######## mem_stage ########
==> mem_stage/layer_met1.png <==
Bar = 50 µm.
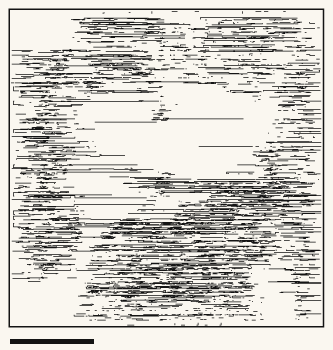
==> mem_stage/layer_met2.png <==
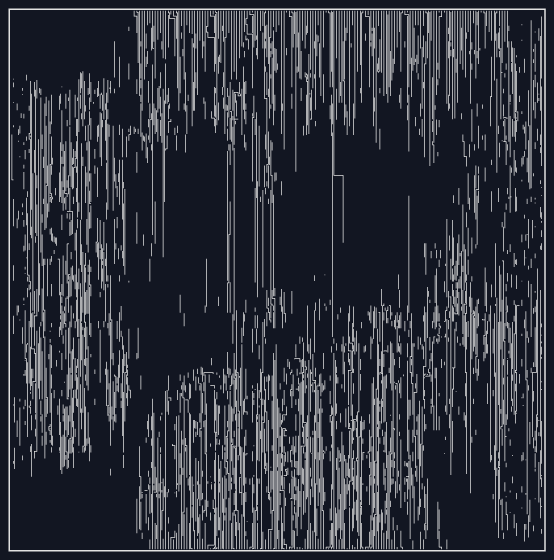
[config.mk]
export PLATFORM = sky130hd
export DESIGN_NAME = mem_stage
export DESIGN_NICKNAME = d
export VERILOG_FILES = /design/src/rtl/mem_pkg.sv /design/src/rtl/mem_load_align.sv /design/src/rtl/mem_stage.sv
export SDC_FILE = /design/constraint.sdc
export NUM_CORES = 1
export LEC_CHECK = 0
export CORE_AREA = 2 2 185 187
export CTS_BUF_LIST = sky130_fd_sc_hd__clkbuf_8
export CTS_CLUSTER_DIAMETER = 50
export DETAILED_ROUTE_END_ITERATION = 6
export DIE_AREA = 0 0 187 189
export HOLD_SLACK_MARGIN = 0.05
export PLACE_DENSITY = 0.57
export SLEW_MARGIN = 20
export SYNTH_ARGS = -nofsm -noshare
export SYNTH_HDL_FRONTEND = slang
export SYNTH_SLANG_ARGS = --single-unit
export TNS_END_PERCENT = 5
[constraint.sdc]
create_clock -name clk -period 1.95 [get_ports clk]
set_input_delay 0.2925 -clock clk [delete_from_list [all_inputs] [get_ports clk]]
set_output_delay 0.2925 -clock clk [all_outputs]
set_load 0.1 [all_outputs]
[src/rtl/mem_pkg.sv]
// Shared encodings, state/size types and access-legality helpers for the RV64 memory stage.
package mem_pkg;

  localparam int unsigned XlenDef = 64;

  // Load funct3 encodings
  localparam logic [2:0] F3Lb  = 3'b000;
  localparam logic [2:0] F3Lh  = 3'b001;
  localparam logic [2:0] F3Lw  = 3'b010;
  localparam logic [2:0] F3Ld  = 3'b011;
  localparam logic [2:0] F3Lbu = 3'b100;
  localparam logic [2:0] F3Lhu = 3'b101;
  localparam logic [2:0] F3Lwu = 3'b110;

  // Store funct3 encodings
  localparam logic [2:0] F3Sb  = 3'b000;
  localparam logic [2:0] F3Sh  = 3'b001;
  localparam logic [2:0] F3Sw  = 3'b010;
  localparam logic [2:0] F3Sd  = 3'b011;

  typedef enum logic {
    StIdle,
    StWait
  } mem_state_e;

  typedef enum logic [1:0] {
    SizeB = 2'd0,
    SizeH = 2'd1,
    SizeW = 2'd2,
    SizeD = 2'd3
  } mem_size_e;

  // Everything handed to write-back lives in one register.
  typedef struct packed {
    logic               reg_write;
    logic               mem_to_reg;
    logic [XlenDef-1:0] alu_result;
    logic [XlenDef-1:0] read_data;
    logic [4:0]         rd;
    logic               misalign;
  } wb_t;

  function automatic mem_size_e decode_size(input logic [2:0] funct3);
    return mem_size_e'(funct3[1:0]);
  endfunction

  function automatic logic is_misaligned(input mem_size_e size, input logic [2:0] offset);
    logic mis;
    unique case (size)
      SizeB:   mis = 1'b0;
      SizeH:   mis = offset[0];
      SizeW:   mis = |offset[1:0];
      SizeD:   mis = |offset;
      default: mis = 1'b1;
    endcase
    return mis;
  endfunction

  // Stores have no unsigned variants; 3'b111 is not a load.
  function automatic logic is_illegal(input logic mem_read, input logic mem_write,
                                      input logic [2:0] funct3);
    return (mem_write & funct3[2]) | (mem_read & (funct3 == 3'b111));
  endfunction

endpackage

[src/rtl/mem_load_align.sv]
// Selects the addressed bytes from a doubleword read and sign/zero-extends them per funct3.
module mem_load_align
  import mem_pkg::*;
#(
  parameter int unsigned XLEN = 64
) (
  input  logic [XLEN-1:0] rdata_i,
  input  logic [2:0]      offset_i,
  input  logic [2:0]      funct3_i,
  output logic [XLEN-1:0] data_o
);

  logic [XLEN-1:0] lane;

  assign lane = rdata_i >> {offset_i, 3'b000};

  always_comb begin
    data_o = lane;
    case (funct3_i)
      F3Lb:    data_o = {{(XLEN-8){lane[7]}}, lane[7:0]};
      F3Lh:    data_o = {{(XLEN-16){lane[15]}}, lane[15:0]};
      F3Lw:    data_o = {{(XLEN-32){lane[31]}}, lane[31:0]};
      F3Ld:    data_o = lane;
      F3Lbu:   data_o = {{(XLEN-8){1'b0}}, lane[7:0]};
      F3Lhu:   data_o = {{(XLEN-16){1'b0}}, lane[15:0]};
      F3Lwu:   data_o = {{(XLEN-32){1'b0}}, lane[31:0]};
      default: data_o = lane;
    endcase
  end

endmodule

[src/rtl/mem_stage.sv]
// RV64 MEM stage: issues data-memory accesses over req/ready, stalls upstream, owns MEM/WB.
module mem_stage
  import mem_pkg::*;
#(
  parameter int unsigned XLEN   = 64,
  parameter int unsigned STRB_W = XLEN / 8
) (
  input  logic              clk,
  input  logic              rst_n,

  input  logic              ValidM,
  input  logic              RegWriteM,
  input  logic              MemToRegM,
  input  logic              MemReadM,
  input  logic              MemWriteM,
  input  logic [2:0]        Funct3M,
  input  logic [XLEN-1:0]   ALU_ResultM,
  input  logic [XLEN-1:0]   WriteDataM,
  input  logic [4:0]        RD_M,
  output logic              StallM,

  output logic              mem_req,
  output logic              mem_we,
  output logic [XLEN-1:0]   mem_addr,
  output logic [XLEN-1:0]   mem_wdata,
  output logic [STRB_W-1:0] mem_wstrb,
  input  logic              mem_ready,
  input  logic [XLEN-1:0]   mem_rdata,

  output logic              RegWriteW,
  output logic              MemToRegW,
  output logic [XLEN-1:0]   ALU_ResultW,
  output logic [XLEN-1:0]   ReadDataW,
  output logic [4:0]        RD_W,
  output logic              MisalignW
);

  mem_state_e        state_q, state_d;
  wb_t               wb_q, wb_d;
  logic              memop;
  logic              access_bad;
  logic              stall;
  mem_size_e         size;
  logic [2:0]        offset;
  logic [XLEN-1:0]   load_data;
  logic [STRB_W-1:0] strb_base;

  assign memop      = ValidM & (MemReadM | MemWriteM);
  assign size       = decode_size(Funct3M);
  assign offset     = ALU_ResultM[2:0];
  assign access_bad = is_misaligned(size, offset) | is_illegal(MemReadM, MemWriteM, Funct3M);

  mem_load_align #(
    .XLEN(XLEN)
  ) u_load_align (
    .rdata_i (mem_rdata),
    .offset_i(offset),
    .funct3_i(Funct3M),
    .data_o  (load_data)
  );

  // Default is a bubble into WB; only a completing instruction overrides it.
  always_comb begin
    state_d = state_q;
    wb_d    = '0;
    stall   = 1'b0;
    unique case (state_q)
      StIdle: begin
        if (memop) begin
          if (access_bad) begin
            wb_d.misalign = 1'b1;
          end else begin
            stall   = 1'b1;
            state_d = StWait;
          end
        end else begin
          wb_d.reg_write  = RegWriteM & ValidM;
          wb_d.mem_to_reg = MemToRegM;
          wb_d.alu_result = ALU_ResultM;
          wb_d.rd         = RD_M;
        end
      end
      StWait: begin
        if (mem_ready) begin
          state_d         = StIdle;
          wb_d.reg_write  = RegWriteM & ValidM;
          wb_d.mem_to_reg = MemToRegM;
          wb_d.alu_result = ALU_ResultM;
          wb_d.read_data  = load_data;
          wb_d.rd         = RD_M;
        end else begin
          stall = 1'b1;
        end
      end
      default: state_d = StIdle;
    endcase
  end

  always_ff @(posedge clk) begin
    if (!rst_n) begin
      state_q <= StIdle;
      wb_q    <= '0;
    end else begin
      state_q <= state_d;
      wb_q    <= wb_d;
    end
  end

  // Upstream must not see a stall while the stage is being reset.
  assign StallM = rst_n & stall;

  always_comb begin
    unique case (size)
      SizeB:   strb_base = STRB_W'(8'h01);
      SizeH:   strb_base = STRB_W'(8'h03);
      SizeW:   strb_base = STRB_W'(8'h0F);
      SizeD:   strb_base = STRB_W'(8'hFF);
      default: strb_base = '0;
    endcase
  end

  assign mem_req   = (state_q == StWait);
  assign mem_we    = mem_req & MemWriteM;
  assign mem_addr  = {ALU_ResultM[XLEN-1:3], 3'b000};
  assign mem_wdata = mem_we ? (WriteDataM << {offset, 3'b000}) : '0;
  assign mem_wstrb = mem_we ? (strb_base << offset) : '0;

  assign RegWriteW   = wb_q.reg_write;
  assign MemToRegW   = wb_q.mem_to_reg;
  assign ALU_ResultW = wb_q.alu_result;
  assign ReadDataW   = wb_q.read_data;
  assign RD_W        = wb_q.rd;
  assign MisalignW   = wb_q.misalign;

endmodule

==> qor.rpt <==
===========================================================================
First-pass GRT wire length                                        56,200 µm
Violated checks                                                negative setup slack
GRT Total Usage                                                       20.8%
Count of instantiated cells in the yosys netlist                        939
Setup Viol. Count Final                                                  64
Count of antenna diodes in the layout                                     2
Flops                                                                   137
Port bufs                                                               479
Post-synth EDFFs                                                          0
Fraction of final layout cells sized beyond drive strength 1          46.0%
Hold path cells                                                           4
Final critical-path share of the clock period                          112%
Drt pass-1 iters                                                          5
Overall die height                                                   189 µm
Final worst-path setup slack                                      -0.225 ns
Run status                                                     finished, violations left
Worst hold path endpoint                                       ReadDataW[23]$_SDFF_PN0_
Count of instances resized after the clock tree is built                 52
Number of DRC violations after detailed-routing iteration 0             412
Cell accounting for the most synthesized area                  sky130_fd_sc_hd__dfxtp_1
Synth Cell Area                                                    8320 µm²
Power density over the cells                                     558 nW/µm²
Met3 wirelength from detailed routing                               2460 µm
Multi-input gates                                                       650
Placeable core region                                            33,300 µm²
Clock network area share                                              2.24%
CP Capture Point                                                     StallM
===========================================================================
About mem_stage/layer_met1.png:
wire length on this layer	15,800 µm
share of all routed wire	42%

About mem_stage/layer_met2.png:
wire length on this layer	18,600 µm
nets with wire on the layer	1,437
share of all routed wire	49%
main direction	vertical

[report_power, final]
part           leakage (nW)  internal, mW  switching (mW)  total (mW)
registers              1.12          2.89          0.0276        2.91
logic                  5.42          1.50            2.35        3.85
clock network         0.186          1.01            1.25        2.25
total                  6.72          5.40            3.62        9.02
[cell families (layout without fill, tap and decap cells)]
logic type | Yosys count | count (layout) | synth area share [%]
AND-OR/OR-AND | 181 | 181 | 14.3
AND/OR/NAND/NOR | 308 | 308 | 18.5
buffers and inverters | 154 | 676 | 10.9
flip-flops | 137 | 137 | 32.9
other | 1 | 5 | 0.0450
multiplexers | 158 | 158 | 23.3

######## mydebounce_flat ########
==> mydebounce_flat/layer_met1.png <==
Bar = 20 µm.
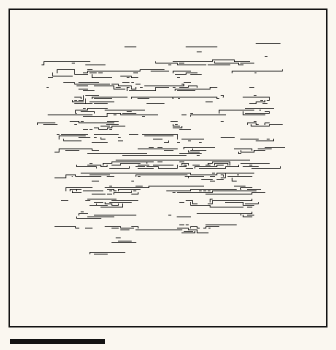
==> mydebounce_flat/layer_met2.png <==
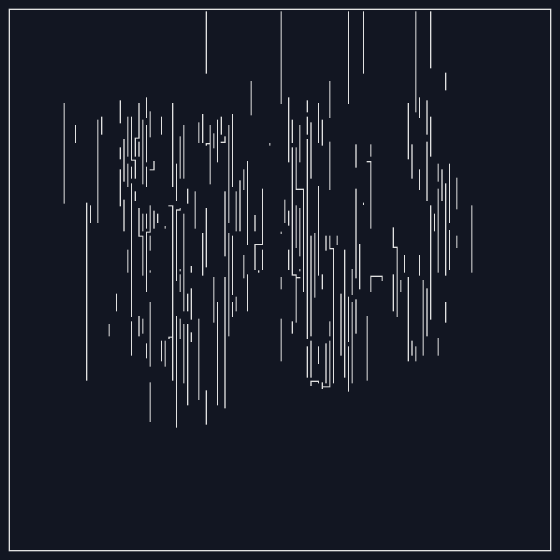
==> mydebounce_flat/layer_met3.png <==
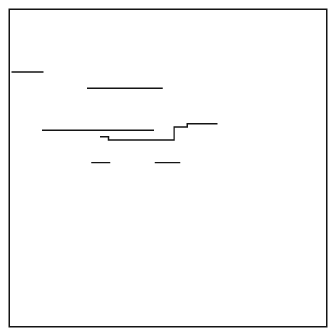
===== src/rtl/mydebounce_if.sv =====
`default_nettype none
// ---------------------------------------------------------------------------
// mydebounce_if : switch input and conditioned outputs of mydebounce
// Revision      : 1.0
// ---------------------------------------------------------------------------
interface mydebounce_if;
  logic D;
  logic Q;
  logic RISE;
  logic FALL;
  logic BUSY;

  modport master (
    output D,
    input  Q,
    input  RISE,
    input  FALL,
    input  BUSY
  );

  modport slave (
    input  D,
    output Q,
    output RISE,
    output FALL,
    output BUSY
  );
endinterface
`default_nettype wire


===== src/rtl/mydebounce.sv =====
`default_nettype none
// ---------------------------------------------------------------------------
// mydebounce : synchronizer + stability-qualified level filter with edge pulses
// Revision   : 1.0
// ---------------------------------------------------------------------------
module mydebounce #(
  parameter int SYNC_STAGES = 2,
  parameter int STABLE_CNT  = 50000,
  parameter int CNT_WIDTH   = 16
) (
  input  wire           CLK,
  input  wire           RST,
  mydebounce_if.slave   bus
);

  typedef enum logic [1:0] {
    ST_STABLE_LO = 2'd0,
    ST_WAIT_HI   = 2'd1,
    ST_STABLE_HI = 2'd2,
    ST_WAIT_LO   = 2'd3
  } state_t;

  localparam logic [CNT_WIDTH-1:0] c_terminal = CNT_WIDTH'(STABLE_CNT - 1);

  logic [SYNC_STAGES-1:0] r_sync  = '0;
  state_t                 r_state = ST_STABLE_LO;
  logic [CNT_WIDTH-1:0]   r_cnt   = '0;
  logic                   r_q     = 1'b0;
  logic                   r_rise  = 1'b0;
  logic                   r_fall  = 1'b0;
  logic                   r_busy  = 1'b0;
  logic                   w_s;

  assign w_s = r_sync[SYNC_STAGES-1];

  // The old-level check precedes the terminal compare, so a bounce on the
  // final qualifying cycle is still rejected; the compare precedes the
  // increment, so the counter cannot wrap.
  always_ff @(posedge CLK) begin
    if (RST) begin
      r_sync  <= '0;
      r_state <= ST_STABLE_LO;
      r_cnt   <= '0;
      r_q     <= 1'b0;
      r_rise  <= 1'b0;
      r_fall  <= 1'b0;
      r_busy  <= 1'b0;
    end else begin
      r_sync <= {r_sync[SYNC_STAGES-2:0], bus.D};
      r_rise <= 1'b0;
      r_fall <= 1'b0;
      case (r_state)
        ST_STABLE_LO: begin
          if (w_s) begin
            r_state <= ST_WAIT_HI;
            r_cnt   <= '0;
            r_busy  <= 1'b1;
          end
        end
        ST_WAIT_HI: begin
          if (!w_s) begin
            r_state <= ST_STABLE_LO;
            r_busy  <= 1'b0;
          end else if (r_cnt == c_terminal) begin
            r_state <= ST_STABLE_HI;
            r_q     <= 1'b1;
            r_rise  <= 1'b1;
            r_busy  <= 1'b0;
          end else begin
            r_cnt <= r_cnt + 1'b1;
          end
        end
        ST_STABLE_HI: begin
          if (!w_s) begin
            r_state <= ST_WAIT_LO;
            r_cnt   <= '0;
            r_busy  <= 1'b1;
          end
        end
        ST_WAIT_LO: begin
          if (w_s) begin
            r_state <= ST_STABLE_HI;
            r_busy  <= 1'b0;
          end else if (r_cnt == c_terminal) begin
            r_state <= ST_STABLE_LO;
            r_q     <= 1'b0;
            r_fall  <= 1'b1;
            r_busy  <= 1'b0;
          end else begin
            r_cnt <= r_cnt + 1'b1;
          end
        end
        default: begin
          r_state <= ST_STABLE_LO;
          r_cnt   <= '0;
          r_q     <= 1'b0;
          r_busy  <= 1'b0;
        end
      endcase
    end
  end

  assign bus.Q    = r_q;
  assign bus.RISE = r_rise;
  assign bus.FALL = r_fall;
  assign bus.BUSY = r_busy;

endmodule
`default_nettype wire

===== src/flat_wrapper.sv =====
// flat-port wrapper written by rule: the top's interface ports become plain ports
module mydebounce_flat 
#(
  parameter int SYNC_STAGES = 2,
  parameter int STABLE_CNT  = 50000,
  parameter int CNT_WIDTH   = 16
)
  (CLK, RST, bus_D, bus_Q, bus_RISE, bus_FALL, bus_BUSY);
  mydebounce_if bus_i ();
  input  wire CLK;
  input  wire RST;
  input wire logic [$bits(bus_i.D)-1:0] bus_D;
  output wire logic [$bits(bus_i.Q)-1:0] bus_Q;
  output wire logic [$bits(bus_i.RISE)-1:0] bus_RISE;
  output wire logic [$bits(bus_i.FALL)-1:0] bus_FALL;
  output wire logic [$bits(bus_i.BUSY)-1:0] bus_BUSY;
  assign bus_i.D = bus_D;
  assign bus_Q = bus_i.Q;
  assign bus_RISE = bus_i.RISE;
  assign bus_FALL = bus_i.FALL;
  assign bus_BUSY = bus_i.BUSY;
  mydebounce #(.SYNC_STAGES(SYNC_STAGES), .STABLE_CNT(STABLE_CNT), .CNT_WIDTH(CNT_WIDTH)) u_core (.CLK(CLK), .RST(RST), .bus(bus_i));
endmodule

===== config.mk =====
export PLATFORM = sky130hd
export DESIGN_NAME = mydebounce_flat
export DESIGN_NICKNAME = d
export VERILOG_FILES = /design/src/rtl/mydebounce_if.sv /design/src/rtl/mydebounce.sv /design/src/flat_wrapper.sv
export SDC_FILE = /design/constraint.sdc
export NUM_CORES = 1
export LEC_CHECK = 0
export CORE_MARGIN = 5
export CORE_UTILIZATION = 34
export DETAILED_ROUTE_END_ITERATION = 10
export HOLD_SLACK_MARGIN = 0.02
export PLACE_DENSITY = 0.56
export REMOVE_ABC_BUFFERS = 1
export SLEW_MARGIN = 20
export SYNTH_ARGS = -nofsm -noshare
export SYNTH_HDL_FRONTEND = slang
export SYNTH_SLANG_ARGS = --single-unit

===== constraint.sdc =====
create_clock -name CLK -period 2.5 [get_ports CLK]
set_clock_uncertainty 0.15 [all_clocks]
set_input_delay 0.5 -clock CLK [delete_from_list [all_inputs] [get_ports CLK]]
set_output_delay 0.5 -clock CLK [all_outputs]
set_load 0.005 [all_outputs]

==> qor.rpt <==
====================================================================================
Run status                                                              finished, final reports clean
Drt pass-1 iters                                                                   4
Multi-input logic area                                                       578 µm²
Multi-input gates                                                                 93
Clock buffer count from CTS                                                        3
Period minus WS final                                                        2.01 ns
Hold path cells                                                                    1
Critical path startpoint                                                u_core.r_cnt[4]$_SDFFE_PP0P_
Internal power                                                              0.567 mW
Number of buffers inserted for hold repair after clock tree synthesis              0
Count of placed standard cells including taps                                    174
Final std cell area, no fill                                                1270 µm²
Power dissipated by switching net loads                                     0.136 mW
Wire per inst                                                                12.5 µm
Max Cap Viol                                                                       0
Number of setup buffers added after CTS                                            0
Yosys chip area                                                             1080 µm²
Yosys warning total                                                                0
Power attributed to sequential cells                                        0.391 mW
Sequential Area                                                              480 µm²
Maximum operating frequency                                                0.497 GHz
Critical Path Source Type                                                  flip-flop
Reg2Reg Launch Point                                                    u_core.r_cnt[4]$_SDFFE_PP0P_
Die width                                                                    66.4 µm
Mean area per synthesized cell                                              8.80 µm²
Cells along the critical path                                           nor4b_1 -> and4_1 -> mux2i_1 -> a21oi_1
Static leakage                                                              0.423 nW
====================================================================================
Notes on mydebounce_flat/layer_met1.png above:
share of all routed wire	50%
longest straight run	28.1 µm
wire length on this layer	1,100 µm
main direction	horizontal
total wire length: 2220 µm
total vias in the final route: 930
met1 Resource Use GR: 13.5%

Notes on mydebounce_flat/layer_met2.png above:
wire length on this layer	1,020 µm
longest straight run	24.5 µm
GRT met2 Usage: 19.3%

Notes on mydebounce_flat/layer_met3.png above:
nets with wire on the layer	5
wire length on this layer	82.5 µm
longest straight run	23.2 µm
share of all routed wire	3.7%
met3 GRT Util: 4.25%

[critical path, delay by kind of cell (launching register included)]
family | cells | cell delay, ns
flip-flops | 1 | 0.37
AND/OR/NAND/NOR | 2 | 1.11
multiplexers | 1 | 0.22
AND-OR/OR-AND | 1 | 0.08
[per-layer routing]
metal	vias to the layer above	part of all wire, %	track usage [%]
met5	-	0	0
met4	0	0.54	3.30
met3	2	3.7	4.25
met2	10	46	19.3
met1	439	50	13.5
li1	479	-	-

######## contador_pessoas ########
==> contador_pessoas/layer_met1.png <==
Bar = 20 µm.
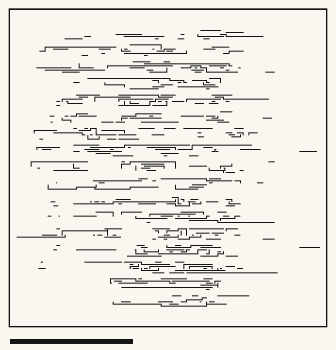
==> contador_pessoas/layer_met2.png <==
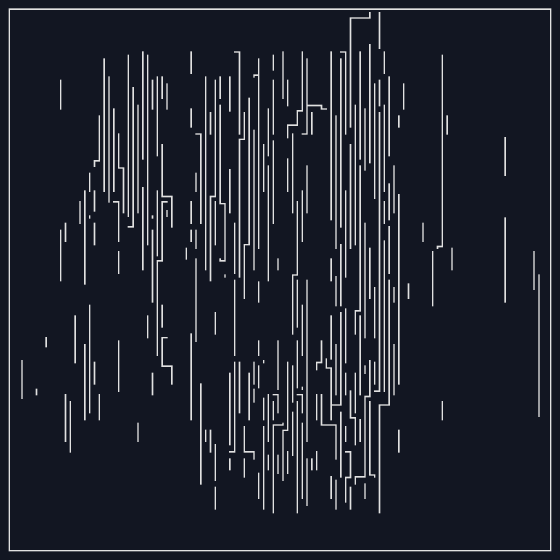
[config.mk]
export PLATFORM = sky130hd
export DESIGN_NAME = contador_pessoas
export DESIGN_NICKNAME = d
export VERILOG_FILES = /design/src/rtl/contador_pessoas.sv
export SDC_FILE = /design/constraint.sdc
export NUM_CORES = 1
export LEC_CHECK = 0
export ABC_AREA = 1
export CAP_MARGIN = 10
export CORE_MARGIN = 2
export CORE_UTILIZATION = 45
export CTS_CLUSTER_DIAMETER = 60
export CTS_CLUSTER_SIZE = 8
export DETAILED_ROUTE_END_ITERATION = 7
export PLACE_DENSITY = 0.65
export SETUP_SLACK_MARGIN = 0.3
export SLEW_MARGIN = 5
export SYNTH_ARGS = -nofsm -noshare
export SYNTH_HDL_FRONTEND = slang
export SYNTH_SLANG_ARGS = --single-unit
[constraint.sdc]
create_clock -name clk -period 1.88 [get_ports clk]
set_clock_uncertainty 0.2 [all_clocks]
set_input_delay 0.564 -clock clk [delete_from_list [all_inputs] [get_ports clk]]
set_output_delay 0.564 -clock clk [all_outputs]
set_load 0.1 [all_outputs]
[src/rtl/contador_pessoas.sv]
// Cabin occupancy counter (0..3) driven by debounced entry/exit beam sensors.
// Events are gated by the door state; outputs feed the occupancy display and controller.

module contador_pessoas_debounce #(
    parameter int unsigned DEBOUNCE = 4
) (
    input  logic clk,
    input  logic reset,
    input  logic nivel,
    output logic evento
);

    typedef enum logic [1:0] {BAIXO, SUBINDO, ALTO, DESCENDO} estado_t;

    localparam logic [3:0] LIMITE = 4'(DEBOUNCE - 1);

    estado_t    estado;
    logic [3:0] cnt;

    always_ff @(posedge clk) begin
        if (reset) begin
            estado <= BAIXO;
            cnt    <= '0;
        end else begin
            case (estado)
                BAIXO: begin
                    if (nivel) begin
                        estado <= SUBINDO;
                        cnt    <= 4'd1;
                    end
                end
                SUBINDO: begin
                    if (!nivel) begin
                        estado <= BAIXO;
                        cnt    <= '0;
                    end else if (cnt == LIMITE) begin
                        estado <= ALTO;
                    end else begin
                        cnt <= cnt + 4'd1;
                    end
                end
                ALTO: begin
                    if (!nivel) begin
                        estado <= DESCENDO;
                        cnt    <= 4'd1;
                    end
                end
                DESCENDO: begin
                    if (nivel) begin
                        estado <= ALTO;
                    end else if (cnt == LIMITE) begin
                        estado <= BAIXO;
                    end else begin
                        cnt <= cnt + 4'd1;
                    end
                end
                default: begin
                    estado <= BAIXO;
                    cnt    <= '0;
                end
            endcase
        end
    end

    // Event is decoded from the qualifying transition so occupancy registers it
    // on the very edge the FSM enters ALTO.
    assign evento = (estado == SUBINDO) && nivel && (cnt == LIMITE);

endmodule

module contador_pessoas #(
    parameter int unsigned DEBOUNCE = 4
) (
    input  logic clk,
    input  logic reset,
    input  logic sensor_entrada,
    input  logic sensor_saida,
    input  logic porta_aberta,
    output logic A,
    output logic B,
    output logic lotado,
    output logic vazio,
    output logic rejeitado
);

    logic       s1_entrada, s2_entrada;
    logic       s1_saida, s2_saida;
    logic       evento_entrada, evento_saida;
    logic [1:0] n, n_saida, n_prox;
    logic       rej_prox;

    always_ff @(posedge clk) begin
        if (reset) begin
            s1_entrada <= 1'b0;
            s2_entrada <= 1'b0;
            s1_saida   <= 1'b0;
            s2_saida   <= 1'b0;
        end else begin
            s1_entrada <= sensor_entrada;
            s2_entrada <= s1_entrada;
            s1_saida   <= sensor_saida;
            s2_saida   <= s1_saida;
        end
    end

    contador_pessoas_debounce #(.DEBOUNCE(DEBOUNCE)) u_deb_entrada (
        .clk    (clk),
        .reset  (reset),
        .nivel  (s2_entrada),
        .evento (evento_entrada)
    );

    contador_pessoas_debounce #(.DEBOUNCE(DEBOUNCE)) u_deb_saida (
        .clk    (clk),
        .reset  (reset),
        .nivel  (s2_saida),
        .evento (evento_saida)
    );

    // Exit is applied first; entry is then judged against the post-exit value.
    always_comb begin
        n_saida = n;
        if (evento_saida && porta_aberta && (n != 2'd0))
            n_saida = n - 2'd1;
        n_prox   = n_saida;
        rej_prox = 1'b0;
        if (evento_entrada) begin
            if (porta_aberta && (n_saida != 2'd3))
                n_prox = n_saida + 2'd1;
            else
                rej_prox = 1'b1;
        end
    end

    always_ff @(posedge clk) begin
        if (reset) begin
            n         <= '0;
            lotado    <= 1'b0;
            vazio     <= 1'b1;
            rejeitado <= 1'b0;
        end else begin
            n         <= n_prox;
            lotado    <= (n_prox == 2'd3);
            vazio     <= (n_prox == 2'd0);
            rejeitado <= rej_prox;
        end
    end

    assign A = n[1];
    assign B = n[0];

endmodule

==> qor.rpt <==
============================================================
Well Taps                                                 28
Pre-placement core utilization                         46.7%
Start point of the worst hold path              s1_saida$_SDFF_PP0_
Arr. time, crit path                                 0.98 ns
Max Cap Viol                                               0
Final Hold Violation Tally                                 0
Remaining antenna violation count                          0
Port bufs                                                  9
Run status                                      finished, final reports clean
Via count of the first global-routing pass               906
Cell accounting for the most synthesized area   sky130_fd_sc_hd__dfxtp_1
Final worst-path setup slack                        0.131 ns
Reg2Reg Launch Point                            n[0]$_SDFF_PP0_
Static leakage                                      0.602 nW
Largest area class, layout                      combinational gates
AND/OR/NAND/NOR Cells, Area Fraction                   28.2%
Detailed-route vias per instance                        5.11
Count of antenna diodes in the layout                      0
Final std cell area, no fill                        1490 µm²
Post-route DRC violation count                             0
============================================================
## Picture notes: contador_pessoas/layer_met1.png
wire length on this layer	939 µm
share of all routed wire	42%
nets with wire on the layer	165
main direction	horizontal
longest straight run	14.7 µm
total wire length: 2260 µm
met1 Resource Use GR: 22.5%

## Picture notes: contador_pessoas/layer_met2.png
share of all routed wire	54%
nets with wire on the layer	155
main direction	vertical
longest straight run	26.5 µm

-- what timing repair did --
action / 4_1_cts / 5_1_grt
pin swaps: 8 / 10
buffers inserted: 6 / 4
gates resized: 17 / 28
hold buffers: 0 / 0
setup endpoints to repair: 14 / 21
-- power by group through the flow --
stage | registers, mW | logic [mW] | clock network (mW)
after CTS | 0.478 | 0.111 | 0.225
final | 0.482 | 0.140 | 0.224
after floorplan | 0.483 | 0.0664 | 0
after global routing | 0.485 | 0.157 | 0.246
after detailed placement | 0.486 | 0.0942 | 0
after global placement | 0.486 | 0.0918 | 0

######## task2_lfsr ########
==> task2_lfsr/layer_met1.png <==
Bar = 10 µm.
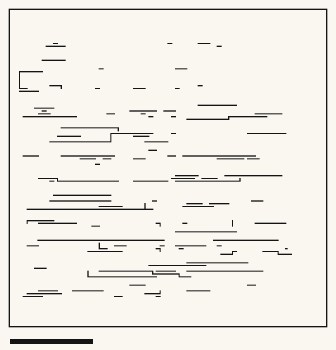
==> task2_lfsr/layer_met2.png <==
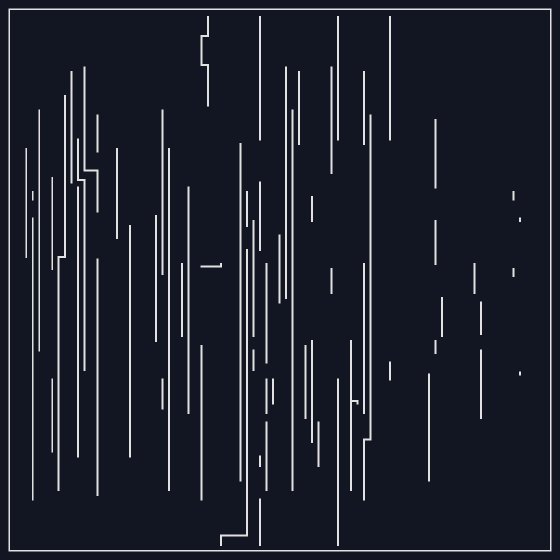
==> task2_lfsr/layer_met3.png <==
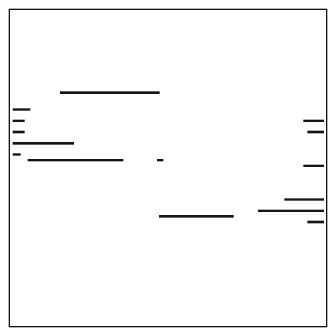
File: src/rtl/task2_lfsr_pkg.sv
// rtl/task2_lfsr_pkg.sv - shared types, defaults and step function for the 16-bit Galois LFSR
//
// Purpose : common definitions for task2_lfsr and anything that needs to
//           predict its sequence. lfsr_next() is the single definition of
//           one Galois step; lfsr_seed_fix() maps the forbidden all-zero
//           seed onto a legal non-zero state.
// Ports   : none (package).
package task2_lfsr_pkg;

  localparam int LFSR_W = 16;

  typedef logic [LFSR_W-1:0] lfsr_t;

  // x^16 + x^14 + x^13 + x^11 + 1, maximal length (period 65535)
  localparam lfsr_t DEFAULT_SEED = 16'hACE1;
  localparam lfsr_t DEFAULT_TAPS = 16'hB400;

  // One Galois step: logical right shift, and the bit falling out of the
  // LSB decides whether the tap mask is folded back in.
  function automatic lfsr_t lfsr_next(lfsr_t s, lfsr_t taps);
    lfsr_t shifted;
    shifted = s >> 1;
    return s[0] ? (shifted ^ taps) : shifted;
  endfunction

  // All-zero is the lock-up state of an XOR LFSR; a zero seed would never
  // leave it, so it is replaced by 1.
  function automatic lfsr_t lfsr_seed_fix(lfsr_t seed);
    return (seed == '0) ? lfsr_t'(1) : seed;
  endfunction

endpackage

File: src/rtl/task2_lfsr.sv
// rtl/task2_lfsr.sv - free-running 16-bit maximal-length Galois LFSR
//
// Purpose : pseudo-random sequence source. Loads the seed N while n_reset
//           is high, then takes one Galois step on every rising clk edge.
//           No enable, no handshake.
// Params  : N     - seed (a zero seed is replaced by 16'h0001)
//           TAPS  - Galois feedback mask
//           WIDTH - register width, 16 only (matches lfsr_t)
// Ports   : q       out WIDTH  current state, straight from the register
//           clk     in  1      rising-edge clock
//           n_reset in  1      asynchronous reset, active HIGH despite the
//                              legacy name; loads the seed immediately
//           wrap    out 1      (only with TASK2_LFSR_WRAP_EN) registered
//                              one-cycle pulse in the cycle q has just
//                              returned to the reset value
// Macro   : TASK2_LFSR_WRAP_EN adds the wrap output and its flop.
// Positional order is fixed: (q, clk, n_reset[, wrap]).
module task2_lfsr
  import task2_lfsr_pkg::*;
#(
  parameter lfsr_t N     = DEFAULT_SEED,
  parameter lfsr_t TAPS  = DEFAULT_TAPS,
  parameter int    WIDTH = LFSR_W
) (
  output logic [WIDTH-1:0] q,
  input  logic             clk,
  input  logic             n_reset
`ifdef TASK2_LFSR_WRAP_EN
  ,
  output logic             wrap
`endif
);

  localparam lfsr_t RESET_Q = lfsr_seed_fix(N);

  lfsr_t q_next;

  assign q_next = lfsr_next(q, TAPS);

  always_ff @(posedge clk or posedge n_reset) begin
    if (n_reset) begin
      q <= RESET_Q;
    end else begin
      q <= q_next;
    end
  end

`ifdef TASK2_LFSR_WRAP_EN
  // Look one step ahead so the pulse lines up with the cycle in which q
  // shows the reset value again. The reset-value cycle right after release
  // is not a wrap: wrap is still cleared from reset and q_next there is
  // the first step, which can only equal RESET_Q after a full period.
  always_ff @(posedge clk or posedge n_reset) begin
    if (n_reset) begin
      wrap <= 1'b0;
    end else begin
      wrap <= (q_next == RESET_Q);
    end
  end
`endif

endmodule

File: config.mk
export PLATFORM = sky130hd
export DESIGN_NAME = task2_lfsr
export DESIGN_NICKNAME = d
export VERILOG_FILES = /design/src/rtl/task2_lfsr_pkg.sv /design/src/rtl/task2_lfsr.sv
export SDC_FILE = /design/constraint.sdc
export NUM_CORES = 1
export LEC_CHECK = 0
export CORE_MARGIN = 1
export CORE_UTILIZATION = 41
export DETAILED_ROUTE_END_ITERATION = 10
export GPL_TIMING_DRIVEN = 0
export PLACE_DENSITY = 0.73
export SYNTH_ARGS = -nofsm -noshare
export SYNTH_HDL_FRONTEND = slang
export SYNTH_SLANG_ARGS = --single-unit
File: constraint.sdc
create_clock -name clk -period 0.85 [get_ports clk]
set_input_delay 0.1275 -clock clk [delete_from_list [all_inputs] [get_ports clk]]
set_output_delay 0.1275 -clock clk [all_outputs]
set_load 0.02 [all_outputs]
==> qor.rpt <==
==========================================================
Run status                                    finished, violations left
Violated checks                               negative setup slack
Most instantiated logic cell after routing    sky130_fd_sc_hd__buf_6
Highest metal layer with signal wires                 met4
Mean area per synthesized cell                    16.3 µm²
Overall die height                                 38.2 µm
Remaining antenna violation count                        0
Area leader share                                    39.1%
Synth Cell Area                                    538 µm²
Number of setup buffers added after CTS                 10
Setup Viol. Count Final                                 19
Drt pass-1 iters                                         2
Final worst-path setup slack                     -0.319 ns
Period minus WS final                              1.17 ns
Detailed-route vias per instance                      4.14
Power density over the cells                   1390 nW/µm²
Yosys chip area                                    538 µm²
Initial antenna violation count                          0
Pre-placement core utilization                       46.5%
Standard cell area after detailed placement        726 µm²
Part of the power in combinational logic              1.5%
==========================================================
Notes on task2_lfsr/layer_met1.png above:
main direction	horizontal
share of all routed wire	35%
wire length on this layer	333 µm
nets with wire on the layer	50
met1 Resource Use GR: 15.5%
total wire length: 964 µm
total vias in the final route: 306

Notes on task2_lfsr/layer_met2.png above:
wire length on this layer	554 µm
longest straight run	26.9 µm

Notes on task2_lfsr/layer_met3.png above:
longest straight run	11.7 µm
share of all routed wire	6.6%
wire length on this layer	63.9 µm
main direction	horizontal
nets with wire on the layer	12

## worst max-delay path, cell delays in order (launching register included)
cell,delay (ns)
sky130_fd_sc_hd__dfstp_2,0.57
sky130_fd_sc_hd__buf_6,0.10
sky130_fd_sc_hd__buf_6,0.10
## area by class of cell
class / count / area, µm²
multi-input cells: 3 / 33.8
clock buffers: 4 / 26.3
well taps: 14 / 17.5
fillers: 79 / 302
repair buffers: 29 / 284
flip-flops and latches: 16 / 410
inverters: 1 / 3.75
plain buffers: 7 / 78.8
## cell families after synthesis
kind of cell,synth area share [%]
buf+inv,18.8
flops,76.3
xor+xnor,4.88

######## pipe_ctrl_flat ########
==> pipe_ctrl_flat/layer_met1.png <==
Bar = 20 µm.
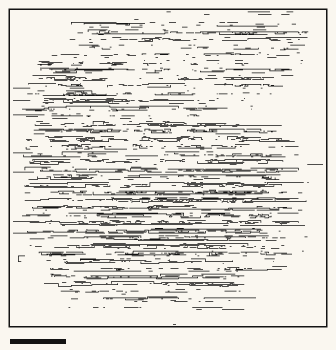
`src/rtl/pipe_ctrl_if.sv`:
```
// Pipeline control bus between the pipeline stages / divider and pipe_ctrl.
//   master : pipeline side; drives stall/flush/divide requests, receives
//            stall vector, flush target and divider control.
//   slave  : pipe_ctrl itself.
interface pipe_ctrl_if;
  logic        id_stallreq_i;
  logic        ex_stallreq_i;
  logic        ex_div_req_i;
  logic        ex_div_signed_i;
  logic        div_ready_i;
  logic        mem_stallreq_i;
  logic        flush_req_i;
  logic [31:0] new_pc_i;
  logic [5:0]  stall_o;
  logic        flush_o;
  logic [31:0] new_pc_o;
  logic        div_start_o;
  logic        div_signed_o;
  logic        div_annul_o;
  logic        div_timeout_o;
  logic [31:0] stall_cycles_o;

  modport master (
    output id_stallreq_i, ex_stallreq_i, ex_div_req_i, ex_div_signed_i,
           div_ready_i, mem_stallreq_i, flush_req_i, new_pc_i,
    input  stall_o, flush_o, new_pc_o, div_start_o, div_signed_o,
           div_annul_o, div_timeout_o, stall_cycles_o
  );

  modport slave (
    input  id_stallreq_i, ex_stallreq_i, ex_div_req_i, ex_div_signed_i,
           div_ready_i, mem_stallreq_i, flush_req_i, new_pc_i,
    output stall_o, flush_o, new_pc_o, div_start_o, div_signed_o,
           div_annul_o, div_timeout_o, stall_cycles_o
  );
endinterface

```
`src/rtl/pipe_ctrl.sv`:
```
// Pipeline stall/flush controller with divider sequencing.
//   clk   : sole clock, rising edge
//   rst   : synchronous, active-high reset
//   ctrl  : pipe_ctrl_if.slave -- stage stall requests, flush request/target,
//           divider handshake in; per-stage stall vector, flush, divider
//           start/signed/annul, sticky timeout and saturating stall counter out.
module pipe_ctrl #(
  parameter int unsigned DIV_TIMEOUT = 48
) (
  input logic        clk,
  input logic        rst,
  pipe_ctrl_if.slave ctrl
);

  typedef enum logic [1:0] {
    IDLE     = 2'd0,
    DIV_RUN  = 2'd1,
    DIV_DONE = 2'd2
  } state_t;

  localparam logic [5:0] CNT_LAST = 6'(DIV_TIMEOUT - 1);

  state_t      state, state_nxt;
  logic [5:0]  cnt, cnt_nxt;
  logic        sgn_q, sgn_nxt;
  logic        to_q, to_set;
  logic        annul;
  logic [5:0]  stall;
  logic [31:0] stall_cnt;

  always_ff @(posedge clk) begin
    if (rst) begin
      state     <= IDLE;
      cnt       <= '0;
      sgn_q     <= 1'b0;
      to_q      <= 1'b0;
      stall_cnt <= '0;
    end else begin
      state <= state_nxt;
      cnt   <= cnt_nxt;
      sgn_q <= sgn_nxt;
      if (to_set)
        to_q <= 1'b1;
      if (stall != '0 && stall_cnt != '1)
        stall_cnt <= stall_cnt + 32'd1;
    end
  end

  always_comb begin
    state_nxt = state;
    cnt_nxt   = cnt;
    sgn_nxt   = sgn_q;
    annul     = 1'b0;
    to_set    = 1'b0;
    unique case (state)
      IDLE: begin
        if (ctrl.ex_div_req_i && !ctrl.flush_req_i && !ctrl.mem_stallreq_i) begin
          state_nxt = DIV_RUN;
          cnt_nxt   = '0;
          sgn_nxt   = ctrl.ex_div_signed_i;
        end
      end
      DIV_RUN: begin
        cnt_nxt = cnt + 6'd1;
        // Flush beats a ready result; a ready result beats the timeout.
        if (ctrl.flush_req_i) begin
          state_nxt = IDLE;
          annul     = 1'b1;
        end else if (ctrl.div_ready_i) begin
          state_nxt = DIV_DONE;
        end else if (cnt == CNT_LAST) begin
          state_nxt = DIV_DONE;
          annul     = 1'b1;
          to_set    = 1'b1;
        end
      end
      DIV_DONE: begin
        // Request line ignored here so the finished divide is not restarted.
        if (ctrl.flush_req_i || !ctrl.mem_stallreq_i)
          state_nxt = IDLE;
      end
      default: state_nxt = IDLE;
    endcase
  end

  always_comb begin
    stall = '0;
    if (ctrl.flush_req_i)
      stall = 6'b000000;
    else if (ctrl.mem_stallreq_i)
      stall = 6'b011111;
    else if (ctrl.ex_stallreq_i || state == DIV_RUN ||
             (state == IDLE && ctrl.ex_div_req_i))
      stall = 6'b001111;
    else if (ctrl.id_stallreq_i)
      stall = 6'b000111;
  end

  // Combinational outputs are forced quiet while reset is held.
  assign ctrl.stall_o        = rst ? '0 : stall;
  assign ctrl.flush_o        = !rst && ctrl.flush_req_i;
  assign ctrl.new_pc_o       = (!rst && ctrl.flush_req_i) ? ctrl.new_pc_i : '0;
  assign ctrl.div_start_o    = !rst && state == DIV_RUN;
  assign ctrl.div_signed_o   = !rst && state == DIV_RUN && sgn_q;
  assign ctrl.div_annul_o    = !rst && annul;
  assign ctrl.div_timeout_o  = to_q;
  assign ctrl.stall_cycles_o = stall_cnt;

endmodule
```
`src/flat_wrapper.sv`:
```
// flat-port wrapper written by rule: the top's interface ports become plain ports
module pipe_ctrl_flat 
#(
  parameter int unsigned DIV_TIMEOUT = 48
)
  (clk, rst, ctrl_id_stallreq_i, ctrl_ex_stallreq_i, ctrl_ex_div_req_i, ctrl_ex_div_signed_i, ctrl_div_ready_i, ctrl_mem_stallreq_i, ctrl_flush_req_i, ctrl_new_pc_i, ctrl_stall_o, ctrl_flush_o, ctrl_new_pc_o, ctrl_div_start_o, ctrl_div_signed_o, ctrl_div_annul_o, ctrl_div_timeout_o, ctrl_stall_cycles_o);
  pipe_ctrl_if ctrl_i ();
  input logic clk;
  input logic rst;
  input wire logic [$bits(ctrl_i.id_stallreq_i)-1:0] ctrl_id_stallreq_i;
  input wire logic [$bits(ctrl_i.ex_stallreq_i)-1:0] ctrl_ex_stallreq_i;
  input wire logic [$bits(ctrl_i.ex_div_req_i)-1:0] ctrl_ex_div_req_i;
  input wire logic [$bits(ctrl_i.ex_div_signed_i)-1:0] ctrl_ex_div_signed_i;
  input wire logic [$bits(ctrl_i.div_ready_i)-1:0] ctrl_div_ready_i;
  input wire logic [$bits(ctrl_i.mem_stallreq_i)-1:0] ctrl_mem_stallreq_i;
  input wire logic [$bits(ctrl_i.flush_req_i)-1:0] ctrl_flush_req_i;
  input wire logic [$bits(ctrl_i.new_pc_i)-1:0] ctrl_new_pc_i;
  output wire logic [$bits(ctrl_i.stall_o)-1:0] ctrl_stall_o;
  output wire logic [$bits(ctrl_i.flush_o)-1:0] ctrl_flush_o;
  output wire logic [$bits(ctrl_i.new_pc_o)-1:0] ctrl_new_pc_o;
  output wire logic [$bits(ctrl_i.div_start_o)-1:0] ctrl_div_start_o;
  output wire logic [$bits(ctrl_i.div_signed_o)-1:0] ctrl_div_signed_o;
  output wire logic [$bits(ctrl_i.div_annul_o)-1:0] ctrl_div_annul_o;
  output wire logic [$bits(ctrl_i.div_timeout_o)-1:0] ctrl_div_timeout_o;
  output wire logic [$bits(ctrl_i.stall_cycles_o)-1:0] ctrl_stall_cycles_o;
  assign ctrl_i.id_stallreq_i = ctrl_id_stallreq_i;
  assign ctrl_i.ex_stallreq_i = ctrl_ex_stallreq_i;
  assign ctrl_i.ex_div_req_i = ctrl_ex_div_req_i;
  assign ctrl_i.ex_div_signed_i = ctrl_ex_div_signed_i;
  assign ctrl_i.div_ready_i = ctrl_div_ready_i;
  assign ctrl_i.mem_stallreq_i = ctrl_mem_stallreq_i;
  assign ctrl_i.flush_req_i = ctrl_flush_req_i;
  assign ctrl_i.new_pc_i = ctrl_new_pc_i;
  assign ctrl_stall_o = ctrl_i.stall_o;
  assign ctrl_flush_o = ctrl_i.flush_o;
  assign ctrl_new_pc_o = ctrl_i.new_pc_o;
  assign ctrl_div_start_o = ctrl_i.div_start_o;
  assign ctrl_div_signed_o = ctrl_i.div_signed_o;
  assign ctrl_div_annul_o = ctrl_i.div_annul_o;
  assign ctrl_div_timeout_o = ctrl_i.div_timeout_o;
  assign ctrl_stall_cycles_o = ctrl_i.stall_cycles_o;
  pipe_ctrl #(.DIV_TIMEOUT(DIV_TIMEOUT)) u_core (.clk(clk), .rst(rst), .ctrl(ctrl_i));
endmodule
```
`config.mk`:
```
export PLATFORM = sky130hd
export DESIGN_NAME = pipe_ctrl_flat
export DESIGN_NICKNAME = d
export VERILOG_FILES = /design/src/rtl/pipe_ctrl_if.sv /design/src/rtl/pipe_ctrl.sv /design/src/flat_wrapper.sv
export SDC_FILE = /design/constraint.sdc
export NUM_CORES = 1
export LEC_CHECK = 0
export ABC_AREA = 1
export ABC_CLOCK_PERIOD_IN_PS = 1580
export CAP_MARGIN = 30
export CELL_PAD_IN_SITES_DETAIL_PLACEMENT = 1
export CELL_PAD_IN_SITES_GLOBAL_PLACEMENT = 1
export CORE_MARGIN = 3
export CORE_UTILIZATION = 27
export CTS_CLUSTER_DIAMETER = 120
export CTS_CLUSTER_SIZE = 25
export DETAILED_ROUTE_END_ITERATION = 8
export GPL_TIMING_DRIVEN = 0
export PLACE_DENSITY_LB_ADDON = 0.2
export SLEW_MARGIN = 30
export SYNTH_ARGS = -nofsm -noshare
export SYNTH_HDL_FRONTEND = slang
export SYNTH_SLANG_ARGS = --single-unit
```
`constraint.sdc`:
```
create_clock -name clk -period 1.58 [get_ports clk]
set_input_delay 0.316 -clock clk [delete_from_list [all_inputs] [get_ports clk]]
set_output_delay 0.316 -clock clk [all_outputs]
set_load 0.005 [all_outputs]
```
==> qor.rpt <==
======================================================================================
Leading cell types by count after synthesis                               sky130_fd_sc_hd__nand2_1, sky130_fd_sc_hd__nor2_1, sky130_fd_sc_hd__inv_1
Flops                                                                               42
Filler cell count                                                                1,390
Violated checks                                                           negative setup slack
Weighted congestion reported at the end of routability-driven placement          0.811
Run status                                                                finished, violations left
Setup Viol. Count Final                                                             11
Initial antenna violation count                                                      0
Final worst-path setup slack                                                -0.0873 ns
Maximum operating frequency                                                  0.600 GHz
Peak VDD IR                                                                     442 µV
Cell repeated most along the worst path                                   sky130_fd_sc_hd__buf_6
Slew HR                                                                          43.2%
Largest area class, layout                                                combinational gates
Sequential share of power                                                        36.8%
======================================================================================
Notes on pipe_ctrl_flat/layer_met1.png above:
wire length on this layer	5,470 µm
main direction	horizontal
share of all routed wire	44%
longest straight run	50.1 µm
total vias in the final route: 3,686
total wire length: 12,400 µm

worst reg2reg max path: stages (launching register included):
cell                        delay [ns]
sky130_fd_sc_hd__dfxtp_4          0.39
sky130_fd_sc_hd__nand2_2          0.11
sky130_fd_sc_hd__nor2_4           0.14
sky130_fd_sc_hd__nand2_2          0.08
sky130_fd_sc_hd__nor2_4           0.14
sky130_fd_sc_hd__nand2_4          0.08
sky130_fd_sc_hd__nand2_8          0.09
sky130_fd_sc_hd__buf_12           0.16
sky130_fd_sc_hd__clkbuf_16        0.17
sky130_fd_sc_hd__nand2_4          0.05
sky130_fd_sc_hd__a21oi_2          0.10

######## mem_bist ########
==> mem_bist/layer_met1.png <==
Bar = 20 µm.
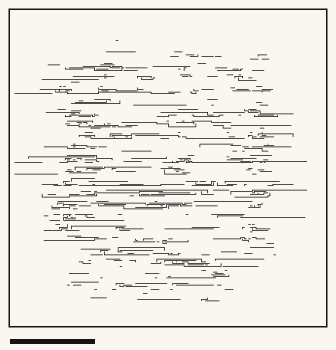
==> mem_bist/layer_met2.png <==
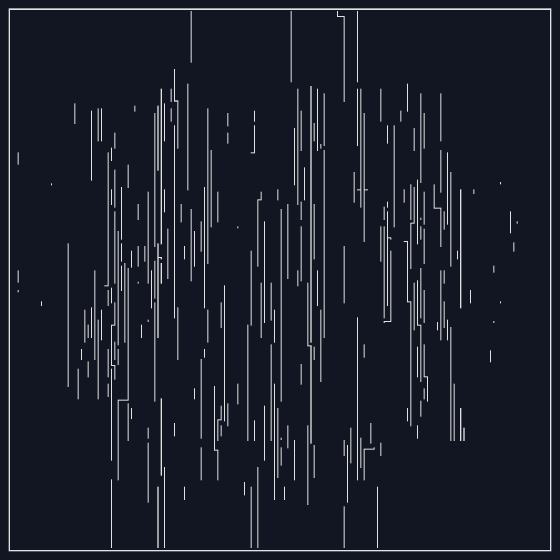
**src/rtl/mem_bist_pkg.sv**
```systemverilog
// Shared constants, FSM state type and pattern helper for the mem_bist engine.
// Optional second inverted pass is enabled by defining MEM_BIST_INV_PASS_EN.
package mem_bist_pkg;

  localparam int AW    = 4;
  localparam int DW    = 2;
  localparam int DEPTH = 16;
  localparam int ERR_W = 5;

  localparam logic [ERR_W-1:0] ERR_MAX   = 5'd31;
  localparam logic [AW-1:0]    LAST_ADDR = AW'(DEPTH - 1);

  typedef enum logic [2:0] {
    IDLE  = 3'd0,
    WR    = 3'd1,
    RD    = 3'd2,
    DRAIN = 3'd3,
    FIN   = 3'd4
  } state_t;

  // State plus the inverted-phase flag used when the second pass is built in.
  typedef struct packed {
    state_t st;
    logic   inv;
  } phase_t;

  function automatic logic [DW-1:0] pattern(input logic [AW-1:0] a,
                                            input logic [DW-1:0] s);
    return a[DW-1:0] ^ s;
  endfunction

endpackage

```
**src/rtl/mem_bist_chk.sv**
```systemverilog
// Read-compare stage: one-deep pipeline holding the expected word, mismatch
// detection, saturating error counter and first-failure address capture.
module mem_bist_chk
  import mem_bist_pkg::*;
(
  input  logic             clk,
  input  logic             rst_n,
  input  logic             clear,
  input  logic             vld,
  input  logic [DW-1:0]    exp,
  input  logic [AW-1:0]    addr,
  input  logic [DW-1:0]    rdata,
  output logic [ERR_W-1:0] err_count,
  output logic [AW-1:0]    fail_addr,
  output logic             clean
);

  logic          rd_vld_q;
  logic [DW-1:0] exp_q;
  logic [AW-1:0] addr_q;
  logic          first_q;
  logic          mismatch;

  // Compare the registered read data against the word expected one cycle earlier.
  always_comb begin
    mismatch = rd_vld_q && (rdata != exp_q);
    clean    = (err_count == '0) && !mismatch;
  end

  // Pipeline register aligning the expectation with the memory read latency.
  always_ff @(posedge clk or negedge rst_n) begin
    if (!rst_n) begin
      rd_vld_q <= 1'b0;
      exp_q    <= '0;
      addr_q   <= '0;
    end else if (clear) begin
      rd_vld_q <= 1'b0;
      exp_q    <= '0;
      addr_q   <= '0;
    end else begin
      rd_vld_q <= vld;
      if (vld) begin
        exp_q  <= exp;
        addr_q <= addr;
      end
    end
  end

  // Error accounting; only the first mismatch records its address.
  always_ff @(posedge clk or negedge rst_n) begin
    if (!rst_n) begin
      err_count <= '0;
      fail_addr <= '0;
      first_q   <= 1'b0;
    end else if (clear) begin
      err_count <= '0;
      fail_addr <= '0;
      first_q   <= 1'b0;
    end else if (mismatch) begin
      if (err_count != ERR_MAX) begin
        err_count <= err_count + ERR_W'(1);
      end
      if (!first_q) begin
        first_q   <= 1'b1;
        fail_addr <= addr_q;
      end
    end
  end

endmodule

```
**src/rtl/mem_bist.sv**
```systemverilog
// March-style write/read/compare BIST engine for a 16x2 registered-read memory.
// Define MEM_BIST_INV_PASS_EN to add a second pass with inverted data.
module mem_bist
  import mem_bist_pkg::*;
(
  input  logic             clk,
  input  logic             rst_n,
  input  logic             start,
  input  logic [DW-1:0]    seed,
  output logic             mem_we,
  output logic [AW-1:0]    mem_addr,
  output logic [DW-1:0]    mem_wdata,
  input  logic [DW-1:0]    mem_rdata,
  output logic             busy,
  output logic             done,
  output logic             pass,
  output logic [AW-1:0]    fail_addr,
  output logic [4:0]       err_count
);

  state_t        state;
  logic [AW-1:0] cnt;
  logic [AW-1:0] cnt_nxt;
  logic [DW-1:0] seed_q;
  logic [DW-1:0] inv_mask;
  logic          accept;
  logic          issue;
  logic          clean;

`ifdef MEM_BIST_INV_PASS_EN
  logic inv_q;
`endif

  // Next address, start acceptance and the data polarity of the current pass.
  always_comb begin
    cnt_nxt  = cnt + AW'(1);
    accept   = (state == IDLE) && start;
    issue    = (state == RD);
    inv_mask = '0;
`ifdef MEM_BIST_INV_PASS_EN
    inv_mask = {DW{inv_q}};
`endif
  end

  mem_bist_chk u_chk (
    .clk       (clk),
    .rst_n     (rst_n),
    .clear     (accept),
    .vld       (issue),
    .exp       (pattern(cnt, seed_q) ^ inv_mask),
    .addr      (cnt),
    .rdata     (mem_rdata),
    .err_count (err_count),
    .fail_addr (fail_addr),
    .clean     (clean)
  );

  // Sequencer; memory port values are registered for the state being entered.
  always_ff @(posedge clk or negedge rst_n) begin
    if (!rst_n) begin
      state     <= IDLE;
      cnt       <= '0;
      seed_q    <= '0;
      mem_we    <= 1'b0;
      mem_addr  <= '0;
      mem_wdata <= '0;
      busy      <= 1'b0;
      done      <= 1'b0;
      pass      <= 1'b0;
`ifdef MEM_BIST_INV_PASS_EN
      inv_q     <= 1'b0;
`endif
    end else begin
      done <= 1'b0;
      case (state)
        IDLE: begin
          mem_we <= 1'b0;
          if (start) begin
            seed_q    <= seed;
            cnt       <= '0;
            busy      <= 1'b1;
            pass      <= 1'b0;
            mem_we    <= 1'b1;
            mem_addr  <= '0;
            mem_wdata <= pattern('0, seed);
            state     <= WR;
`ifdef MEM_BIST_INV_PASS_EN
            inv_q     <= 1'b0;
`endif
          end
        end
        WR: begin
          if (cnt == LAST_ADDR) begin
            cnt      <= '0;
            mem_we   <= 1'b0;
            mem_addr <= '0;
            state    <= RD;
          end else begin
            cnt       <= cnt_nxt;
            mem_addr  <= cnt_nxt;
            mem_wdata <= pattern(cnt_nxt, seed_q) ^ inv_mask;
          end
        end
        RD: begin
          if (cnt == LAST_ADDR) begin
            state <= DRAIN;
          end else begin
            cnt      <= cnt_nxt;
            mem_addr <= cnt_nxt;
          end
        end
        DRAIN: begin
`ifdef MEM_BIST_INV_PASS_EN
          if (!inv_q) begin
            inv_q     <= 1'b1;
            cnt       <= '0;
            mem_we    <= 1'b1;
            mem_addr  <= '0;
            mem_wdata <= ~pattern('0, seed_q);
            state     <= WR;
          end else begin
            busy  <= 1'b0;
            done  <= 1'b1;
            pass  <= clean;
            state <= FIN;
          end
`else
          busy  <= 1'b0;
          done  <= 1'b1;
          pass  <= clean;
          state <= FIN;
`endif
        end
        FIN: begin
          state <= IDLE;
        end
        default: begin
          busy   <= 1'b0;
          mem_we <= 1'b0;
          state  <= IDLE;
        end
      endcase
    end
  end

endmodule

```
**config.mk**
```make
export PLATFORM = sky130hd
export DESIGN_NAME = mem_bist
export DESIGN_NICKNAME = d
export VERILOG_FILES = /design/src/rtl/mem_bist_pkg.sv /design/src/rtl/mem_bist_chk.sv /design/src/rtl/mem_bist.sv
export SDC_FILE = /design/constraint.sdc
export NUM_CORES = 1
export LEC_CHECK = 0
export CAP_MARGIN = 20
export CELL_PAD_IN_SITES_DETAIL_PLACEMENT = 0
export CELL_PAD_IN_SITES_GLOBAL_PLACEMENT = 1
export CORE_MARGIN = 4
export CORE_UTILIZATION = 35
export DETAILED_ROUTE_END_ITERATION = 6
export GPL_TIMING_DRIVEN = 0
export HOLD_SLACK_MARGIN = 0.06
export PLACE_DENSITY = 0.68
export REMOVE_ABC_BUFFERS = 1
export SLEW_MARGIN = 10
export SYNTH_ARGS = -nofsm -noshare
export SYNTH_HDL_FRONTEND = slang
export SYNTH_SLANG_ARGS = --single-unit
export TNS_END_PERCENT = 5
```
**constraint.sdc**
```tcl
create_clock -name clk -period 2.1 [get_ports clk]
set_input_delay 0.525 -clock clk [delete_from_list [all_inputs] [get_ports clk]]
set_output_delay 0.525 -clock clk [all_outputs]
set_load 0.1 [all_outputs]
```
==> qor.rpt <==
=======================================================================
Maximum level of the CTS H-tree                                       2
Fa+ha+maj area frac                                               3.22%
Xor+xnor area frac                                                4.50%
Run status                                                 finished, final reports clean
Register fraction of the total cell area                          41.7%
Max FFs per register                                                  5
Count of instances resized after the clock tree is built             32
Clock root cell                                            sky130_fd_sc_hd__clkbuf_8
Area leader share                                                 51.4%
Critical Path Source Type                                     flip-flop
Pre-placement core utilization                                    37.6%
# clock sinks                                                        32
Largest area class, layout                                 flip-flops and latches
Final Hold Violation Tally                                            0
Crit-path leading delay family                             buffers and inverters
=======================================================================
About mem_bist/layer_met1.png:
wire length on this layer	1,590 µm
main direction	horizontal
share of all routed wire	48%

About mem_bist/layer_met2.png:
share of all routed wire	46%
main direction	vertical
wire length on this layer	1,510 µm
nets with wire on the layer	154
GRT met2 Usage: 19.1%
total vias in the final route: 1,135
total wire length: 3300 µm

==> layer usage <==
| metal | global-route usage (%) | up-vias |
|---|---|---|
| met5 | 0 | - |
| met1 | 17.3 | 532 |
| met2 | 19.1 | 27 |
| met3 | 4.27 | 6 |
| met4 | 4.74 | 0 |
| li1 | - | 570 |

######## if_stage_fetch ########
==> if_stage_fetch/layer_met1.png <==
Bar = 50 µm.
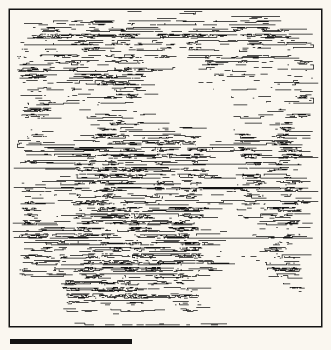
==> if_stage_fetch/layer_met2.png <==
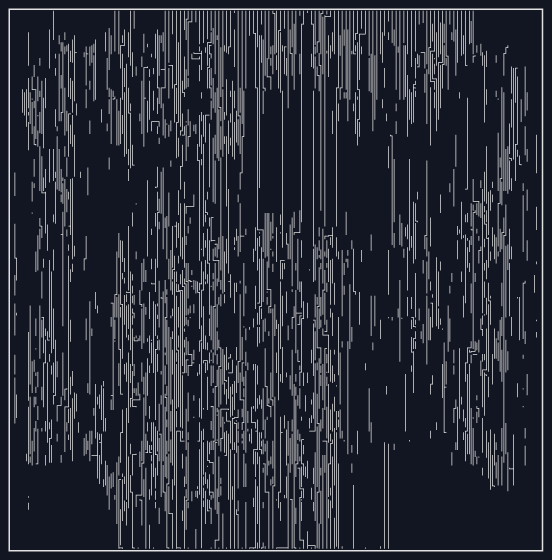
$ cat src/rtl/if_stage_fetch.sv
// ============================================================================
// Module   : if_stage_fetch
// Brief    : Instruction-fetch stage with IF/ID pipeline register and debug counters.
// Revision : 1.0
// ============================================================================
`default_nettype none

module if_stage_fetch #(
    parameter logic [31:0] RESET_PC  = 32'h0000_0000,
    parameter logic [31:0] NOP_INSTR = 32'h0000_0000
) (
    input  logic        clk,
    input  logic        rst,
    input  logic        shouldStall,
    input  logic        shouldJumpOrBranch,
    input  logic [31:0] jumpOrBranchPc,
    output logic [31:0] imem_addr,
    input  logic [31:0] imem_rdata,
    input  logic        imem_ready,
    output logic [31:0] pc_4,
    output logic [31:0] instruction,
    output logic        id_valid,
    output logic [31:0] pc,
    output logic [31:0] fetch_count,
    output logic [31:0] bubble_count
);

    // Word alignment is enforced on every path that loads the PC.
    localparam logic [31:0] RESET_PC_ALIGNED = {RESET_PC[31:2], 2'b00};
    localparam logic [31:0] PC_STEP          = 32'd4;

    logic [31:0] pc_q,           pc_d;
    logic [31:0] instruction_q,  instruction_d;
    logic [31:0] pc_4_q,         pc_4_d;
    logic        id_valid_q,     id_valid_d;
    logic [31:0] fetch_count_q,  fetch_count_d;
    logic [31:0] bubble_count_q, bubble_count_d;

    logic [31:0] pc_plus4;
    logic [31:0] redirect_pc;

    assign pc_plus4    = pc_q + PC_STEP;
    assign redirect_pc = {jumpOrBranchPc[31:2], 2'b00};

    // Stall outranks redirect: ID re-asserts the redirect once its operands settle.
    always_comb begin
        pc_d           = pc_q;
        instruction_d  = instruction_q;
        pc_4_d         = pc_4_q;
        id_valid_d     = id_valid_q;
        fetch_count_d  = fetch_count_q;
        bubble_count_d = bubble_count_q;

        if (shouldStall) begin
            pc_d = pc_q;
        end else if (shouldJumpOrBranch) begin
            pc_d           = redirect_pc;
            instruction_d  = NOP_INSTR;
            pc_4_d         = 32'd0;
            id_valid_d     = 1'b0;
            bubble_count_d = bubble_count_q + 32'd1;
        end else if (!imem_ready) begin
            instruction_d  = NOP_INSTR;
            pc_4_d         = 32'd0;
            id_valid_d     = 1'b0;
            bubble_count_d = bubble_count_q + 32'd1;
        end else begin
            pc_d          = pc_plus4;
            instruction_d = imem_rdata;
            pc_4_d        = pc_plus4;
            id_valid_d    = 1'b1;
            fetch_count_d = fetch_count_q + 32'd1;
        end
    end

    always_ff @(posedge clk or posedge rst) begin
        if (rst) begin
            pc_q           <= RESET_PC_ALIGNED;
            instruction_q  <= NOP_INSTR;
            pc_4_q         <= 32'd0;
            id_valid_q     <= 1'b0;
            fetch_count_q  <= 32'd0;
            bubble_count_q <= 32'd0;
        end else begin
            pc_q           <= pc_d;
            instruction_q  <= instruction_d;
            pc_4_q         <= pc_4_d;
            id_valid_q     <= id_valid_d;
            fetch_count_q  <= fetch_count_d;
            bubble_count_q <= bubble_count_d;
        end
    end

    assign imem_addr    = pc_q;
    assign pc           = pc_q;
    assign instruction  = instruction_q;
    assign pc_4         = pc_4_q;
    assign id_valid     = id_valid_q;
    assign fetch_count  = fetch_count_q;
    assign bubble_count = bubble_count_q;

endmodule

`default_nettype wire

$ cat config.mk
export PLATFORM = sky130hd
export DESIGN_NAME = if_stage_fetch
export DESIGN_NICKNAME = d
export VERILOG_FILES = /design/src/rtl/if_stage_fetch.sv
export SDC_FILE = /design/constraint.sdc
export NUM_CORES = 1
export LEC_CHECK = 0
export ABC_AREA = 0
export ABC_CLOCK_PERIOD_IN_PS = 10330
export CAP_MARGIN = 15
export CORE_AREA = 3 3 124 126
export CTS_BUF_LIST = sky130_fd_sc_hd__clkbuf_16
export DETAILED_ROUTE_END_ITERATION = 16
export DIE_AREA = 0 0 127 129
export DONT_BUFFER_PORTS = 1
export PLACE_DENSITY = 0.72
export SKIP_LAST_GASP = 1
export SYNTH_ARGS = -nofsm -noshare
export SYNTH_HDL_FRONTEND = slang
export SYNTH_SLANG_ARGS = --single-unit
$ cat constraint.sdc
create_clock -name clk -period 10.33 [get_ports clk]
set_clock_uncertainty 0.2 [all_clocks]
set_input_delay 1.033 -clock clk [delete_from_list [all_inputs] [get_ports clk]]
set_output_delay 1.033 -clock clk [all_outputs]
set_load 0.01 [all_outputs]
==> qor.rpt <==
===========================================================================
Highest metal layer with signal wires                                  met4
Late-Pin Clk Latency                                                0.43 ns
Arr. time, crit path                                                3.16 ns
Number of DRC violations after detailed-routing iteration 0             738
Final Hold Violation Tally                                                0
Internal power                                                      1.12 mW
Slew HR                                                               28.2%
Maximum operating frequency                                       0.327 GHz
Most instantiated logic cell after routing                     sky130_fd_sc_hd__dfrtp_1
Clock network area share                                              7.19%
Remaining antenna violation count                                         0
Clock root cell                                                sky130_fd_sc_hd__clkbuf_16
AND/OR/NAND/NOR Cells, Area Fraction                                  20.2%
Count of placed standard cells including taps                           890
Run status                                                     finished, final reports clean
Area share of and-or/or-and cells after synthesis                     13.8%
Yosys warning total                                                       0
Part of the power in combinational logic                               9.5%
Synth Cell Area                                                    7890 µm²
Transition at the pin with the smallest max-transition slack        1.08 ns
Setup total negative slack                                             0 ns
Maximum number of pins on one net before global-route repair             84
Area of the die                                                  16,400 µm²
Drt pass-1 iters                                                          5
Yosys top cell by instances                                    sky130_fd_sc_hd__dfrtp_1
Logic share of the area                                               40.9%
===========================================================================
Notes on if_stage_fetch/layer_met1.png above:
main direction	horizontal
wire length on this layer	8,160 µm
share of all routed wire	39%
total vias in the final route: 6,163
total wire length: 20,700 µm
met1 Resource Use GR: 32.6%

Notes on if_stage_fetch/layer_met2.png above:
longest straight run	54.2 µm
nets with wire on the layer	686
main direction	vertical
share of all routed wire	47%
wire length on this layer	9,800 µm

final timing paths:
kind,cells past startpoint,end
min,1,fetch_count[29]$_DFFE_PP0P_
max reg2reg,5,pc_4[28]$_DFFE_PP0N_
min reg2reg,1,fetch_count[29]$_DFFE_PP0P_
min in group asynchronous,1,instruction[0]$_DFFE_PP0N_
max,5,fetch_count[28]$_DFFE_PP0P_
max in group asynchronous,2,instruction[11]$_DFFE_PP0N_
worst max-delay path, delay by kind of cell:
family        cells  cell delay (ns)
simple gates      3             1.32
xor+xnor          1             0.17
buf+inv           1             0.61

######## decoder3x8_seq ########
==> decoder3x8_seq/layer_met1.png <==
Bar = 20 µm.
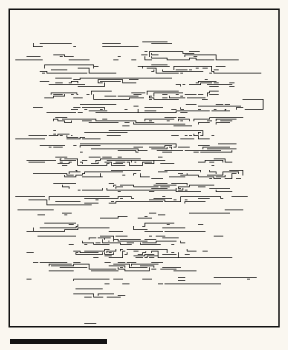
==> decoder3x8_seq/layer_met2.png <==
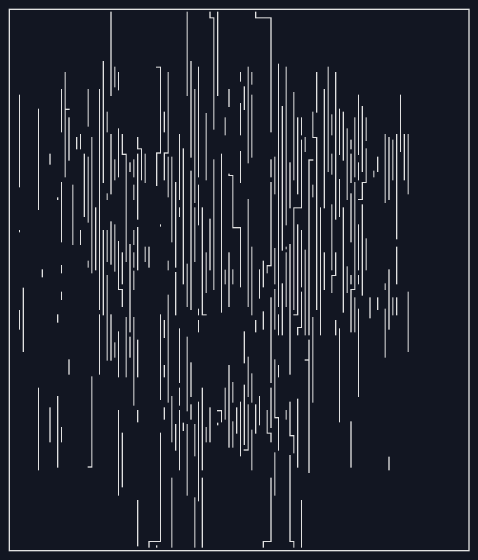
==> decoder3x8_seq/layer_met3.png <==
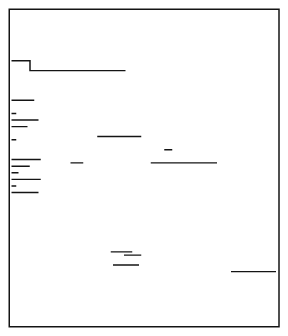
## config.mk

```make
export PLATFORM = sky130hd
export DESIGN_NAME = decoder3x8_seq
export DESIGN_NICKNAME = d
export VERILOG_FILES = /design/src/rtl/decoder_pkg.sv /design/src/rtl/dec_hold_cnt.sv /design/src/rtl/decoder3x8_seq.sv
export SDC_FILE = /design/constraint.sdc
export NUM_CORES = 1
export LEC_CHECK = 0
export ABC_CLOCK_PERIOD_IN_PS = 2650
export CORE_ASPECT_RATIO = 1.2
export CORE_MARGIN = 3
export CORE_UTILIZATION = 52
export DETAILED_ROUTE_END_ITERATION = 12
export HOLD_SLACK_MARGIN = 0.06
export PLACE_DENSITY = 0.79
export SYNTH_ARGS = -nofsm -noshare
export SYNTH_HDL_FRONTEND = slang
export SYNTH_SLANG_ARGS = --single-unit
```

## constraint.sdc

```tcl
create_clock -name clk -period 2.65 [get_ports clk]
set_clock_uncertainty 0.1 [all_clocks]
set_input_delay 0.53 -clock clk [delete_from_list [all_inputs] [get_ports clk]]
set_output_delay 0.53 -clock clk [all_outputs]
set_load 0.05 [all_outputs]
```

## src/rtl/decoder_pkg.sv

```systemverilog
// Shared definitions for the sequenced 3-to-8 decoder: state encoding,
// field widths and the one-hot helper used by the decode register.
package decoder_pkg;

  localparam int CODE_W   = 3;
  localparam int ONEHOT_W = 8;
  localparam int CNT_W    = 8;

  typedef enum logic [1:0] {
    IDLE = 2'd0,
    HOLD = 2'd1,
    GAP  = 2'd2
  } state_e;

  // One-hot of a code, bit k set for code k.
  function automatic logic [ONEHOT_W-1:0] onehot(input logic [CODE_W-1:0] code);
    logic [ONEHOT_W-1:0] one;
    one = {{(ONEHOT_W-1){1'b0}}, 1'b1};
    return one << code;
  endfunction

endpackage

```

## src/rtl/dec_hold_cnt.sv

```systemverilog
// Loadable down-counter with zero flag. One instance times both the HOLD
// and the GAP phase; the counter parks at zero when not reloaded.
module dec_hold_cnt
  import decoder_pkg::*;
(
  input  logic             clk,
  input  logic             rst_n,
  input  logic             load_i,
  input  logic [CNT_W-1:0] load_val_i,
  input  logic             dec_i,
  output logic             zero_o
);

  logic [CNT_W-1:0] cnt_q;

  // Load has priority over decrement; decrement stops at zero.
  always_ff @(posedge clk or negedge rst_n) begin
    if (!rst_n) begin
      cnt_q <= '0;
    end else if (load_i) begin
      cnt_q <= load_val_i;
    end else if (dec_i && (cnt_q != '0)) begin
      cnt_q <= cnt_q - {{(CNT_W-1){1'b0}}, 1'b1};
    end
  end

  assign zero_o = (cnt_q == '0);

endmodule

```

## src/rtl/decoder3x8_seq.sv

```systemverilog
// Sequenced 3-to-8 decoder: accepts a code, drives its one-hot for
// HOLD_CYCLES cycles, then forces GAP_CYCLES idle cycles before the next.
//
//   state | meaning
//   IDLE  | o_de low, ready for a new code when en is high
//   HOLD  | one-hot of the accepted code driven, counter running
//   GAP   | o_de low, enforced spacing before returning to IDLE
module decoder3x8_seq
  import decoder_pkg::*;
#(
  parameter int HOLD_CYCLES = 4,
  parameter int GAP_CYCLES  = 1
) (
  input  logic                clk,
  input  logic                rst_n,
  input  logic                en,
  input  logic                i_valid,
  input  logic [CODE_W-1:0]   i_de,
  output logic                o_ready,
  output logic [ONEHOT_W-1:0] o_de,
  output logic                o_busy,
  output logic                o_done,
  output logic [CNT_W-1:0]    o_count
);

  // Counter reload values: the counter reads N-1 on the first cycle of an
  // N-cycle phase so the zero flag marks the last cycle.
  localparam logic [CNT_W-1:0] HOLD_LOAD = CNT_W'(HOLD_CYCLES - 1);
  localparam logic [CNT_W-1:0] GAP_LOAD  = CNT_W'((GAP_CYCLES > 0) ? (GAP_CYCLES - 1) : 0);

  state_e              state_q, state_d;
  logic [ONEHOT_W-1:0] de_q, de_d;
  logic [CNT_W-1:0]    count_q, count_d;

  logic             cnt_load;
  logic [CNT_W-1:0] cnt_load_val;
  logic             cnt_dec;
  logic             cnt_zero;
  logic             accept;

  dec_hold_cnt u_hold_cnt (
    .clk        (clk),
    .rst_n      (rst_n),
    .load_i     (cnt_load),
    .load_val_i (cnt_load_val),
    .dec_i      (cnt_dec),
    .zero_o     (cnt_zero)
  );

  assign o_ready = (state_q == IDLE) && en;
  assign accept  = i_valid && o_ready;

  // State, decode output and accept count registers.
  always_ff @(posedge clk or negedge rst_n) begin
    if (!rst_n) begin
      state_q <= IDLE;
      de_q    <= '0;
      count_q <= '0;
    end else begin
      state_q <= state_d;
      de_q    <= de_d;
      count_q <= count_d;
    end
  end

  // Next-state, counter control and decode; i_de is only looked at on accept
  // so an undriven code outside a handshake cannot reach any register.
  always_comb begin
    state_d      = state_q;
    de_d         = de_q;
    count_d      = count_q;
    cnt_load     = 1'b0;
    cnt_load_val = '0;
    cnt_dec      = 1'b0;
    unique case (state_q)
      IDLE: begin
        de_d = '0;
        if (accept) begin
          state_d      = HOLD;
          de_d         = onehot(i_de);
          cnt_load     = 1'b1;
          cnt_load_val = HOLD_LOAD;
          if (count_q != '1) begin
            count_d = count_q + {{(CNT_W-1){1'b0}}, 1'b1};
          end
        end
      end
      HOLD: begin
        if (cnt_zero) begin
          de_d = '0;
          if (GAP_CYCLES > 0) begin
            state_d      = GAP;
            cnt_load     = 1'b1;
            cnt_load_val = GAP_LOAD;
          end else begin
            state_d = IDLE;
          end
        end else begin
          cnt_dec = 1'b1;
        end
      end
      GAP: begin
        de_d = '0;
        if (cnt_zero) begin
          state_d = IDLE;
        end else begin
          cnt_dec = 1'b1;
        end
      end
      default: begin
        state_d = IDLE;
        de_d    = '0;
      end
    endcase
  end

  assign o_de    = de_q;
  assign o_busy  = (state_q != IDLE);
  assign o_done  = (state_q == HOLD) && cnt_zero;
  assign o_count = count_q;

endmodule
```

==> qor.rpt <==
===============================================================================
Run status                                                         finished, final reports clean
Drt pass-1 iters                                                              4
I/O pins                                                                     26
Arr. time, crit path                                                    1.85 ns
Overall power                                                           2.01 mW
Power density over the cells                                        1060 nW/µm²
AND/OR/NAND/NOR Cells, Area Fraction                                      18.8%
Most instantiated logic cell after routing                         sky130_fd_sc_hd__dfrtp_1
HPWL after detailed placement                                           2350 µm
Slowest CP cell                                                    sky130_fd_sc_hd__or3b_4
Hold path cells                                                               1
Yosys top cell by instances                                        sky130_fd_sc_hd__dfrtp_1
Xor+xnor area frac                                                        1.73%
Category of the critical setup timing path                         flip-flop to primary output
Pre-placement core utilization                                            57.3%
Number of cells traversed by the worst register-to-register path              5
Count of antenna diodes in the layout                                         0
Fraction of power spent switching nets                                    45.4%
Area share of and-or/or-and cells after synthesis                         14.8%
Clock root cell                                                    sky130_fd_sc_hd__clkbuf_4
Commonest non-fill, non-tap cells in the layout                    sky130_fd_sc_hd__dfrtp_1, sky130_fd_sc_hd__clkdlybuf4s50_1, sky130_fd_sc_hd__nand2_1
Internal power                                                          1.10 mW
Overall die height                                                      65.2 µm
Leading cell types by count after synthesis                        sky130_fd_sc_hd__dfrtp_1, sky130_fd_sc_hd__nand2_1, sky130_fd_sc_hd__mux2_4, sky130_fd_sc_hd__nor3_1
Final critical-path share of the clock period                             93.5%
Reg2Reg Launch Point                                               state_q[0]$_DFFE_PN0P_
Synth Cell Area                                                        1520 µm²
===============================================================================
About decoder3x8_seq/layer_met1.png:
share of all routed wire	45%
longest straight run	19.8 µm
total vias in the final route: 1,220
met1 Resource Use GR: 24.2%
total wire length: 3260 µm

About decoder3x8_seq/layer_met2.png:
main direction	vertical
wire length on this layer	1,690 µm
longest straight run	29.2 µm
nets with wire on the layer	165
share of all routed wire	52%
GRT met2 Usage: 33.9%

About decoder3x8_seq/layer_met3.png:
main direction	horizontal
longest straight run	19.6 µm
met3 GRT Util: 3.14%

state kept, by name (all words and copies together) (netlist names):
signal,count
u_hold_cnt.cnt_q,8
o_count,8
o_de,8
state_q,2
final cells by class:
type / count / area (µm²)
multi-input cells: 107 / 831
fillers: 210 / 752
clock buffers: 3 / 22.5
repair buffers: 29 / 299
flip-flops and latches: 26 / 651
well taps: 33 / 41.3
inverters: 7 / 26.3
clock inverters: 1 / 30.0

######## systolic_feeder ########
==> systolic_feeder/layer_met1.png <==
Bar = 50 µm.
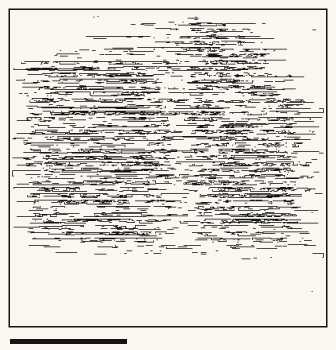
==> systolic_feeder/layer_met2.png <==
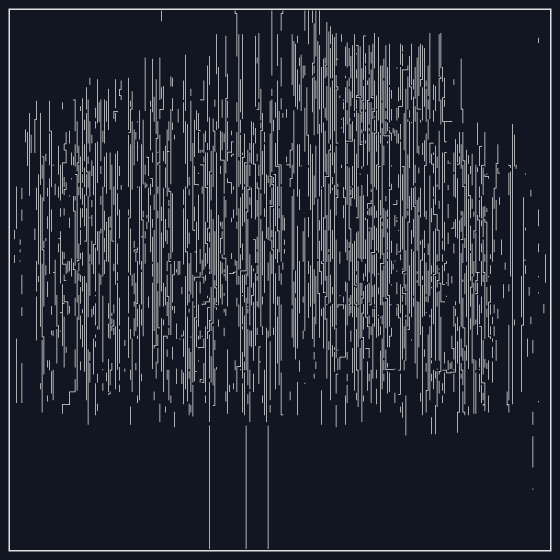
==> systolic_feeder/layer_met3.png <==
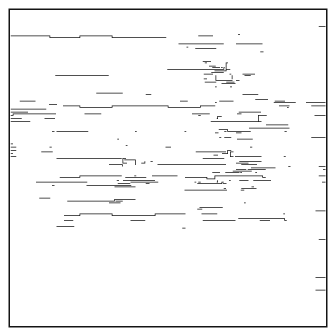
--- src/rtl/systolic_feeder.sv ---
// Feeds 8x8 boolean operands into a systolic array as skewed A/B byte pairs, then reads results back.
// Latency: 16 load cycles, 1-2 align, 30 feed, 2*FLUSH_PAIRS flush, READ_CYCLES readout, then 8 result bytes.
// Backpressure: in_ready low outside LOAD; out_data/out_valid hold while out_ready is low in DRAIN.
module systolic_feeder #(
    parameter int FLUSH_PAIRS = 8,
    parameter int READ_CYCLES = 9
) (
    input  logic       clk,
    input  logic       rst_n,
    input  logic [7:0] in_data,
    input  logic       in_valid,
    output logic       in_ready,
    output logic [7:0] arr_data,
    output logic       arr_readout,
    input  logic [7:0] arr_result,
    output logic [7:0] out_data,
    output logic       out_valid,
    input  logic       out_ready,
    output logic       busy
);

    localparam int FEED_CYCLES  = 30;
    localparam int FLUSH_CYCLES = 2 * FLUSH_PAIRS;
    localparam int MAX_A        = (FLUSH_CYCLES > FEED_CYCLES) ? FLUSH_CYCLES : FEED_CYCLES;
    localparam int MAX_CNT      = (READ_CYCLES > MAX_A) ? READ_CYCLES : MAX_A;
    localparam int CNT_W        = $clog2(MAX_CNT + 1);

    localparam logic [CNT_W-1:0] CNT_ONE    = CNT_W'(1);
    localparam logic [CNT_W-1:0] LOAD_LAST  = CNT_W'(15);
    localparam logic [CNT_W-1:0] FEED_LAST  = CNT_W'(FEED_CYCLES - 1);
    localparam logic [CNT_W-1:0] FLUSH_LAST = CNT_W'(FLUSH_CYCLES - 1);
    localparam logic [CNT_W-1:0] READ_LAST  = CNT_W'(READ_CYCLES - 1);
    localparam logic [CNT_W-1:0] RES_FIRST  = CNT_W'(1);
    localparam logic [CNT_W-1:0] RES_LAST   = CNT_W'(8);

    typedef enum logic [2:0] {
        S_LOAD,
        S_ALIGN,
        S_FEED,
        S_FLUSH,
        S_READ,
        S_DRAIN
    } state_t;

    state_t           state;
    logic [CNT_W-1:0] cnt;
    logic             phase;
    logic [7:0]       a_mem [8];
    logic [7:0]       b_mem [8];
    logic [7:0]       r_mem [8];

    logic [4:0]       feed_idx;
    logic [3:0]       step;
    logic [7:0]       a_byte;
    logic [7:0]       b_byte;
    logic [7:0]       feed_byte;

    // arr_data is registered, so the skew byte is built for the cycle about to start:
    // even feed index carries the A byte, odd the B byte of step feed_idx/2.
    always_comb begin
        feed_idx = (state == S_ALIGN) ? 5'd0 : (cnt[4:0] + 5'd1);
        step     = feed_idx[4:1];
        a_byte   = '0;
        b_byte   = '0;
        for (int j = 0; j < 8; j++) begin
            for (int m = 0; m < 8; m++) begin
                if (j + m == int'(step)) begin
                    a_byte[j] = a_mem[3'(j)][3'(m)];
                    b_byte[j] = b_mem[3'(m)][3'(j)];
                end
            end
        end
        feed_byte = feed_idx[0] ? b_byte : a_byte;
    end

    always_ff @(posedge clk or negedge rst_n) begin
        if (!rst_n) begin
            state       <= S_LOAD;
            cnt         <= '0;
            phase       <= 1'b0;
            in_ready    <= 1'b1;
            out_valid   <= 1'b0;
            out_data    <= '0;
            arr_readout <= 1'b0;
            arr_data    <= '0;
            busy        <= 1'b0;
            for (int i = 0; i < 8; i++) begin
                a_mem[i] <= '0;
                b_mem[i] <= '0;
                r_mem[i] <= '0;
            end
        end else begin
            phase <= ~phase;
            case (state)
                S_LOAD: begin
                    if (in_valid && in_ready) begin
                        if (cnt[3]) begin
                            b_mem[cnt[2:0]] <= in_data;
                        end else begin
                            a_mem[cnt[2:0]] <= in_data;
                        end
                        if (cnt == LOAD_LAST) begin
                            state    <= S_ALIGN;
                            cnt      <= '0;
                            in_ready <= 1'b0;
                            busy     <= 1'b1;
                        end else begin
                            cnt <= cnt + CNT_ONE;
                        end
                    end
                end
                S_ALIGN: begin
                    // Leave on a phase=1 cycle so the first feed byte lands on phase=0 (A slot).
                    if (phase) begin
                        state    <= S_FEED;
                        cnt      <= '0;
                        arr_data <= feed_byte;
                    end
                end
                S_FEED: begin
                    if (cnt == FEED_LAST) begin
                        state    <= S_FLUSH;
                        cnt      <= '0;
                        arr_data <= '0;
                    end else begin
                        cnt      <= cnt + CNT_ONE;
                        arr_data <= feed_byte;
                    end
                end
                S_FLUSH: begin
                    if (cnt == FLUSH_LAST) begin
                        state       <= S_READ;
                        cnt         <= '0;
                        arr_readout <= 1'b1;
                    end else begin
                        cnt <= cnt + CNT_ONE;
                    end
                end
                S_READ: begin
                    // The array answers one cycle after readout starts: cycles 2..9 carry rows 0..7.
                    if (cnt >= RES_FIRST && cnt <= RES_LAST) begin
                        r_mem[3'(cnt - CNT_ONE)] <= arr_result;
                    end
                    if (cnt == READ_LAST) begin
                        state       <= S_DRAIN;
                        cnt         <= '0;
                        arr_readout <= 1'b0;
                        out_valid   <= 1'b1;
                        out_data    <= r_mem[0];
                    end else begin
                        cnt <= cnt + CNT_ONE;
                    end
                end
                S_DRAIN: begin
                    if (out_ready) begin
                        if (cnt[2:0] == 3'd7) begin
                            state     <= S_LOAD;
                            cnt       <= '0;
                            out_valid <= 1'b0;
                            out_data  <= '0;
                            in_ready  <= 1'b1;
                            busy      <= 1'b0;
                            for (int i = 0; i < 8; i++) begin
                                a_mem[i] <= '0;
                                b_mem[i] <= '0;
                            end
                        end else begin
                            cnt      <= cnt + CNT_ONE;
                            out_data <= r_mem[cnt[2:0] + 3'd1];
                        end
                    end
                end
                default: begin
                    state <= S_LOAD;
                end
            endcase
        end
    end

endmodule

--- config.mk ---
export PLATFORM = sky130hd
export DESIGN_NAME = systolic_feeder
export DESIGN_NICKNAME = d
export VERILOG_FILES = /design/src/rtl/systolic_feeder.sv
export SDC_FILE = /design/constraint.sdc
export NUM_CORES = 1
export LEC_CHECK = 0
export ABC_AREA = 1
export CAP_MARGIN = 30
export CORE_MARGIN = 1
export CORE_UTILIZATION = 35
export CTS_CLUSTER_DIAMETER = 120
export DETAILED_ROUTE_END_ITERATION = 8
export GPL_TIMING_DRIVEN = 0
export PLACE_DENSITY = 0.66
export SLEW_MARGIN = 20
export SYNTH_ARGS = -nofsm -noshare
export SYNTH_HDL_FRONTEND = slang
export SYNTH_SLANG_ARGS = --single-unit
--- constraint.sdc ---
create_clock -name clk -period 1.9 [get_ports clk]
set_input_delay 0.38 -clock clk [delete_from_list [all_inputs] [get_ports clk]]
set_output_delay 0.38 -clock clk [all_outputs]
set_load 0.02 [all_outputs]
==> qor.rpt <==
============================================================================
Comb group                                                           8.76 mW
Post-layout nets                                                         926
Clock Tree Buf Depth                                                       2
Sequential Area                                                     3040 µm²
Final worst-path setup slack                                       -0.124 ns
Most instantiated logic cell after routing                      sky130_fd_sc_hd__nand2_1
Count of instances resized after the clock tree is built                 118
Area of the die                                                   18,300 µm²
Clock-pin transition on the worst setup and hold timing paths        0.06 ns
Run status                                                      finished, violations left
Fraction of final layout cells sized beyond drive strength 1           32.1%
Mean area per synthesized cell                                      7.98 µm²
Setup Viol. Count Final                                                   75
Initial antenna violation count                                            0
Fraction of registers with async set/reset                              100%
Violated checks                                                 negative setup slack
Flop-to-flop setup slack                                            -0.12 ns
Number of setup buffers added after CTS                                   19
============================================================================
## Picture notes: systolic_feeder/layer_met1.png
longest straight run	49.2 µm
main direction	horizontal
wire length on this layer	8,070 µm
share of all routed wire	41%
nets with wire on the layer	854

## Picture notes: systolic_feeder/layer_met2.png
wire length on this layer	9,910 µm
nets with wire on the layer	779
main direction	vertical

## Picture notes: systolic_feeder/layer_met3.png
main direction	horizontal
share of all routed wire	5.9%
met3 GRT Util: 4.41%
total wire length: 19,900 µm
total vias in the final route: 6,077

-- routing by layer --
metal | GRT usage [%] | vias to the layer above | wire length (µm)
li1 | - | 2806 | -
met1 | 25.7 | 2934 | 8070
met2 | 35.9 | 263 | 9910
met3 | 4.41 | 74 | 1170
met4 | 7.87 | 0 | 697
met5 | 0 | - | 0
-- sequential cells by signal, summed over array words and instances (netlist names) --
register and flops:
cnt 5, a_mem 16, state 3, phase 1
busy 1, arr_readout 1, out_valid 1, b_mem 16
arr_data 4, r_mem 64, in_ready 1, out_data 8

######## msrh_l1d_rd_bank_arb_flat ########
==> msrh_l1d_rd_bank_arb_flat/congestion.png <==
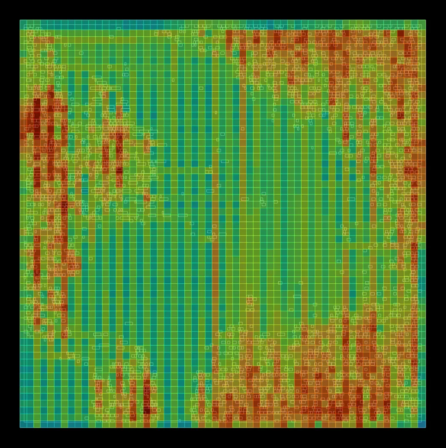
==> msrh_l1d_rd_bank_arb_flat/layer_met2.png <==
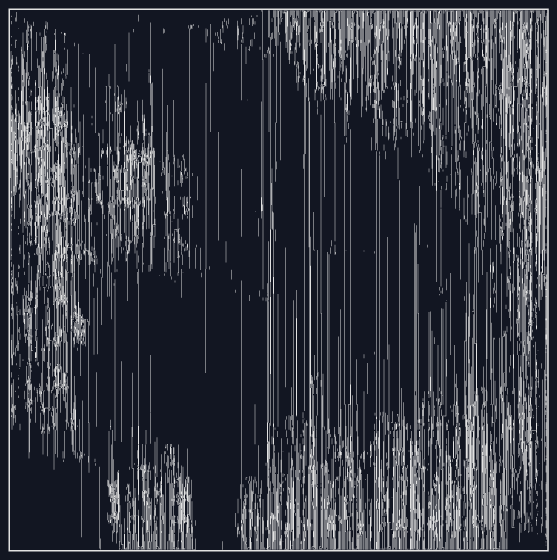
<file path="config.mk">
export PLATFORM = sky130hd
export DESIGN_NAME = msrh_l1d_rd_bank_arb_flat
export DESIGN_NICKNAME = d
export VERILOG_FILES = /design/src/rtl/msrh_l1d_rd_bank_arb_if.sv /design/src/rtl/msrh_l1d_rd_bank_arb.sv /design/src/flat_wrapper.sv
export SDC_FILE = /design/constraint.sdc
export NUM_CORES = 1
export LEC_CHECK = 0
export CORE_AREA = 4 4 404 406
export DETAILED_ROUTE_END_ITERATION = 6
export DIE_AREA = 0 0 408 410
export PLACE_DENSITY = 0.32
export RECOVER_POWER = 100
export SYNTH_ARGS = -nofsm -noshare
export SYNTH_HDL_FRONTEND = slang
export SYNTH_SLANG_ARGS = --single-unit
</file>
<file path="constraint.sdc">
create_clock -name i_clk -period 4.05 [get_ports i_clk]
set_clock_uncertainty 0.1 [all_clocks]
set_input_delay 0.81 -clock i_clk [delete_from_list [all_inputs] [get_ports i_clk]]
set_output_delay 0.81 -clock i_clk [all_outputs]
set_load 0.01 [all_outputs]
</file>
<file path="src/rtl/msrh_l1d_rd_bank_arb_if.sv">
// Read-request bus between L1D requesters, the bank arbiter and the banked data/tag arrays.
// Zero-latency wiring only; s0 requests and s1 responses have no back-pressure.
interface msrh_l1d_rd_bank_arb_if #(
  parameter int REQ_N   = 4,
  parameter int BANK_N  = 2,
  parameter int PADDR_W = 40,
  parameter int DATA_W  = 128
);
  logic [REQ_N-1:0]               i_s0_valid;
  logic [REQ_N-1:0][PADDR_W-1:0]  i_s0_paddr;
  logic [REQ_N-1:0]               i_s0_h_pri;
  logic [REQ_N-1:0]               o_s1_hit;
  logic [REQ_N-1:0]               o_s1_miss;
  logic [REQ_N-1:0]               o_s1_conflict;
  logic [REQ_N-1:0][DATA_W-1:0]   o_s1_data;
  logic [BANK_N-1:0]              o_bank_s0_valid;
  logic [BANK_N-1:0][PADDR_W-1:0] o_bank_s0_paddr;
  logic [BANK_N-1:0]              i_bank_s1_hit;
  logic [BANK_N-1:0]              i_bank_s1_miss;
  logic [BANK_N-1:0][DATA_W-1:0]  i_bank_s1_data;

  modport master (
    output i_s0_valid, i_s0_paddr, i_s0_h_pri, i_bank_s1_hit, i_bank_s1_miss, i_bank_s1_data,
    input  o_s1_hit, o_s1_miss, o_s1_conflict, o_s1_data, o_bank_s0_valid, o_bank_s0_paddr
  );

  modport slave (
    input  i_s0_valid, i_s0_paddr, i_s0_h_pri, i_bank_s1_hit, i_bank_s1_miss, i_bank_s1_data,
    output o_s1_hit, o_s1_miss, o_s1_conflict, o_s1_data, o_bank_s0_valid, o_bank_s0_paddr
  );
endinterface

</file>
<file path="src/rtl/msrh_l1d_rd_bank_arb.sv">
// Per-bank L1D read arbiter: starved > h_pri > round-robin; MSRH_L1D_RD_MERGE_EN adds same-line merging.
// Latency: s0 request -> s1 hit/miss/conflict exactly one cycle later.
// Backpressure: none; losers see s1 conflict and must re-issue.
module msrh_l1d_rd_bank_arb #(
  parameter int REQ_N         = 4,
  parameter int BANK_N        = 2,
  parameter int PADDR_W       = 40,
  parameter int LINE_OFFSET_W = 6,
  parameter int DATA_W        = 128,
  parameter int STARVE_MAX    = 7
) (
  input logic                   i_clk,
  input logic                   i_reset_n,
  msrh_l1d_rd_bank_arb_if.slave bus
);
  localparam int REQ_W  = $clog2(REQ_N);
  localparam int BANK_W = (BANK_N > 1) ? $clog2(BANK_N) : 1;

  logic [REQ_N-1:0][BANK_W-1:0]  req_bank;
  logic [REQ_N-1:0][3:0]         starve_cnt;
  logic [REQ_N-1:0]              starved;
  logic [BANK_N-1:0][REQ_N-1:0]  tgt;
  logic [BANK_N-1:0][REQ_W-1:0]  rr_ptr;
  logic [BANK_N-1:0]             win_vld;
  logic [BANK_N-1:0]             win_rr;
  logic [BANK_N-1:0][REQ_W-1:0]  win_idx;
  logic [REQ_N-1:0]              grant_d;
  logic [REQ_N-1:0]              conflict_d;
  logic [REQ_N-1:0]              grant_q;
  logic [REQ_N-1:0]              conflict_q;
  logic [REQ_N-1:0][BANK_W-1:0]  bank_q;

  always_comb begin
    req_bank = '0;
    starved  = '0;
    tgt      = '0;
    for (int r = 0; r < REQ_N; r++) begin
      req_bank[r] = (BANK_N > 1) ? bus.i_s0_paddr[r][LINE_OFFSET_W +: BANK_W] : '0;
      starved[r]  = (starve_cnt[r] == 4'(STARVE_MAX));
      for (int b = 0; b < BANK_N; b++) begin
        tgt[b][r] = bus.i_s0_valid[r] && (req_bank[r] == BANK_W'(b));
      end
    end
  end

  // Lowest precedence is evaluated first so higher classes overwrite it;
  // descending scans leave the lowest index / nearest rr position as winner.
  always_comb begin
    int idx;
    idx     = 0;
    win_vld = '0;
    win_rr  = '0;
    win_idx = '0;
    for (int b = 0; b < BANK_N; b++) begin
      for (int k = REQ_N - 1; k >= 0; k--) begin
        idx = int'(rr_ptr[b]) + k;
        if (idx >= REQ_N) idx = idx - REQ_N;
        if (tgt[b][idx]) begin
          win_vld[b] = 1'b1;
          win_rr[b]  = 1'b1;
          win_idx[b] = REQ_W'(idx);
        end
      end
      for (int r = REQ_N - 1; r >= 0; r--) begin
        if (tgt[b][r] && bus.i_s0_h_pri[r]) begin
          win_rr[b]  = 1'b0;
          win_idx[b] = REQ_W'(r);
        end
      end
      for (int r = REQ_N - 1; r >= 0; r--) begin
        if (tgt[b][r] && starved[r]) begin
          win_rr[b]  = 1'b0;
          win_idx[b] = REQ_W'(r);
        end
      end
    end
  end

  always_comb begin
    grant_d = '0;
    for (int r = 0; r < REQ_N; r++) begin
      for (int b = 0; b < BANK_N; b++) begin
        if (win_vld[b] && (win_idx[b] == REQ_W'(r))) grant_d[r] = 1'b1;
      end
`ifdef MSRH_L1D_RD_MERGE_EN
      if (bus.i_s0_valid[r] && win_vld[req_bank[r]] &&
          (bus.i_s0_paddr[r][PADDR_W-1:LINE_OFFSET_W] ==
           bus.i_s0_paddr[win_idx[req_bank[r]]][PADDR_W-1:LINE_OFFSET_W])) begin
        grant_d[r] = 1'b1;
      end
`endif
    end
    conflict_d = bus.i_s0_valid & ~grant_d;
  end

  always_comb begin
    bus.o_bank_s0_valid = win_vld;
    bus.o_bank_s0_paddr = '0;
    for (int b = 0; b < BANK_N; b++) begin
      if (win_vld[b]) bus.o_bank_s0_paddr[b] = bus.i_s0_paddr[win_idx[b]];
    end
  end

  always_ff @(posedge i_clk or negedge i_reset_n) begin
    if (!i_reset_n) begin
      grant_q    <= '0;
      conflict_q <= '0;
      bank_q     <= '0;
      rr_ptr     <= '0;
      starve_cnt <= '0;
    end else begin
      grant_q    <= grant_d;
      conflict_q <= conflict_d;
      bank_q     <= req_bank;
      for (int b = 0; b < BANK_N; b++) begin
        if (win_vld[b] && win_rr[b]) begin
          rr_ptr[b] <= (win_idx[b] == REQ_W'(REQ_N - 1)) ? '0 : win_idx[b] + 1'b1;
        end
      end
      for (int r = 0; r < REQ_N; r++) begin
        if (!bus.i_s0_valid[r] || grant_d[r]) begin
          starve_cnt[r] <= '0;
        end else if (starve_cnt[r] < 4'(STARVE_MAX)) begin
          starve_cnt[r] <= starve_cnt[r] + 4'd1;
        end
      end
    end
  end

  always_comb begin
    bus.o_s1_hit      = '0;
    bus.o_s1_miss     = '0;
    bus.o_s1_data     = '0;
    bus.o_s1_conflict = conflict_q;
    for (int r = 0; r < REQ_N; r++) begin
      bus.o_s1_hit[r]  = grant_q[r] & bus.i_bank_s1_hit[bank_q[r]];
      bus.o_s1_miss[r] = grant_q[r] & bus.i_bank_s1_miss[bank_q[r]];
      if (grant_q[r]) bus.o_s1_data[r] = bus.i_bank_s1_data[bank_q[r]];
    end
  end
endmodule

</file>
<file path="src/flat_wrapper.sv">
// flat-port wrapper written by rule: the top's interface ports become plain ports
module msrh_l1d_rd_bank_arb_flat 
#(
  parameter int REQ_N         = 4,
  parameter int BANK_N        = 2,
  parameter int PADDR_W       = 40,
  parameter int LINE_OFFSET_W = 6,
  parameter int DATA_W        = 128,
  parameter int STARVE_MAX    = 7
)
  (i_clk, i_reset_n, bus_i_s0_valid, bus_i_s0_paddr, bus_i_s0_h_pri, bus_i_bank_s1_hit, bus_i_bank_s1_miss, bus_i_bank_s1_data, bus_o_s1_hit, bus_o_s1_miss, bus_o_s1_conflict, bus_o_s1_data, bus_o_bank_s0_valid, bus_o_bank_s0_paddr);
  msrh_l1d_rd_bank_arb_if #(.REQ_N(REQ_N), .BANK_N(BANK_N), .PADDR_W(PADDR_W), .DATA_W(DATA_W)) bus_i ();
  input logic i_clk;
  input logic i_reset_n;
  input wire logic [$bits(bus_i.i_s0_valid)-1:0] bus_i_s0_valid;
  input wire logic [$bits(bus_i.i_s0_paddr)-1:0] bus_i_s0_paddr;
  input wire logic [$bits(bus_i.i_s0_h_pri)-1:0] bus_i_s0_h_pri;
  input wire logic [$bits(bus_i.i_bank_s1_hit)-1:0] bus_i_bank_s1_hit;
  input wire logic [$bits(bus_i.i_bank_s1_miss)-1:0] bus_i_bank_s1_miss;
  input wire logic [$bits(bus_i.i_bank_s1_data)-1:0] bus_i_bank_s1_data;
  output wire logic [$bits(bus_i.o_s1_hit)-1:0] bus_o_s1_hit;
  output wire logic [$bits(bus_i.o_s1_miss)-1:0] bus_o_s1_miss;
  output wire logic [$bits(bus_i.o_s1_conflict)-1:0] bus_o_s1_conflict;
  output wire logic [$bits(bus_i.o_s1_data)-1:0] bus_o_s1_data;
  output wire logic [$bits(bus_i.o_bank_s0_valid)-1:0] bus_o_bank_s0_valid;
  output wire logic [$bits(bus_i.o_bank_s0_paddr)-1:0] bus_o_bank_s0_paddr;
  assign bus_i.i_s0_valid = bus_i_s0_valid;
  assign bus_i.i_s0_paddr = bus_i_s0_paddr;
  assign bus_i.i_s0_h_pri = bus_i_s0_h_pri;
  assign bus_i.i_bank_s1_hit = bus_i_bank_s1_hit;
  assign bus_i.i_bank_s1_miss = bus_i_bank_s1_miss;
  assign bus_i.i_bank_s1_data = bus_i_bank_s1_data;
  assign bus_o_s1_hit = bus_i.o_s1_hit;
  assign bus_o_s1_miss = bus_i.o_s1_miss;
  assign bus_o_s1_conflict = bus_i.o_s1_conflict;
  assign bus_o_s1_data = bus_i.o_s1_data;
  assign bus_o_bank_s0_valid = bus_i.o_bank_s0_valid;
  assign bus_o_bank_s0_paddr = bus_i.o_bank_s0_paddr;
  msrh_l1d_rd_bank_arb #(.REQ_N(REQ_N), .BANK_N(BANK_N), .PADDR_W(PADDR_W), .LINE_OFFSET_W(LINE_OFFSET_W), .DATA_W(DATA_W), .STARVE_MAX(STARVE_MAX)) u_core (.i_clk(i_clk), .i_reset_n(i_reset_n), .bus(bus_i));
endmodule
</file>
==> qor.rpt <==
====================================================================================
Number of buffers inserted for hold repair after clock tree synthesis              0
Maximum level of the CTS H-tree                                                    2
Clock Tree Buf Depth                                                               2
# clock sinks                                                                     32
Worst path buffer plus inverter count                                              8
Count of warning messages emitted by the tools                                    33
Global route overflow                                                              0
Fraction of synthesized area in multiplexers                                   38.2%
Max Cap Viol                                                                       1
Setup total negative slack                                                      0 ns
Final worst-path setup slack                                               0.0909 ns
Violated checks                                                         max-capacitance violations, max-slew violations
Fin. max-slew vios                                                                33
AND/OR/NAND/NOR Cells, Area Fraction                                           31.3%
Count of placed standard cells in the final layout, fillers left out           5,099
Run status                                                              finished, violations left
Period minus WS final                                                        3.96 ns
Final critical-path share of the clock period                                  97.8%
Peak fanout along the critical path                                               19
Clock root cell                                                         sky130_fd_sc_hd__clkbuf_16
Area added between synthesis and finish                                         110%
Wire per inst                                                                28.7 µm
====================================================================================
About msrh_l1d_rd_bank_arb_flat/congestion.png:
GRT met2 Usage: 31.1%
core occupancy in the finished layout: 18.1%
GRT Total Usage: 16.5%
met1 Resource Use GR: 18.6%
met3 GRT Util: 4.15%

About msrh_l1d_rd_bank_arb_flat/layer_met2.png:
wire length on this layer	75.7 mm
longest straight run	340 µm
share of all routed wire	52%

state kept, by name (all words and copies together) (netlist names):
name                      count
u_core.bus.o_s1_conflict      4
u_core.starve_cnt            16
u_core.bank_q                 4
u_core.grant_q                4
u_core.rr_ptr                 4
metal layers:
layer | vias up | GRT usage, %
li1 | 8999 | -
met1 | 9620 | 18.6
met2 | 836 | 31.1
met3 | 130 | 4.15
met4 | 36 | 3.40
met5 | - | 0
what timing repair did:
action | in CTS | in global routing
cloned | 10 | 2
gates resized | 317 | 72
pin swaps | 20 | 13
setup buffers | 17 | 10
setup endpoints to repair | 92 | 85

######## hazard_ctrl_flat ########
==> hazard_ctrl_flat/layer_met1.png <==
Bar = 20 µm.
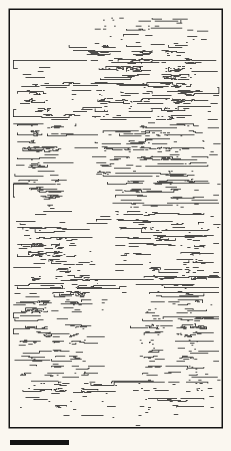
==> hazard_ctrl_flat/layer_met2.png <==
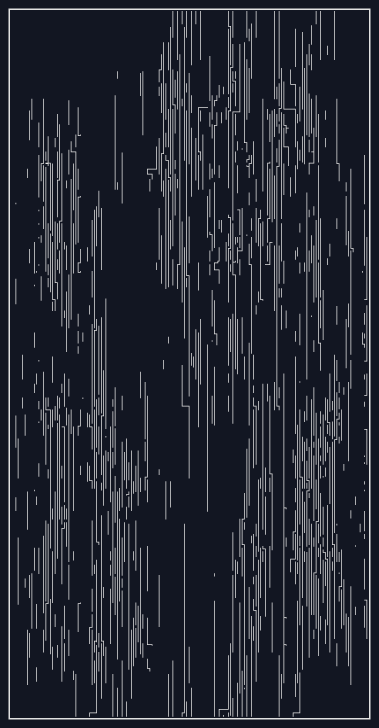
**config.mk**
```make
export PLATFORM = sky130hd
export DESIGN_NAME = hazard_ctrl_flat
export DESIGN_NICKNAME = d
export VERILOG_FILES = /design/src/rtl/hazard_if.sv /design/src/rtl/hazard_ctrl.sv /design/src/flat_wrapper.sv
export SDC_FILE = /design/constraint.sdc
export NUM_CORES = 1
export LEC_CHECK = 0
export CAP_MARGIN = 0
export CORE_ASPECT_RATIO = 2
export CORE_UTILIZATION = 39
export CTS_CLUSTER_DIAMETER = 100
export CTS_CLUSTER_SIZE = 30
export DETAILED_ROUTE_END_ITERATION = 12
export PLACE_DENSITY = 0.69
export SYNTH_ARGS = -nofsm -noshare
export SYNTH_HDL_FRONTEND = slang
export SYNTH_SLANG_ARGS = --single-unit
```
**constraint.sdc**
```tcl
create_clock -name clk -period 6.7 [get_ports clk]
set_clock_uncertainty 0.2 [all_clocks]
set_input_delay 1.34 -clock clk [delete_from_list [all_inputs] [get_ports clk]]
set_output_delay 1.34 -clock clk [all_outputs]
set_load 0.01 [all_outputs]
```
**src/rtl/hazard_if.sv**
```systemverilog
// hazard_if: pipeline <-> hazard controller signal bundle.
// master is the pipeline side, slave is the hazard controller.
interface hazard_if #(parameter int CNT_W = 32);
    logic [4:0] Rs1D, Rs2D, Rs1E, Rs2E, RdE, RdM, RdW;
    logic RegWriteE, PCSrcE, RegWriteM, RegWriteW;
    logic [1:0] ResultSrcE, ForwardAE, ForwardBE;
    logic StallF, StallD, FlushD, FlushE;
    logic [CNT_W-1:0] stall_cnt, flush_cnt;
    modport master (
        output Rs1D, Rs2D, Rs1E, Rs2E, RdE, RegWriteE, ResultSrcE, PCSrcE,
        input  ForwardAE, ForwardBE, StallF, StallD, FlushD, FlushE,
               RdM, RdW, RegWriteM, RegWriteW, stall_cnt, flush_cnt
    );
    modport slave (
        input  Rs1D, Rs2D, Rs1E, Rs2E, RdE, RegWriteE, ResultSrcE, PCSrcE,
        output ForwardAE, ForwardBE, StallF, StallD, FlushD, FlushE,
               RdM, RdW, RegWriteM, RegWriteW, stall_cnt, flush_cnt
    );
endinterface

```
**src/rtl/hazard_ctrl.sv**
```systemverilog
// hazard_ctrl: RV32I five-stage hazard/forwarding control with shadow EX/MEM,
// MEM/WB destination tracking and saturating stall/flush counters.
module hazard_ctrl #(parameter int CNT_W = 32) (
    input logic clk,
    input logic reset,
    hazard_if.slave h
);
    logic [4:0] rd_m, rd_w;
    logic rw_m, rw_w, lw_stall, stall;
    logic [CNT_W-1:0] stall_q, flush_q;
    // MEM result wins over WB so the youngest producer is used
    function automatic logic [1:0] fwd(input logic [4:0] rs, input logic [4:0] dm,
                                       input logic wm, input logic [4:0] dw, input logic ww);
        return (rs != 5'd0 && wm && rs == dm) ? 2'b10 :
               (rs != 5'd0 && ww && rs == dw) ? 2'b01 : 2'b00;
    endfunction
    assign lw_stall = h.ResultSrcE == 2'b01 && h.RdE != 5'd0 &&
                      (h.Rs1D == h.RdE || h.Rs2D == h.RdE);
    assign stall = lw_stall && !h.PCSrcE;
    assign h.ForwardAE = fwd(h.Rs1E, rd_m, rw_m, rd_w, rw_w);
    assign h.ForwardBE = fwd(h.Rs2E, rd_m, rw_m, rd_w, rw_w);
    assign h.StallF = stall;
    assign h.StallD = stall;
    assign h.FlushD = h.PCSrcE;
    assign h.FlushE = lw_stall || h.PCSrcE;
    assign h.RdM = rd_m;
    assign h.RdW = rd_w;
    assign h.RegWriteM = rw_m;
    assign h.RegWriteW = rw_w;
    assign h.stall_cnt = stall_q;
    assign h.flush_cnt = flush_q;
    always_ff @(posedge clk or posedge reset)
        if (reset) begin
            rd_m <= '0;
            rd_w <= '0;
            rw_m <= 1'b0;
            rw_w <= 1'b0;
            stall_q <= '0;
            flush_q <= '0;
        end else begin
            rd_m <= h.RdE;
            rw_m <= h.RegWriteE;
            rd_w <= rd_m;
            rw_w <= rw_m;
            if (stall && stall_q != '1) stall_q <= stall_q + CNT_W'(1);
            if (h.PCSrcE && flush_q != '1) flush_q <= flush_q + CNT_W'(1);
        end
endmodule

```
**src/flat_wrapper.sv**
```systemverilog
// flat-port wrapper written by rule: the top's interface ports become plain ports
module hazard_ctrl_flat 
#(parameter int CNT_W = 32)
  (clk, reset, h_Rs1D, h_Rs2D, h_Rs1E, h_Rs2E, h_RdE, h_RegWriteE, h_ResultSrcE, h_PCSrcE, h_ForwardAE, h_ForwardBE, h_StallF, h_StallD, h_FlushD, h_FlushE, h_RdM, h_RdW, h_RegWriteM, h_RegWriteW, h_stall_cnt, h_flush_cnt);
  hazard_if #(.CNT_W(CNT_W)) h_i ();
  input logic clk;
  input logic reset;
  input wire logic [$bits(h_i.Rs1D)-1:0] h_Rs1D;
  input wire logic [$bits(h_i.Rs2D)-1:0] h_Rs2D;
  input wire logic [$bits(h_i.Rs1E)-1:0] h_Rs1E;
  input wire logic [$bits(h_i.Rs2E)-1:0] h_Rs2E;
  input wire logic [$bits(h_i.RdE)-1:0] h_RdE;
  input wire logic [$bits(h_i.RegWriteE)-1:0] h_RegWriteE;
  input wire logic [$bits(h_i.ResultSrcE)-1:0] h_ResultSrcE;
  input wire logic [$bits(h_i.PCSrcE)-1:0] h_PCSrcE;
  output wire logic [$bits(h_i.ForwardAE)-1:0] h_ForwardAE;
  output wire logic [$bits(h_i.ForwardBE)-1:0] h_ForwardBE;
  output wire logic [$bits(h_i.StallF)-1:0] h_StallF;
  output wire logic [$bits(h_i.StallD)-1:0] h_StallD;
  output wire logic [$bits(h_i.FlushD)-1:0] h_FlushD;
  output wire logic [$bits(h_i.FlushE)-1:0] h_FlushE;
  output wire logic [$bits(h_i.RdM)-1:0] h_RdM;
  output wire logic [$bits(h_i.RdW)-1:0] h_RdW;
  output wire logic [$bits(h_i.RegWriteM)-1:0] h_RegWriteM;
  output wire logic [$bits(h_i.RegWriteW)-1:0] h_RegWriteW;
  output wire logic [$bits(h_i.stall_cnt)-1:0] h_stall_cnt;
  output wire logic [$bits(h_i.flush_cnt)-1:0] h_flush_cnt;
  assign h_i.Rs1D = h_Rs1D;
  assign h_i.Rs2D = h_Rs2D;
  assign h_i.Rs1E = h_Rs1E;
  assign h_i.Rs2E = h_Rs2E;
  assign h_i.RdE = h_RdE;
  assign h_i.RegWriteE = h_RegWriteE;
  assign h_i.ResultSrcE = h_ResultSrcE;
  assign h_i.PCSrcE = h_PCSrcE;
  assign h_ForwardAE = h_i.ForwardAE;
  assign h_ForwardBE = h_i.ForwardBE;
  assign h_StallF = h_i.StallF;
  assign h_StallD = h_i.StallD;
  assign h_FlushD = h_i.FlushD;
  assign h_FlushE = h_i.FlushE;
  assign h_RdM = h_i.RdM;
  assign h_RdW = h_i.RdW;
  assign h_RegWriteM = h_i.RegWriteM;
  assign h_RegWriteW = h_i.RegWriteW;
  assign h_stall_cnt = h_i.stall_cnt;
  assign h_flush_cnt = h_i.flush_cnt;
  hazard_ctrl #(.CNT_W(CNT_W)) u_core (.clk(clk), .reset(reset), .h(h_i));
endmodule
```
==> qor.rpt <==
=====================================================================
Worst path buffer plus inverter count                               3
Run status                                               finished, final reports clean
Count of placed standard cells including taps                     565
Max Cap Viol                                                        0
Cell accounting for the most synthesized area            sky130_fd_sc_hd__dfrtp_1
Period minus WS final                                         5.25 ns
Fraction of power consumed by the clock network                 40.2%
Number of unique standard cell types used by synthesis             34
Delay of the slowest cell on the worst path                   0.57 ns
Total wire length                                             9560 µm
Port bufs                                                         114
Largest area class, layout                               flip-flops and latches
Mean area per synthesized cell                               10.7 µm²
Flop and latch count out of synthesis                              76
Critical path startpoint                                     h_RdE[0]
=====================================================================
About hazard_ctrl_flat/layer_met1.png:
share of all routed wire	38%
nets with wire on the layer	443
longest straight run	24.8 µm

About hazard_ctrl_flat/layer_met2.png:
share of all routed wire	56%
nets with wire on the layer	461
main direction	vertical
wire length on this layer	5,360 µm
longest straight run	61.5 µm

[cell families (layout without fill, tap and decap cells)]
kind of cell	count (synthesis)	after routing	share of synthesized area, %
flops	76	76	50.5
compound gates	7	7	1.36
mux	3	3	0.897
simple gates	155	155	23.0
fa+ha+maj	2	2	0.664
buf+inv	18	142	2.43
xor+xnor	91	91	21.2
[power groups by stage]
stage / clock network, mW / registers [mW] / logic, mW
floorplan: 0 / 0.545 / 0.0654
global placement: 0 / 0.537 / 0.177
detailed placement: 0 / 0.539 / 0.180
CTS: 0.489 / 0.532 / 0.184
global route: 0.513 / 0.537 / 0.197
finish: 0.478 / 0.531 / 0.180

######## cpu7_icu_fetch_resp ########
## src/rtl/cpu7_icu_fetch_resp_pkg.sv

```systemverilog
// Shared types and constants for the ICU fetch responder: FSM encoding,
// fixed bus widths and doubleword alignment helper.
package cpu7_icu_fetch_resp_pkg;

  localparam int ADDR_W = 32;
  localparam int DATA_W = 64;
  localparam int OFF_W  = 3;
  localparam logic [OFF_W-1:0] ALIGN_PAD = 3'b000;

  typedef enum logic [1:0] {
    ST_IDLE = 2'd0,
    ST_REQ  = 2'd1,
    ST_WAIT = 2'd2
  } fetch_state_e;

  function automatic logic [ADDR_W-1:0] dw_addr(input logic [ADDR_W-OFF_W-1:0] line);
    return {line, ALIGN_PAD};
  endfunction

endpackage

```

## src/rtl/cpu7_icu_fetch_resp.sv

```systemverilog
// ICU-side fetch responder: one outstanding 8-byte read per IFU request,
// with cancel/replacement handling that drains the in-flight response.
module cpu7_icu_fetch_resp
  import cpu7_icu_fetch_resp_pkg::*;
(
  input  logic              clk,
  input  logic              resetn,
  input  logic              ifu_icu_req_ic1,
  input  logic [ADDR_W-1:0] ifu_icu_addr_ic1,
  output logic              icu_ifu_ack_ic1,
  input  logic              ifu_icu_cancel,
  output logic [DATA_W-1:0] icu_ifu_data_ic2,
  output logic              icu_ifu_data_valid_ic2,
  output logic              icu_mem_req,
  output logic [ADDR_W-1:0] icu_mem_addr,
  input  logic              mem_icu_gnt,
  input  logic              mem_icu_rvalid,
  input  logic [DATA_W-1:0] mem_icu_rdata
);

  fetch_state_e state_q, state_d;
  logic kill_q, kill_d;
  logic pend_q, pend_d;
  logic [ADDR_W-OFF_W-1:0] addr_q, pend_addr_q, addr_nxt;
  logic addr_ld, addr_from_pend, pend_ld;
  logic idle, ack, rsp, deliver;
  logic unused_addr_bits;

  assign unused_addr_bits = ^ifu_icu_addr_ic1[OFF_W-1:0];

  assign idle    = (state_q == ST_IDLE);
  assign ack     = resetn & ifu_icu_req_ic1 & (idle | ifu_icu_cancel);
  assign rsp     = (state_q == ST_WAIT) & mem_icu_rvalid;
  assign deliver = rsp & ~kill_q & ~ifu_icu_cancel;
  assign pend_ld = ack & ~idle;

  // A replacement that arrives in the same cycle as the drained response
  // bypasses the pending register and is issued directly.
  assign addr_nxt = !addr_from_pend ? ifu_icu_addr_ic1[ADDR_W-1:OFF_W]
                  : (ack ? ifu_icu_addr_ic1[ADDR_W-1:OFF_W] : pend_addr_q);

  always_comb begin
    state_d        = state_q;
    kill_d         = kill_q;
    pend_d         = pend_q;
    addr_ld        = 1'b0;
    addr_from_pend = 1'b0;
    case (state_q)
      ST_IDLE: begin
        if (ack) begin
          state_d = ST_REQ;
          addr_ld = 1'b1;
          kill_d  = 1'b0;
        end
      end
      ST_REQ: begin
        if (ifu_icu_cancel) kill_d = 1'b1;
        if (ack)            pend_d = 1'b1;
        if (mem_icu_gnt)    state_d = ST_WAIT;
      end
      ST_WAIT: begin
        if (mem_icu_rvalid) begin
          kill_d = 1'b0;
          if (deliver) begin
            state_d = ST_IDLE;
          end else if (pend_q | ack) begin
            state_d        = ST_REQ;
            addr_ld        = 1'b1;
            addr_from_pend = 1'b1;
            pend_d         = 1'b0;
          end else begin
            state_d = ST_IDLE;
          end
        end else begin
          if (ifu_icu_cancel) kill_d = 1'b1;
          if (ack)            pend_d = 1'b1;
        end
      end
      default: state_d = ST_IDLE;
    endcase
  end

  always_ff @(posedge clk) begin
    if (!resetn) begin
      state_q <= ST_IDLE;
      kill_q  <= 1'b0;
      pend_q  <= 1'b0;
    end else begin
      state_q <= state_d;
      kill_q  <= kill_d;
      pend_q  <= pend_d;
    end
  end

  always_ff @(posedge clk) begin
    if (addr_ld) addr_q <= addr_nxt;
    if (pend_ld) pend_addr_q <= ifu_icu_addr_ic1[ADDR_W-1:OFF_W];
  end

  assign icu_ifu_ack_ic1        = ack;
  assign icu_ifu_data_valid_ic2 = resetn & deliver;
  assign icu_ifu_data_ic2       = icu_ifu_data_valid_ic2 ? mem_icu_rdata : '0;
  assign icu_mem_req            = resetn & (state_q == ST_REQ);
  assign icu_mem_addr           = icu_mem_req ? dw_addr(addr_q) : '0;

endmodule

```

## config.mk

```make
export PLATFORM = sky130hd
export DESIGN_NAME = cpu7_icu_fetch_resp
export DESIGN_NICKNAME = d
export VERILOG_FILES = /design/src/rtl/cpu7_icu_fetch_resp_pkg.sv /design/src/rtl/cpu7_icu_fetch_resp.sv
export SDC_FILE = /design/constraint.sdc
export NUM_CORES = 1
export LEC_CHECK = 0
export CORE_MARGIN = 8
export CORE_UTILIZATION = 33
export CTS_BUF_LIST = sky130_fd_sc_hd__clkbuf_16
export DETAILED_ROUTE_END_ITERATION = 6
export GPL_TIMING_DRIVEN = 0
export PLACE_DENSITY = 0.76
export SYNTH_ARGS = -nofsm -noshare
export SYNTH_HDL_FRONTEND = slang
export SYNTH_SLANG_ARGS = --single-unit
```

## constraint.sdc

```tcl
create_clock -name clk -period 2.96 [get_ports clk]
set_input_delay 0.444 -clock clk [delete_from_list [all_inputs] [get_ports clk]]
set_output_delay 0.444 -clock clk [all_outputs]
set_load 0.02 [all_outputs]
```

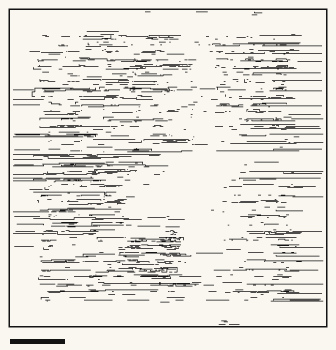
(cpu7_icu_fetch_resp/layer_met1.png)
Bar = 20 µm.
main direction	horizontal
longest straight run	31.0 µm
share of all routed wire	39%
wire length on this layer	4,150 µm
total vias in the final route: 2,646
total wire length: 10,700 µm
met1 Resource Use GR: 16.6%

==> qor.rpt <==
===========================================================================
Run status                                                     finished, final reports clean
Final critical-path share of the clock period                         93.9%
Xor+xnor area frac                                                       0%
Clock tree from TritonCTS                                             built
Static leakage                                                      2.66 nW
Standard cell area after detailed placement                        5370 µm²
Count of instantiated cells in the yosys netlist                        244
Cells along the critical path                                  clkdlybuf4s50_1 -> nand2_1 -> nor4b_4 -> buf_4 -> buf_2 -> and2_1 -> dlygate4sd2_1
Maximum number of pins on one net before global-route repair             30
Critical path startpoint                                       mem_icu_rvalid
Clock Tree Buf Depth                                                      2
Count of antenna diodes in the layout                                     0
Initial antenna violation count                                           0
Power dissipated by switching net loads                            0.673 mW
Fin. max-slew vios                                                        0
Maximum operating frequency                                       0.360 GHz
# clock sinks                                                            62
Global route overflow                                                     0
Fraction of registers with async set/reset                               0%
Count of warning messages emitted by the tools                           32
Area added between synthesis and finish                               77.9%
Top Registers                                                  addr_q: 29 flops, pend_addr_q: 29 flops, state_q: 2 flops
Critical Path Source Type                                      primary input
Final Hold Violation Tally                                                0
===========================================================================
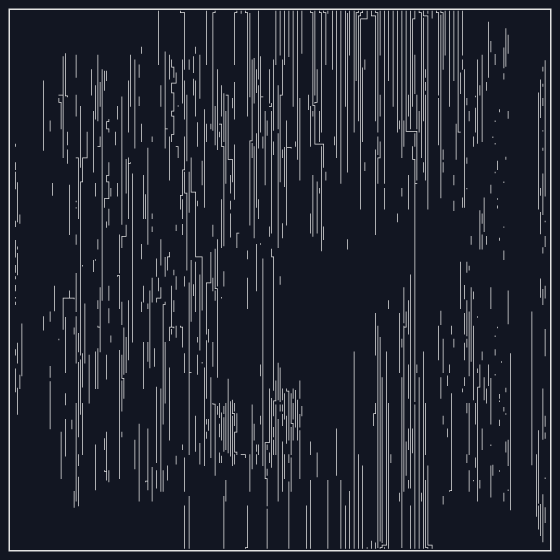
(cpu7_icu_fetch_resp/layer_met2.png)
nets with wire on the layer	484
wire length on this layer	5,370 µm
longest straight run	51.3 µm
main direction	vertical

==> per-layer routing <==
layer | vias up | global-route usage (%)
li1 | 1282 | -
met1 | 1224 | 16.6
met2 | 131 | 28.3
met3 | 9 | 6.22
met4 | 0 | 4.17
met5 | - | 0
==> cell type report <==
type / instances / area (µm²)
plain buffers: 21 / 144
clock buffers: 9 / 225
clock inverters: 6 / 101
fillers: 797 / 3900
inverters: 5 / 18.8
multi-input cells: 158 / 1260
flip-flops and latches: 62 / 1820
well taps: 133 / 166
repair buffers: 195 / 1950

######## fetch_unit ########
==> fetch_unit/layer_met4.png <==
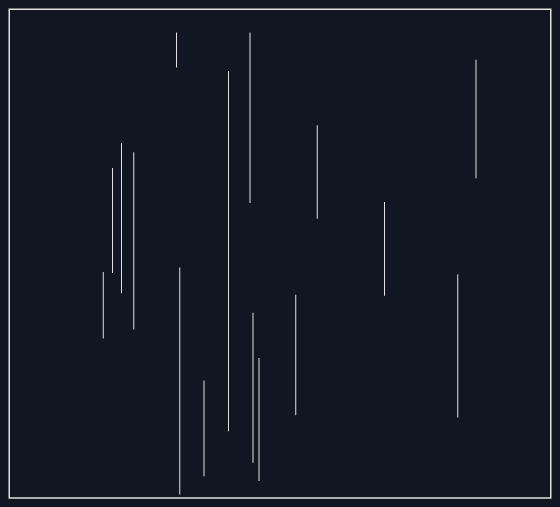
==> fetch_unit/layer_met1.png <==
Bar = 50 µm.
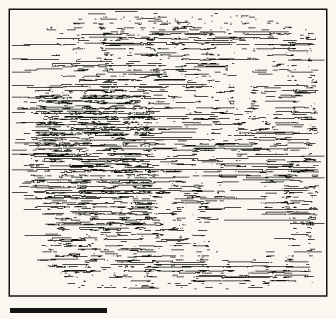
<file path="config.mk">
export PLATFORM = sky130hd
export DESIGN_NAME = fetch_unit
export DESIGN_NICKNAME = d
export VERILOG_FILES = /design/src/rtl/fetch_unit.sv
export SDC_FILE = /design/constraint.sdc
export NUM_CORES = 1
export LEC_CHECK = 0
export ABC_AREA = 1
export CORE_ASPECT_RATIO = 0.9
export CORE_MARGIN = 2
export CORE_UTILIZATION = 45
export CTS_CLUSTER_SIZE = 12
export DETAILED_ROUTE_END_ITERATION = 10
export PLACE_DENSITY = 0.72
export REMOVE_ABC_BUFFERS = 1
export SLEW_MARGIN = 30
export SYNTH_ARGS = -nofsm -noshare
export SYNTH_HDL_FRONTEND = slang
export SYNTH_SLANG_ARGS = --single-unit
</file>
<file path="constraint.sdc">
create_clock -name clk -period 19.1 [get_ports clk]
set_clock_uncertainty 0.1 [all_clocks]
set_input_delay 3.82 -clock clk [delete_from_list [all_inputs] [get_ports clk]]
set_output_delay 3.82 -clock clk [all_outputs]
set_load 0.01 [all_outputs]
</file>
<file path="src/rtl/fetch_unit.sv">
// fetch_unit: instruction fetch front end with credit-based request issue,
// in-order response buffering and redirect/flush handling.
//
// Ports:
//   clk, rst_n       - clock; synchronous active-low reset
//   imem_req_*       - fetch request channel (valid/ready, word address)
//   imem_rsp_*       - in-order instruction return (valid, data)
//   redirect_*       - taken branch/jump: restart fetch at redirect_pc
//   if_valid/if_ready- instruction handoff to decode
//   if_instr/if_pc   - head instruction word and its address
//   if_opcode        - if_instr[6:0]
//   fetch_fault      - misaligned redirect target; fetch halted
module fetch_unit #(
    parameter logic [31:0] RESET_PC = 32'h0000_0000,
    parameter int unsigned MAX_OUT  = 2
) (
    input  logic        clk,
    input  logic        rst_n,
    output logic        imem_req_valid,
    input  logic        imem_req_ready,
    output logic [31:0] imem_req_addr,
    input  logic        imem_rsp_valid,
    input  logic [31:0] imem_rsp_data,
    input  logic        redirect_valid,
    input  logic [31:0] redirect_pc,
    output logic        if_valid,
    input  logic        if_ready,
    output logic [31:0] if_instr,
    output logic [6:0]  if_opcode,
    output logic [31:0] if_pc,
    output logic        fetch_fault
);

    localparam int unsigned CW = $clog2(MAX_OUT + 1);
    localparam int unsigned SW = CW + 1;
    localparam int unsigned PW = (MAX_OUT > 1) ? $clog2(MAX_OUT) : 1;

    typedef enum logic [1:0] {IDLE, RUN, FAULT} state_t;

    typedef struct packed {
        logic [31:0] pc;
        logic [31:0] data;
    } entry_t;

    state_t          state;
    logic [31:0]     pc;
    logic [CW-1:0]   outstanding;   // all in-flight requests, including ones to be dropped
    logic [CW-1:0]   drop_count;    // oldest in-flight responses to discard
    logic [CW-1:0]   buf_count;

    // Address queue holds pcs of live (non-dropped) requests only.
    logic [31:0]     aq_mem [MAX_OUT];
    logic [PW-1:0]   aq_rd;
    logic [PW-1:0]   aq_wr;

    entry_t          fifo_mem [MAX_OUT];
    logic [PW-1:0]   fifo_rd;
    logic [PW-1:0]   fifo_wr;

    logic            req_fire;
    logic            rsp_take;
    logic            rsp_drop;
    logic            rsp_push;
    logic            pop;
    logic            credit_ok;
    logic [CW-1:0]   inflight_next;
    entry_t          head;

    function automatic logic [PW-1:0] ptr_inc(input logic [PW-1:0] p);
        return (p == PW'(MAX_OUT - 1)) ? '0 : p + PW'(1);
    endfunction

    // Request issue: credit covers in-flight plus buffered entries.
    assign credit_ok      = (SW'(outstanding) + SW'(buf_count)) < SW'(MAX_OUT);
    assign imem_req_valid = rst_n && (state == RUN) && !redirect_valid && credit_ok;
    assign imem_req_addr  = pc;
    assign req_fire       = imem_req_valid && imem_req_ready;

    // Response classification; a response with nothing in flight is ignored.
    assign rsp_take      = imem_rsp_valid && (outstanding != '0);
    assign rsp_drop      = rsp_take && (drop_count != '0);
    assign rsp_push      = rsp_take && (drop_count == '0) && !redirect_valid;
    assign inflight_next = outstanding - CW'(rsp_take);

    // Decode handoff from the FIFO head; redirect wins over a pop.
    assign head      = fifo_mem[fifo_rd];
    assign if_valid  = (buf_count != '0);
    assign if_instr  = if_valid ? head.data : '0;
    assign if_pc     = if_valid ? head.pc : '0;
    assign if_opcode = if_instr[6:0];
    assign pop       = if_valid && if_ready && !redirect_valid;

    // State, pc, counters and queues.
    always_ff @(posedge clk) begin
        if (!rst_n) begin
            state       <= IDLE;
            pc          <= RESET_PC;
            // Requests abandoned by reset still return; drop them as they arrive.
            outstanding <= inflight_next;
            drop_count  <= inflight_next;
            buf_count   <= '0;
            aq_rd       <= '0;
            aq_wr       <= '0;
            fifo_rd     <= '0;
            fifo_wr     <= '0;
            fetch_fault <= 1'b0;
        end else begin
            if (state == IDLE) begin
                state <= RUN;
            end
            if (redirect_valid) begin
                pc          <= redirect_pc;
                outstanding <= inflight_next;
                drop_count  <= inflight_next;
                buf_count   <= '0;
                aq_rd       <= aq_wr;
                fifo_rd     <= fifo_wr;
                if (redirect_pc[1:0] == 2'b00) begin
                    state       <= RUN;
                    fetch_fault <= 1'b0;
                end else begin
                    state       <= FAULT;
                    fetch_fault <= 1'b1;
                end
            end else begin
                if (req_fire) begin
                    aq_mem[aq_wr] <= pc;
                    aq_wr         <= ptr_inc(aq_wr);
                    pc            <= pc + 32'd4;
                end
                if (rsp_drop) begin
                    drop_count <= drop_count - CW'(1);
                end
                if (rsp_push) begin
                    fifo_mem[fifo_wr] <= '{pc: aq_mem[aq_rd], data: imem_rsp_data};
                    fifo_wr           <= ptr_inc(fifo_wr);
                    aq_rd             <= ptr_inc(aq_rd);
                end
                if (pop) begin
                    fifo_rd <= ptr_inc(fifo_rd);
                end
                outstanding <= outstanding + CW'(req_fire) - CW'(rsp_take);
                buf_count   <= buf_count + CW'(rsp_push) - CW'(pop);
            end
        end
    end

endmodule

</file>
==> qor.rpt <==
===============================================================================
Post-route DRC violation count                                                0
Logic share of the area                                                   23.1%
Number of cells traversed by the worst register-to-register path              7
Run status                                                         finished, final reports clean
Final Hold Violation Tally                                                    0
Global route overflow                                                         0
Static leakage                                                          4.58 nW
Non-clock buffer contribution to total cell area                          14.4%
Start point of the worst hold path                                 fifo_rd$_SDFFE_PN0N_
Clock buffer count from CTS                                                  25
Sequential Area                                                        6730 µm²
Peak VDD IR                                                             57.8 µV
Kind of path behind the tightest hold check                        flip-flop to flip-flop
Power dissipated by switching net loads                                0.262 mW
Final std cell area, no fill                                         12,900 µm²
Remaining antenna violation count                                             0
Critical Path Source Type                                          primary input
Yosys warning total                                                           0
Clock Tree Buf Depth                                                          3
Wire per inst                                                           16.5 µm
Maximum number of pins on one net before global-route repair                 67
HPWL after detailed placement                                         15,000 µm
Pre-placement core utilization                                            45.5%
Overall die height                                                       147 µm
Setup total negative slack                                                 0 ns
Final worst-path setup slack                                            9.53 ns
Hold path cells                                                               1
Total clock network power                                              0.429 mW
Fin. max-slew vios                                                            0
GRT met2 Usage                                                            32.3%
===============================================================================
## Picture notes: fetch_unit/layer_met4.png
longest straight run	108 µm
share of all routed wire	2.9%
nets with wire on the layer	9

## Picture notes: fetch_unit/layer_met1.png
longest straight run	66.7 µm
share of all routed wire	44%
nets with wire on the layer	1,067
wire length on this layer	10,200 µm
main direction	horizontal
total vias in the final route: 7,120
total wire length: 23,200 µm
met1 Resource Use GR: 26.5%

-- logic make-up after synthesis --
| kind of cell | share of synthesized area, % |
|---|---|
| compound gates | 7.14 |
| xor+xnor | 1.03 |
| fa+ha+maj | 1.06 |
| buf+inv | 5.01 |
| flops | 66.1 |
| mux | 3.54 |
| simple gates | 16.1 |
-- metal layers --
layer / vias to the layer above / part of all wire [%] / wire length (µm)
li1: 3478 / - / -
met1: 3390 / 44 / 10200
met2: 210 / 47 / 11000
met3: 42 / 6.0 / 1390
met4: 0 / 2.9 / 666
met5: - / 0 / 0

######## adder_seq_ctrl_flat ########
==> adder_seq_ctrl_flat/layer_met3.png <==
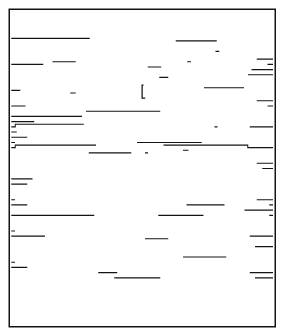
==> adder_seq_ctrl_flat/layer_met4.png <==
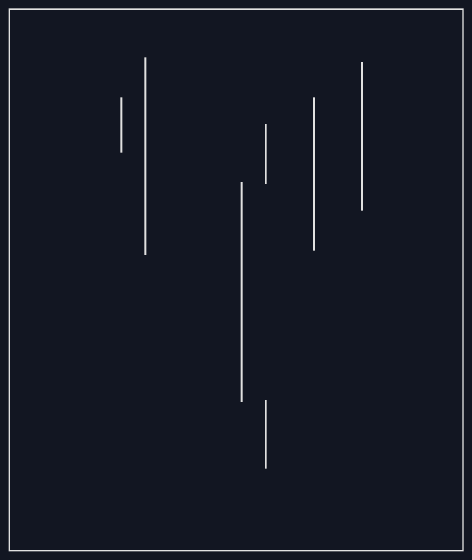
**config.mk**
```make
export PLATFORM = sky130hd
export DESIGN_NAME = adder_seq_ctrl_flat
export DESIGN_NICKNAME = d
export VERILOG_FILES = /design/src/rtl/adder_seq_ctrl_pkg.sv /design/src/rtl/adder_seq_ctrl_if.sv /design/src/rtl/adder_seq_ctrl.sv /design/src/flat_wrapper.sv
export SDC_FILE = /design/constraint.sdc
export NUM_CORES = 1
export LEC_CHECK = 0
export CAP_MARGIN = 40
export CORE_ASPECT_RATIO = 1.2
export CORE_UTILIZATION = 60
export CTS_CLUSTER_DIAMETER = 150
export DETAILED_ROUTE_END_ITERATION = 12
export DONT_BUFFER_PORTS = 1
export PLACE_DENSITY = 0.73
export REMOVE_ABC_BUFFERS = 1
export SETUP_SLACK_MARGIN = 0.1
export SLEW_MARGIN = 20
export SYNTH_ARGS = -nofsm -noshare
export SYNTH_HDL_FRONTEND = slang
export SYNTH_SLANG_ARGS = --single-unit
```
**constraint.sdc**
```tcl
create_clock -name clk -period 7.6 [get_ports clk]
set_input_delay 1.52 -clock clk [delete_from_list [all_inputs] [get_ports clk]]
set_output_delay 1.52 -clock clk [all_outputs]
set_load 0.01 [all_outputs]
```
**src/rtl/adder_seq_ctrl_pkg.sv**
```systemverilog
// Shared definitions for the FIFO adder datapath: state encodings, last-operand
// count and default data width, used by the sequencer and the output decoder.
package adder_seq_ctrl_pkg;

    typedef enum logic [1:0] {
        IDLE = 2'b00,
        EXEC = 2'b01,
        OUT  = 2'b10,
        DONE = 2'b11
    } state_t;

    localparam logic [1:0] COUNT_LAST = 2'b10;
    localparam int         DEF_DATA_W = 32;

endpackage

```
**src/rtl/adder_seq_ctrl_if.sv**
```systemverilog
// Bus between the adder sequencer and its environment (operand FIFO, control
// requests, and the state/count/result outputs feeding the output decoder).
interface adder_seq_ctrl_if #(
    parameter int DATA_W = 32
);
    logic              op_start;
    logic              op_clear;
    logic              fifo_empty;
    logic [DATA_W-1:0] fifo_dout;
    logic [1:0]        state;
    logic [1:0]        count;
    logic [DATA_W-1:0] result;
    logic              op_err;
    logic              ovf;

    modport master (
        output op_start, op_clear, fifo_empty, fifo_dout,
        input  state, count, result, op_err, ovf
    );

    modport slave (
        input  op_start, op_clear, fifo_empty, fifo_dout,
        output state, count, result, op_err, ovf
    );
endinterface

```
**src/rtl/adder_seq_ctrl.sv**
```systemverilog
// State register, operand counter and accumulator for the FIFO adder datapath.
// Optional sticky carry-out flag is enabled by defining OVERFLOW_FLAG_EN.
module adder_seq_ctrl
    import adder_seq_ctrl_pkg::*;
#(
    parameter int DATA_W  = DEF_DATA_W,
    parameter int TMO_MAX = 15
) (
    input logic            clk,
    input logic            reset_n,
    adder_seq_ctrl_if.slave bus
);

    localparam int              TMO_W    = $clog2(TMO_MAX + 1);
    localparam logic [TMO_W-1:0] TMO_LAST = TMO_W'(TMO_MAX - 1);

    state_t            state_q;
    state_t            state_d;
    logic [1:0]        count_q;
    logic [DATA_W-1:0] result_q;
    logic [TMO_W-1:0]  tmo_q;
    logic              op_err_q;
    logic              pop;
    logic              tmo_hit;
    logic [DATA_W:0]   sum;

    assign pop     = (state_q == EXEC) && (count_q != COUNT_LAST) && !bus.fifo_empty;
    assign tmo_hit = (state_q == EXEC) && (count_q != COUNT_LAST) && bus.fifo_empty
                     && (tmo_q == TMO_LAST);

`ifdef OVERFLOW_FLAG_EN
    assign sum = {1'b0, result_q} + {1'b0, bus.fifo_dout};
`else
    assign sum = {1'b0, result_q + bus.fifo_dout};
`endif

    always_ff @(posedge clk) begin
        if (!reset_n) begin
            state_q <= IDLE;
        end else begin
            state_q <= state_d;
        end
    end

    always_comb begin
        state_d = state_q;
        if (bus.op_clear) begin
            state_d = IDLE;
        end else begin
            case (state_q)
                IDLE: if (bus.op_start) state_d = EXEC;
                EXEC: begin
                    if (count_q == COUNT_LAST) state_d = OUT;
                    else if (tmo_hit)          state_d = DONE;
                end
                OUT:     state_d = DONE;
                DONE:    state_d = IDLE;
                default: state_d = IDLE;
            endcase
        end
    end

    // Empty-FIFO cycles in EXEC only advance the timeout; the accumulator and
    // count move solely on an actual pop.
    always_ff @(posedge clk) begin
        if (!reset_n || bus.op_clear) begin
            count_q  <= 2'd0;
            result_q <= '0;
            tmo_q    <= '0;
            op_err_q <= 1'b0;
        end else if (state_q == IDLE && bus.op_start) begin
            count_q  <= 2'd0;
            result_q <= '0;
            tmo_q    <= '0;
            op_err_q <= 1'b0;
        end else if (pop) begin
            count_q  <= count_q + 2'd1;
            result_q <= sum[DATA_W-1:0];
            tmo_q    <= '0;
        end else if (tmo_hit) begin
            op_err_q <= 1'b1;
        end else if (state_q == EXEC && count_q != COUNT_LAST) begin
            tmo_q <= tmo_q + 1'b1;
        end
    end

`ifdef OVERFLOW_FLAG_EN
    logic ovf_q;

    always_ff @(posedge clk) begin
        if (!reset_n || bus.op_clear) begin
            ovf_q <= 1'b0;
        end else if (state_q == IDLE && bus.op_start) begin
            ovf_q <= 1'b0;
        end else if (pop && sum[DATA_W]) begin
            ovf_q <= 1'b1;
        end
    end
`else
    logic ovf_q;
    logic unused_carry;

    assign ovf_q        = 1'b0;
    assign unused_carry = sum[DATA_W];
`endif

    always_comb begin
        bus.state  = state_q;
        bus.count  = count_q;
        bus.result = result_q;
        bus.op_err = op_err_q;
        bus.ovf    = ovf_q;
    end

endmodule

```
**src/flat_wrapper.sv**
```systemverilog
// flat-port wrapper written by rule: the top's interface ports become plain ports
module adder_seq_ctrl_flat import adder_seq_ctrl_pkg::*;
#(
    parameter int DATA_W  = DEF_DATA_W,
    parameter int TMO_MAX = 15
)
  (clk, reset_n, bus_op_start, bus_op_clear, bus_fifo_empty, bus_fifo_dout, bus_state, bus_count, bus_result, bus_op_err, bus_ovf);
  adder_seq_ctrl_if #(.DATA_W(DATA_W)) bus_i ();
  input logic clk;
  input logic reset_n;
  input wire logic [$bits(bus_i.op_start)-1:0] bus_op_start;
  input wire logic [$bits(bus_i.op_clear)-1:0] bus_op_clear;
  input wire logic [$bits(bus_i.fifo_empty)-1:0] bus_fifo_empty;
  input wire logic [$bits(bus_i.fifo_dout)-1:0] bus_fifo_dout;
  output wire logic [$bits(bus_i.state)-1:0] bus_state;
  output wire logic [$bits(bus_i.count)-1:0] bus_count;
  output wire logic [$bits(bus_i.result)-1:0] bus_result;
  output wire logic [$bits(bus_i.op_err)-1:0] bus_op_err;
  output wire logic [$bits(bus_i.ovf)-1:0] bus_ovf;
  assign bus_i.op_start = bus_op_start;
  assign bus_i.op_clear = bus_op_clear;
  assign bus_i.fifo_empty = bus_fifo_empty;
  assign bus_i.fifo_dout = bus_fifo_dout;
  assign bus_state = bus_i.state;
  assign bus_count = bus_i.count;
  assign bus_result = bus_i.result;
  assign bus_op_err = bus_i.op_err;
  assign bus_ovf = bus_i.ovf;
  adder_seq_ctrl #(.DATA_W(DATA_W), .TMO_MAX(TMO_MAX)) u_core (.clk(clk), .reset_n(reset_n), .bus(bus_i));
endmodule
```
==> qor.rpt <==
==========================================================================
Run status                                                    finished, final reports clean
Area share of and-or/or-and cells after synthesis                    28.0%
Cells along the critical path                                 ha_1 -> fa_1 -> a211oi_2 -> o21bai_1 -> o22a_2 -> a311oi_4 -> o31ai_2 -> a41oi_1 -> xor2_1 -> a21oi_1
Setup Viol. Count Final                                                  0
Max FFs per register                                                    32
Final critical-path share of the clock period                        50.0%
Count of instantiated cells in the yosys netlist                       426
Part of the power in combinational logic                             14.7%
Synth Cell Area                                                   3240 µm²
Category of the critical setup timing path                    primary input to flip-flop
Logic inverters                                                          9
Placeable core region                                             5080 µm²
Period minus WS final                                              3.80 ns
Die width                                                          69.1 µm
Hold path cells                                                          2
Register fraction of the total cell area                             24.5%
Fraction of power consumed by the clock network                      34.0%
Number of DRC violations after detailed-routing iteration 0            163
Main power-consuming group                                       registers
Start point of the worst hold path                            u_core.bus.result[15]$_SDFFE_PP0P_
Kind of path behind the tightest hold check                   flip-flop to flip-flop
Maximum level of the CTS H-tree                                          2
Count of instances resized after the clock tree is built                 0
Total clock network power                                         0.145 mW
GRT Total Usage                                                      26.8%
Standard cell area after detailed placement                       3250 µm²
Largest area class, layout                                    combinational gates
==========================================================================
## Picture notes: adder_seq_ctrl_flat/layer_met3.png
longest straight run	21.8 µm
wire length on this layer	391 µm
main direction	horizontal

## Picture notes: adder_seq_ctrl_flat/layer_met4.png
longest straight run	33.3 µm
wire length on this layer	136 µm
share of all routed wire	1.8%
main direction	vertical
nets with wire on the layer	5

-- layer usage --
metal | part of all wire, % | vias up | routed length [µm] | global-route usage [%]
met5 | 0 | - | 0 | 0
met3 | 5.2 | 16 | 390 | 6.43
met2 | 51 | 72 | 3890 | 50.5
met4 | 1.8 | 0 | 136 | 10.8
met1 | 42 | 1372 | 3150 | 29.2
li1 | - | 1509 | - | -
-- through the flow --
stage               power [mW]  cells
global placement         0.285    469
global route             0.446    478
detailed placement       0.286    469
floorplan                0.273    408
finish                   0.427    478
CTS                      0.432    477

######## sram_port_arbiter ########
==> sram_port_arbiter/layer_met1.png <==
Bar = 20 µm.
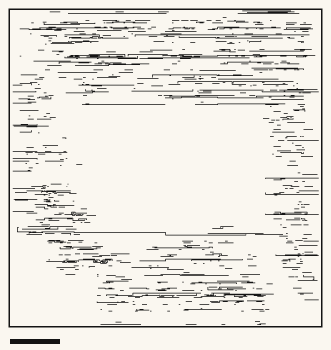
$ cat src/rtl/sram_port_arbiter.sv
// Two-requester arbiter in front of a single SRAM controller port.
// m0 is instruction fetch, m1 is data. The grant is combinational, so a request
// reaches the controller in the same cycle it is raised. A small FIFO of grant
// IDs remembers which port issued each accepted request, so in-order responses
// are routed back to the right requester.
module sram_port_arbiter #(
  parameter int ADDR_WIDTH      = 32,
  parameter int DATA_WIDTH      = 32,
  parameter int MAX_OUTSTANDING = 2,
  parameter int ROUND_ROBIN     = 1
) (
  input  logic                    clk,
  input  logic                    rst_n,
  input  logic [ADDR_WIDTH-1:0]   m0_addr,
  input  logic [DATA_WIDTH-1:0]   m0_wdata,
  input  logic                    m0_we,
  input  logic [DATA_WIDTH/8-1:0] m0_wbe,
  input  logic                    m0_req_valid,
  output logic                    m0_req_ready,
  output logic [DATA_WIDTH-1:0]   m0_rdata,
  output logic                    m0_resp_valid,
  input  logic                    m0_resp_ready,
  input  logic [ADDR_WIDTH-1:0]   m1_addr,
  input  logic [DATA_WIDTH-1:0]   m1_wdata,
  input  logic                    m1_we,
  input  logic [DATA_WIDTH/8-1:0] m1_wbe,
  input  logic                    m1_req_valid,
  output logic                    m1_req_ready,
  output logic [DATA_WIDTH-1:0]   m1_rdata,
  output logic                    m1_resp_valid,
  input  logic                    m1_resp_ready,
  output logic [ADDR_WIDTH-1:0]   s_addr,
  output logic [DATA_WIDTH-1:0]   s_wdata,
  output logic                    s_we,
  output logic [DATA_WIDTH/8-1:0] s_wbe,
  output logic                    s_req_valid,
  input  logic                    s_req_ready,
  input  logic [DATA_WIDTH-1:0]   s_rdata,
  input  logic                    s_resp_valid,
  output logic                    s_resp_ready
);

  localparam int CNT_WIDTH = $clog2(MAX_OUTSTANDING + 1);
  localparam int PTR_WIDTH = (MAX_OUTSTANDING > 1) ? $clog2(MAX_OUTSTANDING) : 1;
  localparam logic [CNT_WIDTH-1:0] FULL_COUNT = CNT_WIDTH'(MAX_OUTSTANDING);
  localparam logic [PTR_WIDTH-1:0] LAST_PTR   = PTR_WIDTH'(MAX_OUTSTANDING - 1);

  // Request-side state: lock holds the granted port steady while the
  // controller stalls; lastGrant drives the round-robin tie break.
  logic                       r_lock;
  logic                       r_lockSel;
  logic                       r_lastGrant;

  // Grant-ID FIFO: one bit per outstanding request (0 = m0, 1 = m1).
  logic [MAX_OUTSTANDING-1:0] r_fifo;
  logic [PTR_WIDTH-1:0]       r_wptr;
  logic [PTR_WIDTH-1:0]       r_rptr;
  logic [CNT_WIDTH-1:0]       r_count;

  logic                       w_full;
  logic                       w_empty;
  logic                       w_sel;
  logic                       w_head;
  logic                       w_push;
  logic                       w_pop;

  assign w_full  = (r_count == FULL_COUNT);
  assign w_empty = (r_count == '0);
  assign w_head  = r_fifo[r_rptr];

  // Grant selection: a locked grant wins, then a lone requester, then the tie break.
  always_comb begin
    w_sel = 1'b0;
    if (r_lock) begin
      w_sel = r_lockSel;
    end else if (m0_req_valid && !m1_req_valid) begin
      w_sel = 1'b0;
    end else if (m1_req_valid && !m0_req_valid) begin
      w_sel = 1'b1;
    end else if (ROUND_ROBIN != 0) begin
      w_sel = ~r_lastGrant;
    end else begin
      w_sel = 1'b1;
    end
  end

  // Valid/ready outputs are forced low while reset is asserted.
  assign s_req_valid  = rst_n && !w_full && (r_lock || m0_req_valid || m1_req_valid);
  assign m0_req_ready = s_req_valid && s_req_ready && (w_sel == 1'b0);
  assign m1_req_ready = s_req_valid && s_req_ready && (w_sel == 1'b1);

  assign s_addr  = w_sel ? m1_addr  : m0_addr;
  assign s_wdata = w_sel ? m1_wdata : m0_wdata;
  assign s_we    = w_sel ? m1_we    : m0_we;
  assign s_wbe   = w_sel ? m1_wbe   : m0_wbe;

  assign m0_rdata      = s_rdata;
  assign m1_rdata      = s_rdata;
  assign m0_resp_valid = rst_n && s_resp_valid && !w_empty && (w_head == 1'b0);
  assign m1_resp_valid = rst_n && s_resp_valid && !w_empty && (w_head == 1'b1);
  assign s_resp_ready  = rst_n && !w_empty && (w_head ? m1_resp_ready : m0_resp_ready);

  assign w_push = s_req_valid && s_req_ready;
  assign w_pop  = s_resp_valid && s_resp_ready;

  // Lock the grant while the controller stalls; release and record it on accept.
  always_ff @(posedge clk or negedge rst_n) begin
    if (!rst_n) begin
      r_lock      <= 1'b0;
      r_lockSel   <= 1'b0;
      r_lastGrant <= 1'b1;
    end else if (w_push) begin
      r_lock      <= 1'b0;
      r_lastGrant <= w_sel;
    end else if (s_req_valid && !s_req_ready) begin
      r_lock      <= 1'b1;
      r_lockSel   <= w_sel;
    end
  end

  // Write side of the grant-ID FIFO.
  always_ff @(posedge clk or negedge rst_n) begin
    if (!rst_n) begin
      r_fifo <= '0;
      r_wptr <= '0;
    end else if (w_push) begin
      r_fifo[r_wptr] <= w_sel;
      r_wptr         <= (r_wptr == LAST_PTR) ? '0 : r_wptr + 1'b1;
    end
  end

  // Read side of the grant-ID FIFO.
  always_ff @(posedge clk or negedge rst_n) begin
    if (!rst_n) begin
      r_rptr <= '0;
    end else if (w_pop) begin
      r_rptr <= (r_rptr == LAST_PTR) ? '0 : r_rptr + 1'b1;
    end
  end

  // Occupancy: a simultaneous push and pop leaves it unchanged.
  always_ff @(posedge clk or negedge rst_n) begin
    if (!rst_n) begin
      r_count <= '0;
    end else begin
      case ({w_push, w_pop})
        2'b10:   r_count <= r_count + 1'b1;
        2'b01:   r_count <= r_count - 1'b1;
        default: r_count <= r_count;
      endcase
    end
  end

  // A response with nothing outstanding means the controller broke protocol.
  a_respWhileEmpty: assert property (@(posedge clk) disable iff (!rst_n)
    !(s_resp_valid && w_empty));

  // Full already masks s_req_valid, so this guards the construction itself.
  a_noOverflow: assert property (@(posedge clk) disable iff (!rst_n)
    !(w_push && w_full));

  // Pop is gated by s_resp_ready, which already requires a non-empty FIFO.
  a_noUnderflow: assert property (@(posedge clk) disable iff (!rst_n)
    !(w_pop && w_empty));

endmodule
$ cat config.mk
export PLATFORM = sky130hd
export DESIGN_NAME = sram_port_arbiter
export DESIGN_NICKNAME = d
export VERILOG_FILES = /design/src/rtl/sram_port_arbiter.sv
export SDC_FILE = /design/constraint.sdc
export NUM_CORES = 1
export LEC_CHECK = 0
export ABC_CLOCK_PERIOD_IN_PS = 2450
export CAP_MARGIN = 15
export CORE_AREA = 3 3 121 123
export CTS_BUF_LIST = sky130_fd_sc_hd__clkbuf_8
export CTS_CLUSTER_DIAMETER = 30
export DETAILED_ROUTE_END_ITERATION = 6
export DIE_AREA = 0 0 124 126
export GPL_TIMING_DRIVEN = 0
export PLACE_DENSITY = 0.53
export SYNTH_ARGS = -nofsm -noshare
export SYNTH_HDL_FRONTEND = slang
export SYNTH_SLANG_ARGS = --single-unit
export TNS_END_PERCENT = 50
$ cat constraint.sdc
create_clock -name clk -period 2.45 [get_ports clk]
set_input_delay 0.3675 -clock clk [delete_from_list [all_inputs] [get_ports clk]]
set_output_delay 0.3675 -clock clk [all_outputs]
set_load 0.02 [all_outputs]
==> qor.rpt <==
====================================================================================
Power dissipated by switching net loads                                      1.56 mW
Run status                                                              finished, final reports clean
Register fraction of the total cell area                                       4.77%
Overall die height                                                            126 µm
Path length in cells of the critical path                                          8
Reg2Reg Launch Point                                                    r_rptr$_DFFE_PN0P_
I/O pins                                                                         317
Fraction of power spent switching nets                                         45.4%
Clock-pin transition on the worst setup and hold timing paths                0.04 ns
WP data required                                                             2.08 ns
Clock Tree Buf Depth                                                               2
Number of buffers inserted for hold repair after clock tree synthesis              0
Total vias in the final route                                                  2,380
Cell repeated most along the worst path                                 sky130_fd_sc_hd__buf_12
Power density over the cells                                              726 nW/µm²
Leading cell types by count after synthesis                             sky130_fd_sc_hd__buf_4, sky130_fd_sc_hd__mux2_1, sky130_fd_sc_hd__mux2_2
Drt pass-1 iters                                                                   4
Non-clock buffer contribution to total cell area                               67.2%
Die width                                                                     124 µm
Commonest non-fill, non-tap cells in the layout                         sky130_fd_sc_hd__clkdlybuf4s50_1, sky130_fd_sc_hd__buf_4, sky130_fd_sc_hd__buf_2
Worst path buffer plus inverter count                                              5
Clock buffers                                                                      3
# clock sinks                                                                      9
CP Capture Point                                                          s_addr[22]
Number of unique standard cell types used by synthesis                            23
====================================================================================
## Picture notes: sram_port_arbiter/layer_met1.png
main direction	horizontal
nets with wire on the layer	554

-- power by group through the flow --
| stage | clock network [mW] | registers (mW) | logic (mW) |
|---|---|---|---|
| 4_1_cts | 0.166 | 0.303 | 3.05 |
| 2_1_floorplan | 0 | 0.286 | 1.71 |
| 3_3_place_gp | 0 | 0.299 | 3.08 |
| 6_report | 0.160 | 0.302 | 2.98 |
| 3_5_place_dp | 0 | 0.305 | 3.08 |
| 5_1_grt | 0.176 | 0.312 | 3.18 |
-- timing repair --
item	CTS	global route
endpoints found under the hold margin	0	0
gates resized	304	22
gates cloned	1	0
buffers inserted	3	0
pin swaps	1	0
setup endpoints to repair	75	34

######## jac_seq_alu_flat ########
<file path="config.mk">
export PLATFORM = sky130hd
export DESIGN_NAME = jac_seq_alu_flat
export DESIGN_NICKNAME = d
export VERILOG_FILES = /design/src/rtl/jac_seq_alu_if.sv /design/src/rtl/jac_seq_alu.sv /design/src/flat_wrapper.sv
export SDC_FILE = /design/constraint.sdc
export NUM_CORES = 1
export LEC_CHECK = 0
export CORE_MARGIN = 4
export CORE_UTILIZATION = 35
export CTS_CLUSTER_DIAMETER = 50
export DETAILED_ROUTE_END_ITERATION = 10
export PLACE_DENSITY = 0.66
export SLEW_MARGIN = 0
export SYNTH_ARGS = -nofsm -noshare
export SYNTH_HDL_FRONTEND = slang
export SYNTH_SLANG_ARGS = --single-unit
</file>
<file path="constraint.sdc">
create_clock -name clk -period 5.2 [get_ports clk]
set_input_delay 1.04 -clock clk [delete_from_list [all_inputs] [get_ports clk]]
set_output_delay 1.04 -clock clk [all_outputs]
set_load 0.005 [all_outputs]
</file>
<file path="src/rtl/jac_seq_alu_if.sv">
`default_nettype none
// ============================================================================
// Module      : jac_seq_alu_if
// Description : Request/response bundle between the ALU and its issuer.
// Revision    : 1.0 - initial release
// ============================================================================
interface jac_seq_alu_if #(
  parameter int WIDTH = 8
);
  logic             start;
  logic [2:0]       op;
  logic [WIDTH-1:0] a;
  logic [WIDTH-1:0] b;
  logic [WIDTH-1:0] result;
  logic [WIDTH-1:0] result_hi;
  logic [1:0]       alu_status;
  logic             stat_wr;
  logic             busy;
  logic             done;

  modport master (
    output start, op, a, b,
    input  result, result_hi, alu_status, stat_wr, busy, done
  );

  modport slave (
    input  start, op, a, b,
    output result, result_hi, alu_status, stat_wr, busy, done
  );
endinterface
`default_nettype wire

</file>
<file path="src/rtl/jac_seq_alu.sv">
`default_nettype none
// ============================================================================
// Module      : jac_seq_alu
// Description : Multi-cycle 8-bit ALU feeding the status register; the
//               shift-and-add multiplier is built only with JAC_ALU_MUL_EN.
// Revision    : 1.0 - initial release
// ============================================================================
module jac_seq_alu (
  input  wire             clk,
  input  wire             res,
  jac_seq_alu_if.slave    bus
);
  localparam logic [2:0] c_OP_ADD = 3'b000;
  localparam logic [2:0] c_OP_SUB = 3'b001;
  localparam logic [2:0] c_OP_AND = 3'b010;
  localparam logic [2:0] c_OP_OR  = 3'b011;
  localparam logic [2:0] c_OP_XOR = 3'b100;
  localparam logic [2:0] c_OP_SHL = 3'b101;
  localparam logic [2:0] c_OP_SHR = 3'b110;
  localparam logic [2:0] c_OP_MUL = 3'b111;

  typedef enum logic [1:0] {
    S_IDLE = 2'd0,
    S_EXEC = 2'd1,
    S_MUL  = 2'd2
  } state_t;

  state_t     r_state, w_state_nxt;
  logic [2:0] r_op;
  logic [7:0] r_a, r_b;
  logic [7:0] r_result, w_result_nxt;
  logic [7:0] r_result_hi, w_result_hi_nxt;
  logic [1:0] r_status, w_status_nxt;
  logic       r_done, w_done_nxt;
  logic       r_stat_wr, w_stat_wr_nxt;
  logic       w_accept;
  logic [8:0] w_sum;
  logic [7:0] w_exec_res;
  logic       w_exec_c;

`ifdef JAC_ALU_MUL_EN
  logic [15:0] r_acc, r_mcand, w_acc_nxt;
  logic [7:0]  r_mplier;
  logic [2:0]  r_cnt;

  assign w_acc_nxt = r_acc + (r_mplier[0] ? r_mcand : 16'h0000);

  always_ff @(posedge clk) begin
    if (res) begin
      r_acc    <= 16'h0000;
      r_mcand  <= 16'h0000;
      r_mplier <= 8'h00;
      r_cnt    <= 3'd0;
    end else if (w_accept) begin
      r_acc    <= 16'h0000;
      r_mcand  <= {8'h00, bus.a};
      r_mplier <= bus.b;
      r_cnt    <= 3'd0;
    end else if (r_state == S_MUL) begin
      r_acc    <= w_acc_nxt;
      r_mcand  <= r_mcand << 1;
      r_mplier <= r_mplier >> 1;
      r_cnt    <= r_cnt + 3'd1;
    end
  end
`endif

  // Single-cycle datapath; 9-bit sum carries the add carry / subtract borrow.
  always_comb begin
    w_sum      = 9'h000;
    w_exec_res = 8'h00;
    w_exec_c   = 1'b0;
    case (r_op)
      c_OP_ADD: begin
        w_sum      = {1'b0, r_a} + {1'b0, r_b};
        w_exec_res = w_sum[7:0];
        w_exec_c   = w_sum[8];
      end
      c_OP_SUB: begin
        w_sum      = {1'b0, r_a} - {1'b0, r_b};
        w_exec_res = w_sum[7:0];
        w_exec_c   = w_sum[8];
      end
      c_OP_AND: w_exec_res = r_a & r_b;
      c_OP_OR:  w_exec_res = r_a | r_b;
      c_OP_XOR: w_exec_res = r_a ^ r_b;
      c_OP_SHL: begin
        w_exec_res = {r_a[6:0], 1'b0};
        w_exec_c   = r_a[7];
      end
      c_OP_SHR: begin
        w_exec_res = {1'b0, r_a[7:1]};
        w_exec_c   = r_a[0];
      end
      default: ;
    endcase
  end

  always_comb begin
    w_state_nxt     = r_state;
    w_result_nxt    = r_result;
    w_result_hi_nxt = r_result_hi;
    w_status_nxt    = r_status;
    w_done_nxt      = 1'b0;
    w_stat_wr_nxt   = 1'b0;
    w_accept        = 1'b0;
    case (r_state)
      S_IDLE: begin
        if (bus.start) begin
          w_accept    = 1'b1;
`ifdef JAC_ALU_MUL_EN
          w_state_nxt = (bus.op == c_OP_MUL) ? S_MUL : S_EXEC;
`else
          w_state_nxt = S_EXEC;
`endif
        end
      end
      S_EXEC: begin
        w_state_nxt = S_IDLE;
        w_done_nxt  = 1'b1;
        // Only reachable with op 111 when the multiplier is absent: flags untouched.
        if (r_op != c_OP_MUL) begin
          w_stat_wr_nxt   = 1'b1;
          w_result_nxt    = w_exec_res;
          w_result_hi_nxt = 8'h00;
          w_status_nxt    = {(w_exec_res == 8'h00), w_exec_c};
        end
      end
      S_MUL: begin
`ifdef JAC_ALU_MUL_EN
        if (r_cnt == 3'd7) begin
          w_state_nxt     = S_IDLE;
          w_done_nxt      = 1'b1;
          w_stat_wr_nxt   = 1'b1;
          w_result_nxt    = w_acc_nxt[7:0];
          w_result_hi_nxt = w_acc_nxt[15:8];
          w_status_nxt    = {(w_acc_nxt == 16'h0000), (w_acc_nxt[15:8] != 8'h00)};
        end
`else
        w_state_nxt = S_IDLE;
`endif
      end
      default: w_state_nxt = S_IDLE;
    endcase
  end

  always_ff @(posedge clk) begin
    if (res) begin
      r_state     <= S_IDLE;
      r_op        <= 3'b000;
      r_a         <= 8'h00;
      r_b         <= 8'h00;
      r_result    <= 8'h00;
      r_result_hi <= 8'h00;
      r_status    <= 2'b00;
      r_done      <= 1'b0;
      r_stat_wr   <= 1'b0;
    end else begin
      r_state     <= w_state_nxt;
      r_result    <= w_result_nxt;
      r_result_hi <= w_result_hi_nxt;
      r_status    <= w_status_nxt;
      r_done      <= w_done_nxt;
      r_stat_wr   <= w_stat_wr_nxt;
      if (w_accept) begin
        r_op <= bus.op;
        r_a  <= bus.a;
        r_b  <= bus.b;
      end
    end
  end

  assign bus.result     = r_result;
  assign bus.result_hi  = r_result_hi;
  assign bus.alu_status = r_status;
  assign bus.stat_wr    = r_stat_wr;
  assign bus.done       = r_done;
  assign bus.busy       = (r_state != S_IDLE);
endmodule
`default_nettype wire

</file>
<file path="src/flat_wrapper.sv">
// flat-port wrapper written by rule: the top's interface ports become plain ports
module jac_seq_alu_flat 
  (clk, res, bus_start, bus_op, bus_a, bus_b, bus_result, bus_result_hi, bus_alu_status, bus_stat_wr, bus_busy, bus_done);
  jac_seq_alu_if bus_i ();
  input  wire clk;
  input  wire res;
  input wire logic [$bits(bus_i.start)-1:0] bus_start;
  input wire logic [$bits(bus_i.op)-1:0] bus_op;
  input wire logic [$bits(bus_i.a)-1:0] bus_a;
  input wire logic [$bits(bus_i.b)-1:0] bus_b;
  output wire logic [$bits(bus_i.result)-1:0] bus_result;
  output wire logic [$bits(bus_i.result_hi)-1:0] bus_result_hi;
  output wire logic [$bits(bus_i.alu_status)-1:0] bus_alu_status;
  output wire logic [$bits(bus_i.stat_wr)-1:0] bus_stat_wr;
  output wire logic [$bits(bus_i.busy)-1:0] bus_busy;
  output wire logic [$bits(bus_i.done)-1:0] bus_done;
  assign bus_i.start = bus_start;
  assign bus_i.op = bus_op;
  assign bus_i.a = bus_a;
  assign bus_i.b = bus_b;
  assign bus_result = bus_i.result;
  assign bus_result_hi = bus_i.result_hi;
  assign bus_alu_status = bus_i.alu_status;
  assign bus_stat_wr = bus_i.stat_wr;
  assign bus_busy = bus_i.busy;
  assign bus_done = bus_i.done;
  jac_seq_alu u_core (.clk(clk), .res(res), .bus(bus_i));
endmodule
</file>
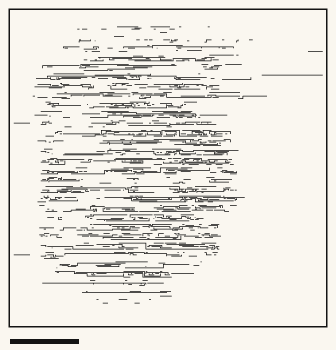
(jac_seq_alu_flat/layer_met1.png)
Bar = 20 µm.
main direction	horizontal
share of all routed wire	48%
longest straight run	29.9 µm
nets with wire on the layer	344
wire length on this layer	2,810 µm

==> qor.rpt <==
======================================================================================
Overall die height                                                             91.4 µm
Wire per inst                                                                  13.4 µm
Post-synth EDFFs                                                                     0
RSZ-0062 raised after global routing                                                no
Weighted congestion reported at the end of routability-driven placement          0.922
Logic share of the area                                                          54.7%
Run status                                                                finished, final reports clean
Global route overflow                                                                0
Final critical-path share of the clock period                                    55.0%
Number of cells traversed by the worst register-to-register path                     6
Pre-placement core utilization                                                   35.8%
Setup Viol. Count Final                                                              0
Non-clock buffer count in the final layout                                          34
Count of placed standard cells in the final layout, fillers left out               442
Number of setup buffers added after CTS                                              0
Static leakage                                                                 1.11 nW
Sequential Area                                                                641 µm²
Area leader share                                                                26.3%
Power dissipated by switching net loads                                       0.213 mW
Critical path startpoint                                                  u_core.r_op[0]$_SDFFE_PP0P_
Commonest non-fill, non-tap cells in the layout                           sky130_fd_sc_hd__nand2_1, sky130_fd_sc_hd__clkdlybuf4s50_1, sky130_fd_sc_hd__dfxtp_1
Setup slack at placement                                                       2.12 ns
======================================================================================
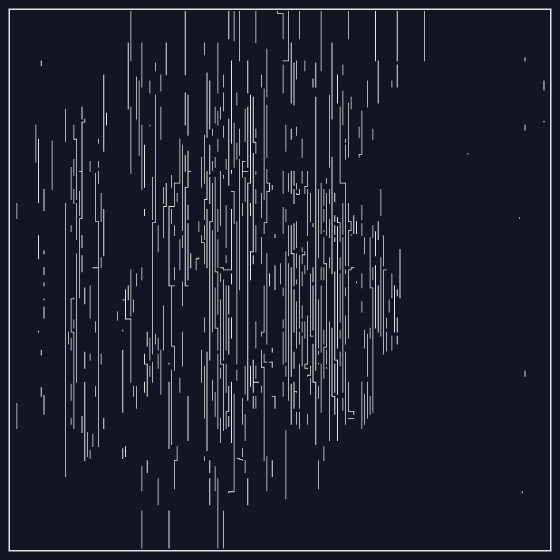
(jac_seq_alu_flat/layer_met2.png)
longest straight run	46.2 µm
nets with wire on the layer	295
share of all routed wire	46%
main direction	vertical
wire length on this layer	2,720 µm

[worst max-delay path, cell delays in order (launching register included)]
cell and delay (ns):
sky130_fd_sc_hd__dfxtp_1 0.94, sky130_fd_sc_hd__clkinv_1 0.58, sky130_fd_sc_hd__o211ai_1 0.20, sky130_fd_sc_hd__o21ai_0 0.11, sky130_fd_sc_hd__a221oi_1 0.55, sky130_fd_sc_hd__nand4_1 0.15
sky130_fd_sc_hd__o31ai_1 0.25

######## sensor_channel_scanner ########
## src/rtl/sensor_channel_scanner.sv

```systemverilog
// Sensor channel scanner: time-multiplexes NUM_CH sensor inputs onto one sampled stream.
// Latency: DWELL edges from entering DWELL to out_valid; one extra edge out of IDLE.
// Backpressure: a captured sample is held stable until out_ready is seen with out_valid.
module sensor_channel_scanner #(
    parameter int NUM_CH = 4,
    parameter int DATA_W = 8,
    parameter int DWELL  = 16,
    parameter int SEL_W  = $clog2(NUM_CH)
) (
    input  logic                     clk,
    input  logic                     rst,
    input  logic                     mode,
    input  logic [SEL_W-1:0]         man_sel,
    input  logic [NUM_CH-1:0]        ch_en,
    input  logic [NUM_CH*DATA_W-1:0] ch_data,
    output logic [DATA_W-1:0]        out_data,
    output logic [SEL_W-1:0]         out_ch,
    output logic                     out_valid,
    input  logic                     out_ready
);

    // Counter only has to reach DWELL-1; keep at least one bit for DWELL == 1.
    localparam int CNT_W = (DWELL > 1) ? $clog2(DWELL) : 1;
    localparam logic [CNT_W-1:0] CNT_LAST = CNT_W'(DWELL - 1);

    typedef enum logic [1:0] {
        ST_IDLE  = 2'd0,
        ST_DWELL = 2'd1,
        ST_HOLD  = 2'd2
    } state_t;

    state_t             state;
    logic [SEL_W-1:0]   cur_ch;
    logic [CNT_W-1:0]   cnt;

    logic [SEL_W-1:0]   at_idx;
    logic               at_found;
    logic [SEL_W-1:0]   nx_idx;
    logic               nx_found;
    logic               man_ok;
    logic [DATA_W-1:0]  sel_data;
    logic               accept;

    // Channel index base+k reduced modulo NUM_CH (NUM_CH need not be a power of two).
    function automatic logic [SEL_W-1:0] wrap_add(input logic [SEL_W-1:0] base, input int k);
        int s;
        s = (int'(base) + k) % NUM_CH;
        return SEL_W'(s);
    endfunction

    // Round-robin search: first enabled channel at/after cur_ch, and strictly after cur_ch.
    // Scanning offsets from high to low lets the nearest enabled channel win.
    // The "after" search includes offset NUM_CH so a lone enabled channel picks itself again.
    always_comb begin
        at_found = 1'b0;
        at_idx   = '0;
        nx_found = 1'b0;
        nx_idx   = '0;
        for (int k = NUM_CH - 1; k >= 0; k--) begin
            if (ch_en[wrap_add(cur_ch, k)]) begin
                at_found = 1'b1;
                at_idx   = wrap_add(cur_ch, k);
            end
        end
        for (int k = NUM_CH; k >= 1; k--) begin
            if (ch_en[wrap_add(cur_ch, k)]) begin
                nx_found = 1'b1;
                nx_idx   = wrap_add(cur_ch, k);
            end
        end
    end

    // Manual selection is only honoured for an index that names a real channel.
    always_comb begin
        man_ok = (int'(man_sel) < NUM_CH);
    end

    // Slice of ch_data belonging to the currently selected channel.
    always_comb begin
        sel_data = '0;
        for (int i = 0; i < NUM_CH; i++) begin
            if (cur_ch == SEL_W'(i)) begin
                sel_data = ch_data[i*DATA_W +: DATA_W];
            end
        end
    end

    // Downstream has taken the presented sample.
    always_comb begin
        accept = out_valid && out_ready;
    end

    // Scanner FSM: choose channel, dwell, capture, then hold until accepted.
    // mode/man_sel/ch_en are only looked at when a channel is being chosen.
    always_ff @(posedge clk) begin
        if (rst) begin
            state     <= ST_IDLE;
            cur_ch    <= '0;
            cnt       <= '0;
            out_data  <= '0;
            out_ch    <= '0;
            out_valid <= 1'b0;
        end else begin
            case (state)
                ST_IDLE: begin
                    if (!mode) begin
                        if (at_found) begin
                            cur_ch <= at_idx;
                            cnt    <= '0;
                            state  <= ST_DWELL;
                        end
                    end else if (man_ok) begin
                        cur_ch <= man_sel;
                        cnt    <= '0;
                        state  <= ST_DWELL;
                    end
                end

                ST_DWELL: begin
                    if (cnt == CNT_LAST) begin
                        out_data  <= sel_data;
                        out_ch    <= cur_ch;
                        out_valid <= 1'b1;
                        cnt       <= '0;
                        state     <= ST_HOLD;
                    end else begin
                        cnt <= cnt + CNT_W'(1);
                    end
                end

                ST_HOLD: begin
                    if (accept) begin
                        out_valid <= 1'b0;
                        if (!mode) begin
                            if (nx_found) begin
                                cur_ch <= nx_idx;
                                cnt    <= '0;
                                state  <= ST_DWELL;
                            end else begin
                                // Nothing enabled: park one past the last channel so the
                                // next search from IDLE continues the rotation.
                                cur_ch <= wrap_add(cur_ch, 1);
                                state  <= ST_IDLE;
                            end
                        end else if (man_ok) begin
                            cur_ch <= man_sel;
                            cnt    <= '0;
                            state  <= ST_DWELL;
                        end else begin
                            state <= ST_IDLE;
                        end
                    end
                end

                default: begin
                    state     <= ST_IDLE;
                    out_valid <= 1'b0;
                end
            endcase
        end
    end

endmodule
```

## config.mk

```make
export PLATFORM = sky130hd
export DESIGN_NAME = sensor_channel_scanner
export DESIGN_NICKNAME = d
export VERILOG_FILES = /design/src/rtl/sensor_channel_scanner.sv
export SDC_FILE = /design/constraint.sdc
export NUM_CORES = 1
export LEC_CHECK = 0
export ABC_AREA = 1
export CAP_MARGIN = 15
export CORE_MARGIN = 3
export CORE_UTILIZATION = 43
export DETAILED_ROUTE_END_ITERATION = 7
export PLACE_DENSITY = 0.8
export SYNTH_ARGS = -nofsm -noshare
export SYNTH_HDL_FRONTEND = slang
export SYNTH_SLANG_ARGS = --single-unit
export TNS_END_PERCENT = 20
```

## constraint.sdc

```tcl
create_clock -name clk -period 2.2 [get_ports clk]
set_clock_uncertainty 0.05 [all_clocks]
set_input_delay 0.33 -clock clk [delete_from_list [all_inputs] [get_ports clk]]
set_output_delay 0.33 -clock clk [all_outputs]
set_load 0.01 [all_outputs]
```

==> qor.rpt <==
==========================================================================
Xor+xnor area frac                                                  0.664%
Sequential-to-total area share from yosys stat                       28.8%
Final critical-path share of the clock period                        87.3%
Highest metal layer with signal wires                                 met4
Number of DRC violations after detailed-routing iteration 0             83
Run status                                                    finished, final reports clean
Clock buffers                                                            3
Cell accounting for the most synthesized area                 sky130_fd_sc_hd__dfxtp_1
Yosys top cell by instances                                   sky130_fd_sc_hd__nand2_1
Reg2Reg Launch Point                                          cur_ch[0]$_SDFFE_PP0P_
Top area cell types                                           sky130_fd_sc_hd__dfxtp_1, sky130_fd_sc_hd__nand2_1, sky130_fd_sc_hd__a21oi_1
Largest Register                                                  out_data
Net count entering floorplan                                           246
Worst r2r dst                                                 out_data[0]$_SDFFE_PP0P_
Most instantiated logic cell after routing                    sky130_fd_sc_hd__clkdlybuf4s50_1
Post-layout nets                                                       297
Drt pass-1 iters                                                         4
Count of instantiated cells in the yosys netlist                       199
Setup Viol. Count Final                                                  0
Met3 GRT Util                                                        4.40%
Area added between synthesis and finish                              42.4%
Post-route DRC violation count                                           0
Fa+ha+maj area frac                                                  4.74%
Flop and latch count out of synthesis                                   19
Clock root cell                                               sky130_fd_sc_hd__clkbuf_4
Logic share of the area                                              43.7%
Non-clock buffer contribution to total cell area                     28.1%
Kind of path behind the tightest hold check                   flip-flop to flip-flop
Met1 Resource Use GR                                                 21.3%
Synth Cell Area                                                   1320 µm²
==========================================================================
## power by group
| part | switching [mW] | leakage (nW) | total (mW) | internal (mW) |
|---|---|---|---|---|
| combinational | 0.215 | 0.656 | 0.388 | 0.173 |
| clock | 0.109 | 0.0177 | 0.177 | 0.0679 |
| sequential | 0.0191 | 0.154 | 0.374 | 0.355 |
| total | 0.342 | 0.828 | 0.938 | 0.596 |
## critical path: cells and delay by family (launching register included)
kind,cells,cell delay (ns)
compound gates,3,0.45
simple gates,2,0.51
flops,1,0.46
fa+ha+maj,1,0.38
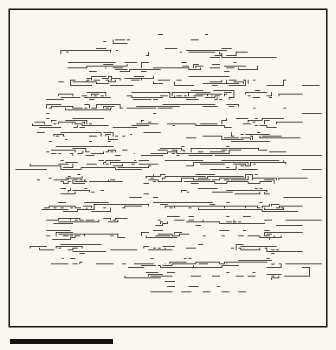
(sensor_channel_scanner/layer_met1.png)
Bar = 20 µm.
longest straight run	20.7 µm
share of all routed wire	45%
main direction	horizontal
nets with wire on the layer	258
total vias in the final route: 1,424
total wire length: 3190 µm

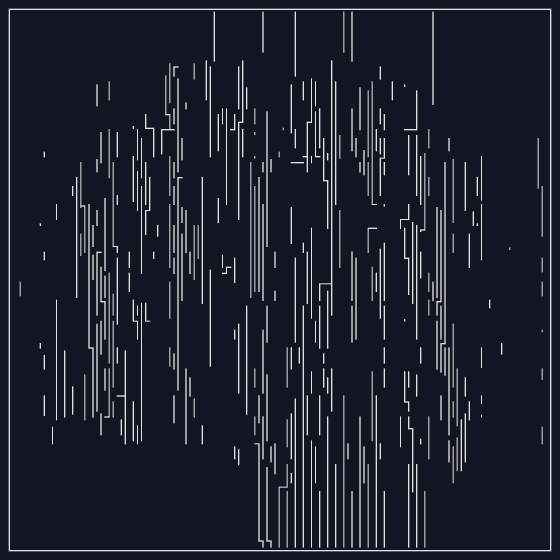
(sensor_channel_scanner/layer_met2.png)
longest straight run	28.9 µm
nets with wire on the layer	229
main direction	vertical
GRT met2 Usage: 30.1%


######## axi_burst_writer ########
==> axi_burst_writer/layer_met1.png <==
Bar = 50 µm.
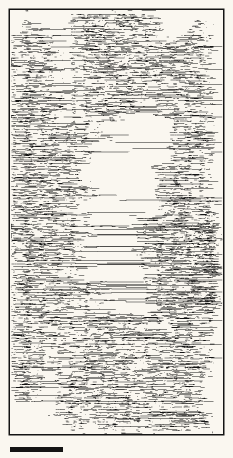
==> axi_burst_writer/layer_met2.png <==
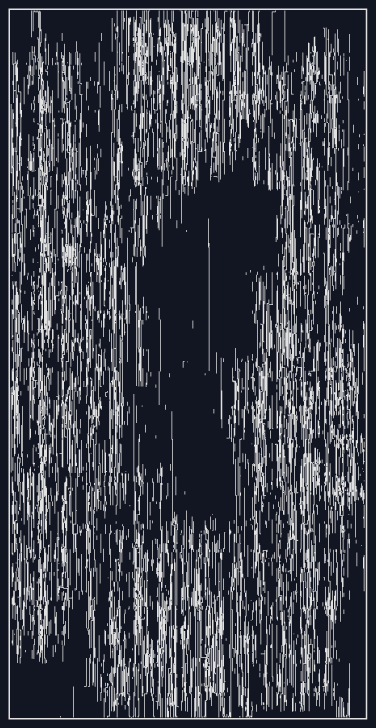
===== src/rtl/axi_burst_writer.sv =====
// ADC sample-beat buffer feeding an AXI write-data channel in fixed-length bursts.
// Beats are queued in a small FIFO and released as W-channel bursts of burst_len beats.
module axi_burst_writer #(
    parameter int unsigned DATA_WIDTH = 128,
    parameter int unsigned FIFO_DEPTH = 8,
    parameter int unsigned LEN_WIDTH  = 8
) (
    input  logic                          clock,
    input  logic                          reset,
    input  logic                          enable,
    input  logic [LEN_WIDTH-1:0]          burst_len,
    input  logic                          in_valid,
    input  logic [DATA_WIDTH-1:0]         in_data,
    output logic [DATA_WIDTH-1:0]         m_axi_wdata,
    output logic                          m_axi_wvalid,
    input  logic                          m_axi_wready,
    output logic                          m_axi_wlast,
    output logic                          m_axi_wstrb,
    output logic                          overflow,
    input  logic                          overflow_clear,
    output logic [$clog2(FIFO_DEPTH):0]   fifo_level
);

    localparam int unsigned PtrW = $clog2(FIFO_DEPTH);
    localparam int unsigned LvlW = PtrW + 1;

    typedef enum logic [0:0] {
        StIdle,
        StSend
    } state_e;

    state_e                 state_q, state_d;
    logic [LEN_WIDTH-1:0]   len_q, len_d;
    logic [LEN_WIDTH-1:0]   cnt_q, cnt_d;
    logic [LEN_WIDTH-1:0]   len_m1;
    logic [PtrW-1:0]        wr_ptr_q, wr_ptr_d;
    logic [PtrW-1:0]        rd_ptr_q, rd_ptr_d;
    logic [LvlW-1:0]        level_q, level_d;
    logic                   ovf_q, ovf_d;
    logic [DATA_WIDTH-1:0]  mem_q [FIFO_DEPTH];

    logic fifo_empty;
    logic fifo_full;
    logic accept;
    logic push;
    logic pop;
    logic drop;
    logic start;

    assign fifo_empty = (level_q == '0);
    assign fifo_full  = (level_q == LvlW'(FIFO_DEPTH));

    // A full FIFO can still take a beat when the head leaves on the same edge.
    assign accept = in_valid && enable;
    assign pop    = m_axi_wvalid && m_axi_wready;
    assign push   = accept && (!fifo_full || pop);
    assign drop   = accept && fifo_full && !pop;
    assign start  = (state_q == StIdle) && enable && !fifo_empty;

    // len_q of zero wraps to all ones, giving a 2^LEN_WIDTH beat burst.
    assign len_m1 = len_q - LEN_WIDTH'(1);

    // State register
    always_ff @(posedge clock) begin
        if (reset) begin
            state_q <= StIdle;
        end else begin
            state_q <= state_d;
        end
    end

    // Next-state logic
    always_comb begin
        state_d = state_q;
        unique case (state_q)
            StIdle: begin
                if (start) begin
                    state_d = StSend;
                end
            end
            StSend: begin
                if (pop && m_axi_wlast) begin
                    state_d = StIdle;
                end
            end
            default: state_d = StIdle;
        endcase
    end

    // Outputs depend on registered state only
    always_comb begin
        m_axi_wvalid = (state_q == StSend) && !fifo_empty;
        m_axi_wlast  = (state_q == StSend) && (cnt_q == len_m1);
        m_axi_wstrb  = m_axi_wvalid;
        m_axi_wdata  = m_axi_wvalid ? mem_q[rd_ptr_q] : '0;
    end

    always_comb begin
        len_d = len_q;
        cnt_d = cnt_q;
        if (start) begin
            len_d = burst_len;
            cnt_d = '0;
        end else if (pop) begin
            cnt_d = cnt_q + LEN_WIDTH'(1);
        end
    end

    always_comb begin
        wr_ptr_d = push ? wr_ptr_q + PtrW'(1) : wr_ptr_q;
        rd_ptr_d = pop ? rd_ptr_q + PtrW'(1) : rd_ptr_q;
        level_d  = level_q;
        if (push && !pop) begin
            level_d = level_q + LvlW'(1);
        end else if (pop && !push) begin
            level_d = level_q - LvlW'(1);
        end
    end

    // A fresh drop wins over a clear on the same edge.
    always_comb begin
        ovf_d = ovf_q;
        if (drop) begin
            ovf_d = 1'b1;
        end else if (overflow_clear) begin
            ovf_d = 1'b0;
        end
    end

    always_ff @(posedge clock) begin
        if (reset) begin
            len_q    <= '0;
            cnt_q    <= '0;
            wr_ptr_q <= '0;
            rd_ptr_q <= '0;
            level_q  <= '0;
            ovf_q    <= 1'b0;
        end else begin
            len_q    <= len_d;
            cnt_q    <= cnt_d;
            wr_ptr_q <= wr_ptr_d;
            rd_ptr_q <= rd_ptr_d;
            level_q  <= level_d;
            ovf_q    <= ovf_d;
        end
    end

    always_ff @(posedge clock) begin
        if (push) begin
            mem_q[wr_ptr_q] <= in_data;
        end
    end

    assign overflow   = ovf_q;
    assign fifo_level = level_q;

endmodule

===== config.mk =====
export PLATFORM = sky130hd
export DESIGN_NAME = axi_burst_writer
export DESIGN_NICKNAME = d
export VERILOG_FILES = /design/src/rtl/axi_burst_writer.sv
export SDC_FILE = /design/constraint.sdc
export NUM_CORES = 1
export LEC_CHECK = 0
export CAP_MARGIN = 40
export CORE_ASPECT_RATIO = 2
export CORE_UTILIZATION = 50
export CTS_BUF_LIST = sky130_fd_sc_hd__clkbuf_4
export CTS_CLUSTER_SIZE = 20
export DETAILED_ROUTE_END_ITERATION = 7
export PLACE_DENSITY = 0.8
export SETUP_SLACK_MARGIN = 0.2
export SKIP_CTS_REPAIR_TIMING = 1
export SYNTH_ARGS = -nofsm -noshare
export SYNTH_HDL_FRONTEND = slang
export SYNTH_SLANG_ARGS = --single-unit

===== constraint.sdc =====
create_clock -name clock -period 23.9 [get_ports clock]
set_input_delay 4.78 -clock clock [delete_from_list [all_inputs] [get_ports clock]]
set_output_delay 4.78 -clock clock [all_outputs]
set_load 0.01 [all_outputs]

==> qor.rpt <==
===========================================================================
Run status                                                     finished, violations left
Violated checks                                                max-slew violations
Highest metal layer with signal wires                                  met5
Sequential share of power                                             56.4%
Standard cell area after detailed placement                      44,600 µm²
Setup slack at placement                                           15.19 ns
AND/OR/NAND/NOR Cells, Area Fraction                                  2.17%
Fin. max-slew vios                                                       54
Met3 GRT Util                                                         5.42%
Fraction of final layout cells sized beyond drive strength 1          26.4%
HPWL after detailed placement                                     44,600 µm
Yosys warning total                                                       0
Clock buffers                                                           290
Reg2Reg Launch Point                                           fifo_level[0]$_SDFFE_PP0P_
Crit-path leading delay family                                 buffers and inverters
Final Hold Violation Tally                                                0
Post-route DRC violation count                                            0
Area added between synthesis and finish                               17.4%
Final critical-path share of the clock period                         39.6%
Well Taps                                                             1,036
Total vias in the final route                                        19,400
Clock tree from TritonCTS                                             built
Late-Pin Clk Latency                                                1.08 ns
===========================================================================
About axi_burst_writer/layer_met1.png:
wire length on this layer	31.6 mm
main direction	horizontal

About axi_burst_writer/layer_met2.png:
nets with wire on the layer	2,223
wire length on this layer	43.2 mm
main direction	vertical
longest straight run	88.2 µm
share of all routed wire	52%

[power groups by stage]
stage	Clock, mW	Sequential (mW)	Combinational (mW)
floorplan	0	2.13	0.203
global placement	0	2.12	0.341
detailed placement	0	2.12	0.360
CTS	1.30	2.08	0.361
global route	1.37	2.08	0.382
finish	1.26	2.08	0.355

######## game_stats_ctrl ########
==> game_stats_ctrl/layer_met1.png <==
Bar = 20 µm.
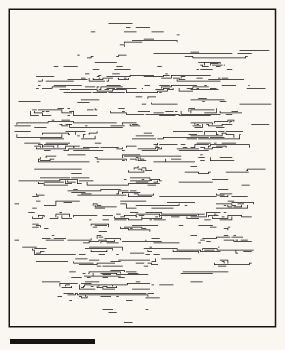
$ cat config.mk
export PLATFORM = sky130hd
export DESIGN_NAME = game_stats_ctrl
export DESIGN_NICKNAME = d
export VERILOG_FILES = /design/src/rtl/game_stats_ctrl.sv
export SDC_FILE = /design/constraint.sdc
export NUM_CORES = 1
export LEC_CHECK = 0
export CORE_ASPECT_RATIO = 1.2
export CORE_UTILIZATION = 44
export DETAILED_ROUTE_END_ITERATION = 10
export PLACE_DENSITY = 0.71
export SYNTH_ARGS = -nofsm -noshare
export SYNTH_HDL_FRONTEND = slang
export SYNTH_SLANG_ARGS = --single-unit
$ cat constraint.sdc
create_clock -name clk -period 3.6 [get_ports clk]
set_clock_uncertainty 0.1 [all_clocks]
set_input_delay 0.36 -clock clk [delete_from_list [all_inputs] [get_ports clk]]
set_output_delay 0.36 -clock clk [all_outputs]
set_load 0.01 [all_outputs]
$ cat src/rtl/game_stats_ctrl.sv
// game_stats_ctrl: score / lives keeper for the scoreboard renderer.
// Point-add requests arrive on a valid/ready handshake and are folded into a
// 3-digit BCD score one digit per cycle (ADD0..ADD2). Hits cost a life and open
// a vsync-counted invulnerability window. Lives at zero park the FSM in OVER
// until a start pulse.
// Optional feature macro: SCORE_EXTRA_LIFE_EN -- every hundreds carry (including
// the 999 -> 000 wrap) grants one extra life, saturating at MAX_LIVES.
module game_stats_ctrl #(
  parameter int unsigned START_LIVES   = 3,
  parameter int unsigned MAX_LIVES     = 9,
  parameter int unsigned INVULN_FRAMES = 60
) (
  input  logic       clk,
  input  logic       reset,
  input  logic       vsync,
  input  logic       start,
  input  logic       add_valid,
  input  logic [3:0] add_points,
  output logic       add_ready,
  input  logic       hit,
  output logic [3:0] score0,
  output logic [3:0] score1,
  output logic [3:0] score2,
  output logic [3:0] lives,
  output logic       invuln,
  output logic       game_over
);

  typedef enum logic [2:0] {PLAY, ADD0, ADD1, ADD2, OVER} state_e;

  localparam logic [3:0] START_L = 4'(START_LIVES);
  localparam logic [3:0] MAX_L   = 4'(MAX_LIVES);
  localparam logic [7:0] INV_L   = 8'(INVULN_FRAMES);

  state_e     state_q, state_d;
  logic [3:0] score0_q, score0_d;
  logic [3:0] score1_q, score1_d;
  logic [3:0] score2_q, score2_d;
  logic [3:0] lives_q, lives_d;
  logic [7:0] cnt_q, cnt_d;
  logic [3:0] pts_q, pts_d;
  logic       vsync_d_q, vsync_d_d;

  logic       tick;
  logic       inc;
  logic       dec;
  logic [4:0] add_sum;
  logic [4:0] lives_sum;

  // Next-state: add sequencing, hit/extra-life accounting, invuln countdown, start override.
  always_comb begin
    // NOTE: every combinational output gets a default first so no path leaves it unassigned (no latches).
    state_d   = state_q;
    score0_d  = score0_q;
    score1_d  = score1_q;
    score2_d  = score2_q;
    cnt_d     = cnt_q;
    pts_d     = pts_q;
    vsync_d_d = vsync;
    inc       = 1'b0;
    dec       = 1'b0;
    add_sum   = {1'b0, score0_q} + {1'b0, pts_q};
    tick      = vsync & ~vsync_d_q;

    if (tick && cnt_q != 8'd0) cnt_d = cnt_q - 8'd1;

    case (state_q)
      PLAY: begin
        if (add_valid) begin
          pts_d   = (add_points > 4'd9) ? 4'd9 : add_points;
          state_d = ADD0;
        end else if (lives_q == 4'd0) begin
          state_d = OVER;
        end
      end
      ADD0: begin
        if (add_sum >= 5'd10) begin
          score0_d = 4'(add_sum - 5'd10);
          state_d  = ADD1;
        end else begin
          score0_d = add_sum[3:0];
          state_d  = PLAY;
        end
      end
      ADD1: begin
        if (score1_q == 4'd9) begin
          score1_d = 4'd0;
          state_d  = ADD2;
        end else begin
          score1_d = score1_q + 4'd1;
          state_d  = PLAY;
        end
      end
      ADD2: begin
        score2_d = (score2_q == 4'd9) ? 4'd0 : score2_q + 4'd1;
`ifdef SCORE_EXTRA_LIFE_EN
        inc      = 1'b1;
`else
        inc      = 1'b0;
`endif
        state_d  = PLAY;
      end
      OVER:    state_d = OVER;
      default: state_d = PLAY;
    endcase

    // A hit only lands outside OVER, with the window closed and a life left.
    if (state_q != OVER && hit && cnt_q == 8'd0 && lives_q != 4'd0) begin
      dec   = 1'b1;
      cnt_d = INV_L;
    end

    // dec implies lives_q > 0, so only the upper bound needs saturation.
    lives_sum = {1'b0, lives_q} + {4'd0, inc} - {4'd0, dec};
    lives_d   = (lives_sum > {1'b0, MAX_L}) ? MAX_L : lives_sum[3:0];

    if (start) begin
      state_d  = PLAY;
      score0_d = 4'd0;
      score1_d = 4'd0;
      score2_d = 4'd0;
      lives_d  = START_L;
      cnt_d    = 8'd0;
    end
  end

  // State register with asynchronous active-high reset.
  always_ff @(posedge clk or posedge reset) begin
    if (reset) begin
      state_q   <= PLAY;
      score0_q  <= 4'd0;
      score1_q  <= 4'd0;
      score2_q  <= 4'd0;
      lives_q   <= START_L;
      cnt_q     <= 8'd0;
      pts_q     <= 4'd0;
      vsync_d_q <= 1'b0;
    end else begin
      // NOTE: non-blocking assignments so all flops update from the same pre-edge values.
      state_q   <= state_d;
      score0_q  <= score0_d;
      score1_q  <= score1_d;
      score2_q  <= score2_d;
      lives_q   <= lives_d;
      cnt_q     <= cnt_d;
      pts_q     <= pts_d;
      vsync_d_q <= vsync_d_d;
    end
  end

  assign score0    = score0_q;
  assign score1    = score1_q;
  assign score2    = score2_q;
  assign lives     = lives_q;
  assign invuln    = (cnt_q != 8'd0);
  assign game_over = (state_q == OVER);
  assign add_ready = (state_q == PLAY);

endmodule

==> qor.rpt <==
===============================================================================
Run status                                                         finished, final reports clean
Count of mapped cells out of synthesis                                      202
Number of cells traversed by the worst register-to-register path              9
Most common flop cell mapped by yosys                              sky130_fd_sc_hd__dfrtp_1
RSZ-0062 raised after global routing                                         no
Start point of the worst hold path                                 pts_q[2]$_DFFE_PP0P_
HPWL after detailed placement                                           2720 µm
Fa+ha+maj area frac                                                       9.52%
GRT met2 Usage                                                            28.9%
Most instantiated logic cell after routing                         sky130_fd_sc_hd__dfrtp_1
Area of the die                                                        4630 µm²
Post-synth EDFFs                                                              0
Setup Viol. Count Final                                                       0
Crit-path leading delay family                                     simple AND/OR/NAND/NOR gates
Transition at the pin with the smallest max-transition slack           0.739 ns
First-pass GRT wire length                                              6220 µm
Hold path cells                                                               2
Final std cell area, no fill                                           2370 µm²
Port bufs                                                                    28
Mean area per synthesized cell                                         9.50 µm²
Post-layout nets                                                            258
===============================================================================
About game_stats_ctrl/layer_met1.png:
main direction	horizontal
longest straight run	18.4 µm
nets with wire on the layer	229
met1 Resource Use GR: 22.0%
total wire length: 3560 µm
total vias in the final route: 1,530

## power by group
part           internal, mW  total (mW)  switching (mW)
Sequential            0.405       0.455          0.0503
Combinational         0.169       0.355           0.186
Clock                 0.205       0.331           0.126
## area by class of cell
type | instances | area (µm²)
Fill cell | 378 | 1700
Multi-Input combinational cell | 150 | 1040
Sequential cell | 32 | 803
Timing Repair Buffer | 31 | 303
Clock buffer | 6 | 72.6
Tap cell | 54 | 67.6
Inverter | 14 | 53.8
Clock inverter | 2 | 35.0

######## spike_event_buffer ########
[config.mk]
export PLATFORM = sky130hd
export DESIGN_NAME = spike_event_buffer
export DESIGN_NICKNAME = d
export VERILOG_FILES = /design/src/rtl/spike_event_buffer.sv
export SDC_FILE = /design/constraint.sdc
export NUM_CORES = 1
export LEC_CHECK = 0
export CELL_PAD_IN_SITES_DETAIL_PLACEMENT = 1
export CELL_PAD_IN_SITES_GLOBAL_PLACEMENT = 2
export CORE_ASPECT_RATIO = 1.2
export CORE_MARGIN = 2
export CORE_UTILIZATION = 52
export CTS_BUF_LIST = sky130_fd_sc_hd__clkbuf_2 sky130_fd_sc_hd__clkbuf_4 sky130_fd_sc_hd__clkbuf_8
export DETAILED_ROUTE_END_ITERATION = 10
export PLACE_DENSITY_LB_ADDON = 0.1
export SLEW_MARGIN = 10
export SYNTH_ARGS = -nofsm -noshare
export SYNTH_HDL_FRONTEND = slang
export SYNTH_SLANG_ARGS = --single-unit
export TNS_END_PERCENT = 1
[constraint.sdc]
create_clock -name clk -period 9.19 [get_ports clk]
set_clock_uncertainty 0.2 [all_clocks]
set_input_delay 2.757 -clock clk [delete_from_list [all_inputs] [get_ports clk]]
set_output_delay 2.757 -clock clk [all_outputs]
set_load 0.02 [all_outputs]
[src/rtl/spike_event_buffer.sv]
// Spike event buffer: detects classifier window boundaries, timestamps
// accepted spikes, applies a refractory period and queues events in a FIFO.
module spike_event_buffer #(
  parameter int FIFO_DEPTH = 8,
  parameter int TS_WIDTH   = 16,
  parameter int REFRACT    = 2
) (
  input  logic                          clk,
  input  logic                          rst,
  input  logic                          en,
  input  logic [4:0]                    cntr,
  input  logic [1:0]                    class_in,
  input  logic                          ev_ready,
  input  logic                          ov_clr,
  output logic                          ev_valid,
  output logic [1:0]                    ev_class,
  output logic [TS_WIDTH-1:0]           ev_ts,
  output logic                          overflow,
  output logic [$clog2(FIFO_DEPTH):0]   fill
);

  localparam int AW = $clog2(FIFO_DEPTH);
  // Keep the countdown at least one bit wide so REFRACT == 0 still elaborates.
  localparam int RW = (REFRACT > 0) ? $clog2(REFRACT + 1) : 1;
  localparam logic [AW:0] FULL_LVL = (AW + 1)'(FIFO_DEPTH);

  typedef enum logic {ST_IDLE, ST_REFRACT} state_t;

  state_t                state;
  logic [RW-1:0]         refr_cnt;
  logic [4:0]            cntr_d;
  logic [TS_WIDTH-1:0]   ts_cnt;
  logic [AW-1:0]         wr_ptr;
  logic [AW-1:0]         rd_ptr;
  logic [1:0]            mem_class [FIFO_DEPTH];
  logic [TS_WIDTH-1:0]   mem_ts    [FIFO_DEPTH];

  logic strobe;
  logic push_req;
  logic full;
  logic pop;
  logic push;
  logic drop;

  assign strobe   = (cntr == 5'd0) && (cntr_d == 5'd31);
  assign full     = (fill == FULL_LVL);
  assign ev_valid = (fill != '0);
  assign pop      = ev_valid && ev_ready;
  assign push_req = strobe && en && (class_in != 2'b00) && (state == ST_IDLE);
  // A pop on the same edge frees the slot, so a full FIFO can still accept.
  assign push     = push_req && (!full || pop);
  assign drop     = push_req && full && !pop;

  assign ev_class = ev_valid ? mem_class[rd_ptr] : '0;
  assign ev_ts    = ev_valid ? mem_ts[rd_ptr]    : '0;

  // Window boundary tracking and free-running window timestamp.
  always_ff @(posedge clk or negedge rst) begin
    if (!rst) begin
      cntr_d <= '0;
      ts_cnt <= '0;
    end else begin
      cntr_d <= cntr;
      if (strobe) ts_cnt <= ts_cnt + 1'b1;
    end
  end

  // Refractory FSM: an accepted spike (even if dropped) blocks the next REFRACT strobes.
  always_ff @(posedge clk or negedge rst) begin
    if (!rst) begin
      state    <= ST_IDLE;
      refr_cnt <= '0;
    end else begin
      case (state)
        ST_IDLE: begin
          if (push_req && (REFRACT > 0)) begin
            state    <= ST_REFRACT;
            refr_cnt <= RW'(REFRACT);
          end
        end
        ST_REFRACT: begin
          if (strobe) begin
            refr_cnt <= refr_cnt - 1'b1;
            if (refr_cnt == RW'(1)) state <= ST_IDLE;
          end
        end
        default: begin
          state    <= ST_IDLE;
          refr_cnt <= '0;
        end
      endcase
    end
  end

  // FIFO pointers and occupancy.
  always_ff @(posedge clk or negedge rst) begin
    if (!rst) begin
      wr_ptr <= '0;
      rd_ptr <= '0;
      fill   <= '0;
    end else begin
      if (push) wr_ptr <= wr_ptr + 1'b1;
      if (pop)  rd_ptr <= rd_ptr + 1'b1;
      if (push && !pop)      fill <= fill + 1'b1;
      else if (!push && pop) fill <= fill - 1'b1;
    end
  end

  // Event storage write.
  always_ff @(posedge clk) begin
    if (push) begin
      mem_class[wr_ptr] <= class_in;
      mem_ts[wr_ptr]    <= ts_cnt;
    end
  end

  // Sticky overflow flag; a drop wins over a simultaneous clear.
  always_ff @(posedge clk or negedge rst) begin
    if (!rst)         overflow <= 1'b0;
    else if (drop)    overflow <= 1'b1;
    else if (ov_clr)  overflow <= 1'b0;
  end

endmodule

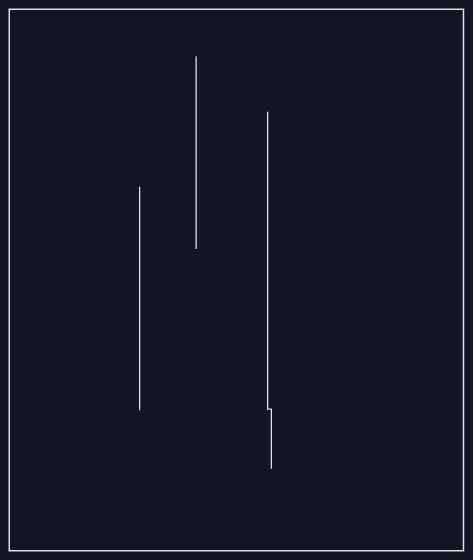
(spike_event_buffer/layer_met4.png)
longest straight run	72.6 µm
share of all routed wire	1.4%
nets with wire on the layer	2
wire length on this layer	189 µm

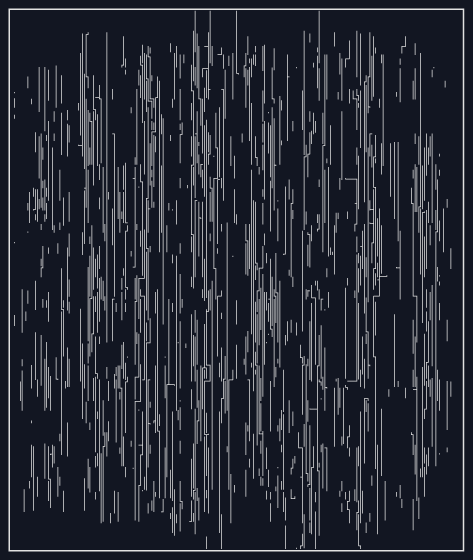
(spike_event_buffer/layer_met2.png)
wire length on this layer	7,020 µm
share of all routed wire	52%
nets with wire on the layer	414
main direction	vertical

==> qor.rpt <==
===============================================================================
Area added between synthesis and finish                                   14.1%
Overall die height                                                       132 µm
Number of cells traversed by the worst register-to-register path             10
Count of mapped cells out of synthesis                                      372
Fa+ha+maj area frac                                                       1.51%
Power dissipated by switching net loads                                0.658 mW
Die width                                                                111 µm
Critical path startpoint                                           rd_ptr[0]$_DFFE_PN0N_
Run status                                                         finished, final reports clean
Non-clock buffer contribution to total cell area                          5.36%
Multi-input logic area                                                 1880 µm²
Number of unique standard cell types used by synthesis                       39
Cell accounting for the most synthesized area                      sky130_fd_sc_hd__edfxtp_1
Area leader share                                                         60.8%
Sequential-to-total area share from yosys stat                            73.1%
Period minus WS final                                                   5.95 ns
Post-route DRC violation count                                                0
Commonest non-fill, non-tap cells in the layout                    sky130_fd_sc_hd__edfxtp_1, sky130_fd_sc_hd__mux4_2, sky130_fd_sc_hd__dfrtp_1, sky130_fd_sc_hd__clkdlybuf4s50_1, sky130_fd_sc_hd__nor2_1
Yosys warning total                                                           0
Number of setup buffers added after CTS                                       0
Post-synth EDFFs                                                            144
Crit-path leading delay family                                     buffers and inverters
Sequential Area                                                        5200 µm²
Fraction of final layout cells sized beyond drive strength 1              21.9%
Fin. max-slew vios                                                            0
Initial antenna violation count                                               0
Port bufs                                                                    35
Part of the power in combinational logic                                  32.2%
===============================================================================
[routing by layer]
metal | track usage [%] | routed length, µm
met5 | 0 | 0
met4 | 6.32 | 189
met3 | 4.05 | 506
met2 | 34.1 | 7020
met1 | 26.5 | 5820
[logic make-up after synthesis]
logic type               after synthesis
multiplexers                          60
AND/OR/NAND/NOR                       76
flip-flops                           179
buffers and inverters                 18
adder cells (fa/ha/maj)                8
AND-OR/OR-AND                         10
XOR/XNOR                              21

######## digit_scanner_flat ########
==> digit_scanner_flat/layer_met3.png <==
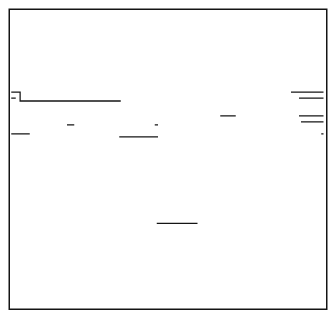
==> digit_scanner_flat/layer_met2.png <==
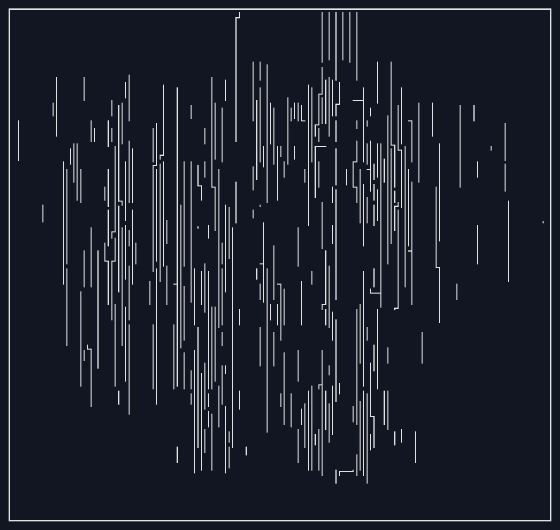
[config.mk]
export PLATFORM = sky130hd
export DESIGN_NAME = digit_scanner_flat
export DESIGN_NICKNAME = d
export VERILOG_FILES = /design/src/rtl/digit_scanner_if.sv /design/src/rtl/digit_scanner.sv /design/src/flat_wrapper.sv
export SDC_FILE = /design/constraint.sdc
export NUM_CORES = 1
export LEC_CHECK = 0
export CAP_MARGIN = 30
export CORE_AREA = 4 4 68 64
export CTS_CLUSTER_SIZE = 25
export DETAILED_ROUTE_END_ITERATION = 10
export DIE_AREA = 0 0 72 68
export GPL_ROUTABILITY_DRIVEN = 0
export MAX_ROUTING_LAYER = met4
export PLACE_DENSITY_LB_ADDON = 0.2
export SKIP_LAST_GASP = 1
export SLEW_MARGIN = 25
export SYNTH_ARGS = -nofsm -noshare
export SYNTH_HDL_FRONTEND = slang
export SYNTH_SLANG_ARGS = --single-unit
[constraint.sdc]
create_clock -name clk -period 1.6 [get_ports clk]
set_clock_uncertainty 0.15 [all_clocks]
set_input_delay 0.32 -clock clk [delete_from_list [all_inputs] [get_ports clk]]
set_output_delay 0.32 -clock clk [all_outputs]
set_load 0.05 [all_outputs]
[src/rtl/digit_scanner_if.sv]
// Scanner-side bundle: enable mask and hold in, anode strobes, digit index and
// slot/frame strobes out. The master side is the scanner; slave is the consumer.
interface digit_scanner_if #(
  parameter int NUM_DIGITS = 4,
  parameter int IDX_W      = 2
);
  logic [NUM_DIGITS-1:0] enable;
  logic                  hold;
  logic [NUM_DIGITS-1:0] anode;
  logic [IDX_W-1:0]      digit_idx;
  logic                  tick;
  logic                  frame_done;

  modport master (
    input  enable,
    input  hold,
    output anode,
    output digit_idx,
    output tick,
    output frame_done
  );

  modport slave (
    output enable,
    output hold,
    input  anode,
    input  digit_idx,
    input  tick,
    input  frame_done
  );
endinterface

[src/rtl/digit_scanner.sv]
// Multiplexed seven-segment digit scanner: active-low one-cold anode strobes with
// enable-mask skip, hold and tick/frame strobes. Define DIGIT_SCAN_BLANK_EN for slot-start blanking.
module digit_scanner #(
  parameter int NUM_DIGITS   = 4,
  parameter int IDX_W        = 2,
  parameter int DIV_COUNT    = 250000,
  parameter int BLANK_CYCLES = 1000
) (
  input  logic            clk,
  input  logic            rst,
  digit_scanner_if.master bus
);
  localparam int               CNT_W    = (DIV_COUNT > 2) ? $clog2(DIV_COUNT) : 1;
  localparam logic [CNT_W-1:0] CNT_LAST = CNT_W'(DIV_COUNT - 1);

  generate
    if (NUM_DIGITS < 2 || NUM_DIGITS > 8) begin : g_bad_digits
      $error("NUM_DIGITS must be in 2..8");
    end
    if ((1 << IDX_W) < NUM_DIGITS) begin : g_bad_idx
      $error("IDX_W too narrow for NUM_DIGITS");
    end
    if (DIV_COUNT < 2 || BLANK_CYCLES >= DIV_COUNT) begin : g_bad_div
      $error("DIV_COUNT must be >= 2 and exceed BLANK_CYCLES");
    end
  endgenerate

  logic [CNT_W-1:0]      cnt, cnt_next;
  logic [IDX_W-1:0]      idx, idx_next, idx_search;
  logic [NUM_DIGITS-1:0] anode, anode_next;
  logic                  tick, tick_next;
  logic                  frame_done, frame_done_next;
  logic                  any_en, slot_end;

  // Next enabled digit strictly above cur, wrapping to the lowest enabled one;
  // a lone enabled digit therefore finds itself.
  function automatic logic [IDX_W-1:0] next_digit(input logic [IDX_W-1:0]      cur,
                                                  input logic [NUM_DIGITS-1:0] en);
    logic [IDX_W-1:0] res;
    logic             found;
    res   = cur;
    found = 1'b0;
    for (int j = 0; j < NUM_DIGITS; j++) begin
      if (!found && en[j] && (j > int'(cur))) begin
        res   = IDX_W'(j);
        found = 1'b1;
      end
    end
    for (int j = 0; j < NUM_DIGITS; j++) begin
      if (!found && en[j]) begin
        res   = IDX_W'(j);
        found = 1'b1;
      end
    end
    return res;
  endfunction

  always_comb begin
    any_en          = |bus.enable;
    slot_end        = (cnt == CNT_LAST) && !bus.hold;
    idx_search      = next_digit(idx, bus.enable);
    cnt_next        = cnt;
    idx_next        = idx;
    tick_next       = 1'b0;
    frame_done_next = 1'b0;

    if (!bus.hold) begin
      cnt_next = (cnt == CNT_LAST) ? '0 : cnt + CNT_W'(1);
    end
    if (slot_end && any_en) begin
      idx_next        = idx_search;
      tick_next       = 1'b1;
      frame_done_next = (idx_search <= idx);
    end

    anode_next = ~((NUM_DIGITS'(1) << idx_next) & bus.enable);
`ifdef DIGIT_SCAN_BLANK_EN
    // Keep the digit dark while segment data settles after a change.
    if (cnt_next < CNT_W'(BLANK_CYCLES)) begin
      anode_next = '1;
    end
`endif
  end

  always_ff @(posedge clk or posedge rst) begin
    if (rst) begin
      cnt        <= '0;
      idx        <= '0;
      anode      <= '1;
      tick       <= 1'b0;
      frame_done <= 1'b0;
    end else begin
      cnt        <= cnt_next;
      idx        <= idx_next;
      anode      <= anode_next;
      tick       <= tick_next;
      frame_done <= frame_done_next;
    end
  end

  assign bus.anode      = anode;
  assign bus.digit_idx  = idx;
  assign bus.tick       = tick;
  assign bus.frame_done = frame_done;
endmodule
[src/flat_wrapper.sv]
// flat-port wrapper written by rule: the top's interface ports become plain ports
module digit_scanner_flat 
#(
  parameter int NUM_DIGITS   = 4,
  parameter int IDX_W        = 2,
  parameter int DIV_COUNT    = 250000,
  parameter int BLANK_CYCLES = 1000
)
  (clk, rst, bus_enable, bus_hold, bus_anode, bus_digit_idx, bus_tick, bus_frame_done);
  digit_scanner_if #(.NUM_DIGITS(NUM_DIGITS), .IDX_W(IDX_W)) bus_i ();
  input  logic clk;
  input  logic rst;
  input wire logic [$bits(bus_i.enable)-1:0] bus_enable;
  input wire logic [$bits(bus_i.hold)-1:0] bus_hold;
  output wire logic [$bits(bus_i.anode)-1:0] bus_anode;
  output wire logic [$bits(bus_i.digit_idx)-1:0] bus_digit_idx;
  output wire logic [$bits(bus_i.tick)-1:0] bus_tick;
  output wire logic [$bits(bus_i.frame_done)-1:0] bus_frame_done;
  assign bus_i.enable = bus_enable;
  assign bus_i.hold = bus_hold;
  assign bus_anode = bus_i.anode;
  assign bus_digit_idx = bus_i.digit_idx;
  assign bus_tick = bus_i.tick;
  assign bus_frame_done = bus_i.frame_done;
  digit_scanner #(.NUM_DIGITS(NUM_DIGITS), .IDX_W(IDX_W), .DIV_COUNT(DIV_COUNT), .BLANK_CYCLES(BLANK_CYCLES)) u_core (.clk(clk), .rst(rst), .bus(bus_i));
endmodule
==> qor.rpt <==
=============================================================
Yosys top cell by instances                      sky130_fd_sc_hd__dfrtp_1
Delay of the slowest cell on the worst path           0.42 ns
Peak VDD IR                                            566 µV
Count of warning messages emitted by the tools             29
Final worst-path setup slack                       -0.0797 ns
Standard-cell rows                                         21
Xor+xnor area frac                                      6.81%
Remaining antenna violation count                           0
Violated checks                                  negative setup slack
Internal power                                        1.15 mW
Final std cell area, no fill                         2250 µm²
Run status                                       finished, violations left
Initial antenna violation count                             0
Clock Tree Buf Depth                                        2
Setup Viol. Count Final                                    15
Count of antenna diodes in the layout                       0
=============================================================
## Picture notes: digit_scanner_flat/layer_met3.png
wire length on this layer	76.3 µm
nets with wire on the layer	11
total vias in the final route: 1,253
total wire length: 3360 µm
met3 GRT Util: 3.38%

## Picture notes: digit_scanner_flat/layer_met2.png
wire length on this layer	1,800 µm
main direction	vertical
nets with wire on the layer	189
longest straight run	39.8 µm
share of all routed wire	53%
GRT met2 Usage: 27.3%

-- layer usage --
metal	global-route usage (%)	up-vias	share of wire [%]
li1	-	624	-
met1	18.4	611	44
met2	27.3	15	53
met3	3.38	3	2.3
met4	4.93	0	0.65
met5	-	-	0
-- power by group through the flow --
stage	Combinational, mW	Sequential, mW	Clock [mW]
6_report	0.466	0.800	0.383
5_1_grt	0.521	0.808	0.432
4_1_cts	0.463	0.797	0.401
3_5_place_dp	0.409	0.813	0
3_3_place_gp	0.398	0.808	0
2_1_floorplan	0.207	0.806	0

######## alu_multicycle ########
--- src/rtl/alu_multicycle_pkg.sv ---
// Shared opcode and sequencer-state types for the multicycle ALU.
// The first ten opcodes keep the encodings used by the combinational ALU.
package alu_multicycle_pkg;

  typedef enum logic [3:0] {
    OP_SLL, OP_SRL, OP_ADD, OP_SUB, OP_AND, OP_OR, OP_XOR, OP_NOR, OP_SLT, OP_SLTU,
    OP_MULT, OP_MULTU, OP_DIV, OP_DIVU, OP_MFHI, OP_MFLO
  } alu_mop_t;

  typedef enum logic [1:0] {IDLE, MUL, DIV, DONE} mdstate_t;

  function automatic logic is_muldiv(alu_mop_t op);
    return op inside {OP_MULT, OP_MULTU, OP_DIV, OP_DIVU};
  endfunction

endpackage

--- src/rtl/alu_multicycle_muldiv_iter.sv ---
// Iterative multiply/divide engine, one bit per cycle on operand magnitudes.
// {acc,sh} is the shared work register: product for mul, remainder/quotient for div.
module muldiv_iter #(
  parameter int WIDTH = 32
) (
  input  logic             clk,
  input  logic             rst,
  input  logic             start,
  input  logic             op_signed,
  input  logic             is_div,
  input  logic [WIDTH-1:0] a,
  input  logic [WIDTH-1:0] b,
  output logic             done,
  output logic [WIDTH-1:0] hi,
  output logic [WIDTH-1:0] lo
);
  localparam int CW = $clog2(WIDTH);

  logic             run, div_q, neg_lo, neg_hi, b_zero;
  logic [CW-1:0]    cnt;
  logic [WIDTH-1:0] acc, sh, mag, a_raw;
  logic [WIDTH-1:0] acc_nx, sh_nx, diff, mag_a, mag_b;
  logic [WIDTH:0]   sum, shifted;
  logic [2*WIDTH-1:0] prod;
  logic             a_neg, b_neg;

  assign a_neg = op_signed & a[WIDTH-1];
  assign b_neg = op_signed & b[WIDTH-1];
  assign mag_a = a_neg ? -a : a;
  assign mag_b = b_neg ? -b : b;
  assign done  = run && (cnt == CW'(WIDTH-1));

  always_comb begin
    sum     = {1'b0, acc} + (sh[0] ? {1'b0, mag} : '0);
    shifted = {acc, sh[WIDTH-1]};
    // remainder < divisor, so the difference always fits in WIDTH bits
    diff    = shifted[WIDTH-1:0] - mag;
    acc_nx  = sum[WIDTH:1];
    sh_nx   = {sum[0], sh[WIDTH-1:1]};
    if (div_q) begin
      if (shifted >= {1'b0, mag}) begin
        acc_nx = diff;
        sh_nx  = {sh[WIDTH-2:0], 1'b1};
      end else begin
        acc_nx = shifted[WIDTH-1:0];
        sh_nx  = {sh[WIDTH-2:0], 1'b0};
      end
    end
  end

  always_comb begin
    prod = neg_lo ? -{acc, sh} : {acc, sh};
    {hi, lo} = prod;
    if (div_q) begin
      lo = b_zero ? '1    : (neg_lo ? -sh  : sh);
      hi = b_zero ? a_raw : (neg_hi ? -acc : acc);
    end
  end

  always_ff @(posedge clk or posedge rst) begin
    if (rst) begin
      run <= 1'b0; div_q <= 1'b0; neg_lo <= 1'b0; neg_hi <= 1'b0; b_zero <= 1'b0;
      cnt <= '0; acc <= '0; sh <= '0; mag <= '0; a_raw <= '0;
    end else if (start) begin
      run    <= 1'b1;
      cnt    <= '0;
      acc    <= '0;
      div_q  <= is_div;
      mag    <= is_div ? mag_b : mag_a;
      sh     <= is_div ? mag_a : mag_b;
      neg_lo <= a_neg ^ b_neg;
      neg_hi <= is_div & a_neg;
      b_zero <= (b == '0);
      a_raw  <= a;
    end else if (run) begin
      acc <= acc_nx;
      sh  <= sh_nx;
      cnt <= cnt + 1'b1;
      if (done) run <= 1'b0;
    end
  end

endmodule

--- src/rtl/alu_multicycle.sv ---
// Registered ALU with valid/ready handshake, iterative mul/div and HI/LO registers.
// Simple ops complete in one cycle; mul/div hold off new ops until HI/LO are written.
module alu_multicycle
  import alu_multicycle_pkg::*;
#(
  parameter int WIDTH = 32,
  parameter int SHW   = $clog2(WIDTH)
) (
  input  logic             clk,
  input  logic             rst,
  input  logic             in_valid,
  output logic             in_ready,
  input  logic [3:0]       op,
  input  logic [WIDTH-1:0] a,
  input  logic [WIDTH-1:0] b,
  output logic             out_valid,
  input  logic             out_ready,
  output logic [WIDTH-1:0] result,
  output logic             n_flag,
  output logic             z_flag,
  output logic             v_flag,
  output logic [WIDTH-1:0] hi,
  output logic [WIDTH-1:0] lo,
  output logic             busy
);
  localparam int M = WIDTH - 1;

  mdstate_t         state_q, state_d;
  alu_mop_t         mop;
  logic             accept, md_start, md_done;
  logic [WIDTH-1:0] md_hi, md_lo, add_r, sub_r, alu_res;
  logic             alu_v;

  assign mop      = alu_mop_t'(op);
  assign in_ready = (state_q == IDLE) && (!out_valid || out_ready);
  assign accept   = in_valid && in_ready;
  assign md_start = accept && is_muldiv(mop);
  assign busy     = (state_q == MUL) || (state_q == DIV);

  muldiv_iter #(.WIDTH(WIDTH)) u_md (
    .clk(clk), .rst(rst), .start(md_start),
    .op_signed(mop == OP_MULT || mop == OP_DIV),
    .is_div(mop == OP_DIV || mop == OP_DIVU),
    .a(a), .b(b), .done(md_done), .hi(md_hi), .lo(md_lo)
  );

  always_ff @(posedge clk or posedge rst) begin
    if (rst) state_q <= IDLE;
    else     state_q <= state_d;
  end

  always_comb begin
    state_d = state_q;
    case (state_q)
      IDLE:    if (md_start) state_d = (mop == OP_DIV || mop == OP_DIVU) ? DIV : MUL;
      MUL,
      DIV:     if (md_done) state_d = DONE;
      DONE:    state_d = IDLE;
      default: state_d = IDLE;
    endcase
  end

  assign add_r = a + b;
  assign sub_r = a - b;

  always_comb begin
    alu_res = '0;
    alu_v   = 1'b0;
    case (mop)
      OP_SLL:  alu_res = a << b[SHW-1:0];
      OP_SRL:  alu_res = a >> b[SHW-1:0];
      OP_ADD: begin
        alu_res = add_r;
        alu_v   = (a[M] == b[M]) && (add_r[M] != a[M]);
      end
      OP_SUB: begin
        alu_res = sub_r;
        alu_v   = (a[M] != b[M]) && (sub_r[M] != a[M]);
      end
      OP_AND:  alu_res = a & b;
      OP_OR:   alu_res = a | b;
      OP_XOR:  alu_res = a ^ b;
      OP_NOR:  alu_res = ~(a | b);
      OP_SLT:  alu_res = {{(WIDTH-1){1'b0}}, $signed(a) < $signed(b)};
      OP_SLTU: alu_res = {{(WIDTH-1){1'b0}}, a < b};
      OP_MFHI: alu_res = hi;
      OP_MFLO: alu_res = lo;
      default: alu_res = '0;
    endcase
  end

  // A mul/div accept only happens once the previous result is gone, so DONE never collides with a held output.
  always_ff @(posedge clk or posedge rst) begin
    if (rst) begin
      out_valid <= 1'b0; result <= '0; n_flag <= 1'b0; z_flag <= 1'b0; v_flag <= 1'b0;
      hi <= '0; lo <= '0;
    end else if (state_q == DONE) begin
      out_valid <= 1'b1;
      result    <= md_lo;
      hi        <= md_hi;
      lo        <= md_lo;
      n_flag    <= md_lo[M];
      z_flag    <= (md_lo == '0);
      v_flag    <= 1'b0;
    end else if (accept && !is_muldiv(mop)) begin
      out_valid <= 1'b1;
      result    <= alu_res;
      n_flag    <= alu_res[M];
      z_flag    <= (alu_res == '0);
      v_flag    <= alu_v;
    end else if (accept || out_ready) begin
      out_valid <= 1'b0;
    end
  end

endmodule

--- config.mk ---
export PLATFORM = sky130hd
export DESIGN_NAME = alu_multicycle
export DESIGN_NICKNAME = d
export VERILOG_FILES = /design/src/rtl/alu_multicycle_pkg.sv /design/src/rtl/alu_multicycle_muldiv_iter.sv /design/src/rtl/alu_multicycle.sv
export SDC_FILE = /design/constraint.sdc
export NUM_CORES = 2
export LEC_CHECK = 0
export ABC_AREA = 1
export CORE_MARGIN = 2
export CORE_UTILIZATION = 40
export DETAILED_ROUTE_END_ITERATION = 16
export SLEW_MARGIN = 20
export SYNTH_ARGS = -nofsm -noshare
export SYNTH_HDL_FRONTEND = slang
export SYNTH_SLANG_ARGS = --single-unit
--- constraint.sdc ---
create_clock -name clk -period 8.23 [get_ports clk]
set_clock_uncertainty 0.05 [all_clocks]
set_input_delay 1.646 -clock clk [delete_from_list [all_inputs] [get_ports clk]]
set_output_delay 1.646 -clock clk [all_outputs]
set_load 0.01 [all_outputs]
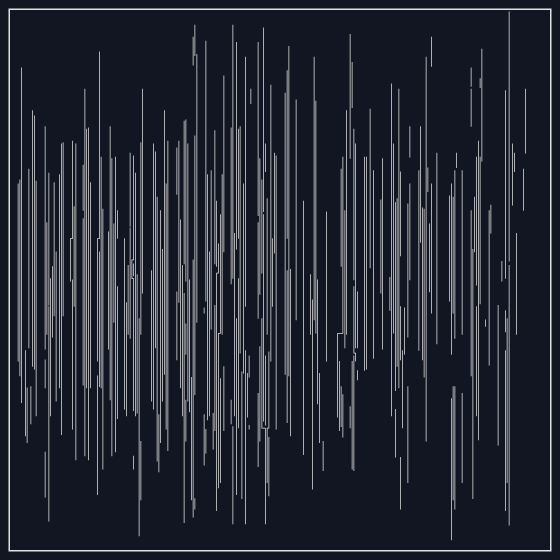
(alu_multicycle/layer_met4.png)
share of all routed wire	9.9%
nets with wire on the layer	214
longest straight run	196 µm
main direction	vertical
total vias in the final route: 37,100
total wire length: 180,000 µm

==> qor.rpt <==
============================================================================
Sequential Area                                                     5990 µm²
Count of warning messages emitted by the tools                           102
Worst path buffer plus inverter count                                      3
RSZ-0062 raised after global routing                                      no
Fraction of power consumed by the clock network                        11.2%
Yosys chip area                                                   29,400 µm²
Multi-input logic area                                            20,200 µm²
Logic share of the area                                                61.1%
Global-route layer with the greatest usage                              met2
Fraction of registers with async set/reset                              100%
WP data required                                                     8.72 ns
Area of the die                                                   75,800 µm²
Clock network area share                                               3.10%
Kind of path behind the tightest hold check                     flip-flop to flip-flop
Run status                                                      finished, final reports clean
Clock buffers                                                             41
Slowest CP cell                                                 sky130_fd_sc_hd__clkdlybuf4s50_1
Fraction of final layout cells sized beyond drive strength 1           4.23%
Pre-placement core utilization                                         40.3%
Standard cell area after detailed placement                       32,000 µm²
Clock root cell                                                 sky130_fd_sc_hd__clkbuf_16
Clock-pin transition on the worst setup and hold timing paths        0.06 ns
Core occupancy in the finished layout                                  45.2%
Cells along the critical path                                   clkdlybuf4s50_1 -> inv_1 -> ha_1 -> nor2_1 -> inv_1 -> nor2_2 -> nand4_1 -> nand3_1 -> nand2_1 -> nand3_1 -> nand3_1 -> nor2_1 -> nand2_1 -> nor2_1 -> nand3_1 -> nor2_1 -> nand2_1 -> a21oi_1
Internal power                                                       5.45 mW
Via count of the first global-routing pass                            34,200
============================================================================
[logic make-up after synthesis]
| logic type | count (synthesis) | share of synthesized area [%] |
|---|---|---|
| and+or+nand+nor | 2803 | 40.7 |
| AOI/OAI and AO/OA | 889 | 17.2 |
| buffers and inverters | 834 | 11.2 |
| DFF | 239 | 20.3 |
| adders and majority gates | 181 | 7.80 |
| xor gates and xnor gates | 95 | 2.83 |
[layer usage]
layer,vias to the layer above,share of wire (%)
li1,16800,-
met1,17500,38
met2,2328,42
met3,503,10
met4,0,9.9
met5,-,0

######## periph_bus_arbiter ########
==> periph_bus_arbiter/layer_met1.png <==
Bar = 50 µm.
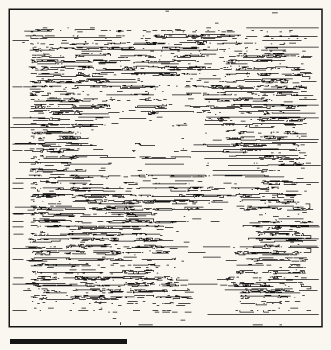
==> periph_bus_arbiter/layer_met2.png <==
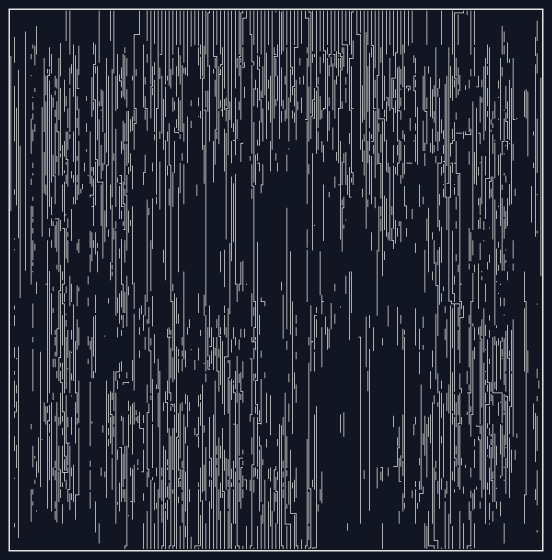
==> periph_bus_arbiter/layer_met3.png <==
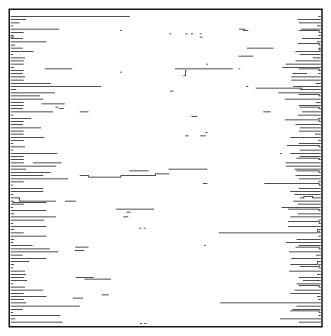
--- config.mk ---
export PLATFORM = sky130hd
export DESIGN_NAME = periph_bus_arbiter
export DESIGN_NICKNAME = d
export VERILOG_FILES = /design/src/rtl/periph_bus_arbiter.sv
export SDC_FILE = /design/constraint.sdc
export NUM_CORES = 1
export LEC_CHECK = 0
export CORE_AREA = 5 5 128 130
export CTS_CLUSTER_DIAMETER = 60
export DETAILED_ROUTE_END_ITERATION = 6
export DIE_AREA = 0 0 133 135
export PLACE_DENSITY = 0.81
export SYNTH_ARGS = -nofsm -noshare
export SYNTH_HDL_FRONTEND = slang
export SYNTH_SLANG_ARGS = --single-unit
export TNS_END_PERCENT = 10
--- constraint.sdc ---
create_clock -name clk -period 2.4 [get_ports clk]
set_input_delay 0.6 -clock clk [delete_from_list [all_inputs] [get_ports clk]]
set_output_delay 0.6 -clock clk [all_outputs]
set_load 0.01 [all_outputs]
--- src/rtl/periph_bus_arbiter.sv ---
// Two-master, three-slave peripheral bus arbiter.
// Round-robin arbitration between the core (requester 0) and the preload/debug
// master (requester 1), address decode onto bootrom/UART/PLIC, and a bounded
// wait for the slave acknowledge with an error response on timeout or unmapped
// address. One transaction is in flight at a time.
module periph_bus_arbiter #(
   parameter int unsigned     XLEN          = 32,
   parameter logic [XLEN-1:0] BOOTROM_BASE  = 32'h8000_0000,
   parameter logic [XLEN-1:0] BOOTROM_RANGE = 32'h0000_1000,
   parameter logic [XLEN-1:0] UART_BASE     = 32'h1000_0000,
   parameter logic [XLEN-1:0] UART_RANGE    = 32'h0000_1000,
   parameter logic [XLEN-1:0] PLIC_BASE     = 32'h0C00_0000,
   parameter logic [XLEN-1:0] PLIC_RANGE    = 32'h0000_1000,
   parameter int unsigned     TIMEOUT       = 16
) (
   input  logic                clk,
   input  logic                rst,
   input  logic [1:0]          m_req,
   input  logic [2*XLEN-1:0]   m_addr,
   input  logic [2*XLEN-1:0]   m_wdata,
   input  logic [1:0]          m_we,
   output logic [1:0]          m_gnt,
   output logic [1:0]          m_rvalid,
   output logic [1:0]          m_err,
   output logic [XLEN-1:0]     m_rdata,
   output logic                s_req,
   output logic [2:0]          s_sel,
   output logic [XLEN-1:0]     s_addr,
   output logic [XLEN-1:0]     s_wdata,
   output logic                s_we,
   input  logic [2:0]          s_ack,
   input  logic [3*XLEN-1:0]   s_rdata
);

   // Timer wide enough to hold TIMEOUT-1 (TIMEOUT is at least 2).
   localparam int unsigned TW = $clog2(TIMEOUT);
   localparam logic [TW-1:0] TIMER_LAST = TW'(TIMEOUT - 1);

   localparam logic [XLEN-1:0] REGION_BASE  [3] = '{BOOTROM_BASE,  UART_BASE,  PLIC_BASE};
   localparam logic [XLEN-1:0] REGION_RANGE [3] = '{BOOTROM_RANGE, UART_RANGE, PLIC_RANGE};

   typedef enum logic [1:0] {IDLE, BUSY, RESP, ERR} state_t;

   state_t            r_state;
   state_t            w_state_next;

   logic              r_last;      // requester granted most recently
   logic              r_winner;    // requester owning the current transaction
   logic [XLEN-1:0]   r_addr;
   logic [XLEN-1:0]   r_wdata;
   logic              r_we;
   logic [2:0]        r_sel;
   logic [TW-1:0]     r_timer;
   logic [XLEN-1:0]   r_rdata;

   logic              w_any_req;
   logic              w_win;
   logic [XLEN-1:0]   w_req_addr;
   logic [XLEN-1:0]   w_req_wdata;
   logic              w_req_we;
   logic [2:0]        w_hit;
   logic [2:0]        w_sel_dec;
   logic              w_ack_hit;
   logic [XLEN-1:0]   w_rdata_sel;
   logic              w_accept;

   assign w_any_req = |m_req;

   // Round-robin pick: on contention the requester not granted last time wins.
   always_comb begin
      w_win = 1'b0;
      if (m_req == 2'b11) begin
         w_win = ~r_last;
      end else if (m_req[1]) begin
         w_win = 1'b1;
      end
   end

   assign w_req_addr  = w_win ? m_addr[2*XLEN-1:XLEN]  : m_addr[XLEN-1:0];
   assign w_req_wdata = w_win ? m_wdata[2*XLEN-1:XLEN] : m_wdata[XLEN-1:0];
   assign w_req_we    = w_win ? m_we[1]                : m_we[0];

   // Region hit: unsigned offset from base must fall below the range.
   genvar gi;
   generate
      for (gi = 0; gi < 3; gi++) begin : g_region
         assign w_hit[gi] = (w_req_addr >= REGION_BASE[gi]) &&
                            ((w_req_addr - REGION_BASE[gi]) < REGION_RANGE[gi]);
      end
   endgenerate

   // Overlapping regions resolve bootrom first, then UART, then PLIC.
   always_comb begin
      w_sel_dec = 3'b000;
      if (w_hit[0]) begin
         w_sel_dec = 3'b001;
      end else if (w_hit[1]) begin
         w_sel_dec = 3'b010;
      end else if (w_hit[2]) begin
         w_sel_dec = 3'b100;
      end
   end

   // Only the acknowledge of the selected slave counts; its read data is muxed out.
   assign w_ack_hit = |(s_ack & r_sel);

   always_comb begin
      w_rdata_sel = '0;
      for (int i = 0; i < 3; i++) begin
         if (r_sel[i]) begin
            w_rdata_sel = s_rdata[i*XLEN +: XLEN];
         end
      end
   end

   assign w_accept = (r_state == IDLE) && w_any_req;

   // State register.
   always_ff @(posedge clk) begin
      if (rst) begin
         r_state <= IDLE;
      end else begin
         r_state <= w_state_next;
      end
   end

   // Next state and all bus outputs; outputs are zero unless the state drives them.
   always_comb begin
      w_state_next = r_state;
      m_gnt        = 2'b00;
      m_rvalid     = 2'b00;
      m_err        = 2'b00;
      m_rdata      = '0;
      s_req        = 1'b0;
      s_sel        = 3'b000;
      s_addr       = '0;
      s_wdata      = '0;
      s_we         = 1'b0;
      case (r_state)
         IDLE: begin
            if (w_any_req) begin
               m_gnt[w_win] = 1'b1;
               // An unmapped address never reaches the slave bus.
               w_state_next = (|w_hit) ? BUSY : ERR;
            end
         end
         BUSY: begin
            s_req   = 1'b1;
            s_sel   = r_sel;
            s_addr  = r_addr;
            s_wdata = r_wdata;
            s_we    = r_we;
            // A valid acknowledge takes priority over an expiring timer.
            if (w_ack_hit) begin
               w_state_next = RESP;
            end else if (r_timer == TIMER_LAST) begin
               w_state_next = ERR;
            end
         end
         RESP: begin
            m_rvalid[r_winner] = 1'b1;
            m_rdata            = r_rdata;
            w_state_next       = IDLE;
         end
         ERR: begin
            m_rvalid[r_winner] = 1'b1;
            m_err[r_winner]    = 1'b1;
            w_state_next       = IDLE;
         end
         default: begin
            w_state_next = IDLE;
         end
      endcase
   end

   // Request latch, round-robin pointer, wait timer and read-data capture.
   always_ff @(posedge clk) begin
      if (rst) begin
         r_last   <= 1'b1;
         r_winner <= 1'b0;
         r_addr   <= '0;
         r_wdata  <= '0;
         r_we     <= 1'b0;
         r_sel    <= 3'b000;
         r_timer  <= '0;
         r_rdata  <= '0;
      end else begin
         if (w_accept) begin
            r_last   <= w_win;
            r_winner <= w_win;
            r_addr   <= w_req_addr;
            r_wdata  <= w_req_wdata;
            r_we     <= w_req_we;
            r_sel    <= w_sel_dec;
         end
         if (r_state == BUSY) begin
            r_timer <= r_timer + 1'b1;
         end else begin
            r_timer <= '0;
         end
         if ((r_state == BUSY) && w_ack_hit) begin
            r_rdata <= w_rdata_sel;
         end
      end
   end

endmodule

==> qor.rpt <==
====================================================================================
Run status                                                              finished, final reports clean
Yosys warning total                                                                0
HPWL after detailed placement                                              17,500 µm
Top Registers                                                           r_addr: 32 flops, r_rdata: 32 flops, r_wdata: 32 flops
Total vias in the final route                                                  6,653
Slew HR                                                                        61.2%
Count of antenna diodes in the layout                                              1
Static leakage                                                               4.03 nW
Logic inverters                                                                    2
Largest area class, layout                                              non-clock buffers
Critical Path Source Type                                               primary input
Area added between synthesis and finish                                        68.9%
Yosys top cell by instances                                             sky130_fd_sc_hd__nand2_1
Fraction of registers with async set/reset                                        0%
Critical path startpoint                                                    m_req[0]
Number of buffers inserted for hold repair after clock tree synthesis              0
Non-clock buffer count in the final layout                                       375
Area leader share                                                              37.9%
Late-Pin Clk Latency                                                         0.34 ns
Met1 Resource Use GR                                                           25.8%
GRT met2 Usage                                                                 43.3%
Path length in cells of the critical path                                          5
Start point of the worst hold path                                      r_wdata[5]$_SDFFE_PP0P_
====================================================================================
About periph_bus_arbiter/layer_met1.png:
wire length on this layer	8,350 µm
share of all routed wire	37%
nets with wire on the layer	1,170
main direction	horizontal

About periph_bus_arbiter/layer_met2.png:
longest straight run	59.7 µm
nets with wire on the layer	1,094
main direction	vertical
share of all routed wire	51%

About periph_bus_arbiter/layer_met3.png:
wire length on this layer	2,080 µm
longest straight run	50.6 µm
nets with wire on the layer	224
share of all routed wire	9.3%
main direction	horizontal
total wire length: 22,500 µm
met3 GRT Util: 7.86%

-- power by group through the flow --
stage / sequential (mW) / clock [mW] / combinational (mW)
finish: 2.00 / 1.66 / 1.16
global route: 2.02 / 1.76 / 1.27
CTS: 2.00 / 1.70 / 1.16
detailed placement: 2.04 / 0 / 1.19
global placement: 2.03 / 0 / 1.18
floorplan: 2.02 / 0 / 0.496

######## stream_distributor ########
--- src/rtl/stream_distributor_pkg.sv ---
// Shared constants for the stream distributor: per-output buffer depth and
// the select encodings that steer a beat to output 0 or output 1.
package stream_distributor_pkg;

    localparam int STREAM_BUF_DEPTH = 2;
    localparam int STREAM_CNT_W     = $clog2(STREAM_BUF_DEPTH + 1);

    localparam logic SEL_OUT0 = 1'b0;
    localparam logic SEL_OUT1 = 1'b1;

endpackage

--- src/rtl/stream_distributor_skid_buffer.sv ---
// stream_skid_buffer: 2-entry FIFO (head + second register) with a registered
// valid/data interface on the output side and a full flag for upstream steering.
module stream_skid_buffer
    import stream_distributor_pkg::*;
#(
    parameter int WIDTH = 32
) (
    input  logic             iCLK,
    input  logic             iRST,
    input  logic             iPush,
    input  logic [WIDTH-1:0] iPushData,
    output logic             oFull,
    output logic             oValid,
    input  logic             iReady,
    output logic [WIDTH-1:0] oData
);

    logic [STREAM_CNT_W-1:0] count_q, count_d;
    logic [WIDTH-1:0]        head_q, head_d;
    logic [WIDTH-1:0]        second_q, second_d;
    logic                    push_ok;
    logic                    pop;

    assign oFull   = (count_q == STREAM_CNT_W'(STREAM_BUF_DEPTH));
    assign oValid  = (count_q != '0);
    assign oData   = head_q;
    assign push_ok = iPush && !oFull;
    assign pop     = oValid && iReady;

    always_comb begin
        count_d  = count_q;
        head_d   = head_q;
        second_d = second_q;
        if (push_ok && pop) begin
            // At count 1 the incoming beat becomes head directly.
            if (count_q == STREAM_CNT_W'(1)) begin
                head_d = iPushData;
            end else begin
                head_d   = second_q;
                second_d = iPushData;
            end
        end else if (pop) begin
            head_d  = second_q;
            count_d = count_q - STREAM_CNT_W'(1);
        end else if (push_ok) begin
            if (count_q == '0) begin
                head_d = iPushData;
            end else begin
                second_d = iPushData;
            end
            count_d = count_q + STREAM_CNT_W'(1);
        end
    end

    always_ff @(posedge iCLK) begin
        if (iRST) begin
            count_q  <= '0;
            head_q   <= '0;
            second_q <= '0;
        end else begin
            count_q  <= count_d;
            head_q   <= head_d;
            second_q <= second_d;
        end
    end

endmodule

--- src/rtl/stream_distributor.sv ---
// Splits one valid/ready stream into two buffered output streams by select bit.
// Optional STREAM_DISTRIBUTOR_BROADCAST_EN adds iBroadcast_AS to push into both.
module stream_distributor
    import stream_distributor_pkg::*;
#(
    parameter int WIDTH0 = 32,
    parameter int WIDTH1 = 32
) (
    input  logic                     iCLK,
    input  logic                     iRST,
    input  logic                     iValid_AS,
    output logic                     oReady_AS,
    input  logic                     iSelect_AS,
`ifdef STREAM_DISTRIBUTOR_BROADCAST_EN
    input  logic                     iBroadcast_AS,
`endif
    input  logic [WIDTH1+WIDTH0-1:0] iData_AS,
    output logic                     oValid_BM0,
    input  logic                     iReady_BM0,
    output logic [WIDTH0-1:0]        oData_BM0,
    output logic                     oValid_BM1,
    input  logic                     iReady_BM1,
    output logic [WIDTH1-1:0]        oData_BM1
);

    logic full_0, full_1;
    logic bcast;
    logic ready;
    logic push_0, push_1;

`ifdef STREAM_DISTRIBUTOR_BROADCAST_EN
    assign bcast = iBroadcast_AS;
`else
    assign bcast = 1'b0;
`endif

    // Ready depends only on buffer fullness, never on downstream ready.
    always_comb begin
        if (bcast) begin
            ready = !full_0 && !full_1;
        end else if (iSelect_AS == SEL_OUT1) begin
            ready = !full_1;
        end else begin
            ready = !full_0;
        end
    end

    assign oReady_AS = ready && !iRST;
    assign push_0    = iValid_AS && oReady_AS && (bcast || iSelect_AS == SEL_OUT0);
    assign push_1    = iValid_AS && oReady_AS && (bcast || iSelect_AS == SEL_OUT1);

    stream_skid_buffer #(.WIDTH(WIDTH0)) u_buf0 (
        .iCLK      (iCLK),
        .iRST      (iRST),
        .iPush     (push_0),
        .iPushData (iData_AS[WIDTH0-1:0]),
        .oFull     (full_0),
        .oValid    (oValid_BM0),
        .iReady    (iReady_BM0),
        .oData     (oData_BM0)
    );

    stream_skid_buffer #(.WIDTH(WIDTH1)) u_buf1 (
        .iCLK      (iCLK),
        .iRST      (iRST),
        .iPush     (push_1),
        .iPushData (iData_AS[WIDTH1+WIDTH0-1:WIDTH0]),
        .oFull     (full_1),
        .oValid    (oValid_BM1),
        .iReady    (iReady_BM1),
        .oData     (oData_BM1)
    );

endmodule

--- config.mk ---
export PLATFORM = sky130hd
export DESIGN_NAME = stream_distributor
export DESIGN_NICKNAME = d
export VERILOG_FILES = /design/src/rtl/stream_distributor_pkg.sv /design/src/rtl/stream_distributor_skid_buffer.sv /design/src/rtl/stream_distributor.sv
export SDC_FILE = /design/constraint.sdc
export NUM_CORES = 1
export LEC_CHECK = 0
export ABC_AREA = 1
export ABC_CLOCK_PERIOD_IN_PS = 2400
export CAP_MARGIN = 15
export CORE_MARGIN = 2
export CORE_UTILIZATION = 48
export DETAILED_ROUTE_END_ITERATION = 7
export PLACE_DENSITY = 0.77
export SLEW_MARGIN = 15
export SYNTH_ARGS = -nofsm -noshare
export SYNTH_HDL_FRONTEND = slang
export SYNTH_SLANG_ARGS = --single-unit
export TNS_END_PERCENT = 20
--- constraint.sdc ---
create_clock -name iCLK -period 2.4 [get_ports iCLK]
set_clock_uncertainty 0.1 [all_clocks]
set_input_delay 0.36 -clock iCLK [delete_from_list [all_inputs] [get_ports iCLK]]
set_output_delay 0.36 -clock iCLK [all_outputs]
set_load 0.05 [all_outputs]
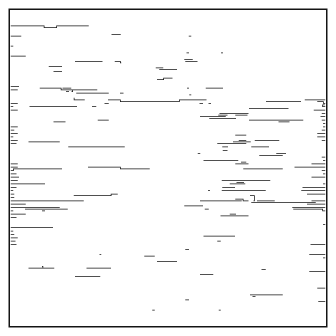
(stream_distributor/layer_met3.png)
wire length on this layer	1,030 µm
longest straight run	29.2 µm
nets with wire on the layer	133

==> qor.rpt <==
==========================================================================
Run status                                                    finished, final reports clean
Xor+xnor area frac                                                  0.238%
Path length in cells of the critical path                                7
AND/OR/NAND/NOR Cells, Area Fraction                                 36.3%
Filler cell count                                                    1,343
Area share of and-or/or-and cells after synthesis                    11.6%
Post-layout nets                                                     1,408
Total vias in the final route                                        7,768
Max Cap Viol                                                             0
Clock network area share                                             6.57%
Number of unique standard cell types used by synthesis                  28
Hold path cells                                                          2
Final std cell area, no fill                                      9710 µm²
Number of DRC violations after detailed-routing iteration 0            549
Static leakage                                                     4.50 nW
Slowest CP cell                                               sky130_fd_sc_hd__dfxtp_1
Register fraction of the total cell area                             27.2%
Overall die height                                                  128 µm
RSZ-0062 raised after global routing                                    no
Crit-path leading delay family                                buffers and inverters
Standard cell area after detailed placement                       9070 µm²
Sequential share of power                                            29.2%
==========================================================================
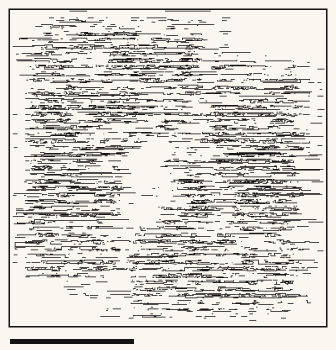
(stream_distributor/layer_met1.png)
Bar = 50 µm.
wire length on this layer	8,690 µm
longest straight run	31.7 µm
main direction	horizontal

## layer usage
metal  share of wire [%]  up-vias  global-route usage [%]
li1                    -     3977                       -
met1                  45     3512                    31.2
met2                  48      249                    40.0
met3                 5.3       30                    4.80
met4                 2.1        0                    8.92
met5                   0        -                       0
## power groups by stage
stage	sequential [mW]	combinational (mW)	clock (mW)
after floorplan	3.62	1.81	0
after global placement	2.80	3.81	0
after detailed placement	2.80	3.85	0
after CTS	2.76	3.88	2.87
after global routing	2.80	4.21	2.96
final	2.76	3.88	2.83

######## sa_skew_feeder ########
==> sa_skew_feeder/layer_met1.png <==
Bar = 50 µm.
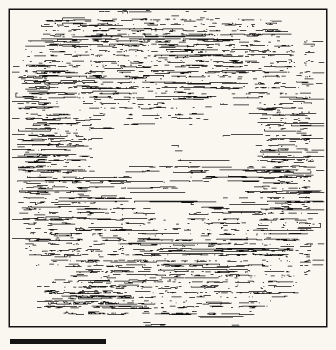
==> sa_skew_feeder/layer_met2.png <==
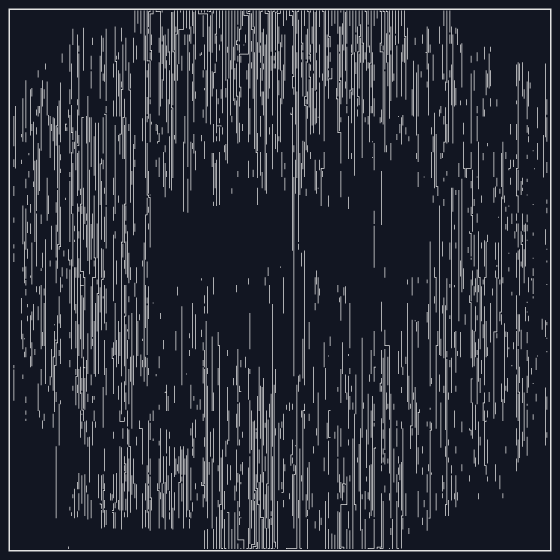
==> sa_skew_feeder/layer_met3.png <==
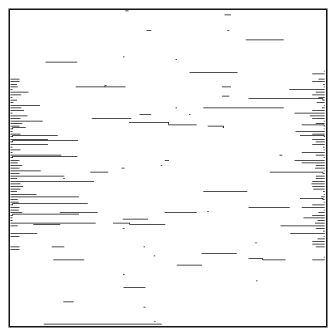
===== src/rtl/sa_pkg.sv =====
// Shared definitions for the systolic-array skew feeder: element defaults,
// the FP16 zero used for bubbles, and the feeder state type.
package sa_pkg;

    localparam int unsigned SA_XLEN_DEFAULT = 16;
    localparam int unsigned SA_N_DEFAULT    = 4;

    localparam logic [15:0] FP16_ZERO = 16'h0000;

    typedef enum logic [1:0] {
        ST_IDLE  = 2'd0,
        ST_CLEAR = 2'd1,
        ST_FEED  = 2'd2,
        ST_FLUSH = 2'd3
    } sa_state_e;

endpackage


===== src/rtl/sa_skew_line.sv =====
// Fixed-length register delay line with synchronous clear; one instance per
// array row or column produces that lane's skew.
module sa_skew_line
    import sa_pkg::*;
#(
    parameter int unsigned XLEN  = SA_XLEN_DEFAULT,
    parameter int unsigned DEPTH = 1
) (
    input  logic            clk,
    input  logic            clr_i,
    input  logic [XLEN-1:0] d_i,
    output logic [XLEN-1:0] q_o
);

    logic [XLEN-1:0] tap_q [DEPTH];

    always_ff @(posedge clk) begin
        if (clr_i) begin
            for (int unsigned k = 0; k < DEPTH; k++) begin
                tap_q[k] <= '0;
            end
        end else begin
            tap_q[0] <= d_i;
            for (int unsigned k = 1; k < DEPTH; k++) begin
                tap_q[k] <= tap_q[k-1];
            end
        end
    end

    assign q_o = tap_q[DEPTH-1];

endmodule


===== src/rtl/sa_skew_feeder.sv =====
// Feeds k-slices of A and B into an NxN systolic array with per-lane skew,
// sequences accumulator clear, and signals when the array results are final.
module sa_skew_feeder
    import sa_pkg::*;
#(
    parameter int unsigned XLEN = SA_XLEN_DEFAULT,
    parameter int unsigned N    = SA_N_DEFAULT
) (
    input  logic              clk,
    input  logic              rst,
    input  logic              start,
    input  logic              s_valid,
    output logic              s_ready,
    input  logic              s_last,
    input  logic [N*XLEN-1:0] s_a,
    input  logic [N*XLEN-1:0] s_b,
    output logic [N*XLEN-1:0] west_o,
    output logic [N*XLEN-1:0] north_o,
    output logic              arr_clr,
    output logic              busy,
    output logic              done
);

    localparam int unsigned     CW         = $clog2(2 * N);
    localparam logic [CW-1:0]   FLUSH_LOAD = CW'(2 * N - 1);

    sa_state_e         state_q;
    logic [CW-1:0]     cnt_q;
    logic              ready_q;
    logic              busy_q;
    logic              clr_q;
    logic              done_q;

    logic [N*XLEN-1:0] inj_a_d;
    logic [N*XLEN-1:0] inj_b_d;
    logic [N*XLEN-1:0] west_w;
    logic [N*XLEN-1:0] north_w;

    // Outputs are registered alongside the state so they track it exactly;
    // done is raised on the edge that brings the flush count to zero.
    always_ff @(posedge clk) begin
        if (rst) begin
            state_q <= ST_IDLE;
            cnt_q   <= '0;
            ready_q <= 1'b0;
            busy_q  <= 1'b0;
            clr_q   <= 1'b0;
            done_q  <= 1'b0;
        end else begin
            done_q <= 1'b0;
            unique case (state_q)
                ST_IDLE: begin
                    if (start) begin
                        state_q <= ST_CLEAR;
                        busy_q  <= 1'b1;
                        clr_q   <= 1'b1;
                    end
                end
                ST_CLEAR: begin
                    state_q <= ST_FEED;
                    clr_q   <= 1'b0;
                    ready_q <= 1'b1;
                end
                ST_FEED: begin
                    if (s_valid && s_last) begin
                        state_q <= ST_FLUSH;
                        ready_q <= 1'b0;
                        cnt_q   <= FLUSH_LOAD;
                    end
                end
                ST_FLUSH: begin
                    if (cnt_q == '0) begin
                        state_q <= ST_IDLE;
                        busy_q  <= 1'b0;
                    end else begin
                        cnt_q  <= cnt_q - CW'(1);
                        done_q <= (cnt_q == CW'(1));
                    end
                end
                default: begin
                    state_q <= ST_IDLE;
                end
            endcase
        end
    end

    // Anything not accepted in FEED enters the skew lines as zeros.
    always_comb begin
        inj_a_d = {N{XLEN'(FP16_ZERO)}};
        inj_b_d = {N{XLEN'(FP16_ZERO)}};
        if (state_q == ST_FEED && s_valid) begin
            inj_a_d = s_a;
            inj_b_d = s_b;
        end
    end

    for (genvar g = 0; g < N; g++) begin : g_lane
        sa_skew_line #(
            .XLEN  (XLEN),
            .DEPTH (g + 1)
        ) u_west (
            .clk   (clk),
            .clr_i (rst),
            .d_i   (inj_a_d[g*XLEN +: XLEN]),
            .q_o   (west_w[g*XLEN +: XLEN])
        );

        sa_skew_line #(
            .XLEN  (XLEN),
            .DEPTH (g + 1)
        ) u_north (
            .clk   (clk),
            .clr_i (rst),
            .d_i   (inj_b_d[g*XLEN +: XLEN]),
            .q_o   (north_w[g*XLEN +: XLEN])
        );
    end

    // Reset forces the edge outputs quiet and holds the array clear for as
    // long as it is asserted, not only from the first reset edge onward.
    assign west_o  = rst ? '0 : west_w;
    assign north_o = rst ? '0 : north_w;
    assign s_ready = ready_q & ~rst;
    assign busy    = busy_q  & ~rst;
    assign done    = done_q  & ~rst;
    assign arr_clr = clr_q   |  rst;

endmodule

===== config.mk =====
export PLATFORM = sky130hd
export DESIGN_NAME = sa_skew_feeder
export DESIGN_NICKNAME = d
export VERILOG_FILES = /design/src/rtl/sa_pkg.sv /design/src/rtl/sa_skew_line.sv /design/src/rtl/sa_skew_feeder.sv
export SDC_FILE = /design/constraint.sdc
export NUM_CORES = 1
export LEC_CHECK = 0
export ABC_CLOCK_PERIOD_IN_PS = 1600
export CAP_MARGIN = 5
export CORE_MARGIN = 3
export CORE_UTILIZATION = 40
export CTS_BUF_LIST = sky130_fd_sc_hd__clkbuf_8
export CTS_CLUSTER_DIAMETER = 60
export DETAILED_ROUTE_END_ITERATION = 6
export PLACE_DENSITY = 0.73
export SETUP_SLACK_MARGIN = 0.4
export SLEW_MARGIN = 10
export SYNTH_ARGS = -nofsm -noshare
export SYNTH_HDL_FRONTEND = slang
export SYNTH_SLANG_ARGS = --single-unit

===== constraint.sdc =====
create_clock -name clk -period 1.6 [get_ports clk]
set_input_delay 0.24 -clock clk [delete_from_list [all_inputs] [get_ports clk]]
set_output_delay 0.24 -clock clk [all_outputs]
set_load 0.02 [all_outputs]

==> qor.rpt <==
===============================================================================
Worst hold margin                                                      0.147 ns
Reg2Reg Launch Point                                               state_q[0]$_SDFFE_PP0P_
Area of the die                                                      26,900 µm²
Cells along the critical path                                      inv_4 -> ha_4 -> and3b_4 -> buf_12 -> buf_12 -> buf_16 -> and2_1
Final critical-path share of the clock period                             94.3%
Mean area per synthesized cell                                         11.3 µm²
Area leader share                                                         65.9%
Run status                                                         finished, final reports clean
Flop and latch count out of synthesis                                       329
Worst setup skew after layout                                         0.0190 ns
Critical Path Source Type                                             flip-flop
Number of cells traversed by the worst register-to-register path              7
Setup Viol. Count Final                                                       0
Most instantiated logic cell after routing                         sky130_fd_sc_hd__dfxtp_1
Late-Pin Clk Latency                                                    0.54 ns
Placeable core region                                                24,500 µm²
Fin. max-slew vios                                                            0
Remaining antenna violation count                                             0
===============================================================================
About sa_skew_feeder/layer_met1.png:
main direction	horizontal
nets with wire on the layer	1,247

About sa_skew_feeder/layer_met2.png:
main direction	vertical
longest straight run	67.3 µm
nets with wire on the layer	1,129
total wire length: 24,500 µm
total vias in the final route: 6,738
GRT met2 Usage: 28.3%

About sa_skew_feeder/layer_met3.png:
main direction	horizontal
longest straight run	61.0 µm
wire length on this layer	1,600 µm
met3 GRT Util: 5.45%

==> cell families (layout without fill, tap and decap cells) <==
kind of cell,count (synthesis),in the layout
flip-flops,329,329
AND/OR/NAND/NOR,474,474
adder cells (fa/ha/maj),8,8
multiplexers,1,1
buffers and inverters,58,437
AND-OR/OR-AND,12,12
==> flip-flops by register name, indices dropped and copies added, names as in the netlist <==
register,flops
busy_q,1
state_q,2
g_lane.u_north.tap_q,160
g_lane.u_west.tap_q,160
done_q,1
ready_q,1
cnt_q,3
clr_q,1
==> power by group <==
part           switching [mW]  internal (mW)
sequential              0.142           8.56
clock                    2.98           3.84
combinational           0.915           1.33

######## uart_tx_port ########
--- config.mk ---
export PLATFORM = sky130hd
export DESIGN_NAME = uart_tx_port
export DESIGN_NICKNAME = d
export VERILOG_FILES = /design/src/rtl/uart_tx_port.sv
export SDC_FILE = /design/constraint.sdc
export NUM_CORES = 1
export LEC_CHECK = 0
export ABC_AREA = 0
export ABC_CLOCK_PERIOD_IN_PS = 3640
export CAP_MARGIN = 20
export CORE_UTILIZATION = 50
export CTS_CLUSTER_SIZE = 12
export DETAILED_ROUTE_END_ITERATION = 7
export PLACE_DENSITY = 0.83
export RECOVER_POWER = 50
export SLEW_MARGIN = 20
export SYNTH_ARGS = -nofsm -noshare
export SYNTH_HDL_FRONTEND = slang
export SYNTH_SLANG_ARGS = --single-unit
--- constraint.sdc ---
create_clock -name clk -period 3.64 [get_ports clk]
set_input_delay 0.364 -clock clk [delete_from_list [all_inputs] [get_ports clk]]
set_output_delay 0.364 -clock clk [all_outputs]
set_load 0.01 [all_outputs]
--- src/rtl/uart_tx_port.sv ---
// Memory-mapped UART transmitter: one hold byte + shifter, 8N1 (8E1 with UART_TX_PARITY_EN); tx falls 1 cycle after hold fills.
// Status on out = {overflow, busy, hold_full}; a data write while hold is full is dropped and sets the sticky overflow flag.
module uart_tx_port #(
    parameter int CLKS_PER_BIT = 217
) (
    input  logic        clk,
    input  logic        rst_n,
    input  logic [15:0] in,
    input  logic        load,
    output logic [15:0] out,
    output logic        tx
);

    localparam logic [15:0] BAUD_MAX = 16'(CLKS_PER_BIT - 1);

    typedef enum logic [2:0] {
        S_IDLE,
        S_START,
        S_DATA,
`ifdef UART_TX_PARITY_EN
        S_PARITY,
`endif
        S_STOP
    } state_t;

    state_t      state_q, state_d;
    logic [15:0] baud_q, baud_d;
    logic [2:0]  bit_q, bit_d;
    logic [7:0]  shift_q, shift_d;
    logic [7:0]  hold_q, hold_d;
    logic        hold_full_q, hold_full_d;
    logic        ovf_q, ovf_d;
    logic        tx_q, tx_d;
    logic        baud_end;
    logic        transfer;

    assign baud_end = (baud_q == BAUD_MAX);

    always_comb begin
        state_d     = state_q;
        baud_d      = baud_q;
        bit_d       = bit_q;
        shift_d     = shift_q;
        hold_d      = hold_q;
        hold_full_d = hold_full_q;
        ovf_d       = ovf_q;
        transfer    = 1'b0;
        tx_d        = 1'b1;

        if (state_q != S_IDLE) begin
            baud_d = baud_end ? 16'd0 : baud_q + 16'd1;
        end

        case (state_q)
            S_IDLE: begin
                if (hold_full_q) begin
                    transfer = 1'b1;
                    state_d  = S_START;
                    baud_d   = 16'd0;
                end
            end
            S_START: begin
                if (baud_end) state_d = S_DATA;
            end
            S_DATA: begin
                if (baud_end) begin
                    bit_d = bit_q + 3'd1;
                    if (bit_q == 3'd7) begin
`ifdef UART_TX_PARITY_EN
                        state_d = S_PARITY;
`else
                        state_d = S_STOP;
`endif
                    end
                end
            end
`ifdef UART_TX_PARITY_EN
            S_PARITY: begin
                if (baud_end) state_d = S_STOP;
            end
`endif
            S_STOP: begin
                if (baud_end) begin
                    // Chain straight into the next start bit when a byte is waiting.
                    if (hold_full_q) begin
                        transfer = 1'b1;
                        state_d  = S_START;
                    end else begin
                        state_d = S_IDLE;
                    end
                end
            end
            default: begin
                state_d = S_IDLE;
                baud_d  = 16'd0;
            end
        endcase

        if (transfer) begin
            shift_d     = hold_q;
            hold_full_d = 1'b0;
        end

        // A transfer in this cycle frees the hold register for the incoming byte.
        if (load) begin
            if (in[15]) begin
                ovf_d = 1'b0;
            end else if (!hold_full_q || transfer) begin
                hold_d      = in[7:0];
                hold_full_d = 1'b1;
            end else begin
                ovf_d = 1'b1;
            end
        end

        case (state_d)
            S_START:  tx_d = 1'b0;
            S_DATA:   tx_d = shift_d[bit_d];
`ifdef UART_TX_PARITY_EN
            S_PARITY: tx_d = ^shift_d;
`endif
            default:  tx_d = 1'b1;
        endcase
    end

    always_ff @(posedge clk or negedge rst_n) begin
        if (!rst_n) begin
            state_q     <= S_IDLE;
            baud_q      <= 16'd0;
            bit_q       <= 3'd0;
            shift_q     <= 8'd0;
            hold_q      <= 8'd0;
            hold_full_q <= 1'b0;
            ovf_q       <= 1'b0;
            tx_q        <= 1'b1;
        end else begin
            state_q     <= state_d;
            baud_q      <= baud_d;
            bit_q       <= bit_d;
            shift_q     <= shift_d;
            hold_q      <= hold_d;
            hold_full_q <= hold_full_d;
            ovf_q       <= ovf_d;
            tx_q        <= tx_d;
        end
    end

    assign tx  = tx_q;
    assign out = {13'd0, ovf_q, (state_q != S_IDLE), hold_full_q};

endmodule

==> qor.rpt <==
===========================================================================
Run status                                                     finished, violations left
Violated checks                                                max-capacitance violations, max-slew violations
Count of instantiated cells in the yosys netlist                        190
Internal power                                                     0.844 mW
AND/OR/NAND/NOR Cells, Area Fraction                                  16.1%
Worst hold path endpoint                                       shift_q[6]$_DFF_PN0_
Drt pass-1 iters                                                          4
Remaining antenna violation count                                         0
Transition at the pin with the smallest max-transition slack        2.06 ns
Period minus WS final                                               2.89 ns
Multi-input logic area                                              933 µm²
Register fraction of the total cell area                              44.3%
Count of mapped cells out of synthesis                                  190
Max Cap Viol                                                              1
Multi-input gates                                                       136
Most common flop cell mapped by yosys                          sky130_fd_sc_hd__dfrtp_1
Fin. max-slew vios                                                       42
Worst hold margin                                                  0.501 ns
Late-Pin Clk Latency                                                0.29 ns
===========================================================================
==> metal layers <==
| layer | GRT usage, % | wire length (µm) |
|---|---|---|
| met1 | 20.0 | 1480 |
| met5 | 0 | 0 |
| met3 | 6.34 | 137 |
| met4 | 5.59 | 40 |
| met2 | 28.5 | 1610 |
==> critical path: cells and delay by family (launching register included) <==
family	cells	cell delay [ns]
mux	2	0.65
simple gates	2	0.93
fa+ha+maj	1	0.16
compound gates	3	0.56
buf+inv	1	0.10
flops	1	0.40
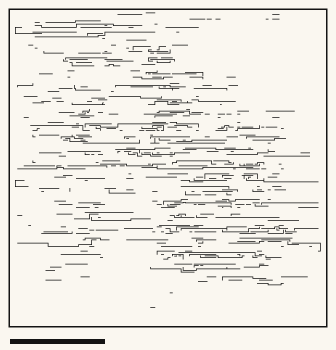
(uart_tx_port/layer_met1.png)
Bar = 20 µm.
longest straight run	16.1 µm
share of all routed wire	45%
wire length on this layer	1,480 µm

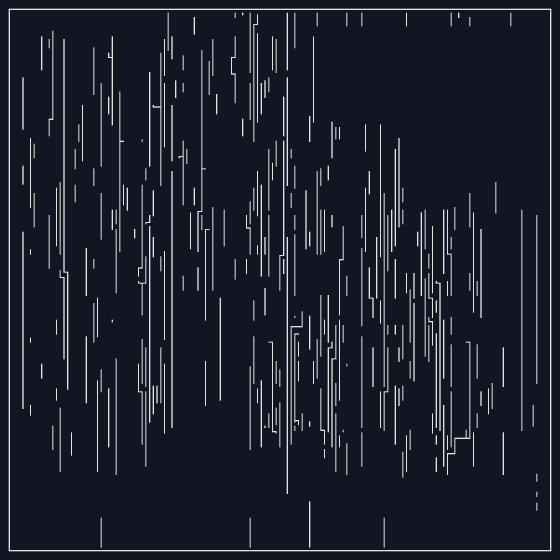
(uart_tx_port/layer_met2.png)
nets with wire on the layer	190
main direction	vertical
longest straight run	31.6 µm
GRT met2 Usage: 28.5%
total wire length: 3270 µm
total vias in the final route: 1,336

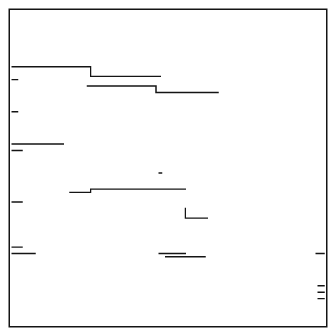
(uart_tx_port/layer_met3.png)
share of all routed wire	4.2%
longest straight run	20.0 µm


######## pong_sequencer ########
--- src/rtl/pong_sequencer.sv ---
// Game-flow sequencer for a VGA pong: serve hold, play, miss flash and game over.
// Owns score (BCD), lives and speed level; the datapath owns ball motion.
module pong_sequencer #(
    parameter int LIVES_INIT   = 3,
    parameter int SERVE_FRAMES = 60,
    parameter int MISS_FRAMES  = 63,
    parameter int SPEEDUP_HITS = 5
) (
    input  logic       clk25,
    input  logic       reset,
    input  logic [9:0] xpos,
    input  logic [9:0] ypos,
    input  logic       go,
    input  logic       hit,
    input  logic       miss,
    output logic       ball_reset,
    output logic       ball_run,
    output logic       flash,
    output logic       game_over,
    output logic [7:0] score,
    output logic [1:0] lives,
    output logic [1:0] speed,
    output logic [2:0] state
);

    typedef enum logic [2:0] {
        S_IDLE  = 3'd0,
        S_SERVE = 3'd1,
        S_PLAY  = 3'd2,
        S_MISS  = 3'd3,
        S_OVER  = 3'd4
    } state_t;

    localparam logic [7:0] SERVE_LOAD = 8'(SERVE_FRAMES - 1);
    localparam logic [7:0] MISS_LOAD  = 8'(MISS_FRAMES - 1);
    localparam logic [1:0] LIVES_LOAD = 2'(LIVES_INIT);
    localparam logic [3:0] HIT_LAST   = 4'(SPEEDUP_HITS - 1);

    state_t     state_q, state_d;
    logic [7:0] score_q, score_d;
    logic [1:0] lives_q, lives_d;
    logic [1:0] speed_q, speed_d;
    logic [7:0] frame_cnt_q, frame_cnt_d;
    logic [3:0] hit_cnt_q, hit_cnt_d;
    logic       ball_reset_q, ball_reset_d;
    logic       ball_run_q, ball_run_d;
    logic       flash_q, flash_d;
    logic       game_over_q, game_over_d;
    logic       go_s1_q, go_s1_d, go_s2_q, go_s2_d, go_s3_q, go_s3_d;
    logic [1:0] fill_q, fill_d;
    logic       armed_q, armed_d;
    logic       frame_tick, go_edge;

    function automatic logic [7:0] bcd_inc(input logic [7:0] v);
        if (v == 8'h99)
            return v;
        if (v[3:0] == 4'd9)
            return {v[7:4] + 4'd1, 4'd0};
        return {v[7:4], v[3:0] + 4'd1};
    endfunction

    always_comb begin
        frame_tick = (xpos == 10'd0) && (ypos == 10'd480);
        go_s1_d    = go;
        go_s2_d    = go_s1_q;
        go_s3_d    = go_s2_q;
        // Edges are accepted only once go has been seen low after reset, so a
        // button held through reset release cannot start a game.
        fill_d     = (fill_q == 2'd2) ? fill_q : fill_q + 2'd1;
        armed_d    = armed_q | ((fill_q == 2'd2) && !go_s2_q);
        go_edge    = go_s2_q & ~go_s3_q & armed_q;

        state_d      = state_q;
        score_d      = score_q;
        lives_d      = lives_q;
        speed_d      = speed_q;
        frame_cnt_d  = frame_cnt_q;
        hit_cnt_d    = hit_cnt_q;
        ball_reset_d = 1'b0;

        case (state_q)
            S_IDLE, S_OVER: begin
                if (go_edge) begin
                    state_d      = S_SERVE;
                    score_d      = 8'h00;
                    lives_d      = LIVES_LOAD;
                    speed_d      = 2'd0;
                    hit_cnt_d    = 4'd0;
                    frame_cnt_d  = SERVE_LOAD;
                    ball_reset_d = 1'b1;
                end
            end
            S_SERVE: begin
                if (frame_tick) begin
                    if (frame_cnt_q == 8'd0)
                        state_d = S_PLAY;
                    else
                        frame_cnt_d = frame_cnt_q - 8'd1;
                end
            end
            S_PLAY: begin
                // A simultaneous hit is discarded: the ball is already lost.
                if (miss) begin
                    state_d     = S_MISS;
                    lives_d     = (lives_q == 2'd0) ? 2'd0 : lives_q - 2'd1;
                    frame_cnt_d = MISS_LOAD;
                end else if (hit) begin
                    score_d = bcd_inc(score_q);
                    if (hit_cnt_q == HIT_LAST) begin
                        hit_cnt_d = 4'd0;
                        speed_d   = (speed_q == 2'd3) ? 2'd3 : speed_q + 2'd1;
                    end else begin
                        hit_cnt_d = hit_cnt_q + 4'd1;
                    end
                end
            end
            S_MISS: begin
                if (frame_tick) begin
                    if (frame_cnt_q != 8'd0) begin
                        frame_cnt_d = frame_cnt_q - 8'd1;
                    end else if (lives_q == 2'd0) begin
                        state_d = S_OVER;
                    end else begin
                        state_d      = S_SERVE;
                        frame_cnt_d  = SERVE_LOAD;
                        ball_reset_d = 1'b1;
                    end
                end
            end
            default: state_d = S_IDLE;
        endcase

        ball_run_d  = (state_d == S_PLAY);
        flash_d     = (state_d == S_MISS);
        game_over_d = (state_d == S_OVER);
    end

    always_ff @(posedge clk25) begin
        if (reset) begin
            state_q      <= S_IDLE;
            score_q      <= 8'h00;
            lives_q      <= LIVES_LOAD;
            speed_q      <= 2'd0;
            frame_cnt_q  <= 8'd0;
            hit_cnt_q    <= 4'd0;
            ball_reset_q <= 1'b0;
            ball_run_q   <= 1'b0;
            flash_q      <= 1'b0;
            game_over_q  <= 1'b0;
            go_s1_q      <= 1'b0;
            go_s2_q      <= 1'b0;
            go_s3_q      <= 1'b0;
            fill_q       <= 2'd0;
            armed_q      <= 1'b0;
        end else begin
            state_q      <= state_d;
            score_q      <= score_d;
            lives_q      <= lives_d;
            speed_q      <= speed_d;
            frame_cnt_q  <= frame_cnt_d;
            hit_cnt_q    <= hit_cnt_d;
            ball_reset_q <= ball_reset_d;
            ball_run_q   <= ball_run_d;
            flash_q      <= flash_d;
            game_over_q  <= game_over_d;
            go_s1_q      <= go_s1_d;
            go_s2_q      <= go_s2_d;
            go_s3_q      <= go_s3_d;
            fill_q       <= fill_d;
            armed_q      <= armed_d;
        end
    end

    assign ball_reset = ball_reset_q;
    assign ball_run   = ball_run_q;
    assign flash      = flash_q;
    assign game_over  = game_over_q;
    assign score      = score_q;
    assign lives      = lives_q;
    assign speed      = speed_q;
    assign state      = state_q;

endmodule

--- config.mk ---
export PLATFORM = sky130hd
export DESIGN_NAME = pong_sequencer
export DESIGN_NICKNAME = d
export VERILOG_FILES = /design/src/rtl/pong_sequencer.sv
export SDC_FILE = /design/constraint.sdc
export NUM_CORES = 1
export LEC_CHECK = 0
export ABC_CLOCK_PERIOD_IN_PS = 1660
export CAP_MARGIN = 20
export CORE_ASPECT_RATIO = 0.75
export CORE_MARGIN = 8
export CORE_UTILIZATION = 45
export CTS_CLUSTER_SIZE = 28
export DETAILED_ROUTE_END_ITERATION = 8
export PLACE_DENSITY = 0.73
export SLEW_MARGIN = 20
export SYNTH_ARGS = -nofsm -noshare
export SYNTH_HDL_FRONTEND = slang
export SYNTH_SLANG_ARGS = --single-unit
--- constraint.sdc ---
create_clock -name clk25 -period 1.66 [get_ports clk25]
set_input_delay 0.332 -clock clk25 [delete_from_list [all_inputs] [get_ports clk25]]
set_output_delay 0.332 -clock clk25 [all_outputs]
set_load 0.01 [all_outputs]
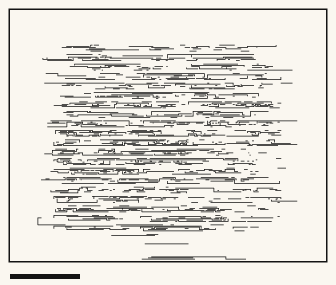
(pong_sequencer/layer_met1.png)
Bar = 20 µm.
wire length on this layer	3,140 µm
longest straight run	33.1 µm
share of all routed wire	43%

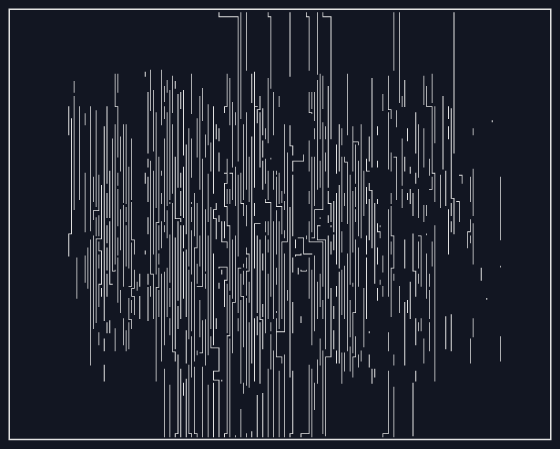
(pong_sequencer/layer_met2.png)
wire length on this layer	3,610 µm
longest straight run	38.1 µm
total wire length: 7280 µm
GRT met2 Usage: 27.4%
total vias in the final route: 2,049

==> registers in the layout, summed over array words and instances, names as in the netlist <==
name and count:
fill_q 2, game_over 1, go_s3_q 1, state 3, flash 1, ball_reset 1, frame_cnt_q 8, go_s2_q 1
armed_q 1, speed 2, hit_cnt_q 4, ball_run 1, go_s1_q 1, lives 2, score 8
==> where the power goes <==
part / switching (mW) / total, mW / internal [mW] / leakage [nW]
Combinational: 0.229 / 0.444 / 0.215 / 1.11
Sequential: 0.0294 / 0.962 / 0.933 / 0.302
Clock: 0.350 / 0.838 / 0.489 / 0.0574
Total: 0.608 / 2.24 / 1.64 / 1.47
==> qor.rpt <==
======================================================================================
Run status                                                                finished, violations left
Violated checks                                                           negative setup slack
Delay of the slowest cell on the worst path                                    0.36 ns
Maximum level of the CTS H-tree                                                      2
Area added between synthesis and finish                                          72.7%
Clock buffers                                                                        6
Cells along the critical path                                             inv_2 -> ha_4 -> nor4b_4 -> nand2_2 -> buf_6 -> nor4_4 -> mux2i_2 -> nor2b_1
Flop and latch count out of synthesis                                               37
Met3 GRT Util                                                                    5.26%
Fin. max-slew vios                                                                   0
Clock tree from TritonCTS                                                        built
Peak VDD IR                                                                     695 µV
Weighted congestion reported at the end of routability-driven placement          0.863
Slew HR                                                                          64.3%
Setup Viol. Count Final                                                             13
Cell accounting for the most synthesized area                             sky130_fd_sc_hd__dfxtp_1
Logic share of the area                                                          42.5%
Filler cell count                                                                  232
Post-route DRC violation count                                                       0
Leading cell types by count after synthesis                               sky130_fd_sc_hd__dfxtp_1, sky130_fd_sc_hd__nor2_1, sky130_fd_sc_hd__inv_1, sky130_fd_sc_hd__nand2_1, sky130_fd_sc_hd__nor3_1
Flop-to-flop setup slack                                                      -0.22 ns
Sequential Area                                                                747 µm²
Yosys top cell by instances                                               sky130_fd_sc_hd__dfxtp_1
Overall die height                                                             72.2 µm
Fraction of synthesized area in multiplexers                                     1.12%
Late-Pin Clk Latency                                                           0.30 ns
Final worst-path setup slack                                                 -0.223 ns
Maximum number of pins on one net before global-route repair                        18
======================================================================================


==> layout pictures side by side <==
Wires at chosen ports, followed through buffers.
Bar = 20 µm.
image #1
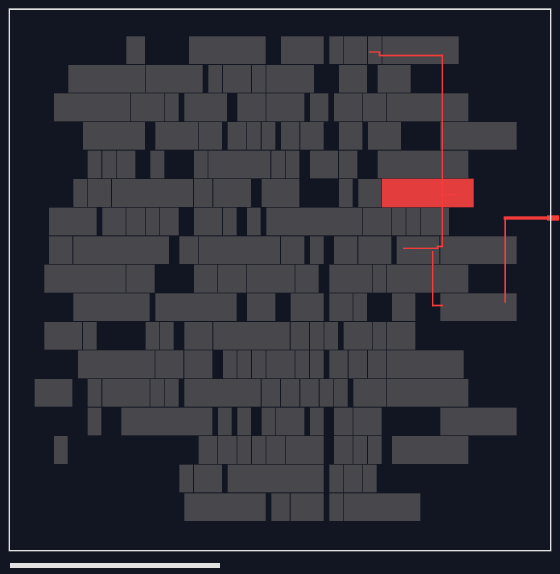
image #2
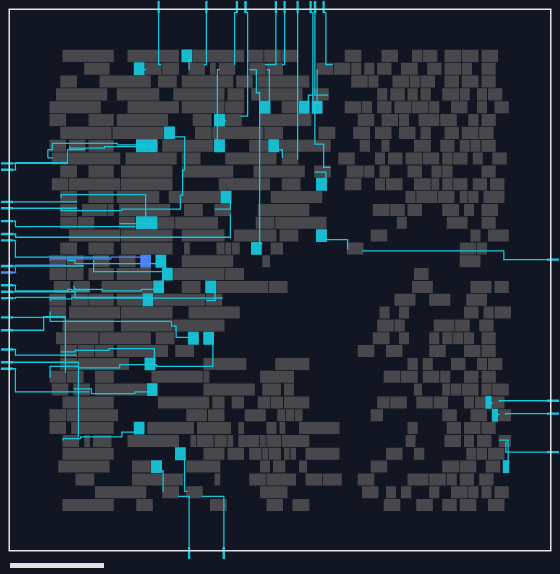
image #3
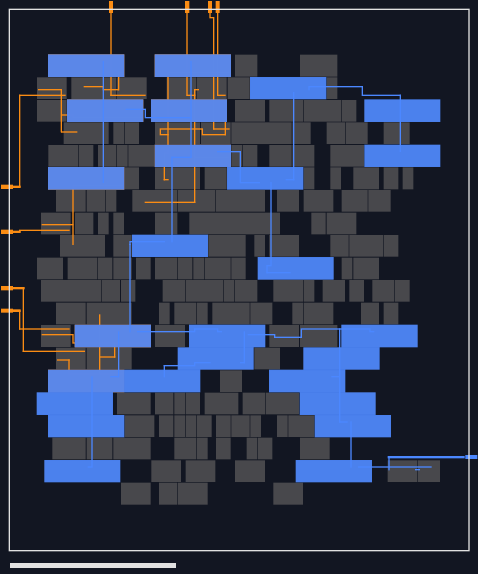
image #4
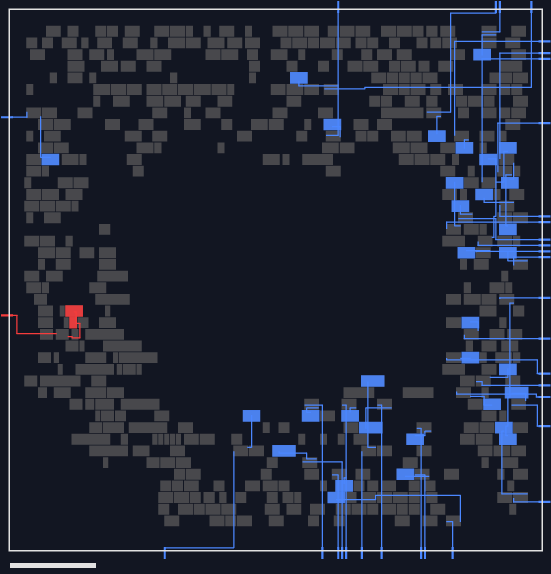
image #5
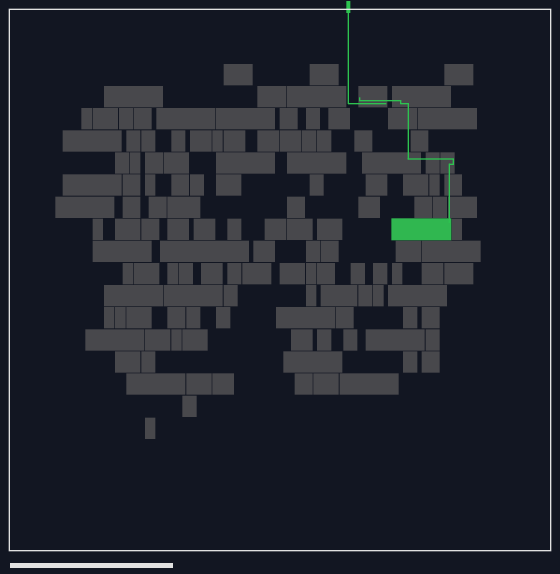
image #6
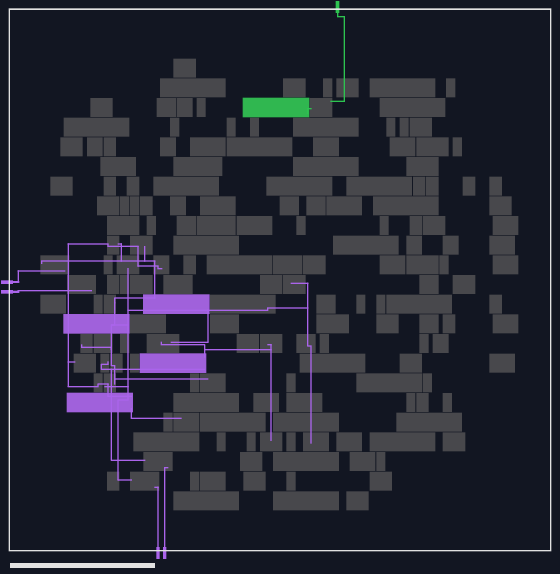
The one with the largest die is image #4.
- image #3 = decoder3x8_seq
- image #1 = contador_pessoas
- image #6 = mem_bist
- image #4 = sram_port_arbiter
- image #5 = mydebounce_flat
- image #2 = cpu7_icu_fetch_resp


==> layout pictures side by side <==
Metal 2.
(a)
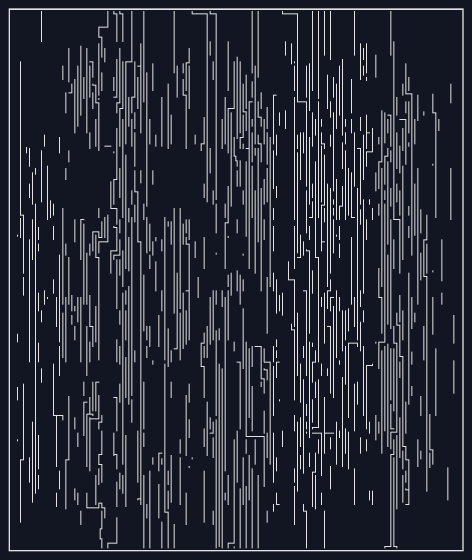
(b)
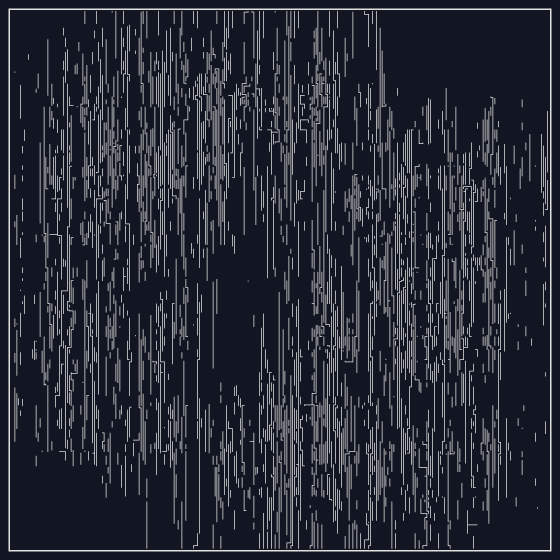
(c)
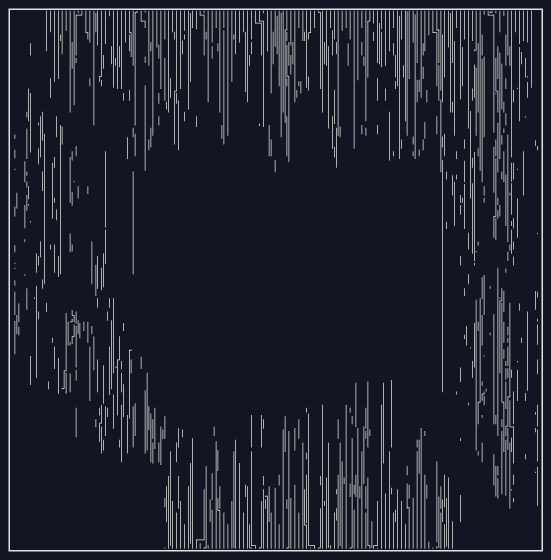
(d)
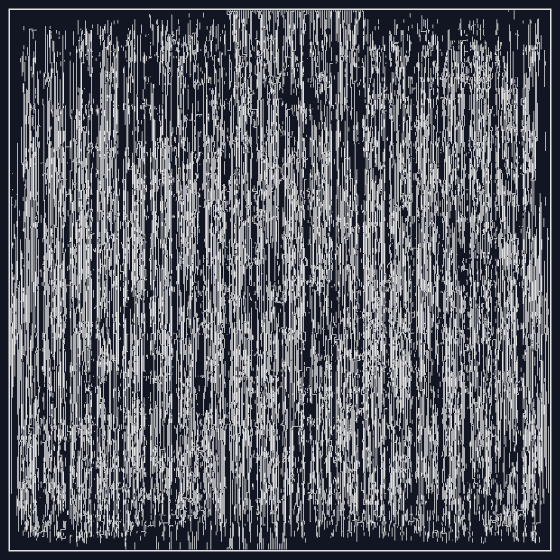
alu_multicycle -> (d)
adder_seq_ctrl_flat -> (a)
sram_port_arbiter -> (c)
stream_distributor -> (b)

No activity file was given, so power comes from the tool's default toggle rates.
